# ---- design 1 ----
==> design_1/final_congestion.png <==
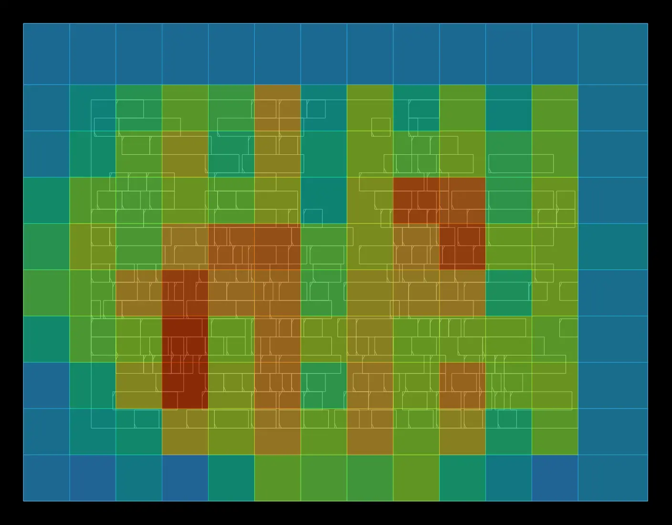

## config.mk

```make
export PLATFORM = sky130hd
export DESIGN_NAME = cam_seq_ctrl
export DESIGN_NICKNAME = d
export VERILOG_FILES = /design/src/rtl/cam_seq_ctrl.sv
export SDC_FILE = /design/constraint.sdc
export NUM_CORES = 1
export LEC_CHECK = 0
export CORE_ASPECT_RATIO = 0.7
export CORE_MARGIN = 10
export CORE_UTILIZATION = 37
export CTS_CLUSTER_SIZE = 8
export DETAILED_ROUTE_END_ITERATION = 8
export PLACE_DENSITY = 0.71
export SLEW_MARGIN = 5
export SYNTH_ARGS = -nofsm -noshare
export SYNTH_HDL_FRONTEND = slang
export SYNTH_SLANG_ARGS = --single-unit
```

## constraint.sdc

```tcl
create_clock -name clk -period 1.55 [get_ports clk]
set_input_delay 0.155 -clock clk [delete_from_list [all_inputs] [get_ports clk]]
set_output_delay 0.155 -clock clk [all_outputs]
set_load 0.05 [all_outputs]
```

## src/rtl/cam_seq_ctrl.sv

```systemverilog
// rtl/cam_seq_ctrl.sv - two-requester round-robin sequencer driving an 8x4 CAM lookup/update cycle
module cam_seq_ctrl (
    input  logic       clk,
    input  logic       init_n,
    input  logic [1:0] req_valid,
    output logic [1:0] req_ready,
    input  logic [1:0] req_op,
    input  logic [7:0] req_key,
    input  logic [7:0] req_new,
    output logic       rsp_valid,
    input  logic       rsp_ready,
    output logic       rsp_id,
    output logic       rsp_op,
    output logic       rsp_hit,
    output logic [2:0] rsp_min,
    output logic [2:0] rsp_max,
    output logic [7:0] repl_count,
    output logic [3:0] cam_lookup,
    output logic       cam_setD,
    output logic [3:0] cam_newD,
    output logic       cam_init,
    input  logic       cam_valid,
    input  logic [2:0] cam_min,
    input  logic [2:0] cam_max
);

    typedef enum logic [1:0] {
        IDLE = 2'd0,
        LOOK = 2'd1,
        UPD  = 2'd2,
        RESP = 2'd3
    } state_t;

    state_t     state;
    state_t     state_nxt;
    logic       rr_last;
    logic       cmd_id;
    logic       cmd_op;
    logic [3:0] cmd_key;
    logic [3:0] cmd_new;
    logic [1:0] grant;
    logic       acc_id;
    logic       accept;

    // rr_last names the most recently served requester; the other one wins a tie
    always_comb begin
        grant = 2'b00;
        unique case (req_valid)
            2'b01:   grant = 2'b01;
            2'b10:   grant = 2'b10;
            2'b11:   grant = rr_last ? 2'b01 : 2'b10;
            default: grant = 2'b00;
        endcase
    end

    assign acc_id = grant[1];

    always_ff @(posedge clk or negedge init_n) begin
        if (!init_n) begin
            state <= IDLE;
        end else begin
            state <= state_nxt;
        end
    end

    always_comb begin
        state_nxt = state;
        req_ready = 2'b00;
        accept    = 1'b0;
        rsp_valid = 1'b0;
        cam_setD  = 1'b0;
        unique case (state)
            IDLE: begin
                req_ready = grant & {2{init_n}};
                if (grant != 2'b00) begin
                    accept    = 1'b1;
                    state_nxt = LOOK;
                end
            end
            LOOK: begin
                state_nxt = (cmd_op && cam_valid) ? UPD : RESP;
            end
            UPD: begin
                cam_setD  = 1'b1;
                state_nxt = RESP;
            end
            RESP: begin
                rsp_valid = 1'b1;
                if (rsp_ready) begin
                    state_nxt = IDLE;
                end
            end
            default: state_nxt = IDLE;
        endcase
    end

    always_ff @(posedge clk or negedge init_n) begin
        if (!init_n) begin
            rr_last    <= 1'b1;
            cmd_id     <= 1'b0;
            cmd_op     <= 1'b0;
            cmd_key    <= 4'd0;
            cmd_new    <= 4'd0;
            rsp_id     <= 1'b0;
            rsp_op     <= 1'b0;
            rsp_hit    <= 1'b0;
            rsp_min    <= 3'd0;
            rsp_max    <= 3'd0;
            repl_count <= 8'd0;
        end else begin
            if (accept) begin
                cmd_id  <= acc_id;
                cmd_op  <= req_op[acc_id];
                cmd_key <= req_key[{acc_id, 2'b00} +: 4];
                cmd_new <= req_new[{acc_id, 2'b00} +: 4];
                rr_last <= acc_id;
            end
            // min/max are captured before any update so they reflect the pre-write match
            if (state == LOOK) begin
                rsp_id  <= cmd_id;
                rsp_op  <= cmd_op;
                rsp_hit <= cam_valid;
                rsp_min <= cam_min;
                rsp_max <= cam_max;
                if (cmd_op && cam_valid && (repl_count != 8'hFF)) begin
                    repl_count <= repl_count + 8'd1;
                end
            end
        end
    end

    assign cam_lookup = cmd_key;
    assign cam_newD   = cmd_new;
    assign cam_init   = ~init_n;

endmodule
```

# ---- design 2 ----
[config.mk]
export PLATFORM = sky130hd
export DESIGN_NAME = sdram_stream_scheduler
export DESIGN_NICKNAME = d
export VERILOG_FILES = /design/src/rtl/sdram_stream_pkg.sv /design/src/rtl/sdram_blk_ptr.sv /design/src/rtl/sdram_stream_scheduler.sv
export SDC_FILE = /design/constraint.sdc
export NUM_CORES = 1
export LEC_CHECK = 0
export ABC_AREA = 1
export CORE_UTILIZATION = 40
export CTS_BUF_LIST = sky130_fd_sc_hd__clkbuf_4 sky130_fd_sc_hd__clkbuf_8
export DETAILED_ROUTE_END_ITERATION = 16
export GPL_TIMING_DRIVEN = 0
export SKIP_CTS_REPAIR_TIMING = 1
export SYNTH_ARGS = -nofsm -noshare
export SYNTH_HDL_FRONTEND = slang
export SYNTH_SLANG_ARGS = --single-unit
[constraint.sdc]
create_clock -name clk -period 2.65 [get_ports clk]
set_clock_uncertainty 0.1 [all_clocks]
set_input_delay 0.6625 -clock clk [delete_from_list [all_inputs] [get_ports clk]]
set_output_delay 0.6625 -clock clk [all_outputs]
set_load 0.02 [all_outputs]
[src/rtl/sdram_stream_pkg.sv]
// Shared sizing constants and FSM encoding for the SDRAM block-ring stream scheduler.
package sdram_stream_pkg;
   localparam int BLOCK_WORDS = 512;
   localparam int NUM_BLOCKS  = 8192;
   localparam int ADDR_W      = 22;
   localparam int PTR_W       = $clog2(NUM_BLOCKS);
   localparam int CNT_W       = PTR_W + 1;

   typedef enum logic [1:0] {
      IDLE      = 2'd0,
      ISSUE     = 2'd1,
      WAIT_DONE = 2'd2
   } state_t;
endpackage

[src/rtl/sdram_blk_ptr.sv]
// Wrapping block pointer; a power-of-two ring makes the natural rollover the wrap.
module sdram_blk_ptr #(
   parameter int W = sdram_stream_pkg::PTR_W
) (
   input  logic         clk,
   input  logic         rst_n,
   input  logic         inc,
   output logic [W-1:0] ptr
);
   always_ff @(posedge clk) begin
      if (!rst_n)
         ptr <= '0;
      else if (inc)
         ptr <= ptr + W'(1);
   end
endmodule

[src/rtl/sdram_stream_scheduler.sv]
// Schedules one-at-a-time write/read bursts between stream FIFOs and an SDRAM block ring.
module sdram_stream_scheduler #(
   parameter int BLOCK_WORDS = sdram_stream_pkg::BLOCK_WORDS,
   parameter int NUM_BLOCKS  = sdram_stream_pkg::NUM_BLOCKS,
   parameter int ADDR_W      = sdram_stream_pkg::ADDR_W
) (
   input  logic                        clk,
   input  logic                        rst_n,
   input  logic [9:0]                  in_fifo_usedw,
   input  logic                        in_fifo_full,
   input  logic [9:0]                  out_fifo_usedw,
   input  logic                        out_fifo_full,
   output logic                        cmd_valid,
   output logic                        cmd_write,
   output logic [ADDR_W-1:0]           cmd_addr,
   input  logic                        cmd_ready,
   input  logic                        burst_done,
   output logic [$clog2(NUM_BLOCKS):0] blk_count,
   output logic                        sdram_full,
   output logic                        sdram_empty,
   output logic                        busy
);
   import sdram_stream_pkg::*;

   localparam int PW = $clog2(NUM_BLOCKS);
   localparam int CW = PW + 1;
   localparam int OW = $clog2(BLOCK_WORDS);

   state_t          state, state_nx;
   logic [PW-1:0]   wr_ptr, rd_ptr, sel_ptr;
   logic            last_write;
   logic            wr_req, rd_req, pick_write;
   logic            load, accept, done;

   assign sdram_full  = (blk_count == CW'(NUM_BLOCKS));
   assign sdram_empty = (blk_count == '0);
   assign busy        = (state != IDLE);

   assign wr_req = (({1'b0, in_fifo_usedw} >= 11'(BLOCK_WORDS)) || in_fifo_full) && !sdram_full;
   assign rd_req = (({1'b0, out_fifo_usedw} <= 11'(1024 - BLOCK_WORDS)) && !out_fifo_full) && !sdram_empty;

   // On a tie, serve the direction not granted last (last_write=0 resets to read).
   assign pick_write = wr_req && (!rd_req || !last_write);
   assign sel_ptr    = pick_write ? wr_ptr : rd_ptr;

   always_comb begin
      state_nx = state;
      load     = 1'b0;
      accept   = 1'b0;
      done     = 1'b0;
      case (state)
         IDLE: begin
            if (wr_req || rd_req) begin
               state_nx = ISSUE;
               load     = 1'b1;
            end
         end
         ISSUE: begin
            if (cmd_ready) begin
               state_nx = WAIT_DONE;
               accept   = 1'b1;
            end
         end
         WAIT_DONE: begin
            if (burst_done) begin
               state_nx = IDLE;
               done     = 1'b1;
            end
         end
         default: state_nx = IDLE;
      endcase
   end

   always_ff @(posedge clk) begin
      if (!rst_n) begin
         state      <= IDLE;
         cmd_valid  <= 1'b0;
         cmd_write  <= 1'b0;
         cmd_addr   <= '0;
         blk_count  <= '0;
         last_write <= 1'b0;
      end else begin
         state <= state_nx;
         if (load) begin
            cmd_valid <= 1'b1;
            cmd_write <= pick_write;
            cmd_addr  <= ADDR_W'({sel_ptr, OW'(0)});
         end
         if (accept)
            cmd_valid <= 1'b0;
         if (done) begin
            last_write <= cmd_write;
            if (cmd_write)
               blk_count <= blk_count + CW'(1);
            else
               blk_count <= blk_count - CW'(1);
         end
      end
   end

   sdram_blk_ptr #(.W(PW)) u_wr_ptr (
      .clk   (clk),
      .rst_n (rst_n),
      .inc   (done && cmd_write),
      .ptr   (wr_ptr)
   );

   sdram_blk_ptr #(.W(PW)) u_rd_ptr (
      .clk   (clk),
      .rst_n (rst_n),
      .inc   (done && !cmd_write),
      .ptr   (rd_ptr)
   );
endmodule
# ---- design 3 ----
--- config.mk ---
export PLATFORM = sky130hd
export DESIGN_NAME = uart_tx_flat
export DESIGN_NICKNAME = d
export VERILOG_FILES = /design/src/rtl/uart_pkg.sv /design/src/rtl/uart_tx_if.sv /design/src/rtl/uart_baud_gen.sv /design/src/rtl/uart_tx.sv /design/src/flat_wrapper.sv
export SDC_FILE = /design/constraint.sdc
export NUM_CORES = 1
export LEC_CHECK = 0
export ABC_AREA = 1
export CAP_MARGIN = 20
export CORE_MARGIN = 1.5
export CORE_UTILIZATION = 49
export CTS_BUF_LIST = sky130_fd_sc_hd__clkbuf_4 sky130_fd_sc_hd__clkbuf_8
export CTS_CLUSTER_SIZE = 25
export DETAILED_ROUTE_END_ITERATION = 12
export HOLD_SLACK_MARGIN = 0.02
export PLACE_DENSITY = 0.83
export SLEW_MARGIN = 10
export SYNTH_ARGS = -nofsm -noshare
export SYNTH_HDL_FRONTEND = slang
export SYNTH_SLANG_ARGS = --single-unit
export TNS_END_PERCENT = 50
--- constraint.sdc ---
create_clock -name clk -period 1.3 [get_ports clk]
set_input_delay 0.26 -clock clk [delete_from_list [all_inputs] [get_ports clk]]
set_output_delay 0.26 -clock clk [all_outputs]
set_load 0.03 [all_outputs]
--- src/rtl/uart_pkg.sv ---
// Shared UART definitions: state encoding, default bit timing and line levels.
// Used by uart_tx (and later uart_rx).
package uart_pkg;

    localparam int unsigned CLKS_PER_BIT_DEFAULT = 143;
    localparam int unsigned DATA_BITS_DEFAULT    = 8;

    localparam logic START_BIT = 1'b0;
    localparam logic STOP_BIT  = 1'b1;

    typedef enum logic [2:0] {
        IDLE   = 3'd0,
        START  = 3'd1,
        DATA   = 3'd2,
        PARITY = 3'd3,
        STOP   = 3'd4
    } uart_state_e;

    // Even parity bit over a full payload byte.
    function automatic logic even_parity(input logic [DATA_BITS_DEFAULT-1:0] d);
        return ^d;
    endfunction

endpackage

--- src/rtl/uart_tx_if.sv ---
// Producer-side byte handshake for uart_tx (data/valid in, ready/busy out).
interface uart_tx_if #(
    parameter int unsigned DATA_BITS = 8
) ();
    logic [DATA_BITS-1:0] data;
    logic                 data_valid;
    logic                 ready;
    logic                 busy;

    modport master (output data, output data_valid, input ready, input busy);
    modport slave  (input data, input data_valid, output ready, output busy);
endinterface

--- src/rtl/uart_baud_gen.sv ---
// Bit-period counter: counts 0..CLKS_PER_BIT-1 and raises a registered one-cycle
// tick_o while the counter sits at its terminal count. clr_i holds it at zero.
module uart_baud_gen #(
    parameter int unsigned CLKS_PER_BIT = 143
) (
    input  logic clk,
    input  logic rst,
    input  logic clr_i,
    output logic tick_o
);
    localparam int unsigned CNT_W = (CLKS_PER_BIT > 1) ? $clog2(CLKS_PER_BIT) : 1;
    localparam logic [CNT_W-1:0] LAST = CNT_W'(CLKS_PER_BIT - 1);

    logic [CNT_W-1:0] cnt_q, cnt_d;
    logic             tick_q;

    always_comb begin
        cnt_d = cnt_q;
        if (clr_i || (cnt_q == LAST)) begin
            cnt_d = '0;
        end else begin
            cnt_d = cnt_q + CNT_W'(1);
        end
    end

    // Tick is predicted from the next count so it is high exactly while cnt_q == LAST.
    always_ff @(posedge clk) begin
        if (rst) begin
            cnt_q  <= '0;
            tick_q <= 1'b0;
        end else begin
            cnt_q  <= cnt_d;
            tick_q <= (cnt_d == LAST);
        end
    end

    assign tick_o = tick_q;

endmodule

--- src/rtl/uart_tx.sv ---
// UART transmitter, 8N1 framing, LSB first, idle-high registered tx.
// Define UART_TX_PARITY_EN to insert an even-parity bit between data and stop.
module uart_tx
    import uart_pkg::*;
#(
    parameter int unsigned CLKS_PER_BIT = CLKS_PER_BIT_DEFAULT,
    parameter int unsigned DATA_BITS    = DATA_BITS_DEFAULT
) (
    input  logic      clk,
    input  logic      rst,
    uart_tx_if.slave  bus,
    output logic      tx
);
    localparam int unsigned BIT_W = (DATA_BITS > 1) ? $clog2(DATA_BITS) : 1;
    localparam logic [BIT_W-1:0] LAST_BIT = BIT_W'(DATA_BITS - 1);

    uart_state_e          state_q;
    logic [DATA_BITS-1:0] shift_q;
    logic [BIT_W-1:0]     bit_cnt_q;
    logic                 tx_q;
    logic                 ready_q;
    logic                 busy_q;
    logic                 tick;
    logic                 baud_clr_c;
`ifdef UART_TX_PARITY_EN
    logic                 parity_q;
`endif

    // Baud counter idles at zero, so every frame starts on a fresh bit period.
    assign baud_clr_c = (state_q == IDLE);

    uart_baud_gen #(
        .CLKS_PER_BIT (CLKS_PER_BIT)
    ) u_baud (
        .clk    (clk),
        .rst    (rst),
        .clr_i  (baud_clr_c),
        .tick_o (tick)
    );

    always_ff @(posedge clk) begin
        if (rst) begin
            state_q   <= IDLE;
            shift_q   <= '0;
            bit_cnt_q <= '0;
            tx_q      <= STOP_BIT;
            ready_q   <= 1'b1;
            busy_q    <= 1'b0;
`ifdef UART_TX_PARITY_EN
            parity_q  <= 1'b0;
`endif
        end else begin
            case (state_q)
                IDLE: begin
                    tx_q <= STOP_BIT;
                    if (bus.data_valid && ready_q) begin
                        shift_q <= bus.data;
`ifdef UART_TX_PARITY_EN
                        parity_q <= ^bus.data;
`endif
                        tx_q    <= START_BIT;
                        ready_q <= 1'b0;
                        busy_q  <= 1'b1;
                        state_q <= START;
                    end
                end
                START: begin
                    if (tick) begin
                        tx_q    <= shift_q[0];
                        state_q <= DATA;
                    end
                end
                DATA: begin
                    if (tick) begin
                        shift_q <= shift_q >> 1;
                        if (bit_cnt_q == LAST_BIT) begin
                            bit_cnt_q <= '0;
`ifdef UART_TX_PARITY_EN
                            tx_q    <= parity_q;
                            state_q <= PARITY;
`else
                            tx_q    <= STOP_BIT;
                            state_q <= STOP;
`endif
                        end else begin
                            bit_cnt_q <= bit_cnt_q + BIT_W'(1);
                            tx_q      <= shift_q[1];
                        end
                    end
                end
`ifdef UART_TX_PARITY_EN
                PARITY: begin
                    if (tick) begin
                        tx_q    <= STOP_BIT;
                        state_q <= STOP;
                    end
                end
`endif
                STOP: begin
                    if (tick) begin
                        ready_q <= 1'b1;
                        busy_q  <= 1'b0;
                        state_q <= IDLE;
                    end
                end
                default: begin
                    tx_q    <= STOP_BIT;
                    ready_q <= 1'b1;
                    busy_q  <= 1'b0;
                    state_q <= IDLE;
                end
            endcase
        end
    end

    assign tx        = tx_q;
    assign bus.ready = ready_q;
    assign bus.busy  = busy_q;

endmodule

--- src/flat_wrapper.sv ---
// flat-port wrapper written by rule: the top's interface ports become plain ports
module uart_tx_flat import uart_pkg::*;
#(
    parameter int unsigned CLKS_PER_BIT = CLKS_PER_BIT_DEFAULT,
    parameter int unsigned DATA_BITS    = DATA_BITS_DEFAULT
)
  (clk, rst, tx, bus_data, bus_data_valid, bus_ready, bus_busy);
  uart_tx_if #(.DATA_BITS(DATA_BITS)) bus_i ();
  input  logic clk;
  input  logic rst;
  output logic tx;
  input wire logic [$bits(bus_i.data)-1:0] bus_data;
  input wire logic [$bits(bus_i.data_valid)-1:0] bus_data_valid;
  output wire logic [$bits(bus_i.ready)-1:0] bus_ready;
  output wire logic [$bits(bus_i.busy)-1:0] bus_busy;
  assign bus_i.data = bus_data;
  assign bus_i.data_valid = bus_data_valid;
  assign bus_ready = bus_i.ready;
  assign bus_busy = bus_i.busy;
  uart_tx #(.CLKS_PER_BIT(CLKS_PER_BIT), .DATA_BITS(DATA_BITS)) u_core (.clk(clk), .rst(rst), .bus(bus_i), .tx(tx));
endmodule
# ---- design 4 ----
<file path="config.mk">
export PLATFORM = sky130hd
export DESIGN_NAME = param_datapath
export DESIGN_NICKNAME = d
export VERILOG_FILES = /design/src/rtl/datapath_pkg.sv /design/src/rtl/seg7_enc.sv /design/src/rtl/param_datapath.sv
export SDC_FILE = /design/constraint.sdc
export NUM_CORES = 1
export LEC_CHECK = 0
export ABC_AREA = 1
export CAP_MARGIN = 30
export CORE_MARGIN = 2
export CORE_UTILIZATION = 30
export CTS_BUF_LIST = sky130_fd_sc_hd__clkbuf_16
export DETAILED_ROUTE_END_ITERATION = 12
export GPL_ROUTABILITY_DRIVEN = 0
export PLACE_DENSITY = 0.49
export SETUP_SLACK_MARGIN = 0.02
export SKIP_CTS_REPAIR_TIMING = 1
export SYNTH_ARGS = -nofsm -noshare
export SYNTH_HDL_FRONTEND = slang
export SYNTH_SLANG_ARGS = --single-unit
</file>
<file path="constraint.sdc">
create_clock -name clock -period 5.2 [get_ports clock]
set_input_delay 1.04 -clock clock [delete_from_list [all_inputs] [get_ports clock]]
set_output_delay 1.04 -clock clock [all_outputs]
set_load 0.01 [all_outputs]
</file>
<file path="src/rtl/datapath_pkg.sv">
// Shared types and constants for param_datapath: ALU opcodes, FSM states and
// seven-segment patterns (segments lit = 1, bit 0 = segment a).
package datapath_pkg;

  typedef enum logic [2:0] {
    OP_NOP = 3'd0,
    OP_ADD = 3'd1,
    OP_SUB = 3'd2,
    OP_INC = 3'd3,
    OP_DEC = 3'd4,
    OP_AND = 3'd5,
    OP_MUL = 3'd6,
    OP_XOR = 3'd7
  } alu_op_e;

  typedef enum logic [2:0] {
    IDLE,
    EXEC,
    MUL,
    CONV,
    DONE
  } state_e;

  localparam logic [6:0] SEG_0     = 7'h3F;
  localparam logic [6:0] SEG_1     = 7'h06;
  localparam logic [6:0] SEG_2     = 7'h5B;
  localparam logic [6:0] SEG_3     = 7'h4F;
  localparam logic [6:0] SEG_4     = 7'h66;
  localparam logic [6:0] SEG_5     = 7'h6D;
  localparam logic [6:0] SEG_6     = 7'h7C;
  localparam logic [6:0] SEG_7     = 7'h07;
  localparam logic [6:0] SEG_8     = 7'h7F;
  localparam logic [6:0] SEG_9     = 7'h67;
  localparam logic [6:0] SEG_F     = 7'b1110001;
  localparam logic [6:0] SEG_BLANK = 7'h00;

  function automatic logic [6:0] seg_lit(input logic [3:0] d);
    logic [6:0] s;
    case (d)
      4'd0:    s = SEG_0;
      4'd1:    s = SEG_1;
      4'd2:    s = SEG_2;
      4'd3:    s = SEG_3;
      4'd4:    s = SEG_4;
      4'd5:    s = SEG_5;
      4'd6:    s = SEG_6;
      4'd7:    s = SEG_7;
      4'd8:    s = SEG_8;
      4'd9:    s = SEG_9;
      default: s = SEG_BLANK;
    endcase
    return s;
  endfunction

endpackage

</file>
<file path="src/rtl/seg7_enc.sv">
// One BCD digit to active-low seven-segment drive; non-decimal codes go blank.
module seg7_enc
  import datapath_pkg::*;
(
  input  logic [3:0] bcd,
  output logic [6:0] seg_n
);

  assign seg_n = ~seg_lit(bcd);

endmodule

</file>
<file path="src/rtl/param_datapath.sv">
// Bus mux, register file, A/B buffers, sequenced ALU with BCD display readout.
// Define PARAM_DATAPATH_MUL_EN to include the shift-add multiplier (op 6).
module param_datapath
  import datapath_pkg::*;
#(
  parameter int WIDTH  = 8,
  parameter int DEPTH  = 8,
  parameter int DIGITS = 3
) (
  input  logic                       clock,
  input  logic                       reset,
  input  logic [$clog2(DEPTH)-1:0]   reg_add,
  input  logic                       RNW,
  input  logic [2:0]                 BS,
  input  logic                       WrA,
  input  logic                       WrB,
  input  logic [2:0]                 ALUop,
  input  logic                       start,
  output logic                       busy,
  output logic                       done,
  output logic                       ovf,
  output logic [WIDTH-1:0]           ALUout,
  output logic [WIDTH-1:0]           A_out,
  output logic [WIDTH-1:0]           B_out,
  output logic [WIDTH-1:0]           Multiplexer_out,
  output logic [WIDTH-1:0]           Register_out,
  output logic [7*DIGITS-1:0]        disp_drv
);

  // BCD buffer always holds at least 5 digits, enough for any 16-bit value,
  // so digits beyond DIGITS reveal display overflow.
  localparam int NB = (DIGITS > 5) ? DIGITS : 5;
  localparam int CW = $clog2(WIDTH + 1);

  state_e             state, state_nx;
  alu_op_e            op_q;
  logic [WIDTH-1:0]   rf [DEPTH];
  logic [CW-1:0]      cnt;
  logic [4*NB-1:0]    bcd;
  logic [WIDTH:0]     ex_res;
  logic               conv_bit;
  logic               over;
  logic [7*DIGITS-1:0] seg_n;
  logic [7*DIGITS-1:0] disp_nx;

  function automatic logic [4*NB-1:0] dabble(input logic [4*NB-1:0] v, input logic b);
    logic [4*NB-1:0] t;
    t = v;
    for (int i = 0; i < NB; i++) begin
      if (t[4*i +: 4] >= 4'd5) t[4*i +: 4] = t[4*i +: 4] + 4'd3;
    end
    return {t[4*NB-2:0], b};
  endfunction

  assign busy = (state != IDLE);
  assign done = (state == DONE);

  always_comb begin
    ex_res = '0;
    case (op_q)
      OP_ADD:  ex_res = {1'b0, A_out} + {1'b0, B_out};
      OP_SUB:  ex_res = {1'b0, A_out} - {1'b0, B_out};
      OP_INC:  ex_res = {1'b0, A_out} + {{WIDTH{1'b0}}, 1'b1};
      OP_DEC:  ex_res = {1'b0, A_out} - {{WIDTH{1'b0}}, 1'b1};
      OP_AND:  ex_res = {1'b0, A_out & B_out};
      OP_XOR:  ex_res = {1'b0, A_out ^ B_out};
      default: ex_res = '0;
    endcase
  end

  // Conversion consumes ALUout MSB first, one bit per CONV cycle.
  always_comb begin
    conv_bit = 1'b0;
    for (int i = 0; i < WIDTH; i++) begin
      if (CW'(WIDTH - 1 - i) == cnt) conv_bit = ALUout[i];
    end
  end

  always_comb begin
    over = 1'b0;
    for (int i = DIGITS; i < NB; i++) begin
      over = over | (bcd[4*i +: 4] != 4'd0);
    end
  end

  for (genvar g = 0; g < DIGITS; g++) begin : g_seg
    seg7_enc u_seg (
      .bcd   (bcd[4*g +: 4]),
      .seg_n (seg_n[7*g +: 7])
    );
  end

  assign disp_nx = over ? {DIGITS{~SEG_F}} : seg_n;

`ifdef PARAM_DATAPATH_MUL_EN
  logic [2*WIDTH-1:0] prod, prod_nx;
  logic [WIDTH:0]     psum;

  always_comb begin
    psum    = {1'b0, prod[2*WIDTH-1:WIDTH]} + (prod[0] ? {1'b0, A_out} : {(WIDTH+1){1'b0}});
    prod_nx = {psum, prod[WIDTH-1:1]};
  end

  always_ff @(posedge clock or posedge reset) begin
    if (reset) begin
      prod <= '0;
    end else if (state == IDLE && start && ALUop == OP_MUL) begin
      prod <= {{WIDTH{1'b0}}, B_out};
    end else if (state == MUL) begin
      prod <= prod_nx;
    end
  end
`endif

  always_comb begin
    state_nx = state;
    case (state)
      IDLE: begin
        if (start) begin
`ifdef PARAM_DATAPATH_MUL_EN
          state_nx = (ALUop == OP_MUL) ? MUL : EXEC;
`else
          state_nx = EXEC;
`endif
        end
      end
      EXEC: state_nx = (op_q == OP_NOP) ? IDLE : CONV;
`ifdef PARAM_DATAPATH_MUL_EN
      MUL:  if (cnt == CW'(WIDTH - 1)) state_nx = CONV;
`endif
      CONV: if (cnt == CW'(WIDTH)) state_nx = DONE;
      DONE: state_nx = IDLE;
      default: state_nx = IDLE;
    endcase
  end

  always_ff @(posedge clock or posedge reset) begin
    if (reset) begin
      state           <= IDLE;
      op_q            <= OP_NOP;
      A_out           <= '0;
      B_out           <= '0;
      ALUout          <= '0;
      ovf             <= 1'b0;
      Multiplexer_out <= '0;
      Register_out    <= '0;
      cnt             <= '0;
      bcd             <= '0;
      disp_drv        <= {DIGITS{7'h40}};
      for (int i = 0; i < DEPTH; i++) rf[i] <= '0;
    end else begin
      state <= state_nx;

      case (BS)
        3'd0:    Multiplexer_out <= '0;
        3'd1:    Multiplexer_out <= WIDTH'(1);
        3'd2:    Multiplexer_out <= WIDTH'(2);
        3'd3:    Multiplexer_out <= WIDTH'(4);
        3'd4:    Multiplexer_out <= Register_out;
        3'd5:    Multiplexer_out <= ALUout;
        default: Multiplexer_out <= '0;
      endcase

      if (!RNW) rf[reg_add] <= Multiplexer_out;
      else      Register_out <= rf[reg_add];

      if (state == IDLE) begin
        if (WrA)      A_out <= Multiplexer_out;
        else if (WrB) B_out <= Multiplexer_out;
        if (start) begin
          op_q <= alu_op_e'(ALUop);
          cnt  <= '0;
        end
      end

      case (state)
        EXEC: begin
          ovf <= ex_res[WIDTH];
          if (op_q != OP_NOP) begin
            ALUout <= ex_res[WIDTH-1:0];
            cnt    <= '0;
            bcd    <= '0;
          end
        end
`ifdef PARAM_DATAPATH_MUL_EN
        MUL: begin
          if (cnt == CW'(WIDTH - 1)) begin
            ALUout <= prod_nx[WIDTH-1:0];
            ovf    <= |prod_nx[2*WIDTH-1:WIDTH];
            cnt    <= '0;
            bcd    <= '0;
          end else begin
            cnt <= cnt + CW'(1);
          end
        end
`endif
        CONV: begin
          if (cnt == CW'(WIDTH)) begin
            disp_drv <= disp_nx;
          end else begin
            bcd <= dabble(bcd, conv_bit);
            cnt <= cnt + CW'(1);
          end
        end
        default: ;
      endcase
    end
  end

endmodule

</file>
==> design_1/gate_families.png <==
Scale: 4 px per um.
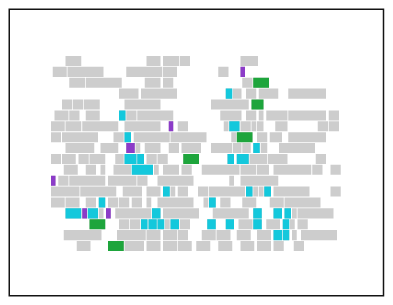
| colour | family | cells |
|---|---|---|
| cyan | inverting AOI/OAI gates | 31 |
| purple | inverters | 6 |
| green | AND and OR gates | 6 |

Notes on design_1/final_congestion.png above:
global routing usage on met3: 0.0645
global route hottest layer: met2
total track usage: 0.120

==> changes_impl.md, design 1 <==
## Implementation

* Setup slack after layout at -0.0424 ns
* Top cells by area: dfrtp_1, mux2_2, ha_1, nand2_1, o22ai_1
* Int Pwr at 2.59 mW
* Clock slew at reported path FFs at 0.06 ns
* Failing checks: setup timing
* Root Driver: clkbuf_8
* Min Hold Slack at 0.357 ns
* Area fraction in compound gates at 0.144
* CP top delay family: simple AND/OR/NAND/NOR gates
* Routed via count at 1212
* Non-Filler Cell Area, Final at ~2300 um^2
* Non-filler cells, final at 253
* Synth Warn # at 0
* Syn Inst Count at 123
* Gate Area at 653 um^2
* Non-Clock Buffer Area Fraction at 0.303
* First DRT Iteration DRCs at 35
* Final Setup Violations at 3
* Pre-Place Util at 0.390
* Outcome: complete, but fails checks
* Mux frac, synth at 0.108
* Cell variety after synth at 30
* Core Region at 3560 um^2
* Routed length on met3 at 339 um
* Most common cell in the netlist: dfrtp_1
* WL met1 at 1530 um
* Clock Sinks at 30
* Met1 Use GR at 0.123
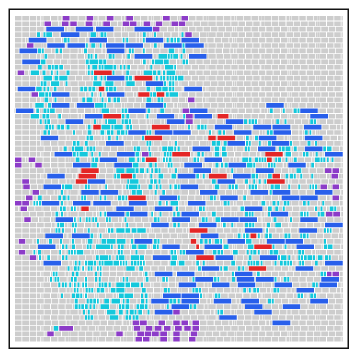
(design_4/cell_classes.png)
Scale: 2 px per um. Fill, decap, tap and diode cells in grey.
| colour | class | cells | share of their area |
|---|---|---|---|
| purple | other buffers and delay cells | 80 | 8.6% |
| red | clock drivers and dummy loads | 32 | 6.4% |
| blue | flip-flops | 156 | 41% |
| cyan | all other logic | 803 | 44% |

==> design_4/drive_strength.png <==
Scale: 2 px per um.
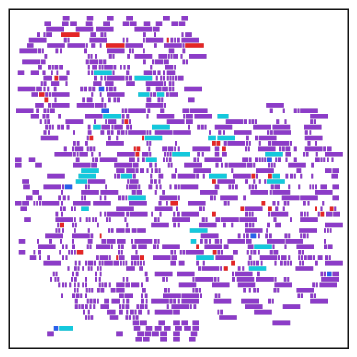
| colour | size | cells | share |
|---|---|---|---|
| red | drive 2 | 36 | 3.4% |
| blue | drive 3 to 4 | 7 | 0.65% |
| cyan | drive 6 and up | 29 | 2.7% |
| purple | drive 1 or less | 999 | 93% |

==> changes_impl.md, design 4 <==
## Implementation

* First DRT Iteration DRCs at 449
* Met2 usage at 0.269
* TAP cells at ~340
* Number of flip-flops under the largest register name at 64
* Area reported by Yosys stat at between 8000 and 9000 um^2
* Fin nets at about 1100
* Largest net degree at the start of global routing at 157
* Non-CTS buffers at roughly 80
* Int Pwr at 2.87 mW
* Clock slew at reported path FFs at 0.07 ns
* Post-synth EDFFs at 0
* Synth Warn # at 0
* Total track usage at 0.171
* Global routing usage on met3 at 0.0309
* Total negative setup slack at 0 ns
* N_diodes at 0
* Largest regs: rf (64), disp_drv (21), bcd (20)
* Wire per inst at 16.6 um
* Clk pwr share at 0.253
* Vias in the first global route at 6919
* Met1 Use GR at 0.240
* Outcome: finished clean
* Syn-to-layout area delta at 21.2%
==> design_2/met3.png <==
Scale: 4 px per um.
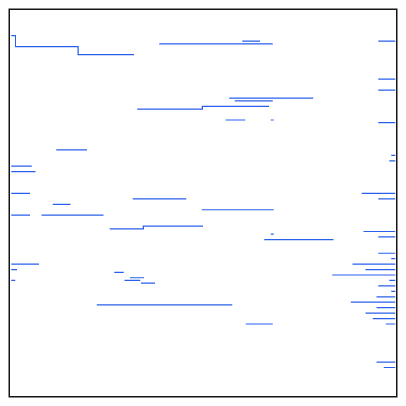
main direction: horizontal
nets with wire on the layer: 47

==> design_2/drive_strength.png <==
Scale: 4 px per um.
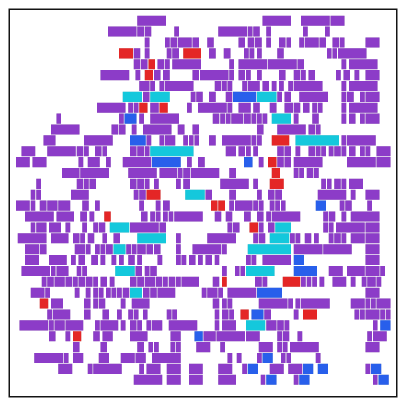
| colour | size | cells | share | most used |
|---|---|---|---|---|
| cyan | drive 6 and up | 17 | 2.9% | clkbuf_8 |
| red | drive 2 | 21 | 3.5% | nand2_2 |
| purple | drive 1 or less | 538 | 90% | nand2_1 |
| blue | drive 3 to 4 | 20 | 3.4% | buf_4 |

==> changes_impl.md, design 2 <==
## Implementation

* Drt pass-1 iters at 4
* Critical Path Source: state[1]
* Top Layout Cells: nand2_1, inv_1, dfxtp_1, a21oi_1
* Top FF cell, synth: dfxtp_1
* Root Driver: clkbuf_8
* Worst hold stages at 2
* Fillers at around 900
* CP top delay family: buffers and inverters
* Largest cell class: multi-input combinational cells
* Die Wd at 96.5 um
* Hold Path Sink: u_rd_ptr.ptr[10]
* Min-delay src: u_rd_ptr.ptr[10]
* Req. time, crit path at 1.89 ns
* Post-DP HPWL at 6360 um
* Area fraction in compound gates at 0.147
* DP Area at 4220 um^2
* Cts bufs inserted at 9
* MaxCap Viol Count at 0
* Outcome: finished clean
* N_diodes at 0
==> design_3/final_congestion.png <==
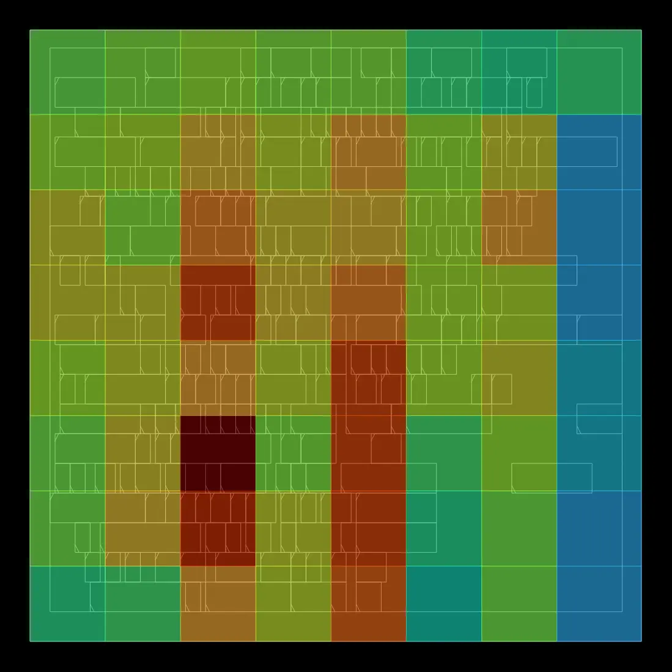
wire per inst: 12.1 um
met2 usage: 0.318
total track usage: 0.203
global routing usage on met3: 0.0302
met1 Use GR: 0.272

==> design_3/met3.png <==
Scale: 8 px per um.
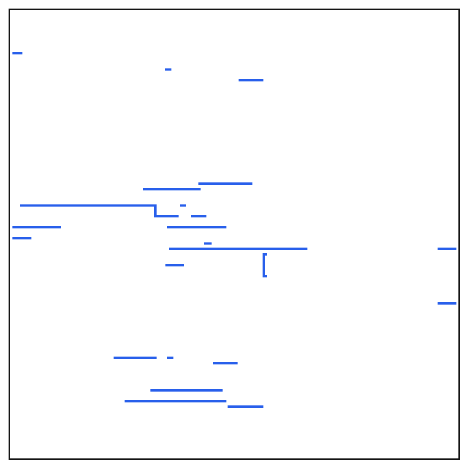
share of all routed wire: 3.5%
longest straight run: 17.0 um
wire length on this layer: 115 um
nets with wire on the layer: 18

==> changes_impl.md, design 3 <==
## Implementation

* Outcome: finished clean
* Critical path data arrival time at 0.99 ns
* Top FF cell, synth: dfxtp_1
* CP top delay family: flip-flops
* Hold Crit Class: reg -> reg
* Cell variety after synth at 19
* Worst reg-to-reg setup slack at 0.06 ns
* Slowest CP cell: dfxtp_1
* Worst-path cell chain: clkdlybuf4s15_2
* Syn_area_per_cell at about 6.7 um^2
* Die Wd at 56.0 um
* Chip area at 3140 um^2
* Pins Over Slew Limit at 0
* R2R depth at 7
* Root Driver: clkbuf_4
* Clk pwr share at 0.126
* Metal2 WL at about 1600 um
* GPL Wtd Cong at 0.861
* Crit path to: bus_busy
* Synth Cell Area at 1380 um^2
* Min-delay src: u_core.bit_cnt_q[1]
* Largest regs: u_core.shift_q (8), u_core.u_baud.cnt_q (8)
* Crit share post-route at 0.962
* R2R Path End: u_core.u_baud.tick_o
* Vias in the first global route at 1234
* Mux frac, synth at 0
* First-pass GRT wire length at between 5000 and 6000 um
* Async SR Flop Fraction at 0
* Worst hold stages at 2

# ---- design 5 ----
==> design_5/final_congestion.png <==
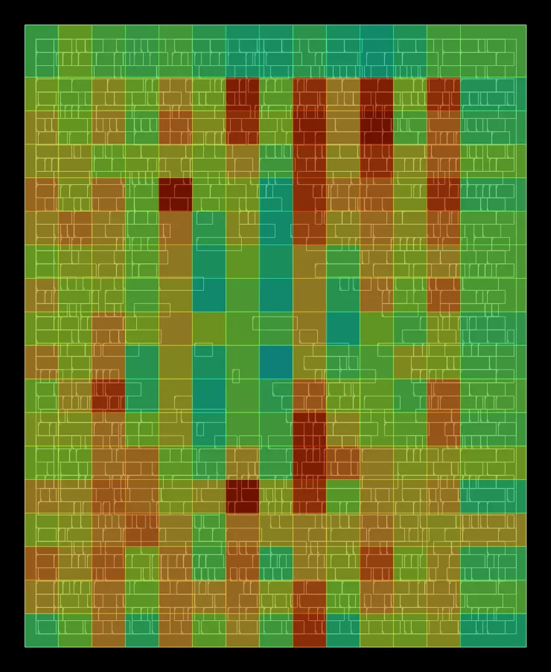

--- src/rtl/alu_pkg.sv ---
// Shared ALU definitions: opcode map, opcode classification helpers and the
// sequencer state encoding.
package alu_pkg;

   localparam logic [4:0] OpAdd  = 5'd1;
   localparam logic [4:0] OpSub  = 5'd2;
   localparam logic [4:0] OpMul  = 5'd3;
   localparam logic [4:0] OpDiv  = 5'd4;
   localparam logic [4:0] OpShr  = 5'd5;
   localparam logic [4:0] OpShl  = 5'd6;
   localparam logic [4:0] OpShra = 5'd7;
   localparam logic [4:0] OpRor  = 5'd8;
   localparam logic [4:0] OpRol  = 5'd9;
   localparam logic [4:0] OpAnd  = 5'd10;
   localparam logic [4:0] OpOr   = 5'd11;
   localparam logic [4:0] OpNeg  = 5'd12;
   localparam logic [4:0] OpXor  = 5'd13;
   localparam logic [4:0] OpNor  = 5'd14;
   localparam logic [4:0] OpNot  = 5'd15;

   localparam logic [1:0] StIdle  = 2'd0;
   localparam logic [1:0] StIssue = 2'd1;
   localparam logic [1:0] StWait  = 2'd2;
   localparam logic [1:0] StResp  = 2'd3;

   function automatic logic op_legal(input logic [4:0] op);
      return (op != 5'd0) && (op <= OpNot);
   endfunction

   // Wide ops produce a full double-width result and take the long wait.
   function automatic logic op_is_wide(input logic [4:0] op);
      return (op == OpMul) || (op == OpDiv);
   endfunction

endpackage

--- src/rtl/alu_seq_timer.sv ---
// 8-bit loadable down-counter that stops at zero; zero flag reflects the
// current count.
module alu_seq_timer (
   input  logic       clk,
   input  logic       clr,
   input  logic       load,
   input  logic [7:0] load_val,
   input  logic       dec,
   output logic       zero
);

   logic [7:0] cnt_q, cnt_d;

   always_comb begin
      cnt_d = cnt_q;
      if (load) begin
         cnt_d = load_val;
      end else if (dec && (cnt_q != 8'd0)) begin
         cnt_d = cnt_q - 8'd1;
      end
   end

   always_ff @(posedge clk) begin
      if (clr) begin
         cnt_q <= 8'd0;
      end else begin
         cnt_q <= cnt_d;
      end
   end

   assign zero = (cnt_q == 8'd0);

endmodule

--- src/rtl/alu_op_sequencer.sv ---
// Sequences one ALU operation at a time: accept, drive opcode, capture result,
// hand back over valid/ready. ALU_SEQ_FLAGS_EN adds rsp_zero/rsp_neg outputs.
module alu_op_sequencer
   import alu_pkg::*;
#(
   parameter int unsigned WIDTH       = 32,
   parameter int unsigned MULDIV_WAIT = 4
) (
   input  logic               clk,
   input  logic               clr,
   input  logic               req_valid,
   output logic               req_ready,
   input  logic [4:0]         req_op,
   input  logic [WIDTH-1:0]   req_a,
   input  logic [WIDTH-1:0]   req_b,
   output logic [WIDTH-1:0]   alu_a,
   output logic [WIDTH-1:0]   alu_b,
   output logic [4:0]         alu_opcode,
   input  logic [2*WIDTH-1:0] alu_c,
   output logic               rsp_valid,
   input  logic               rsp_ready,
   output logic [WIDTH-1:0]   rsp_lo,
   output logic [WIDTH-1:0]   rsp_hi,
   output logic               rsp_wide,
   output logic               rsp_err,
`ifdef ALU_SEQ_FLAGS_EN
   output logic               rsp_zero,
   output logic               rsp_neg,
`endif
   output logic               busy
);

   localparam logic [7:0] WaitLoad = 8'(MULDIV_WAIT - 1);

   logic [1:0]       state_q, state_d;
   logic [4:0]       op_q;
   logic [WIDTH-1:0] a_q, b_q, lo_q, hi_q;
   logic             wide_q, err_q;
   logic             accept, capture, reject;
   logic             tmr_load, tmr_zero;
   logic [7:0]       tmr_val;

   assign accept   = (state_q == StIdle) && req_valid;
   assign reject   = accept && !op_legal(req_op);
   assign capture  = (state_q == StWait) && tmr_zero;
   assign tmr_load = (state_q == StIssue);
   assign tmr_val  = op_is_wide(op_q) ? WaitLoad : 8'd0;

   alu_seq_timer u_timer (
      .clk      (clk),
      .clr      (clr),
      .load     (tmr_load),
      .load_val (tmr_val),
      .dec      (state_q == StWait),
      .zero     (tmr_zero)
   );

   always_comb begin
      state_d = state_q;
      case (state_q)
         StIdle:  if (req_valid) state_d = op_legal(req_op) ? StIssue : StResp;
         StIssue: state_d = StWait;
         StWait:  if (tmr_zero) state_d = StResp;
         StResp:  if (rsp_ready) state_d = StIdle;
         default: state_d = StIdle;
      endcase
   end

   always_ff @(posedge clk) begin
      if (clr) begin
         state_q <= StIdle;
         op_q    <= 5'd0;
         a_q     <= '0;
         b_q     <= '0;
         lo_q    <= '0;
         hi_q    <= '0;
         wide_q  <= 1'b0;
         err_q   <= 1'b0;
      end else begin
         state_q <= state_d;
         if (accept) begin
            op_q <= req_op;
            a_q  <= req_a;
            b_q  <= req_b;
         end
         if (reject) begin
            lo_q   <= '0;
            hi_q   <= '0;
            wide_q <= 1'b0;
            err_q  <= 1'b1;
         end else if (capture) begin
            lo_q   <= alu_c[WIDTH-1:0];
            hi_q   <= alu_c[2*WIDTH-1:WIDTH];
            wide_q <= op_is_wide(op_q);
            err_q  <= 1'b0;
         end
      end
   end

`ifdef ALU_SEQ_FLAGS_EN
   logic zero_q, neg_q, cap_zero, cap_neg;

   always_comb begin
      if (op_is_wide(op_q)) begin
         cap_zero = (alu_c == '0);
         cap_neg  = alu_c[2*WIDTH-1];
      end else begin
         cap_zero = (alu_c[WIDTH-1:0] == '0);
         cap_neg  = alu_c[WIDTH-1];
      end
   end

   always_ff @(posedge clk) begin
      if (clr || reject) begin
         zero_q <= 1'b0;
         neg_q  <= 1'b0;
      end else if (capture) begin
         zero_q <= cap_zero;
         neg_q  <= cap_neg;
      end
   end

   assign rsp_zero = zero_q;
   assign rsp_neg  = neg_q;
`endif

   assign req_ready  = (state_q == StIdle);
   assign busy       = (state_q != StIdle);
   assign rsp_valid  = (state_q == StResp);
   assign alu_opcode = ((state_q == StIssue) || (state_q == StWait)) ? op_q : 5'd0;
   assign alu_a      = a_q;
   assign alu_b      = b_q;
   assign rsp_lo     = lo_q;
   assign rsp_hi     = hi_q;
   assign rsp_wide   = wide_q;
   assign rsp_err    = err_q;

endmodule

--- config.mk ---
export PLATFORM = sky130hd
export DESIGN_NAME = alu_op_sequencer
export DESIGN_NICKNAME = d
export VERILOG_FILES = /design/src/rtl/alu_pkg.sv /design/src/rtl/alu_seq_timer.sv /design/src/rtl/alu_op_sequencer.sv
export SDC_FILE = /design/constraint.sdc
export NUM_CORES = 1
export LEC_CHECK = 0
export CORE_ASPECT_RATIO = 1.25
export CORE_MARGIN = 2
export CORE_UTILIZATION = 43
export DETAILED_ROUTE_END_ITERATION = 7
export PLACE_DENSITY = 0.89
export REMOVE_ABC_BUFFERS = 1
export SLEW_MARGIN = 10
export SYNTH_ARGS = -nofsm -noshare
export SYNTH_HDL_FRONTEND = slang
export SYNTH_SLANG_ARGS = --single-unit
--- constraint.sdc ---
create_clock -name clk -period 3.21 [get_ports clk]
set_clock_uncertainty 0.1 [all_clocks]
set_input_delay 0.963 -clock clk [delete_from_list [all_inputs] [get_ports clk]]
set_output_delay 0.963 -clock clk [all_outputs]
set_load 0.02 [all_outputs]
# ---- design 6 ----
**config.mk**
```make
export PLATFORM = sky130hd
export DESIGN_NAME = mlp_frame_sequencer
export DESIGN_NICKNAME = d
export VERILOG_FILES = /design/src/rtl/mlp_frame_sequencer.sv
export SDC_FILE = /design/constraint.sdc
export NUM_CORES = 1
export LEC_CHECK = 0
export CORE_ASPECT_RATIO = 0.7
export CORE_MARGIN = 10
export CORE_UTILIZATION = 62
export DETAILED_ROUTE_END_ITERATION = 6
export DONT_BUFFER_PORTS = 1
export PLACE_DENSITY = 0.88
export SETUP_SLACK_MARGIN = 0.05
export SYNTH_ARGS = -nofsm -noshare
export SYNTH_HDL_FRONTEND = slang
export SYNTH_SLANG_ARGS = --single-unit
```
**constraint.sdc**
```tcl
create_clock -name clk -period 1.98 [get_ports clk]
set_input_delay 0.198 -clock clk [delete_from_list [all_inputs] [get_ports clk]]
set_output_delay 0.198 -clock clk [all_outputs]
set_load 0.05 [all_outputs]
```
**src/rtl/mlp_frame_sequencer.sv**
```systemverilog
// Purpose : frames a feature stream into the packed input of a slow combinational
//           classifier, waits a settle window, then returns the class index.
// Latency : class valid SETTLE_CYC edges after the last feature beat transfers.
// Backpr. : s_feat_ready low while settling or while a result waits for m_cls_ready.
//
// Ports:
//   clk, rst_n        clock (rising edge), asynchronous active-low reset
//   s_feat_*          feature beat stream in (valid/ready, data, last)
//   mlp_inp           registered packed classifier input, feature 0 in the low slot
//   mlp_out           classifier argmax output, sampled at the end of the settle window
//   m_cls_*           class result stream out (valid/ready, data)
//   err_frame         one-cycle pulse per malformed frame (early or missing last)
//   busy              high unless idle in LOAD with no partial frame collected
module mlp_frame_sequencer #(
    parameter int NUM_FEAT   = 8,
    parameter int FEAT_W     = 4,
    parameter int CLS_W      = 2,
    parameter int SETTLE_CYC = 4
) (
    input  logic                       clk,
    input  logic                       rst_n,
    input  logic                       s_feat_valid,
    output logic                       s_feat_ready,
    input  logic [FEAT_W-1:0]          s_feat_data,
    input  logic                       s_feat_last,
    output logic [NUM_FEAT*FEAT_W-1:0] mlp_inp,
    input  logic [CLS_W-1:0]           mlp_out,
    output logic                       m_cls_valid,
    input  logic                       m_cls_ready,
    output logic [CLS_W-1:0]           m_cls_data,
    output logic                       err_frame,
    output logic                       busy
);

    localparam int IDX_W = (NUM_FEAT > 1) ? $clog2(NUM_FEAT) : 1;

    localparam logic [1:0] ST_LOAD   = 2'd0;
    localparam logic [1:0] ST_DROP   = 2'd1;
    localparam logic [1:0] ST_SETTLE = 2'd2;
    localparam logic [1:0] ST_HOLD   = 2'd3;

    localparam logic [IDX_W-1:0] LAST_IDX    = IDX_W'(NUM_FEAT - 1);
    localparam logic [7:0]       SETTLE_INIT = 8'(SETTLE_CYC - 1);

    logic [1:0]                 r_state;
    logic [IDX_W-1:0]           r_idx;
    logic [NUM_FEAT*FEAT_W-1:0] r_inp;
    logic [7:0]                 r_cnt;
    logic                       r_cls_vld;
    logic [CLS_W-1:0]           r_cls_dat;
    logic                       r_err;
    // Keeps ready low until the first edge after reset release.
    logic                       r_started;

    logic w_accepting;
    logic w_xfer;
    logic w_at_last;

    assign w_accepting = r_started && ((r_state == ST_LOAD) || (r_state == ST_DROP));
    assign w_xfer      = s_feat_valid && w_accepting;
    assign w_at_last   = (r_idx == LAST_IDX);

    always_ff @(posedge clk or negedge rst_n) begin
        if (!rst_n) begin
            r_state   <= ST_LOAD;
            r_idx     <= '0;
            r_inp     <= '0;
            r_cnt     <= '0;
            r_cls_vld <= 1'b0;
            r_cls_dat <= '0;
            r_err     <= 1'b0;
            r_started <= 1'b0;
        end else begin
            r_started <= 1'b1;
            r_err     <= 1'b0;
            case (r_state)
                ST_LOAD: begin
                    if (w_xfer) begin
                        // Only the addressed slot is written; others keep old values.
                        for (int i = 0; i < NUM_FEAT; i++) begin
                            if (r_idx == IDX_W'(i)) begin
                                r_inp[i*FEAT_W +: FEAT_W] <= s_feat_data;
                            end
                        end
                        if (w_at_last && s_feat_last) begin
                            r_state <= ST_SETTLE;
                            r_cnt   <= SETTLE_INIT;
                            r_idx   <= '0;
                        end else if (s_feat_last) begin
                            // Short frame: discard, restart collection in place.
                            r_err <= 1'b1;
                            r_idx <= '0;
                        end else if (w_at_last) begin
                            // Frame overran without last: swallow beats up to its last.
                            r_err   <= 1'b1;
                            r_idx   <= '0;
                            r_state <= ST_DROP;
                        end else begin
                            r_idx <= r_idx + 1'b1;
                        end
                    end
                end
                ST_DROP: begin
                    if (w_xfer && s_feat_last) begin
                        r_state <= ST_LOAD;
                        r_idx   <= '0;
                    end
                end
                ST_SETTLE: begin
                    if (r_cnt == 8'd0) begin
                        r_cls_dat <= mlp_out;
                        r_cls_vld <= 1'b1;
                        r_state   <= ST_HOLD;
                    end else begin
                        r_cnt <= r_cnt - 8'd1;
                    end
                end
                ST_HOLD: begin
                    // No bypass to the feature side: ready returns the cycle after.
                    if (m_cls_ready) begin
                        r_cls_vld <= 1'b0;
                        r_state   <= ST_LOAD;
                    end
                end
                default: begin
                    r_state <= ST_LOAD;
                    r_idx   <= '0;
                end
            endcase
        end
    end

    assign s_feat_ready = w_accepting;
    assign mlp_inp      = r_inp;
    assign m_cls_valid  = r_cls_vld;
    assign m_cls_data   = r_cls_dat;
    assign err_frame    = r_err;
    assign busy         = (r_state != ST_LOAD) || (r_idx != '0);

endmodule

```
==> design_6/gate_families.png <==
Scale: 4 px per um.
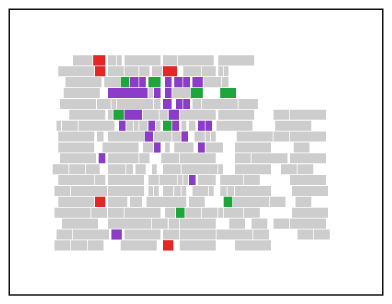
| colour | family | cells |
|---|---|---|
| purple | inverting AOI/OAI gates | 26 |
| green | AND and OR gates | 8 |
| red | AND-OR and OR-AND gates | 5 |

==> changes_impl.md, design 6 <==
## Implementation

* Clock slew at reported path FFs at 0.09 ns
* Global routing usage on met3 at 0.0864
* Vias per std cell at ~6.2
* Num rows at 18
* CP max stage delay at 0.41 ns
* Number of flip-flops under the largest register name at 32
* Min Hold Slack at 0.0162 ns
* Setup crit start kind: flip-flop
* Post-synth EDFFs at 0
* First-pass GRT wire length at 8720 um
* Outcome: finished clean
* Clk. pwr at 0.702 mW
* Combinational power share at 0.130
* Drt pass-1 iters at 4
* CTS tree: done
* Hold Crit Class: in -> reg
* Worst-path cell chain: ha_1 > ha_1 > ha_4 > a31oi_2 > or2_2 > o21ai_1 > mux2i_1
* Min-delay src: s_feat_data[3]
* Commonest Layout Cell: dfrtp_1
* Pwr Total at 3.21 mW
* Comb. pwr at 0.418 mW
* # resized after CTS at 1
* MaxCap Viol Count at 0
* FA/HA/MAJ Cells, Area Fraction at 0.0487
==> design_5/met3.png <==
Scale: 4 px per um.
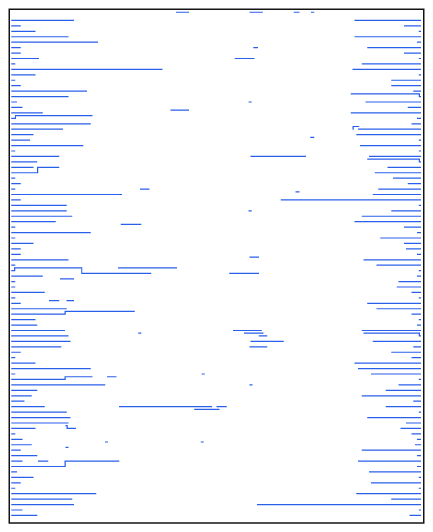
longest straight run: 40.7 um
wire length on this layer: 1700 um
share of all routed wire: 11%

Notes on design_5/final_congestion.png above:
global route hottest layer: met2
wire per inst: 14.7 um
met2 usage: 0.416

==> changes_impl.md, design 5 <==
## Implementation

* Outcome: finished clean
* Normalized max-slew margin at 0.544
* Worst reg-to-reg setup slack at 0.91 ns
* First DRT Iteration DRCs at 176
* Routed length on met3 at ~1700 um
* Syn_area_per_cell at 7.90 um^2
* Num ports at 275
* Gate Area at 2160 um^2
* Non-filler cells, final at 1101
* Xor/xnor share at 0.00992
* Drt pass-1 iters at 6
* Top FF cell, synth: dfxtp_1
* Routed via count at 5383
* Post-DP HPWL at 11500 um
* Slowest CP cell: clkdlybuf4s50_1
* Combinational share of cell area at 0.247
* Largest net degree at the start of global routing at about 70
* Hold Path Sink: rsp_hi[29]
* Crit-path max FO at 6
* Mux frac, synth at 0
* WL met1 at 6260 um
* Vias in the first global route at ~5300
* Root Driver: clkbuf_16
* Top Layout Cells: clkdlybuf4s50_1, nand2_1, dfxtp_1, a21oi_1, clkbuf_16

==> layout pictures side by side <==
Placement by cell class.
panel A
Scale: 4 px per um. Fill, decap, tap and diode cells in grey.
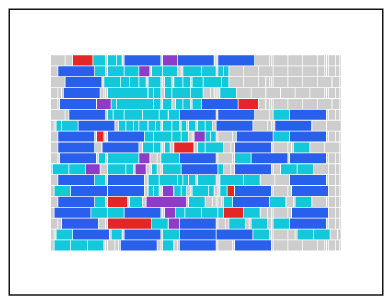
panel B
Scale: 3 px per um. Fill, decap, tap and diode cells in grey.
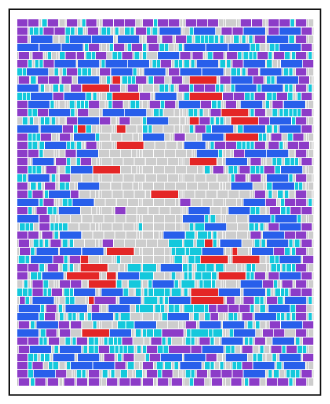
- most cells: panel B
design 6 -> panel A
design 5 -> panel B


# ---- design 7 ----
==> design_7/met3.png <==
Scale: 6 px per um.
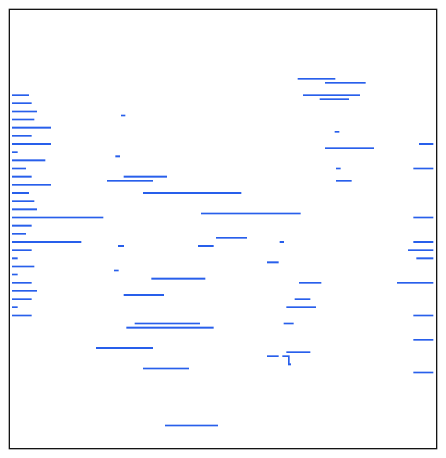

==> config.mk <==
export PLATFORM = sky130hd
export DESIGN_NAME = counter_share_sched_flat
export DESIGN_NICKNAME = d
export VERILOG_FILES = /design/src/rtl/counter_share_sched_if.sv /design/src/rtl/counter_share_sched.sv /design/src/flat_wrapper.sv
export SDC_FILE = /design/constraint.sdc
export NUM_CORES = 1
export LEC_CHECK = 0
export ABC_AREA = 1
export CORE_AREA = 2 2 69 71
export DETAILED_ROUTE_END_ITERATION = 10
export DIE_AREA = 0 0 71 73
export PLACE_DENSITY = 0.84
export RECOVER_POWER = 50
export SLEW_MARGIN = 20
export SYNTH_ARGS = -nofsm -noshare
export SYNTH_HDL_FRONTEND = slang
export SYNTH_SLANG_ARGS = --single-unit
==> constraint.sdc <==
create_clock -name clk -period 4.85 [get_ports clk]
set_input_delay 0.97 -clock clk [delete_from_list [all_inputs] [get_ports clk]]
set_output_delay 0.97 -clock clk [all_outputs]
set_load 0.005 [all_outputs]
==> src/rtl/counter_share_sched_if.sv <==
// Bus between timing clients and the shared-counter scheduler.
// The master side drives requests, lengths and hold; the slave side drives grant, done and counter status.
interface counter_share_sched_if #(
    parameter int NREQ  = 4,
    parameter int WIDTH = 8
);
    localparam int IDXW = $clog2(NREQ);

    logic [NREQ-1:0]       i_req;
    logic [NREQ*WIDTH-1:0] i_len;
    logic                  i_hold;
    logic [NREQ-1:0]       o_grant;
    logic [NREQ-1:0]       o_done;
    logic [IDXW-1:0]       o_owner;
    logic                  o_busy;
    logic [WIDTH-1:0]      o_count;

    modport master (
        output i_req, i_len, i_hold,
        input  o_grant, o_done, o_owner, o_busy, o_count
    );

    modport slave (
        input  i_req, i_len, i_hold,
        output o_grant, o_done, o_owner, o_busy, o_count
    );
endinterface

==> src/rtl/counter_share_sched.sv <==
// Round-robin scheduler that lends one up-counter to NREQ requesters in turn,
// runs it to the owner's latched length and pulses that owner's done.
module counter_share_sched #(
    parameter int NREQ  = 4,
    parameter int WIDTH = 8
) (
    input  logic                 clk,
    input  logic                 reset,
    counter_share_sched_if.slave bus
);
    localparam int IDXW = $clog2(NREQ);

    typedef enum logic [1:0] {
        IDLE,
        GRANT,
        RUN,
        DONE
    } state_t;

    state_t           r_state;
    logic [IDXW-1:0]  r_rr;
    logic [IDXW-1:0]  r_owner;
    logic [WIDTH-1:0] r_len;
    logic [WIDTH-1:0] r_count;
    logic [NREQ-1:0]  r_grant;
    logic [NREQ-1:0]  r_done;
    logic             r_busy;

    logic             w_pickValid;
    logic [IDXW-1:0]  w_pick;
    logic [NREQ-1:0]  w_pickOneHot;
    logic [IDXW-1:0]  w_nextRr;
    logic [WIDTH:0]   w_countInc;
    logic [WIDTH-1:0] w_pickLen;

    // Scan from the highest offset down so the closest requester at/after r_rr wins.
    always_comb begin
        logic [IDXW-1:0] cand;
        cand        = '0;
        w_pickValid = 1'b0;
        w_pick      = '0;
        for (int k = NREQ - 1; k >= 0; k--) begin
            cand = IDXW'((int'(r_rr) + k) % NREQ);
            if (bus.i_req[cand]) begin
                w_pickValid = 1'b1;
                w_pick      = cand;
            end
        end
    end

    assign w_pickOneHot = NREQ'(1) << w_pick;
    assign w_pickLen    = bus.i_len[int'(w_pick)*WIDTH +: WIDTH];
    assign w_nextRr     = (r_owner == IDXW'(NREQ - 1)) ? '0 : r_owner + 1'b1;
    assign w_countInc   = {1'b0, r_count} + (WIDTH+1)'(1);

    always_ff @(posedge clk or posedge reset) begin
        if (reset) begin
            r_state <= IDLE;
            r_rr    <= '0;
            r_owner <= '0;
            r_len   <= '0;
            r_count <= '0;
            r_grant <= '0;
            r_done  <= '0;
            r_busy  <= 1'b0;
        end else begin
            case (r_state)
                IDLE: begin
                    if (w_pickValid) begin
                        r_state <= GRANT;
                        r_owner <= w_pick;
                        r_len   <= w_pickLen;
                        r_grant <= w_pickOneHot;
                        r_busy  <= 1'b1;
                        r_count <= '0;
                    end
                end
                GRANT: begin
                    if (r_len == '0) begin
                        r_state <= DONE;
                        r_done  <= r_grant;
                    end else begin
                        r_state <= RUN;
                    end
                end
                RUN: begin
                    // Losing the request beats both hold and reaching the length.
                    if (!bus.i_req[r_owner]) begin
                        r_state <= IDLE;
                        r_count <= '0;
                        r_grant <= '0;
                        r_busy  <= 1'b0;
                        r_rr    <= w_nextRr;
                    end else if (!bus.i_hold) begin
                        r_count <= w_countInc[WIDTH-1:0];
                        if (w_countInc == {1'b0, r_len}) begin
                            r_state <= DONE;
                            r_done  <= r_grant;
                        end
                    end
                end
                DONE: begin
                    r_state <= IDLE;
                    r_done  <= '0;
                    r_grant <= '0;
                    r_busy  <= 1'b0;
                    r_count <= '0;
                    r_rr    <= w_nextRr;
                end
                default: r_state <= IDLE;
            endcase
        end
    end

    assign bus.o_grant = r_grant;
    assign bus.o_done  = r_done;
    assign bus.o_owner = r_owner;
    assign bus.o_busy  = r_busy;
    assign bus.o_count = r_count;
endmodule
==> src/flat_wrapper.sv <==
// flat-port wrapper written by rule: the top's interface ports become plain ports
module counter_share_sched_flat 
#(
    parameter int NREQ  = 4,
    parameter int WIDTH = 8
)
  (clk, reset, bus_i_req, bus_i_len, bus_i_hold, bus_o_grant, bus_o_done, bus_o_owner, bus_o_busy, bus_o_count);
  counter_share_sched_if #(.NREQ(NREQ), .WIDTH(WIDTH)) bus_i ();
  input  logic clk;
  input  logic reset;
  input wire logic [$bits(bus_i.i_req)-1:0] bus_i_req;
  input wire logic [$bits(bus_i.i_len)-1:0] bus_i_len;
  input wire logic [$bits(bus_i.i_hold)-1:0] bus_i_hold;
  output wire logic [$bits(bus_i.o_grant)-1:0] bus_o_grant;
  output wire logic [$bits(bus_i.o_done)-1:0] bus_o_done;
  output wire logic [$bits(bus_i.o_owner)-1:0] bus_o_owner;
  output wire logic [$bits(bus_i.o_busy)-1:0] bus_o_busy;
  output wire logic [$bits(bus_i.o_count)-1:0] bus_o_count;
  assign bus_i.i_req = bus_i_req;
  assign bus_i.i_len = bus_i_len;
  assign bus_i.i_hold = bus_i_hold;
  assign bus_o_grant = bus_i.o_grant;
  assign bus_o_done = bus_i.o_done;
  assign bus_o_owner = bus_i.o_owner;
  assign bus_o_busy = bus_i.o_busy;
  assign bus_o_count = bus_i.o_count;
  counter_share_sched #(.NREQ(NREQ), .WIDTH(WIDTH)) u_core (.clk(clk), .reset(reset), .bus(bus_i));
endmodule
# ---- design 8 ----
### config.mk
export PLATFORM = sky130hd
export DESIGN_NAME = bridge_ahb_slave_if
export DESIGN_NICKNAME = d
export VERILOG_FILES = /design/src/rtl/bridge_ahb_slave_if.sv
export SDC_FILE = /design/constraint.sdc
export NUM_CORES = 1
export LEC_CHECK = 0
export CAP_MARGIN = 20
export CORE_UTILIZATION = 46
export CTS_BUF_LIST = sky130_fd_sc_hd__clkbuf_2 sky130_fd_sc_hd__clkbuf_4 sky130_fd_sc_hd__clkbuf_8
export DETAILED_ROUTE_END_ITERATION = 6
export GPL_TIMING_DRIVEN = 0
export PLACE_DENSITY = 0.76
export REMOVE_ABC_BUFFERS = 1
export SYNTH_ARGS = -nofsm -noshare
export SYNTH_HDL_FRONTEND = slang
export SYNTH_SLANG_ARGS = --single-unit
### constraint.sdc
create_clock -name HCLK -period 4.7 [get_ports HCLK]
set_clock_uncertainty 0.1 [all_clocks]
set_input_delay 1.41 -clock HCLK [delete_from_list [all_inputs] [get_ports HCLK]]
set_output_delay 1.41 -clock HCLK [all_outputs]
set_load 0.01 [all_outputs]
### src/rtl/bridge_ahb_slave_if.sv
// AHB-side front end of the AHB2APB bridge.
// Qualifies AHB transfers, pipelines the accepted address and tracks burst
// addresses. It also decodes the APB slave target and returns a two-cycle
// ERROR response for unmapped addresses or illegal sizes.
module bridge_ahb_slave_if #(
  parameter int               WIDTH      = 32,
  parameter logic [WIDTH-1:0] TIMER_BASE = 32'h8000_0000,
  parameter logic [WIDTH-1:0] INTC_BASE  = 32'h8000_1000,
  parameter logic [WIDTH-1:0] RPC_BASE   = 32'h8000_2000,
  parameter logic [WIDTH-1:0] SLV4_BASE  = 32'h8000_3000,
  parameter logic [WIDTH-1:0] REGION_SZ  = 32'h0000_1000
) (
  input  logic             HCLK,
  input  logic             HRESETn,
  input  logic             HSEL,
  input  logic             HREADY_IN,
  input  logic [1:0]       HTRANS,
  input  logic             HWRITE,
  input  logic [2:0]       HSIZE,
  input  logic [2:0]       HBURST,
  input  logic [WIDTH-1:0] HADDR,
  output logic             valid,
  output logic [WIDTH-1:0] HADDR_REG_D1,
  output logic [WIDTH-1:0] HADDR_REG_D2,
  output logic [WIDTH-1:0] HADDR_REG_D3,
  output logic [WIDTH-1:0] INC_ADDR,
  output logic             flag_timer,
  output logic             flag_interruptc,
  output logic             flag_remap_pause_controller,
  output logic             flag_slave4,
  output logic             HRESP,
  output logic             HREADY_ERR
);

  localparam logic [WIDTH-1:0] REGION_MASK = ~(REGION_SZ - WIDTH'(1));

  typedef enum logic [1:0] {ST_OKAY, ST_ERR1, ST_ERR2} state_t;

  state_t           state_q, state_d;
  logic [WIDTH-1:0] d1_q, d1_d, d2_q, d3_q;
  logic [WIDTH-1:0] trk_q, trk_d;
  logic [2:0]       burst_q, burst_d;
  logic [3:0]       flags_q, flags_d;
  logic [3:0]       hit;
  logic             req, ok, accept, err_req;

  // Direction does not affect address qualification or burst tracking.
  logic unused_hwrite;
  assign unused_hwrite = HWRITE;

  // Next burst address: linear increment, or wrap inside an n*size boundary.
  function automatic logic [WIDTH-1:0] next_addr(input logic [WIDTH-1:0] a,
                                                 input logic [2:0]       size,
                                                 input logic [2:0]       burst);
    logic [WIDTH-1:0] sz, inc, wb;
    sz  = WIDTH'(1) << size;
    inc = a + sz;
    case (burst)
      3'b010:  wb = sz << 2;
      3'b100:  wb = sz << 3;
      3'b110:  wb = sz << 4;
      default: wb = '0;
    endcase
    if (wb == '0) return inc;
    return (a & ~(wb - WIDTH'(1))) | (inc & (wb - WIDTH'(1)));
  endfunction

  // Region decode and transfer qualification for the current address phase.
  always_comb begin
    hit[0]  = (HADDR & REGION_MASK) == TIMER_BASE;
    hit[1]  = (HADDR & REGION_MASK) == INTC_BASE;
    hit[2]  = (HADDR & REGION_MASK) == RPC_BASE;
    hit[3]  = (HADDR & REGION_MASK) == SLV4_BASE;
    req     = HSEL & HREADY_IN & HTRANS[1];
    ok      = (|hit) & (HSIZE <= 3'd2);
    // Nothing is sampled while the first ERROR cycle stalls the bus.
    accept  = req & ok & (state_q != ST_ERR1);
    err_req = req & ~ok & (state_q != ST_ERR1);
    valid   = accept;
  end

  // Next values for address pipe, flags and burst tracker.
  always_comb begin
    d1_d    = d1_q;
    flags_d = flags_q;
    trk_d   = trk_q;
    burst_d = burst_q;
    if (accept) begin
      d1_d    = HADDR;
      flags_d = hit;
      if (HTRANS[0]) begin
        trk_d = next_addr(trk_q, HSIZE, burst_q);
      end else begin
        trk_d   = HADDR;
        burst_d = HBURST;
      end
    end
  end

  // Datapath registers; D2/D3 shift every cycle regardless of accept.
  always_ff @(posedge HCLK or negedge HRESETn) begin
    if (!HRESETn) begin
      d1_q    <= '0;
      d2_q    <= '0;
      d3_q    <= '0;
      trk_q   <= '0;
      burst_q <= '0;
      flags_q <= '0;
    end else begin
      d1_q    <= d1_d;
      d2_q    <= d1_q;
      d3_q    <= d2_q;
      trk_q   <= trk_d;
      burst_q <= burst_d;
      flags_q <= flags_d;
    end
  end

  // Error FSM state register.
  always_ff @(posedge HCLK or negedge HRESETn) begin
    if (!HRESETn) state_q <= ST_OKAY;
    else          state_q <= state_d;
  end

  // Error FSM next-state logic.
  always_comb begin
    state_d = state_q;
    case (state_q)
      ST_OKAY: state_d = err_req ? ST_ERR1 : ST_OKAY;
      ST_ERR1: state_d = ST_ERR2;
      ST_ERR2: state_d = err_req ? ST_ERR1 : ST_OKAY;
      default: state_d = ST_OKAY;
    endcase
  end

  // Error FSM outputs: ERROR held two cycles, HREADY low only in the first.
  always_comb begin
    HRESP      = (state_q != ST_OKAY);
    HREADY_ERR = (state_q != ST_ERR1);
  end

  assign HADDR_REG_D1                = d1_q;
  assign HADDR_REG_D2                = d2_q;
  assign HADDR_REG_D3                = d3_q;
  assign INC_ADDR                    = trk_q;
  assign flag_timer                  = flags_q[0];
  assign flag_interruptc             = flags_q[1];
  assign flag_remap_pause_controller = flags_q[2];
  assign flag_slave4                 = flags_q[3];

endmodule

# ---- design 9 ----
$ cat config.mk
export PLATFORM = sky130hd
export DESIGN_NAME = vga_img_disp_flat
export DESIGN_NICKNAME = d
export VERILOG_FILES = /design/src/rtl/vga_img_disp_if.sv /design/src/rtl/vga_img_disp.sv /design/src/flat_wrapper.sv
export SDC_FILE = /design/constraint.sdc
export NUM_CORES = 1
export LEC_CHECK = 0
export CORE_MARGIN = 3
export CORE_UTILIZATION = 40
export CTS_BUF_LIST = sky130_fd_sc_hd__clkbuf_4 sky130_fd_sc_hd__clkbuf_8
export CTS_CLUSTER_DIAMETER = 40
export DETAILED_ROUTE_END_ITERATION = 10
export GPL_ROUTABILITY_DRIVEN = 1
export GPL_TIMING_DRIVEN = 0
export PLACE_DENSITY = 0.66
export SLEW_MARGIN = 20
export SYNTH_ARGS = -nofsm -noshare
export SYNTH_HDL_FRONTEND = slang
export SYNTH_SLANG_ARGS = --single-unit
$ cat constraint.sdc
create_clock -name clk -period 6.1 [get_ports clk]
set_clock_uncertainty 0.15 [all_clocks]
set_input_delay 0.915 -clock clk [delete_from_list [all_inputs] [get_ports clk]]
set_output_delay 0.915 -clock clk [all_outputs]
set_load 0.005 [all_outputs]
$ cat src/rtl/vga_img_disp_if.sv
// Bus bundle for vga_img_disp: the two ROM read ports plus the video output.
// master = the display core, slave = the ROM / video sink side.
interface vga_img_disp_if #(
   parameter int AW = 16,
   parameter int DW = 8
);
   logic [AW-1:0] addra;
   logic [AW-1:0] addrb;
   logic [DW-1:0] qa;
   logic [DW-1:0] qb;
   logic          hs;
   logic          vs;
   logic          de;
   logic [DW-1:0] rgb;
   logic [1:0]    mode;
   logic          frame_start;

   modport master (
      output addra, addrb, hs, vs, de, rgb, mode, frame_start,
      input  qa, qb
   );

   modport slave (
      input  addra, addrb, hs, vs, de, rgb, mode, frame_start,
      output qa, qb
   );
endinterface

$ cat src/rtl/vga_img_disp.sv
// Parametrised VGA timing generator and two-image compositor.
// The counters feed an address stage, the ROM adds ROM_LAT cycles, and a final
// register produces rgb; sync/de/frame_start ride a matching delay line.
//
// Mode FSM:
//   state    | meaning
//   M_A      | image A (port A) centred in the active area
//   M_B      | image B (port B) centred in the active area
//   M_BOUNCE | image A, origin moves one pixel diagonally per frame
//   M_BARS   | eight vertical colour bars
module vga_img_disp #(
   parameter int             H_ACTIVE = 640,
   parameter int             H_FP     = 16,
   parameter int             H_SYNC   = 96,
   parameter int             H_BP     = 48,
   parameter int             V_ACTIVE = 480,
   parameter int             V_FP     = 10,
   parameter int             V_SYNC   = 2,
   parameter int             V_BP     = 33,
   parameter int             SYNC_POL = 0,
   parameter int             IMG_W    = 200,
   parameter int             IMG_H    = 200,
   parameter int             AW       = 16,
   parameter int             DW       = 8,
   parameter int             ROM_LAT  = 1,
   parameter logic [DW-1:0]  BG_COLOR = '0
) (
   input  logic           clk,
   input  logic           rst,
   input  logic           key_pulse,
   vga_img_disp_if.master bus
);
   localparam int H_TOT    = H_ACTIVE + H_FP + H_SYNC + H_BP;
   localparam int V_TOT    = V_ACTIVE + V_FP + V_SYNC + V_BP;
   localparam int HW       = $clog2(H_TOT);
   localparam int VW       = $clog2(V_TOT);
   localparam int HS_START = H_ACTIVE + H_FP;
   localparam int HS_END   = HS_START + H_SYNC;
   localparam int VS_START = V_ACTIVE + V_FP;
   localparam int VS_END   = VS_START + V_SYNC;
   localparam int BAR_W    = H_ACTIVE / 8;

   localparam logic [HW-1:0] H_LAST = HW'(H_TOT - 1);
   localparam logic [VW-1:0] V_LAST = VW'(V_TOT - 1);
   localparam logic [HW-1:0] X_MAX  = HW'(H_ACTIVE - IMG_W);
   localparam logic [VW-1:0] Y_MAX  = VW'(V_ACTIVE - IMG_H);
   localparam logic [HW-1:0] X_C    = HW'((H_ACTIVE - IMG_W) / 2);
   localparam logic [VW-1:0] Y_C    = VW'((V_ACTIVE - IMG_H) / 2);
   localparam logic          SP     = (SYNC_POL != 0);
   localparam logic          SP_N   = ~SP;

   localparam logic [7:0] BAR_TBL [0:7] =
      '{8'hFF, 8'hFC, 8'h1F, 8'h1C, 8'hE3, 8'hE0, 8'h03, 8'h00};

   typedef enum logic [1:0] {M_A = 2'd0, M_B = 2'd1, M_BOUNCE = 2'd2, M_BARS = 2'd3} mode_t;

   // Pixel source chosen at the address stage and resolved after the ROM.
   localparam logic [1:0] SRC_NONE = 2'd0;
   localparam logic [1:0] SRC_QA   = 2'd1;
   localparam logic [1:0] SRC_QB   = 2'd2;
   localparam logic [1:0] SRC_COL  = 2'd3;

   typedef struct packed {
      logic          hs;
      logic          vs;
      logic          de;
      logic          fs;
      logic [1:0]    src;
      logic [DW-1:0] col;
   } ctl_t;

   localparam ctl_t CTL_RST = {SP_N, SP_N, 1'b0, 1'b0, SRC_NONE, {DW{1'b0}}};

   logic [HW-1:0] h_cnt;
   logic [VW-1:0] v_cnt;
   logic [HW-1:0] x0, x_step;
   logic [VW-1:0] y0, y_step;
   logic          dx_pos, dy_pos;
   mode_t         mode_q;
   logic [1:0]    pending_q;
   int            hx, vx, x0i, y0i;
   logic          active, in_win, frame_end;
   logic [AW-1:0] addr_nxt;
   logic [DW-1:0] bar_col;
   ctl_t          ctl_nxt;
   ctl_t          pipe [0:ROM_LAT];

   assign hx        = int'(h_cnt);
   assign vx        = int'(v_cnt);
   assign x0i       = int'(x0);
   assign y0i       = int'(y0);
   assign active    = (hx < H_ACTIVE) && (vx < V_ACTIVE);
   assign in_win    = (hx >= x0i) && (hx < x0i + IMG_W) && (vx >= y0i) && (vx < y0i + IMG_H);
   assign addr_nxt  = in_win ? AW'((vx - y0i) * IMG_W + (hx - x0i)) : '0;
   assign frame_end = (h_cnt == H_LAST) && (v_cnt == V_LAST);
   assign x_step    = dx_pos ? x0 + 1'b1 : x0 - 1'b1;
   assign y_step    = dy_pos ? y0 + 1'b1 : y0 - 1'b1;
   assign bus.mode  = mode_q;

   // Raster counters: h wraps every line, v advances on each h wrap.
   always_ff @(posedge clk) begin
      if (rst) begin
         h_cnt <= '0;
         v_cnt <= '0;
      end else if (h_cnt == H_LAST) begin
         h_cnt <= '0;
         v_cnt <= (v_cnt == V_LAST) ? '0 : v_cnt + 1'b1;
      end else begin
         h_cnt <= h_cnt + 1'b1;
      end
   end

   // Mode FSM; mode and the bounce origin only change on the last pixel of a frame.
   always_ff @(posedge clk) begin
      if (rst) begin
         mode_q    <= M_A;
         pending_q <= 2'd0;
         x0        <= X_C;
         y0        <= Y_C;
         dx_pos    <= 1'b1;
         dy_pos    <= 1'b1;
      end else begin
         pending_q <= pending_q + {1'b0, key_pulse};
         if (frame_end) begin
            mode_q <= mode_t'(pending_q);
            if (mode_q == M_BOUNCE && pending_q == 2'd2) begin
               x0 <= x_step;
               y0 <= y_step;
               if (x_step == '0 || x_step == X_MAX) dx_pos <= ~dx_pos;
               if (y_step == '0 || y_step == Y_MAX) dy_pos <= ~dy_pos;
            end else begin
               // Any other frame (including the first in bounce) starts from the centre.
               x0     <= X_C;
               y0     <= Y_C;
               dx_pos <= 1'b1;
               dy_pos <= 1'b1;
            end
         end
      end
   end

   // Colour-bar lookup: the last bar whose left edge is at or before h.
   always_comb begin
      bar_col = DW'(BAR_TBL[0]);
      for (int i = 1; i < 8; i++) begin
         if (hx >= i * BAR_W) bar_col = DW'(BAR_TBL[i]);
      end
   end

   // Per-pixel control word computed alongside the ROM address.
   always_comb begin
      ctl_nxt     = CTL_RST;
      ctl_nxt.hs  = (hx >= HS_START && hx < HS_END) ? SP : SP_N;
      ctl_nxt.vs  = (vx >= VS_START && vx < VS_END) ? SP : SP_N;
      ctl_nxt.de  = active;
      ctl_nxt.fs  = (h_cnt == '0) && (v_cnt == '0);
      ctl_nxt.src = SRC_NONE;
      ctl_nxt.col = '0;
      if (active) begin
         if (mode_q == M_BARS) begin
            ctl_nxt.src = SRC_COL;
            ctl_nxt.col = bar_col;
         end else if (in_win) begin
            ctl_nxt.src = (mode_q == M_B) ? SRC_QB : SRC_QA;
         end else begin
            ctl_nxt.src = SRC_COL;
            ctl_nxt.col = BG_COLOR;
         end
      end
   end

   // Address stage plus the control delay line that tracks the ROM latency.
   always_ff @(posedge clk) begin
      if (rst) begin
         bus.addra <= '0;
         bus.addrb <= '0;
         for (int i = 0; i <= ROM_LAT; i++) pipe[i] <= CTL_RST;
      end else begin
         bus.addra <= addr_nxt;
         bus.addrb <= addr_nxt;
         pipe[0]   <= ctl_nxt;
         for (int i = 1; i <= ROM_LAT; i++) pipe[i] <= pipe[i-1];
      end
   end

   // Output register: picks the ROM word or a fixed colour for the aligned pixel.
   always_ff @(posedge clk) begin
      if (rst) begin
         bus.hs          <= SP_N;
         bus.vs          <= SP_N;
         bus.de          <= 1'b0;
         bus.frame_start <= 1'b0;
         bus.rgb         <= '0;
      end else begin
         bus.hs          <= pipe[ROM_LAT].hs;
         bus.vs          <= pipe[ROM_LAT].vs;
         bus.de          <= pipe[ROM_LAT].de;
         bus.frame_start <= pipe[ROM_LAT].fs;
         case (pipe[ROM_LAT].src)
            SRC_QA:  bus.rgb <= bus.qa;
            SRC_QB:  bus.rgb <= bus.qb;
            SRC_COL: bus.rgb <= pipe[ROM_LAT].col;
            default: bus.rgb <= '0;
         endcase
      end
   end
endmodule

$ cat src/flat_wrapper.sv
// flat-port wrapper written by rule: the top's interface ports become plain ports
module vga_img_disp_flat 
#(
   parameter int             H_ACTIVE = 640,
   parameter int             H_FP     = 16,
   parameter int             H_SYNC   = 96,
   parameter int             H_BP     = 48,
   parameter int             V_ACTIVE = 480,
   parameter int             V_FP     = 10,
   parameter int             V_SYNC   = 2,
   parameter int             V_BP     = 33,
   parameter int             SYNC_POL = 0,
   parameter int             IMG_W    = 200,
   parameter int             IMG_H    = 200,
   parameter int             AW       = 16,
   parameter int             DW       = 8,
   parameter int             ROM_LAT  = 1,
   parameter logic [DW-1:0]  BG_COLOR = '0
)
  (clk, rst, key_pulse, bus_addra, bus_addrb, bus_hs, bus_vs, bus_de, bus_rgb, bus_mode, bus_frame_start, bus_qa, bus_qb);
  vga_img_disp_if #(.AW(AW), .DW(DW)) bus_i ();
  input  logic clk;
  input  logic rst;
  input  logic key_pulse;
  output wire logic [$bits(bus_i.addra)-1:0] bus_addra;
  output wire logic [$bits(bus_i.addrb)-1:0] bus_addrb;
  output wire logic [$bits(bus_i.hs)-1:0] bus_hs;
  output wire logic [$bits(bus_i.vs)-1:0] bus_vs;
  output wire logic [$bits(bus_i.de)-1:0] bus_de;
  output wire logic [$bits(bus_i.rgb)-1:0] bus_rgb;
  output wire logic [$bits(bus_i.mode)-1:0] bus_mode;
  output wire logic [$bits(bus_i.frame_start)-1:0] bus_frame_start;
  input wire logic [$bits(bus_i.qa)-1:0] bus_qa;
  input wire logic [$bits(bus_i.qb)-1:0] bus_qb;
  assign bus_addra = bus_i.addra;
  assign bus_addrb = bus_i.addrb;
  assign bus_hs = bus_i.hs;
  assign bus_vs = bus_i.vs;
  assign bus_de = bus_i.de;
  assign bus_rgb = bus_i.rgb;
  assign bus_mode = bus_i.mode;
  assign bus_frame_start = bus_i.frame_start;
  assign bus_i.qa = bus_qa;
  assign bus_i.qb = bus_qb;
  vga_img_disp #(.H_ACTIVE(H_ACTIVE), .H_FP(H_FP), .H_SYNC(H_SYNC), .H_BP(H_BP), .V_ACTIVE(V_ACTIVE), .V_FP(V_FP), .V_SYNC(V_SYNC), .V_BP(V_BP), .SYNC_POL(SYNC_POL), .IMG_W(IMG_W), .IMG_H(IMG_H), .AW(AW), .DW(DW), .ROM_LAT(ROM_LAT), .BG_COLOR(BG_COLOR)) u_core (.clk(clk), .rst(rst), .key_pulse(key_pulse), .bus(bus_i));
endmodule
# ---- design 10 ----
$ cat config.mk
export PLATFORM = sky130hd
export DESIGN_NAME = io_lut_filter
export DESIGN_NICKNAME = d
export VERILOG_FILES = /design/src/rtl/io_lut_filter_pkg.sv /design/src/rtl/io_debounce_chan.sv /design/src/rtl/io_lut_filter.sv
export SDC_FILE = /design/constraint.sdc
export NUM_CORES = 1
export LEC_CHECK = 0
export CORE_MARGIN = 5
export CORE_UTILIZATION = 40
export CTS_CLUSTER_SIZE = 8
export DETAILED_ROUTE_END_ITERATION = 6
export PLACE_DENSITY_LB_ADDON = 0.3
export SETUP_SLACK_MARGIN = 0.05
export SYNTH_ARGS = -nofsm -noshare
export SYNTH_HDL_FRONTEND = slang
export SYNTH_HIERARCHICAL = 1
export SYNTH_SLANG_ARGS = --single-unit
$ cat constraint.sdc
create_clock -name clk -period 5.2 [get_ports clk]
set_clock_uncertainty 0.05 [all_clocks]
set_input_delay 1.04 -clock clk [delete_from_list [all_inputs] [get_ports clk]]
set_output_delay 1.04 -clock clk [all_outputs]
set_load 0.03 [all_outputs]
$ cat src/rtl/io_lut_filter_pkg.sv
`default_nettype none
// ============================================================================
// Module   : io_lut_filter_pkg
// Brief    : Shared helpers for io_lut_filter; reset polarity follows the
//            optional IO_LUT_FILTER_PULLUP_EN build macro.
// Revision : 1.0 - initial release
// ============================================================================
package io_lut_filter_pkg;

   localparam int EVT_W_DEFAULT = 16;

`ifdef IO_LUT_FILTER_PULLUP_EN
   localparam logic PULLUP_RESET = 1'b1;
`else
   localparam logic PULLUP_RESET = 1'b0;
`endif

   function automatic int deb_cnt_width(input int cycles);
      return (cycles < 1) ? 1 : $clog2(cycles + 1);
   endfunction

   // AND truth table: only the all-ones input vector yields 1 (NUM_IN <= 6).
   function automatic logic [63:0] and_truth_table(input int num_in);
      return 64'(1) << ((1 << num_in) - 1);
   endfunction

endpackage
`default_nettype wire

$ cat src/rtl/io_debounce_chan.sv
`default_nettype none
// ============================================================================
// Module   : io_debounce_chan
// Brief    : One pad channel: multi-flop synchroniser followed by a
//            consecutive-difference debounce filter.
// Revision : 1.0 - initial release
// ============================================================================
module io_debounce_chan
   import io_lut_filter_pkg::*;
#(
   parameter int SYNC_STAGES     = 2,
   parameter int DEBOUNCE_CYCLES = 4
) (
   input  logic clk,
   input  logic rst_n,
   input  logic i_pad,
   output logic o_deb
);

   localparam int                c_CNT_W    = deb_cnt_width(DEBOUNCE_CYCLES);
   localparam logic [c_CNT_W-1:0] c_CNT_LAST = c_CNT_W'(DEBOUNCE_CYCLES - 1);

   logic [SYNC_STAGES-1:0] r_sync;
   logic [c_CNT_W-1:0]     r_cnt;
   logic                   r_deb;
   logic                   w_sync;

   assign w_sync = r_sync[SYNC_STAGES-1];
   assign o_deb  = r_deb;

   always_ff @(posedge clk or negedge rst_n) begin
      if (!rst_n) begin
         r_sync <= {SYNC_STAGES{PULLUP_RESET}};
      end else begin
         r_sync <= {r_sync[SYNC_STAGES-2:0], i_pad};
      end
   end

   // Any return to equality restarts the count, so short glitches never land.
   always_ff @(posedge clk or negedge rst_n) begin
      if (!rst_n) begin
         r_deb <= PULLUP_RESET;
         r_cnt <= '0;
      end else if (w_sync == r_deb) begin
         r_cnt <= '0;
      end else if (r_cnt == c_CNT_LAST) begin
         r_deb <= w_sync;
         r_cnt <= '0;
      end else begin
         r_cnt <= r_cnt + 1'b1;
      end
   end

endmodule
`default_nettype wire

$ cat src/rtl/io_lut_filter.sv
`default_nettype none
// ============================================================================
// Module   : io_lut_filter
// Brief    : N-channel debounced pad inputs feeding a registered truth table,
//            with change pulse and saturating rising-edge counter.
//            Build macro IO_LUT_FILTER_PULLUP_EN: all-ones channel reset.
// Revision : 1.0 - initial release
// ============================================================================
module io_lut_filter
   import io_lut_filter_pkg::*;
#(
   parameter int                        NUM_IN          = 2,
   parameter int                        SYNC_STAGES     = 2,
   parameter int                        DEBOUNCE_CYCLES = 4,
   parameter logic [(1<<NUM_IN)-1:0]    LUT_INIT        = (1 << NUM_IN)'(and_truth_table(NUM_IN)),
   parameter int                        EVT_W           = EVT_W_DEFAULT
) (
   input  logic              clk,
   input  logic              rst_n,
   input  logic [NUM_IN-1:0] pad_in,
   output logic [NUM_IN-1:0] deb_out,
   output logic              lut_out,
   output logic              out_chg,
   output logic [EVT_W-1:0]  evt_cnt,
   output logic              evt_sat
);

   localparam logic [NUM_IN-1:0] c_DEB_RST = {NUM_IN{PULLUP_RESET}};
   localparam logic              c_LUT_RST = LUT_INIT[c_DEB_RST];
   localparam logic [EVT_W-1:0]  c_EVT_MAX = '1;

   logic [NUM_IN-1:0] w_deb;
   logic              w_lut_next;
   logic              w_rise;
   logic              r_lut;
   logic              r_chg;
   logic [EVT_W-1:0]  r_evt;
   logic              r_sat;

   generate
      for (genvar k = 0; k < NUM_IN; k++) begin : g_chan
         io_debounce_chan #(
            .SYNC_STAGES     (SYNC_STAGES),
            .DEBOUNCE_CYCLES (DEBOUNCE_CYCLES)
         ) u_chan (
            .clk   (clk),
            .rst_n (rst_n),
            .i_pad (pad_in[k]),
            .o_deb (w_deb[k])
         );
      end
   endgenerate

   assign w_lut_next = LUT_INIT[w_deb];
   assign w_rise     = w_lut_next & ~r_lut;

   always_ff @(posedge clk or negedge rst_n) begin
      if (!rst_n) begin
         r_lut <= c_LUT_RST;
         r_chg <= 1'b0;
      end else begin
         r_lut <= w_lut_next;
         r_chg <= w_lut_next ^ r_lut;
      end
   end

   // Saturation flag rises together with the final increment and is sticky.
   always_ff @(posedge clk or negedge rst_n) begin
      if (!rst_n) begin
         r_evt <= '0;
         r_sat <= 1'b0;
      end else if (w_rise && (r_evt != c_EVT_MAX)) begin
         r_evt <= r_evt + 1'b1;
         if (r_evt == (c_EVT_MAX - 1'b1)) begin
            r_sat <= 1'b1;
         end
      end
   end

   assign deb_out = w_deb;
   assign lut_out = r_lut;
   assign out_chg = r_chg;
   assign evt_cnt = r_evt;
   assign evt_sat = r_sat;

endmodule
`default_nettype wire

==> design_10/cell_classes.png <==
Scale: 6 px per um. Fill, decap, tap and diode cells in grey.
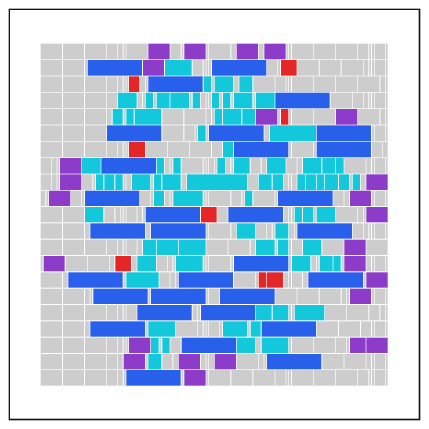
| colour | class | cells | share of their area |
|---|---|---|---|
| purple | other buffers and delay cells | 25 | 15% |
| cyan | all other logic | 78 | 35% |
| red | clock drivers and dummy loads | 8 | 3.0% |
| blue | flip-flops | 31 | 47% |

==> changes_impl.md, design 10 <==
## Implementation

* Outcome: finished clean
* P per Cell Area at 412 nW/um^2
* Largest net degree at the start of global routing at 32
* Ys cells at 109
* Reg2reg start: g_chan[0].u_chan/o_deb
* Crit share post-route at 0.506
* Worst-margin pin slew at roughly 0.55 ns
* Number of buffers added for setup after CTS at 0
* Worst VDD drop at 0.185 mV
* Highest Signal Layer: met4
* Vias per std cell at ~4.9
* CTS tree: done
* Placement Setup Slack at ~3 ns
* Vias in the first global route at about 930
* MI comb cells at 74
* Synth Cell Area at 1350 um^2
* Top cells by area: dfrtp_1, xor2_1, ha_1, nand2_1, nor3_1
* Wire per inst at 12.8 um
* CP max stage delay at slightly above 0.7 ns
* Clock Sinks at 31
* Number of flip-flops under the largest register name at 16
* Post-DP HPWL at between 1500 and 2000 um
* Non-Clock Buffer Area Fraction at 0.145
* Non-Filler Cell Area, Final at 1710 um^2
* First DRT Iteration DRCs at 35
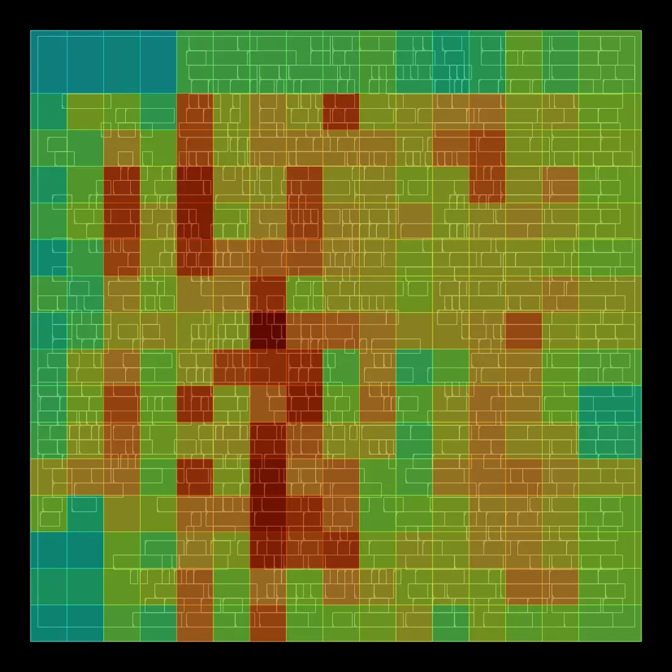
(design_8/final_congestion.png)
global route hottest layer: met2
wire per inst: 17.6 um
met1 Use GR: 0.316
global routing usage on met3: 0.0601
Core Util, Final: 0.664

==> changes_impl.md, design 8 <==
## Implementation

* Outcome: finished clean
* Most common cell in the netlist: dfrtp_1
* Pwr top: registers
* Hold Crit Class: reg -> reg
* Root Driver: clkbuf_8
* Number of buffers added for setup after CTS at 5
* P per Cell Area at between 200 and 300 nW/um^2
* Highest Signal Layer: met4
* Min Hold Slack at 0.273 ns
* Yosys simple share at 0.225
* First DRT Iteration DRCs at between 300 and 400
* Top cells by count, synth: dfrtp_1, nand2_1, a21oi_1, clkbuf_1, and2_1
* Leakage at 3.74 nW
* Crit path to: valid
* Setup crit start kind: input pin
* Routed via count at roughly 5000
* Chip area at 13300 um^2
* WP depth at 6
* Unrepaired setup endpoints after global routing: no
* Tool warnings at 26
* Fin crit period at 4.53 ns
* Pwr Total at 2.36 mW
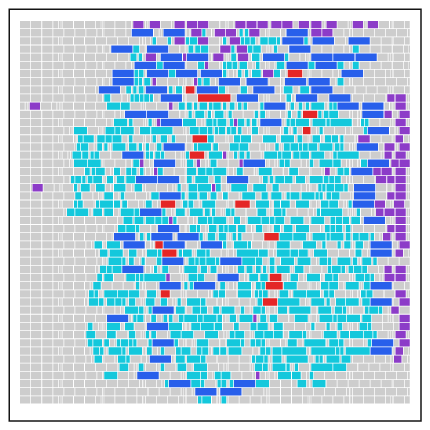
(design_9/cell_classes.png)
Scale: 3 px per um. Fill, decap, tap and diode cells in grey.
| colour | class | cells | share of their area |
|---|---|---|---|
| cyan | all other logic | 676 | 62% |
| blue | flip-flops | 92 | 24% |
| purple | other buffers and delay cells | 99 | 11% |
| red | clock drivers and dummy loads | 16 | 2.8% |

==> design_9/gate_families.png <==
Scale: 3 px per um.
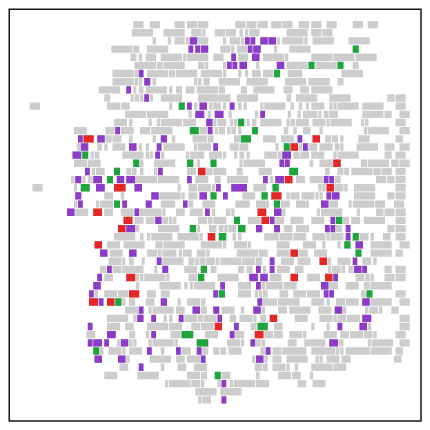
| colour | family | cells |
|---|---|---|
| purple | inverting AOI/OAI gates | 145 |
| red | AND-OR and OR-AND gates | 27 |
| green | AND and OR gates | 41 |

==> changes_impl.md, design 9 <==
## Implementation

* Port Buffers at around 64
* Pre-Place Util at 0.411
* Critical Path Source: u_core.v_cnt[0]
* Pins Over Slew Limit at 0
* Fin nets at approximately 1000
* Root Driver: clkbuf_8
* Highest Signal Layer: met4
* Synth Warn # at 0
* FA/HA/MAJ Cells, Area Fraction at 0.211
* Outcome: finished clean
* Type of the worst setup path: reg -> reg
* Area reported by Yosys stat at 6840 um^2
* Pwr Total at about 1.1 mW
* Worst-path cell chain: inv_1 > ha_1 > fa_1 > nand2b_1 > a21oi_1 > a21o_1 > a21oi_1 > xnor2_1 > ha_1 > inv_1 > fa_1 > inv_1 > ha_1 > ha_1 > o21ai_0 > nor2_1 > nor2_1 > xnor2_1 > ha_1 > o41ai_1 > xnor3_1 > nor2_1
* CP max stage delay at 0.48 ns
* Routed via count at 5633
* Largest net degree at the start of global routing at 19
* Slowest CP cell: o41ai_1
* Syn_nets at 931
* Global routing usage on met3 at 0.0239
==> design_7/gate_families.png <==
Scale: 4 px per um.
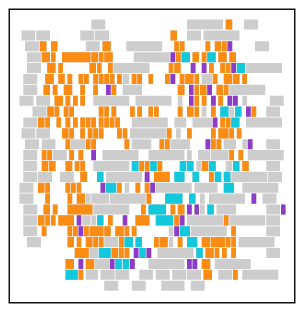
| colour | family | cells |
|---|---|---|
| purple | inverters | 37 |
| orange | NAND gates | 204 |
| cyan | inverting AOI/OAI gates | 35 |

==> design_7/cell_classes.png <==
Scale: 4 px per um. Fill, decap, tap and diode cells in grey.
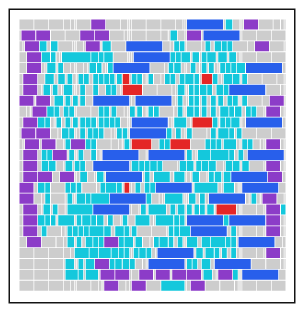
| colour | class | cells | share of their area |
|---|---|---|---|
| blue | flip-flops | 31 | 27% |
| red | clock drivers and dummy loads | 8 | 2.9% |
| cyan | all other logic | 301 | 50% |
| purple | other buffers and delay cells | 57 | 20% |

About design_7/met3.png:
main direction: horizontal
share of all routed wire: 5.9%

==> changes_impl.md, design 7 <==
## Implementation

* Reg2reg start: u_core.r_rr[0]
* Critical path data arrival time at roughly 2.9 ns
* Die Wd at 71 um
* TAP cells at 54
* Dpl cells at around 440
* Min-delay src: u_core.bus.o_done[3]
* Outcome: finished clean
* Final Hold Fails at 0
* Global routing usage on met3 at 0.0262
* Post-synth EDFFs at 0
* WL met1 at approximately 2400 um
* Total negative setup slack at 0 ns
* Register share after synthesis at 0.337
* Placement Setup Slack at 1.84 ns
* Number of buffers added for setup after CTS at 0

# ---- design 11 ----
==> design_11/cell_classes.png <==
Scale: 2 px per um. Fill, decap, tap and diode cells in grey.
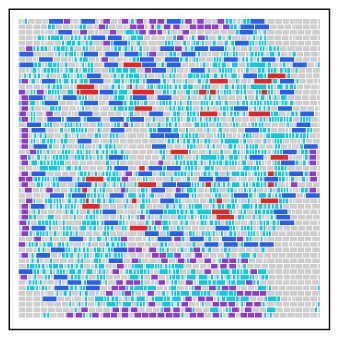

$ cat config.mk
export PLATFORM = sky130hd
export DESIGN_NAME = sync_frame_controller
export DESIGN_NICKNAME = d
export VERILOG_FILES = /design/src/rtl/sync_frame_controller.sv
export SDC_FILE = /design/constraint.sdc
export NUM_CORES = 1
export LEC_CHECK = 0
export ABC_AREA = 1
export CELL_PAD_IN_SITES_DETAIL_PLACEMENT = 0
export CELL_PAD_IN_SITES_GLOBAL_PLACEMENT = 1
export CORE_MARGIN = 4
export CORE_UTILIZATION = 39
export DETAILED_ROUTE_END_ITERATION = 10
export PLACE_DENSITY = 0.84
export SLEW_MARGIN = 20
export SYNTH_ARGS = -nofsm -noshare
export SYNTH_HDL_FRONTEND = slang
export SYNTH_SLANG_ARGS = --single-unit
export TNS_END_PERCENT = 5
$ cat constraint.sdc
create_clock -name axis_aclk -period 7.9 [get_ports axis_aclk]
set_clock_uncertainty 0.15 [all_clocks]
set_input_delay 1.58 -clock axis_aclk [delete_from_list [all_inputs] [get_ports axis_aclk]]
set_output_delay 1.58 -clock axis_aclk [all_outputs]
set_load 0.005 [all_outputs]
$ cat src/rtl/sync_frame_controller.sv
// sync_frame_controller: qualifies correlator peaks, fires the one-cycle sync
// trigger, tracks delivered symbols on the synchronizer output stream, runs
// the capture watchdog and the post-frame guard, and keeps frame/drop status.
// Build option: define SYNC_CTRL_DROP_CNT_EN to keep the busy-drop counter;
// left undefined, o_drop_count is tied to zero.
module sync_frame_controller #(
    parameter int G_SYM_W = 4,
    parameter int G_CNT_W = 16
) (
    input  logic               axis_aclk,
    input  logic               axis_rst,
    input  logic               i_enable,
    input  logic               i_peak_valid,
    input  logic [31:0]        i_peak_metric,
    input  logic [31:0]        i_threshold,
    input  logic [G_SYM_W-1:0] i_symbols,
    input  logic [31:0]        i_guard_cycles,
    input  logic [31:0]        i_timeout_cycles,
    input  logic               i_mon_tvalid,
    input  logic               i_mon_tready,
    input  logic               i_mon_tlast,
    output logic               o_max_sync,
    output logic               o_busy,
    output logic               o_frame_done,
    output logic               o_frame_timeout,
    output logic [G_CNT_W-1:0] o_frame_count,
    output logic [G_CNT_W-1:0] o_drop_count,
    output logic [1:0]         o_state
);

    typedef enum logic [1:0] {
        S_IDLE      = 2'd0,
        S_WAIT_PEAK = 2'd1,
        S_CAPTURE   = 2'd2,
        S_GUARD     = 2'd3
    } state_t;

    state_t             state_q, state_d;
    // target holds preamble + data symbols, so it needs one extra bit
    logic [G_SYM_W:0]   target_q, target_d;
    logic [G_SYM_W:0]   sym_cnt_q, sym_cnt_d;
    logic [31:0]        tmo_q, tmo_d;
    logic [31:0]        wd_q, wd_d;
    logic [31:0]        guard_q, guard_d;
    logic [G_CNT_W-1:0] frame_cnt_q, frame_cnt_d;
    logic               sync_q, sync_d;
    logic               done_q, done_d;
    logic               tout_q, tout_d;

    logic               peak_qual;
    logic               sym_beat;
    logic               sym_hit;
    logic               wd_hit;
    logic [G_SYM_W:0]   sym_inc;
    logic [31:0]        wd_inc;

    assign peak_qual = i_peak_valid && (i_peak_metric >= i_threshold);
    assign sym_beat  = i_mon_tvalid && i_mon_tready && i_mon_tlast;
    assign sym_inc   = sym_cnt_q + (G_SYM_W+1)'(1);
    assign sym_hit   = sym_beat && (sym_inc == target_q);
    assign wd_inc    = wd_q + 32'd1;
    // a zero timeout latched at the trigger disables the watchdog
    assign wd_hit    = (tmo_q != 32'd0) && (wd_inc == tmo_q);

    assign o_busy          = (state_q == S_CAPTURE) || (state_q == S_GUARD);
    assign o_state         = state_q;
    assign o_max_sync      = sync_q;
    assign o_frame_done    = done_q;
    assign o_frame_timeout = tout_q;
    assign o_frame_count   = frame_cnt_q;

    // next-state, per-frame counters and pulse requests
    always_comb begin
        state_d     = state_q;
        target_d    = target_q;
        sym_cnt_d   = sym_cnt_q;
        tmo_d       = tmo_q;
        wd_d        = wd_q;
        guard_d     = guard_q;
        frame_cnt_d = frame_cnt_q;
        sync_d      = 1'b0;
        done_d      = 1'b0;
        tout_d      = 1'b0;
        unique case (state_q)
            S_IDLE: begin
                if (i_enable) state_d = S_WAIT_PEAK;
            end
            S_WAIT_PEAK: begin
                // a peak beats a simultaneous enable drop
                if (peak_qual) begin
                    state_d   = S_CAPTURE;
                    sync_d    = 1'b1;
                    target_d  = {1'b0, i_symbols} + (G_SYM_W+1)'(1);
                    sym_cnt_d = '0;
                    tmo_d     = i_timeout_cycles;
                    wd_d      = '0;
                end else if (!i_enable) begin
                    state_d = S_IDLE;
                end
            end
            S_CAPTURE: begin
                if (sym_beat) sym_cnt_d = sym_inc;
                if (tmo_q != 32'd0) wd_d = wd_inc;
                // completion has priority over a coincident timeout
                if (sym_hit) begin
                    done_d  = 1'b1;
                    state_d = S_GUARD;
                    guard_d = i_guard_cycles;
                    if (frame_cnt_q != '1) frame_cnt_d = frame_cnt_q + G_CNT_W'(1);
                end else if (wd_hit) begin
                    tout_d  = 1'b1;
                    state_d = S_GUARD;
                    guard_d = i_guard_cycles;
                end
            end
            S_GUARD: begin
                // guard of 0 or 1 both give a single GUARD cycle
                if (guard_q <= 32'd1) state_d = i_enable ? S_WAIT_PEAK : S_IDLE;
                else                  guard_d = guard_q - 32'd1;
            end
            default: state_d = S_IDLE;
        endcase
    end

    // state and counter registers, cleared by synchronous reset
    always_ff @(posedge axis_aclk) begin
        if (axis_rst) begin
            state_q     <= S_IDLE;
            target_q    <= '0;
            sym_cnt_q   <= '0;
            tmo_q       <= '0;
            wd_q        <= '0;
            guard_q     <= '0;
            frame_cnt_q <= '0;
            sync_q      <= 1'b0;
            done_q      <= 1'b0;
            tout_q      <= 1'b0;
        end else begin
            state_q     <= state_d;
            target_q    <= target_d;
            sym_cnt_q   <= sym_cnt_d;
            tmo_q       <= tmo_d;
            wd_q        <= wd_d;
            guard_q     <= guard_d;
            frame_cnt_q <= frame_cnt_d;
            sync_q      <= sync_d;
            done_q      <= done_d;
            tout_q      <= tout_d;
        end
    end

`ifdef SYNC_CTRL_DROP_CNT_EN
    logic [G_CNT_W-1:0] drop_cnt_q;

    // count qualified peaks that arrive while a frame is in flight
    always_ff @(posedge axis_aclk) begin
        if (axis_rst) begin
            drop_cnt_q <= '0;
        end else if (peak_qual && o_busy && (drop_cnt_q != '1)) begin
            drop_cnt_q <= drop_cnt_q + G_CNT_W'(1);
        end
    end

    assign o_drop_count = drop_cnt_q;
`else
    assign o_drop_count = '0;
`endif

endmodule
# ---- design 12 ----
`config.mk`:
```
export PLATFORM = sky130hd
export DESIGN_NAME = ui_set_controller
export DESIGN_NICKNAME = d
export VERILOG_FILES = /design/src/rtl/ui_pkg.sv /design/src/rtl/key_debounce.sv /design/src/rtl/ui_set_controller.sv
export SDC_FILE = /design/constraint.sdc
export NUM_CORES = 1
export LEC_CHECK = 0
export CAP_MARGIN = 30
export CORE_UTILIZATION = 55
export DETAILED_ROUTE_END_ITERATION = 10
export HOLD_SLACK_MARGIN = 0.15
export PLACE_DENSITY = 0.75
export SYNTH_ARGS = -nofsm -noshare
export SYNTH_HDL_FRONTEND = slang
export SYNTH_HIERARCHICAL = 1
export SYNTH_SLANG_ARGS = --single-unit
```
`constraint.sdc`:
```
create_clock -name clk -period 2.6 [get_ports clk]
set_clock_uncertainty 0.15 [all_clocks]
set_input_delay 0.78 -clock clk [delete_from_list [all_inputs] [get_ports clk]]
set_output_delay 0.78 -clock clk [all_outputs]
set_load 0.005 [all_outputs]
```
`src/rtl/ui_pkg.sv`:
```
// Shared types and constants for the manual time-setting front end.
// State encoding, field codes for sethms and key positions on the KEY bus.
package ui_pkg;

  typedef enum logic [1:0] {
    RUN      = 2'b00,
    SET_HOUR = 2'b01,
    SET_MIN  = 2'b10,
    SET_SEC  = 2'b11
  } ui_state_t;

  localparam logic [1:0] FIELD_SEC  = 2'b00;
  localparam logic [1:0] FIELD_MIN  = 2'b01;
  localparam logic [1:0] FIELD_HOUR = 2'b10;

  localparam int KEY_UP   = 0;
  localparam int KEY_DN   = 1;
  localparam int KEY_NEXT = 2;
  localparam int KEY_MODE = 3;

  // Field rotation used by the next-field key: hour -> min -> sec -> hour.
  function automatic ui_state_t next_field(input ui_state_t cur);
    case (cur)
      SET_HOUR: next_field = SET_MIN;
      SET_MIN:  next_field = SET_SEC;
      SET_SEC:  next_field = SET_HOUR;
      default:  next_field = SET_HOUR;
    endcase
  endfunction

endpackage

```
`src/rtl/key_debounce.sv`:
```
// One pushbutton: 2-flop synchronizer, stability counter and press-event detect.
// Output level is active-high; press is a one-cycle pulse on released->pressed.
module key_debounce #(
  parameter int unsigned DEBOUNCE_CYCLES = 500000
) (
  input  logic clk,
  input  logic reset,
  input  logic key_raw,
  output logic level,
  output logic press
);

  localparam int unsigned CW = $clog2(DEBOUNCE_CYCLES + 1);

  logic          sync1_r;
  logic          sync2_r;
  logic          level_r;
  logic          press_r;
  logic [CW-1:0] cnt_r;
  logic          raw_s;
  logic          differ_s;
  logic          flip_s;

  assign raw_s    = ~sync2_r;
  assign differ_s = (raw_s != level_r);
  // The level only moves once the new value has been seen DEBOUNCE_CYCLES times in a row.
  assign flip_s   = differ_s && (cnt_r == CW'(DEBOUNCE_CYCLES));

  // Synchronizer, stability counter, debounced level and press pulse.
  always_ff @(posedge clk) begin
    if (reset) begin
      sync1_r <= 1'b1;
      sync2_r <= 1'b1;
      level_r <= 1'b0;
      press_r <= 1'b0;
      cnt_r   <= '0;
    end else begin
      sync1_r <= key_raw;
      sync2_r <= sync1_r;
      press_r <= flip_s & raw_s;
      if (flip_s) begin
        level_r <= raw_s;
        cnt_r   <= '0;
      end else if (differ_s) begin
        cnt_r   <= cnt_r + CW'(1);
      end else begin
        cnt_r   <= '0;
      end
    end
  end

  assign level = level_r;
  assign press = press_r;

endmodule

```
`src/rtl/ui_set_controller.sv`:
```
// Key-driven time-setting sequencer: debounced keys, field FSM, step pulses, blink mask.
// Optional auto-repeat of held up/down keys is enabled by defining UI_AUTO_REPEAT_EN.
module ui_set_controller
  import ui_pkg::*;
#(
  parameter int unsigned DEBOUNCE_CYCLES      = 500000,
  parameter int unsigned REPEAT_DELAY_CYCLES  = 25000000,
  parameter int unsigned REPEAT_PERIOD_CYCLES = 5000000,
  parameter int unsigned TIMEOUT_CYCLES       = 500000000,
  parameter int unsigned BLINK_HALF_CYCLES    = 12500000
) (
  input  logic       clk,
  input  logic       reset,
  input  logic [3:0] button,
  output logic       set,
  output logic [1:0] sethms,
  output logic [1:0] upDown,
  output logic       blink,
  output logic [3:0] pressed
);

  localparam int unsigned TMO_W = $clog2(TIMEOUT_CYCLES + 1);
  localparam int unsigned BLK_W = $clog2(BLINK_HALF_CYCLES + 1);

  if ((DEBOUNCE_CYCLES == 0) || (REPEAT_DELAY_CYCLES == 0) || (REPEAT_PERIOD_CYCLES == 0) ||
      (TIMEOUT_CYCLES == 0) || (BLINK_HALF_CYCLES == 0)) begin : g_bad_cfg
    $error("ui_set_controller: all cycle-count parameters must be non-zero");
  end

  logic [3:0]       level_s;
  logic [3:0]       ev_s;
  ui_state_t        state_r;
  ui_state_t        next_state_s;
  logic             in_set_s;
  logic             stay_s;
  logic             timeout_s;
  logic             step_up_s;
  logic             step_dn_s;
  logic             rpt_due_s;
  logic             rpt_dn_s;
  logic             rpt_fire_s;
  logic [TMO_W-1:0] tmo_cnt_r;
  logic [BLK_W-1:0] blink_cnt_r;
  logic             set_r;
  logic [1:0]       sethms_r;
  logic [1:0]       ud_r;
  logic             blink_r;

  for (genvar k = 0; k < 4; k++) begin : g_key
    key_debounce #(
      .DEBOUNCE_CYCLES(DEBOUNCE_CYCLES)
    ) u_key (
      .clk    (clk),
      .reset  (reset),
      .key_raw(button[k]),
      .level  (level_s[k]),
      .press  (ev_s[k])
    );
  end

  assign in_set_s  = (state_r != RUN);
  assign stay_s    = (next_state_s == state_r);
  // Any press or repeat pulse in the same cycle pre-empts the idle timeout.
  assign timeout_s = in_set_s && (ev_s == 4'b0000) && !rpt_due_s &&
                     (tmo_cnt_r == TMO_W'(TIMEOUT_CYCLES - 1));
  assign step_up_s = in_set_s && ev_s[KEY_UP] && !ev_s[KEY_DN] && !ev_s[KEY_MODE];
  assign step_dn_s = in_set_s && ev_s[KEY_DN] && !ev_s[KEY_UP] && !ev_s[KEY_MODE];
  assign rpt_fire_s = rpt_due_s && stay_s;

  // Next-state decode; the mode key outranks both timeout and next-field.
  always_comb begin
    next_state_s = state_r;
    case (state_r)
      RUN: begin
        if (ev_s[KEY_MODE]) begin
          next_state_s = SET_HOUR;
        end else begin
          next_state_s = RUN;
        end
      end
      SET_HOUR, SET_MIN, SET_SEC: begin
        if (ev_s[KEY_MODE] || timeout_s) begin
          next_state_s = RUN;
        end else if (ev_s[KEY_NEXT]) begin
          next_state_s = next_field(state_r);
        end else begin
          next_state_s = state_r;
        end
      end
      default: next_state_s = RUN;
    endcase
  end

  // State register and registered set/field/step outputs.
  always_ff @(posedge clk) begin
    if (reset) begin
      state_r  <= RUN;
      set_r    <= 1'b0;
      sethms_r <= FIELD_SEC;
      ud_r     <= 2'b00;
    end else begin
      state_r  <= next_state_s;
      set_r    <= (next_state_s != RUN);
      ud_r     <= {step_dn_s | (rpt_fire_s & rpt_dn_s), step_up_s | (rpt_fire_s & ~rpt_dn_s)};
      case (next_state_s)
        SET_HOUR: sethms_r <= FIELD_HOUR;
        SET_MIN:  sethms_r <= FIELD_MIN;
        SET_SEC:  sethms_r <= FIELD_SEC;
        default:  sethms_r <= sethms_r;
      endcase
    end
  end

  // Idle timeout counter for the set states.
  always_ff @(posedge clk) begin
    if (reset) begin
      tmo_cnt_r <= '0;
    end else if (!in_set_s || timeout_s || (ev_s != 4'b0000) || rpt_due_s) begin
      tmo_cnt_r <= '0;
    end else begin
      tmo_cnt_r <= tmo_cnt_r + TMO_W'(1);
    end
  end

  // Blink phase: solid in RUN, restarts dark on every field entry.
  always_ff @(posedge clk) begin
    if (reset) begin
      blink_r     <= 1'b1;
      blink_cnt_r <= '0;
    end else if (next_state_s == RUN) begin
      blink_r     <= 1'b1;
      blink_cnt_r <= '0;
    end else if (!stay_s) begin
      blink_r     <= 1'b0;
      blink_cnt_r <= '0;
    end else if (blink_cnt_r == BLK_W'(BLINK_HALF_CYCLES - 1)) begin
      blink_r     <= ~blink_r;
      blink_cnt_r <= '0;
    end else begin
      blink_cnt_r <= blink_cnt_r + BLK_W'(1);
    end
  end

`ifdef UI_AUTO_REPEAT_EN
  localparam int unsigned RPT_MAX = (REPEAT_DELAY_CYCLES > REPEAT_PERIOD_CYCLES) ?
                                    REPEAT_DELAY_CYCLES : REPEAT_PERIOD_CYCLES;
  localparam int unsigned RPT_W   = $clog2(RPT_MAX + 1);

  logic             rpt_arm_r;
  logic             rpt_dir_r;
  logic [RPT_W-1:0] rpt_cnt_r;
  logic             rpt_hold_s;

  assign rpt_hold_s = in_set_s && (level_s[KEY_UP] ^ level_s[KEY_DN]) &&
                      (level_s[KEY_DN] == rpt_dir_r);
  assign rpt_due_s  = rpt_arm_r && rpt_hold_s && (rpt_cnt_r == '0);
  assign rpt_dn_s   = rpt_dir_r;

  // Repeat timer: armed only by a real step pulse, so a key held across reset or entry stays silent.
  always_ff @(posedge clk) begin
    if (reset) begin
      rpt_arm_r <= 1'b0;
      rpt_dir_r <= 1'b0;
      rpt_cnt_r <= '0;
    end else if ((step_up_s || step_dn_s) && stay_s) begin
      rpt_arm_r <= 1'b1;
      rpt_dir_r <= step_dn_s;
      rpt_cnt_r <= RPT_W'(REPEAT_DELAY_CYCLES - 1);
    end else if (!rpt_hold_s || !stay_s) begin
      rpt_arm_r <= 1'b0;
      rpt_cnt_r <= '0;
    end else if (rpt_arm_r && (rpt_cnt_r == '0)) begin
      rpt_cnt_r <= RPT_W'(REPEAT_PERIOD_CYCLES - 1);
    end else if (rpt_arm_r) begin
      rpt_cnt_r <= rpt_cnt_r - RPT_W'(1);
    end else begin
      rpt_cnt_r <= rpt_cnt_r;
    end
  end
`else
  assign rpt_due_s = 1'b0;
  assign rpt_dn_s  = 1'b0;
`endif

  assign set     = set_r;
  assign sethms  = sethms_r;
  assign upDown  = ud_r;
  assign blink   = blink_r;
  assign pressed = level_s;

endmodule

```
# ---- design 13 ----
--- src/rtl/uart_tx_sched.sv ---
// Round-robin byte scheduler and between-frame config applier feeding one UART transmitter.
// Config changes are only committed when the transmitter is idle, then a settle gap holds off the next byte.
module uart_tx_sched #(
  parameter int NREQ       = 4,
  parameter int DW         = 8,
  parameter int SETTLE_CYC = 16
) (
  input  logic                 clk,
  input  logic                 reset,
  input  logic [NREQ-1:0]      req,
  input  logic [NREQ*DW-1:0]   req_data,
  output logic [NREQ-1:0]      grant,
  input  logic                 cfg_eight,
  input  logic                 cfg_pen,
  input  logic                 cfg_ohel,
  input  logic [3:0]           cfg_baud,
  output logic                 eight,
  output logic                 pen,
  output logic                 ohel,
  output logic [3:0]           baud,
  output logic                 cfg_pending,
  input  logic                 tx_rdy,
  output logic                 tx_load,
  output logic [DW-1:0]        tx_data,
  output logic                 busy
);

  localparam int IW = (NREQ > 1) ? $clog2(NREQ) : 1;
  localparam int CW = $clog2(SETTLE_CYC + 1);
  localparam logic [IW:0] NREQ_W = (IW+1)'(NREQ);

  typedef enum logic [2:0] {IDLE, LOAD, HOLD, WAIT, APPLY, SETTLE} state_t;

  state_t            state_reg;
  logic [IW-1:0]     last_reg;
  logic [IW-1:0]     win_reg;
  logic [CW-1:0]     settle_reg;
  logic [NREQ-1:0]   grant_reg;
  logic              tx_load_reg;
  logic [DW-1:0]     tx_data_reg;
  logic              eight_reg;
  logic              pen_reg;
  logic              ohel_reg;
  logic [3:0]        baud_reg;

  logic [DW-1:0]     req_byte [NREQ];
  logic [IW:0]       scan_sum [NREQ];
  logic [IW-1:0]     scan_idx [NREQ];
  logic              win_valid;
  logic [IW-1:0]     win_idx;

  // scan_idx[k] is the k-th requester to consider, starting just after the last winner.
  generate
    for (genvar gi = 0; gi < NREQ; gi++) begin : g_scan
      localparam logic [IW:0] OFFSET = (IW+1)'(gi + 1);
      assign req_byte[gi] = req_data[gi*DW +: DW];
      assign scan_sum[gi] = {1'b0, last_reg} + OFFSET;
      assign scan_idx[gi] = (scan_sum[gi] >= NREQ_W) ? IW'(scan_sum[gi] - NREQ_W)
                                                     : scan_sum[gi][IW-1:0];
    end
  endgenerate

  // Walk from the lowest priority down so the highest-priority hit is the one that sticks.
  always_comb begin
    win_valid = 1'b0;
    win_idx   = '0;
    for (int k = NREQ - 1; k >= 0; k--) begin
      if (req[scan_idx[k]]) begin
        win_valid = 1'b1;
        win_idx   = scan_idx[k];
      end
    end
  end

  assign cfg_pending = {cfg_eight, cfg_pen, cfg_ohel, cfg_baud} != {eight_reg, pen_reg, ohel_reg, baud_reg};

  always_ff @(posedge clk) begin
    if (reset) begin
      state_reg   <= IDLE;
      last_reg    <= IW'(NREQ - 1);
      win_reg     <= '0;
      settle_reg  <= '0;
      grant_reg   <= '0;
      tx_load_reg <= 1'b0;
      tx_data_reg <= '0;
      eight_reg   <= 1'b0;
      pen_reg     <= 1'b0;
      ohel_reg    <= 1'b0;
      baud_reg    <= '0;
    end else begin
      grant_reg   <= '0;
      tx_load_reg <= 1'b0;
      case (state_reg)
        IDLE: begin
          // Config is committed on entry so the new format is visible for the whole APPLY cycle.
          if (cfg_pending && tx_rdy) begin
            state_reg <= APPLY;
            eight_reg <= cfg_eight;
            pen_reg   <= cfg_pen;
            ohel_reg  <= cfg_ohel;
            baud_reg  <= cfg_baud;
          end else if (win_valid && tx_rdy) begin
            state_reg   <= LOAD;
            win_reg     <= win_idx;
            tx_data_reg <= req_byte[win_idx];
            tx_load_reg <= 1'b1;
            grant_reg   <= NREQ'(1) << win_idx;
          end
        end
        LOAD: begin
          last_reg  <= win_reg;
          state_reg <= HOLD;
        end
        HOLD: state_reg <= WAIT;
        WAIT: begin
          if (tx_rdy) state_reg <= IDLE;
        end
        APPLY: begin
          settle_reg <= CW'(SETTLE_CYC - 1);
          state_reg  <= SETTLE;
        end
        SETTLE: begin
          if (settle_reg == '0) state_reg <= IDLE;
          else settle_reg <= settle_reg - CW'(1);
        end
        default: state_reg <= IDLE;
      endcase
    end
  end

  assign grant   = grant_reg;
  assign tx_load = tx_load_reg;
  assign tx_data = tx_data_reg;
  assign eight   = eight_reg;
  assign pen     = pen_reg;
  assign ohel    = ohel_reg;
  assign baud    = baud_reg;
  assign busy    = (state_reg != IDLE);

endmodule
--- config.mk ---
export PLATFORM = sky130hd
export DESIGN_NAME = uart_tx_sched
export DESIGN_NICKNAME = d
export VERILOG_FILES = /design/src/rtl/uart_tx_sched.sv
export SDC_FILE = /design/constraint.sdc
export NUM_CORES = 1
export LEC_CHECK = 0
export ABC_AREA = 1
export CAP_MARGIN = 20
export CELL_PAD_IN_SITES_DETAIL_PLACEMENT = 1
export CELL_PAD_IN_SITES_GLOBAL_PLACEMENT = 2
export CORE_AREA = 3 3 91 93
export DETAILED_ROUTE_END_ITERATION = 6
export DIE_AREA = 0 0 94 96
export PLACE_DENSITY_LB_ADDON = 0.12
export SETUP_SLACK_MARGIN = 0.02
export SYNTH_ARGS = -nofsm -noshare
export SYNTH_HDL_FRONTEND = slang
export SYNTH_SLANG_ARGS = --single-unit
export TNS_END_PERCENT = 50
--- constraint.sdc ---
create_clock -name clk -period 2.8 [get_ports clk]
set_clock_uncertainty 0.2 [all_clocks]
set_input_delay 0.28 -clock clk [delete_from_list [all_inputs] [get_ports clk]]
set_output_delay 0.28 -clock clk [all_outputs]
set_load 0.005 [all_outputs]
# ---- design 14 ----
===== src/rtl/encoder_16_4_debounced_pkg.sv =====
// ----------------------------------------------------------------------------
// encoder_pkg
// Shared definitions for the debounced 16-to-4 key encoder:
//   state_t      - debounce FSM states (ST_STABLE = 0, ST_SETTLING = 1)
//   prio_enc16   - 16 -> 4 priority encode, highest set bit wins, 0 if none
//   multi_hot16  - true when more than one bit of the vector is set
// ----------------------------------------------------------------------------
package encoder_pkg;

    typedef enum logic {
        ST_STABLE   = 1'b0,
        ST_SETTLING = 1'b1
    } state_t;

    function automatic logic [3:0] prio_enc16(input logic [15:0] v);
        logic [3:0] idx;
        idx = 4'd0;
        // Ascending scan so the last (highest) set bit overwrites lower ones.
        for (int i = 0; i < 16; i++) begin
            if (v[i]) idx = 4'(i);
        end
        return idx;
    endfunction

    function automatic logic multi_hot16(input logic [15:0] v);
        // Clearing the lowest set bit leaves something only if 2+ bits were set.
        return (v & (v - 16'd1)) != 16'd0;
    endfunction

endpackage


===== src/rtl/sync_2ff.sv =====
// ----------------------------------------------------------------------------
// sync_2ff
// Two-flop synchronizer for asynchronous board inputs, one chain per bit.
// Ports:
//   clk    in   system clock
//   rst_n  in   synchronous active-low reset, clears both stages to 0
//   d      in   WIDTH raw asynchronous inputs
//   q      out  WIDTH synchronized outputs (two clk edges behind d)
// ----------------------------------------------------------------------------
module sync_2ff #(
    parameter int WIDTH = 16
) (
    input  logic             clk,
    input  logic             rst_n,
    input  logic [WIDTH-1:0] d,
    output logic [WIDTH-1:0] q
);

    logic [WIDTH-1:0] sync1;

    always_ff @(posedge clk) begin
        if (!rst_n) begin
            sync1 <= '0;
            q     <= '0;
        end else begin
            sync1 <= d;
            q     <= sync1;
        end
    end

endmodule


===== src/rtl/encoder_16_4_debounced.sv =====
// ----------------------------------------------------------------------------
// encoder_16_4_debounced
// Registered 16-to-4 priority encoder for the waterfall board keys. The raw
// key vector is synchronized, debounced as a whole, then encoded; Y feeds
// the 4-16 LED decoder directly.
// Ports:
//   clk        in   system clock
//   rst_n      in   synchronous active-low reset
//   D          in   16 raw asynchronous key inputs, active-high
//   Y          out  index of the highest set debounced key, 0 when none
//   valid      out  at least one debounced key is set
//   multi      out  more than one debounced key is set
//   new_pulse  out  one-cycle pulse when a new key code becomes valid
// ----------------------------------------------------------------------------
module encoder_16_4_debounced
    import encoder_pkg::*;
#(
    parameter int DEB_CYCLES = 1_000_000,
    parameter int CNT_W      = 20
) (
    input  logic        clk,
    input  logic        rst_n,
    input  logic [15:0] D,
    output logic [3:0]  Y,
    output logic        valid,
    output logic        multi,
    output logic        new_pulse
);

    localparam logic [CNT_W-1:0] CNT_LAST = CNT_W'(DEB_CYCLES - 1);

    logic [15:0]      sync2;
    logic [15:0]      cand;
    logic [15:0]      stable_vec;
    logic [CNT_W-1:0] cnt;
    state_t           state;

    logic [3:0]       next_y;
    logic             next_valid;

    // ---- synchronizer stage ----
    sync_2ff #(
        .WIDTH(16)
    ) u_sync (
        .clk   (clk),
        .rst_n (rst_n),
        .d     (D),
        .q     (sync2)
    );

    // ---- debounce stage ----
    // One counter serves the whole vector: any bit changing restarts the
    // count, so a chord is only accepted once every key has settled.
    always_ff @(posedge clk) begin
        if (!rst_n) begin
            state      <= ST_STABLE;
            cand       <= '0;
            stable_vec <= '0;
            cnt        <= '0;
        end else begin
            case (state)
                ST_STABLE: begin
                    if (sync2 != stable_vec) begin
                        cand  <= sync2;
                        cnt   <= '0;
                        state <= ST_SETTLING;
                    end
                end
                ST_SETTLING: begin
                    if (sync2 != cand) begin
                        cand <= sync2;
                        cnt  <= '0;
                    end else if (cnt == CNT_LAST) begin
                        // May commit the old value after a bounce; the
                        // encode stage then sees no change.
                        stable_vec <= cand;
                        state      <= ST_STABLE;
                    end else begin
                        cnt <= cnt + CNT_W'(1);
                    end
                end
            endcase
        end
    end

    // ---- encode stage ----
    assign next_y     = prio_enc16(stable_vec);
    assign next_valid = |stable_vec;

    always_ff @(posedge clk) begin
        if (!rst_n) begin
            Y         <= 4'h0;
            valid     <= 1'b0;
            multi     <= 1'b0;
            new_pulse <= 1'b0;
        end else begin
            Y         <= next_y;
            valid     <= next_valid;
            multi     <= multi_hot16(stable_vec);
            // Only a change of the winning index is news; lower keys joining
            // or leaving under the same top key are not.
            new_pulse <= next_valid && (!valid || (next_y != Y));
        end
    end

endmodule


===== config.mk =====
export PLATFORM = sky130hd
export DESIGN_NAME = encoder_16_4_debounced
export DESIGN_NICKNAME = d
export VERILOG_FILES = /design/src/rtl/encoder_16_4_debounced_pkg.sv /design/src/rtl/sync_2ff.sv /design/src/rtl/encoder_16_4_debounced.sv
export SDC_FILE = /design/constraint.sdc
export NUM_CORES = 1
export LEC_CHECK = 0
export CAP_MARGIN = 30
export CORE_UTILIZATION = 59
export DETAILED_ROUTE_END_ITERATION = 6
export PLACE_DENSITY = 0.9
export REMOVE_ABC_BUFFERS = 1
export SLEW_MARGIN = 20
export SYNTH_ARGS = -nofsm -noshare
export SYNTH_HDL_FRONTEND = slang
export SYNTH_SLANG_ARGS = --single-unit

===== constraint.sdc =====
create_clock -name clk -period 3.52 [get_ports clk]
set_input_delay 0.88 -clock clk [delete_from_list [all_inputs] [get_ports clk]]
set_output_delay 0.88 -clock clk [all_outputs]
set_load 0.05 [all_outputs]

==> design_12/cell_classes.png <==
Scale: 3 px per um. Fill, decap, tap and diode cells in grey.
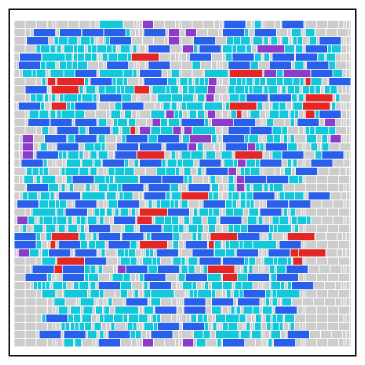
| colour | class | cells | share of their area |
|---|---|---|---|
| purple | other buffers and delay cells | 35 | 4.6% |
| red | clock drivers and dummy loads | 32 | 7.3% |
| cyan | all other logic | 592 | 49% |
| blue | flip-flops | 153 | 39% |

==> design_12/met3.png <==
Scale: 4 px per um.
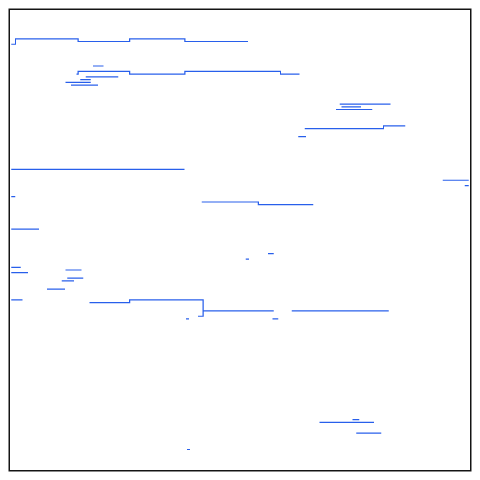
main direction: horizontal
longest straight run: 43.0 um
share of all routed wire: 3.1%
wire length on this layer: 406 um

==> changes_impl.md, design 12 <==
## Implementation

* Most common cell in the netlist: dfxtp_1
* Critical Path Source: tmo_cnt_r[20]
* Outcome: finished clean
* R2R depth at 8
* Worst reg-to-reg setup slack at 0.008 ns
* Total negative setup slack at 0 ns
* Post-synth top area cell: dfxtp_1
* Register fraction of the total cell area at 0.377
* Routed length on met3 at ~400 um
* Synth Cell Area at 7020 um^2
* Commonest Layout Cell: dfxtp_1
* Seq pwr share at 0.496
* Combinational share of cell area at 0.466
* Total track usage at 0.215
* Syn Inst Count at 757
* Fin crit period at 2.59 ns
* Setup crit start kind: flip-flop
* Cts bufs inserted at 17
* Total routed wirelength at 13200 um
* Pwr top: registers
* Largest family of logic cells by area: simple AND/OR/NAND/NOR gates
* Mux frac, synth at 0.00285
* Combinational power share at 0.008
* Share of layout cells above drive strength 1 at 0.147
* CTS tree: done
* DP Area at 7420 um^2
* N_diodes at 0
* Fillers at 1004
* First-pass GRT wire length at ~23000 um
* WP depth at 8
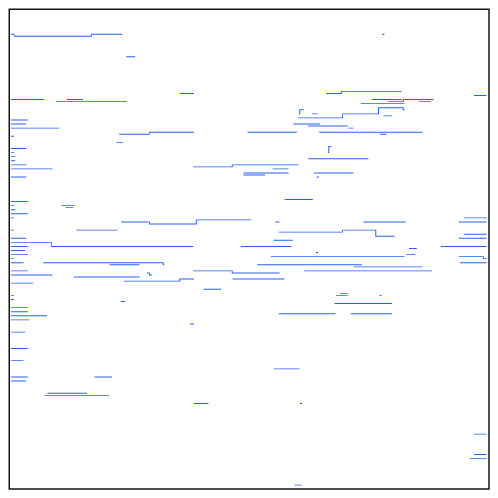
(design_11/met3.png)
Scale: 3 px per um.
share of all routed wire: 4.7%
longest straight run: 47.2 um
wire length on this layer: 1280 um

Notes on design_11/cell_classes.png above:
| colour | class | cells | share of their area |
|---|---|---|---|
| purple | other buffers and delay cells | 166 | 15% |
| cyan | all other logic | 1286 | 56% |
| red | clock drivers and dummy loads | 32 | 5.4% |
| blue | flip-flops | 127 | 23% |

==> changes_impl.md, design 11 <==
## Implementation

* Final Setup Violations at 0
* Top Layout Cells: nand2_1, nor2_1, inv_1, clkdlybuf4s50_1, dfxtp_1
* CTS tree: done
* Met1 Use GR at 0.280
* Pre-Place Util at 0.396
* Register share after synthesis at 0.284
* MaxCap Viol Count at 0
* Clock buffer depth at 2
* Pwr Total at 3.08 mW
* Outcome: finished clean
* CP top delay family: simple AND/OR/NAND/NOR gates
* Sw frac at 0.434
* Critical path data arrival time at 4.87 ns
* Fillers at 2364
* Ys cells at 1459
* Xor/xnor share at 0.0321
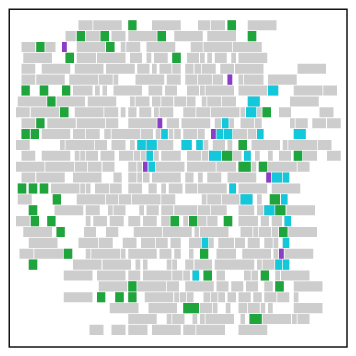
(design_14/gate_families.png)
Scale: 4 px per um.
| colour | family | cells |
|---|---|---|
| purple | inverters | 7 |
| green | AND and OR gates | 50 |
| cyan | inverting AOI/OAI gates | 29 |

==> design_14/met3.png <==
Scale: 6 px per um.
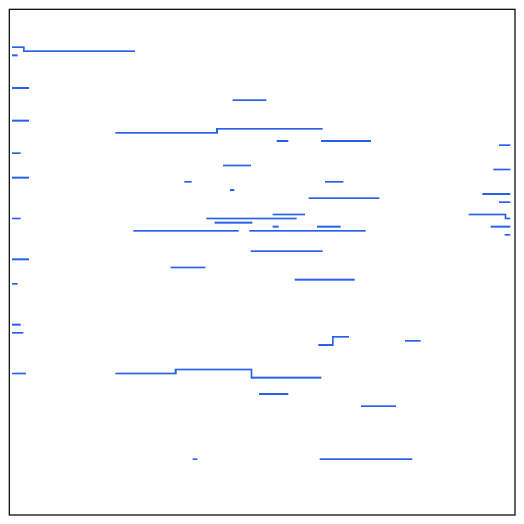
wire length on this layer: 294 um
main direction: horizontal
share of all routed wire: 4.2%

==> changes_impl.md, design 14 <==
## Implementation

* Vias in the first global route at between 2000 and 3000
* Total negative setup slack at 0 ns
* Core Util, Final at 0.681
* Normalized max-slew margin at 0.609
* Setup crit start kind: flip-flop
* # resized after CTS at 0
* DRC at 2
* Outcome: complete, but fails checks
* Int Pwr at ~1.4 mW
* Fin nets at ~450
* Top cells by area: dfxtp_1, mux2i_1, xnor2_1, nor2_1, and2_1
* Num ports at 25
* Initial antenna violation count at 0
* Pre-Place Util at 0.619
* Crit-path max FO at 17
* Worst path bufs/invs at 1
* Failing checks: DRC
* Cts bufs inserted at 9
* First DRT Iteration DRCs at 215
* Non-Filler Cell Area, Final at 4380 um^2
* Pwr Total at 1.86 mW
* CP top delay family: simple AND/OR/NAND/NOR gates
* Worst reg-to-reg setup slack at 0.93 ns
==> design_13/final_congestion.png <==
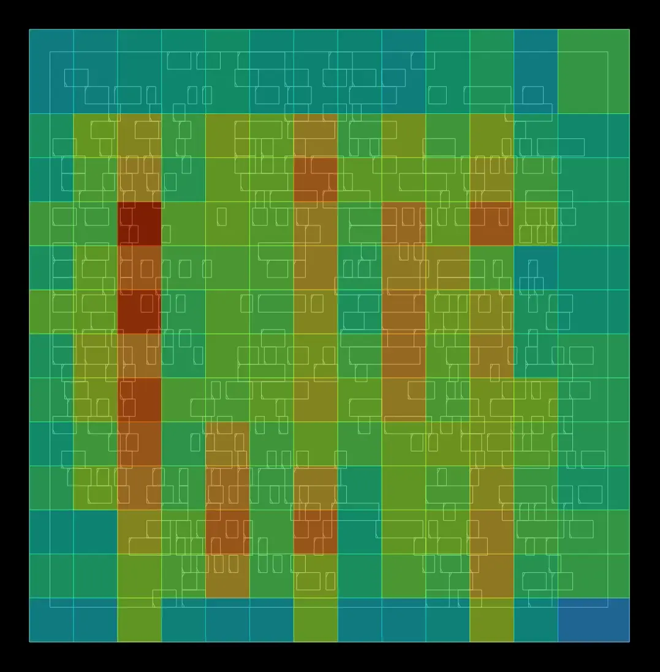
Core Util, Final: 0.369
wire per inst: 13.0 um
total track usage: 0.130
met1 Use GR: 0.167

==> design_13/cell_classes.png <==
Scale: 4 px per um. Fill, decap, tap and diode cells in grey.
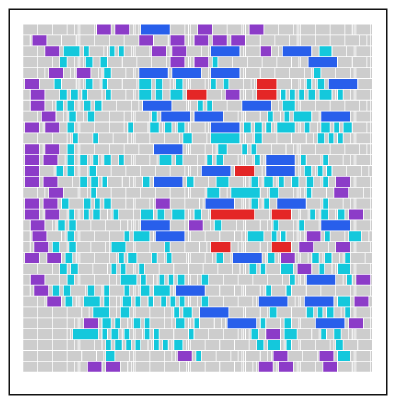
| colour | class | cells | share of their area |
|---|---|---|---|
| red | clock drivers and dummy loads | 8 | 4.7% |
| purple | other buffers and delay cells | 68 | 25% |
| cyan | all other logic | 233 | 46% |
| blue | flip-flops | 32 | 24% |

==> changes_impl.md, design 13 <==
## Implementation

* Area reported by Yosys stat at between 1500 and 2000 um^2
* Number of buffers added for setup after CTS at 0
* Outcome: finished clean
* Synth Cell Area at 1940 um^2
* Total routed wirelength at 5740 um
* Signal inverters at 25
* Worst-margin pin slew at 0.590 ns
* Crit-path max FO at 12
* MaxCap Viol Count at 0
* Crit share post-route at 0.827
* Normalized max-slew margin at 0.603
* Cell variety after synth at 29
* Placement Setup Slack at 0.350 ns
* Sequential cell power at 0.699 mW
* Pwr top: combinational logic
* Highest Signal Layer: met4
* # resized after CTS at 0
* Seq pwr share at 0.232

==> layout pictures side by side <==
Cell sizes after repair.
picture 1
Scale: 4 px per um.
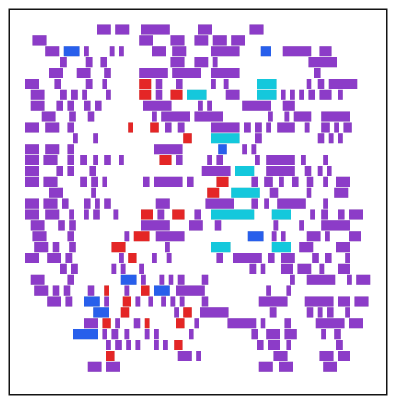
picture 2
Scale: 3 px per um.
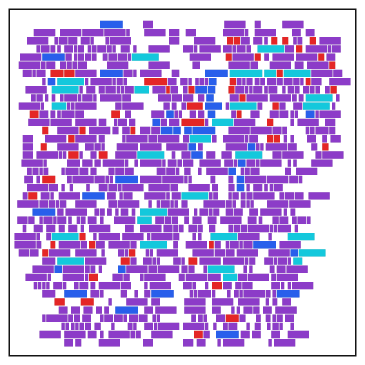
picture 3
Scale: 2 px per um.
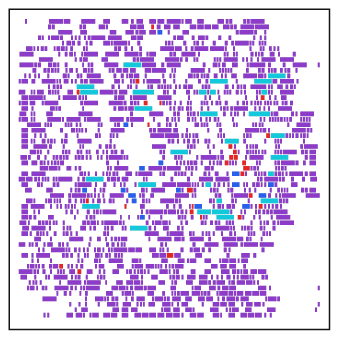
picture 4
Scale: 4 px per um.
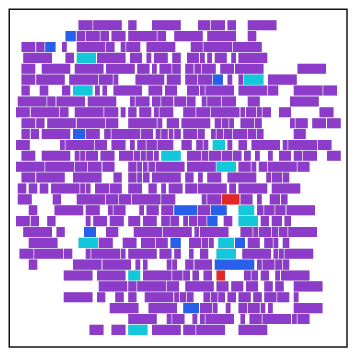
| picture | from |
|---|---|
| picture 2 | design 12 |
| picture 4 | design 14 |
| picture 1 | design 13 |
| picture 3 | design 11 |



==> layout pictures side by side <==
Metal 3.
shot_01.png
Scale: 4 px per um.
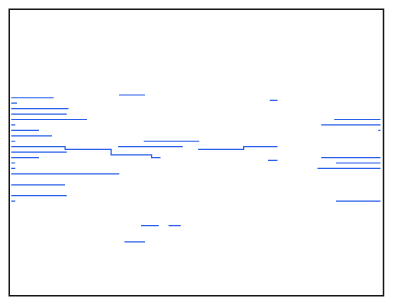
shot_02.png
Scale: 4 px per um.
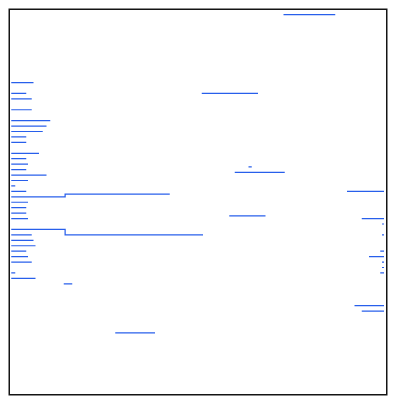
shot_03.png
Scale: 3 px per um.
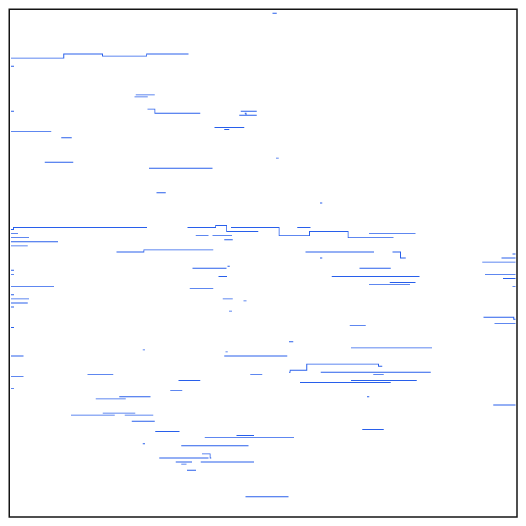
shot_04.png
Scale: 4 px per um.
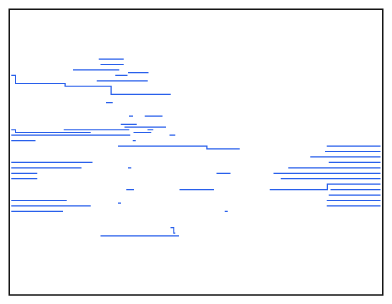
shot_05.png
Scale: 6 px per um.
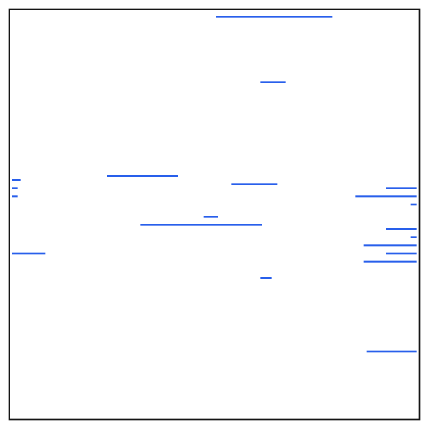
shot_06.png
Scale: 4 px per um.
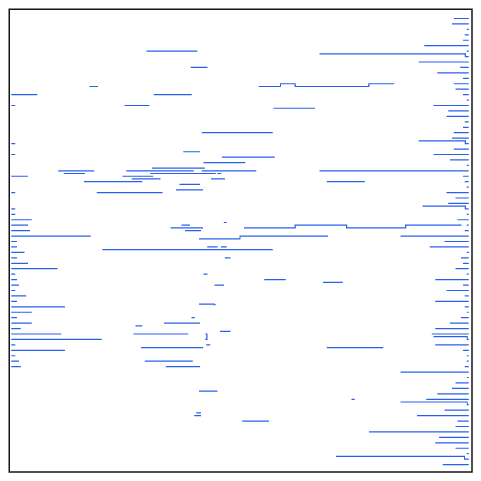
Of these, smallest die: shot_05.png
| from | picture |
|---|---|
| design 1 | shot_01.png |
| design 10 | shot_05.png |
| design 8 | shot_06.png |
| design 6 | shot_04.png |
| design 4 | shot_03.png |
| design 13 | shot_02.png |


==> layout pictures side by side <==
Congestion heat map.
Plate I
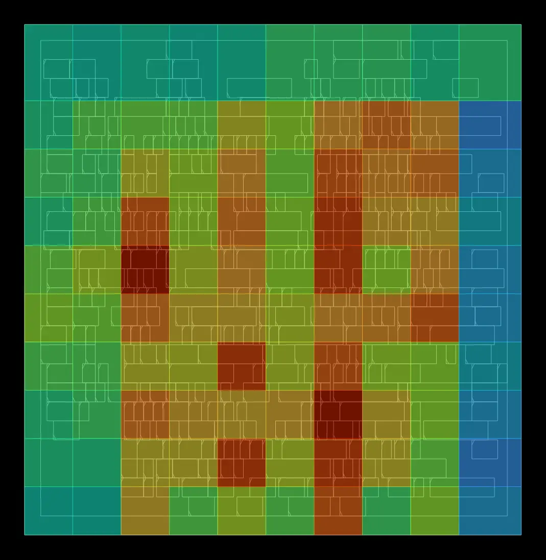
Plate II
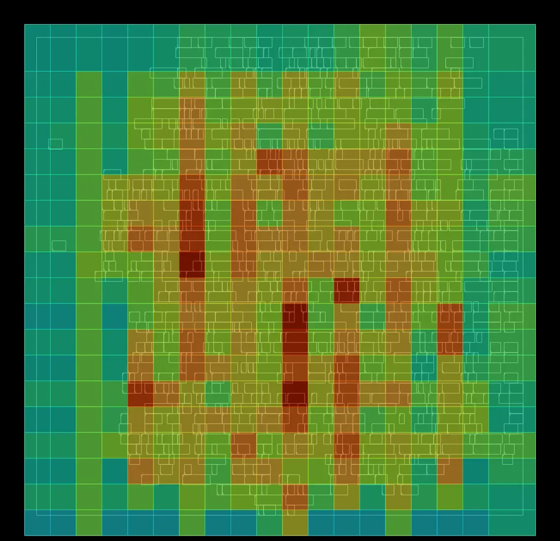
Plate III
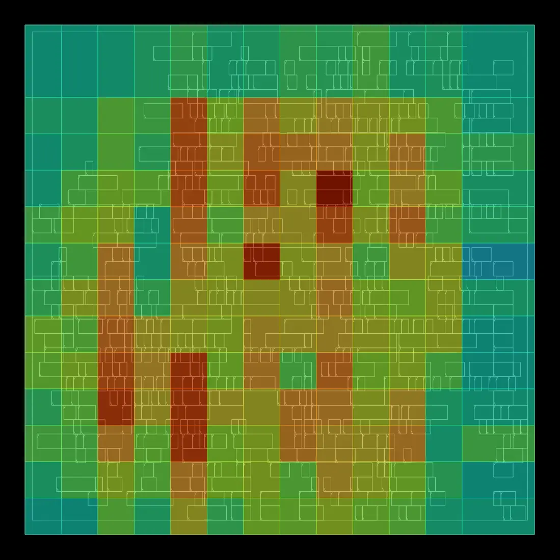
Plate IV
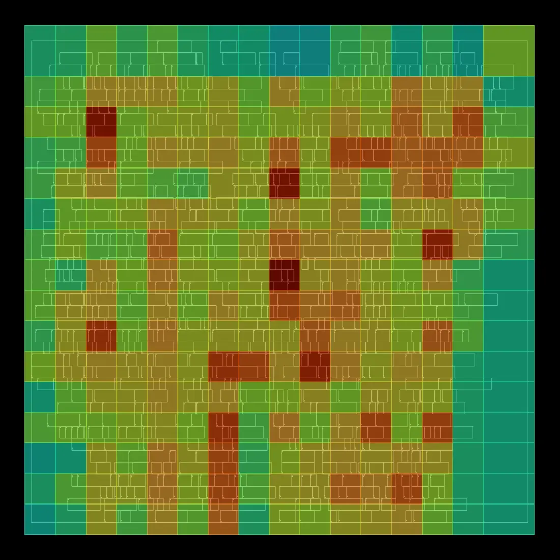
Plate V
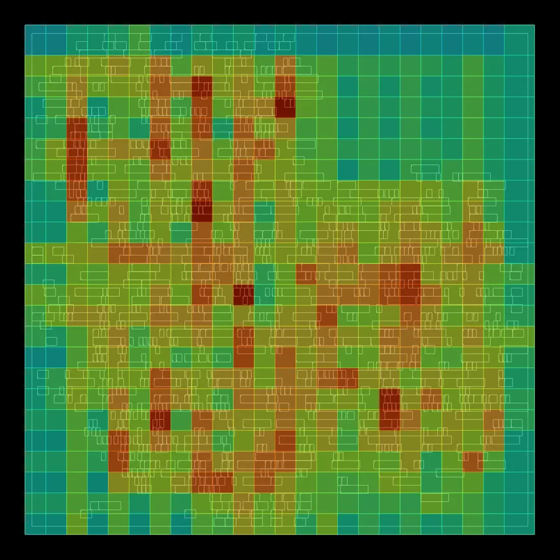
Plate VI
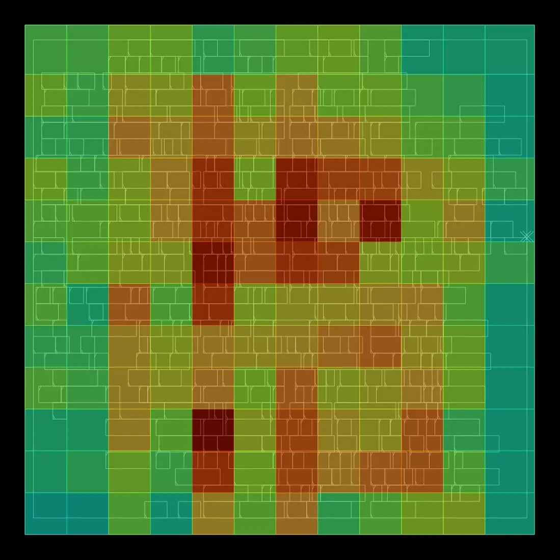
Plate III comes from design 2.
Plate I comes from design 7.
Plate IV comes from design 12.
Plate II comes from design 9.
Plate VI comes from design 14.
Plate V comes from design 4.
Of these, lowest utilization: Plate V
Of these, most wire per cell: Plate V

Power figures rest on the tool's default switching activity, not on a simulated workload.
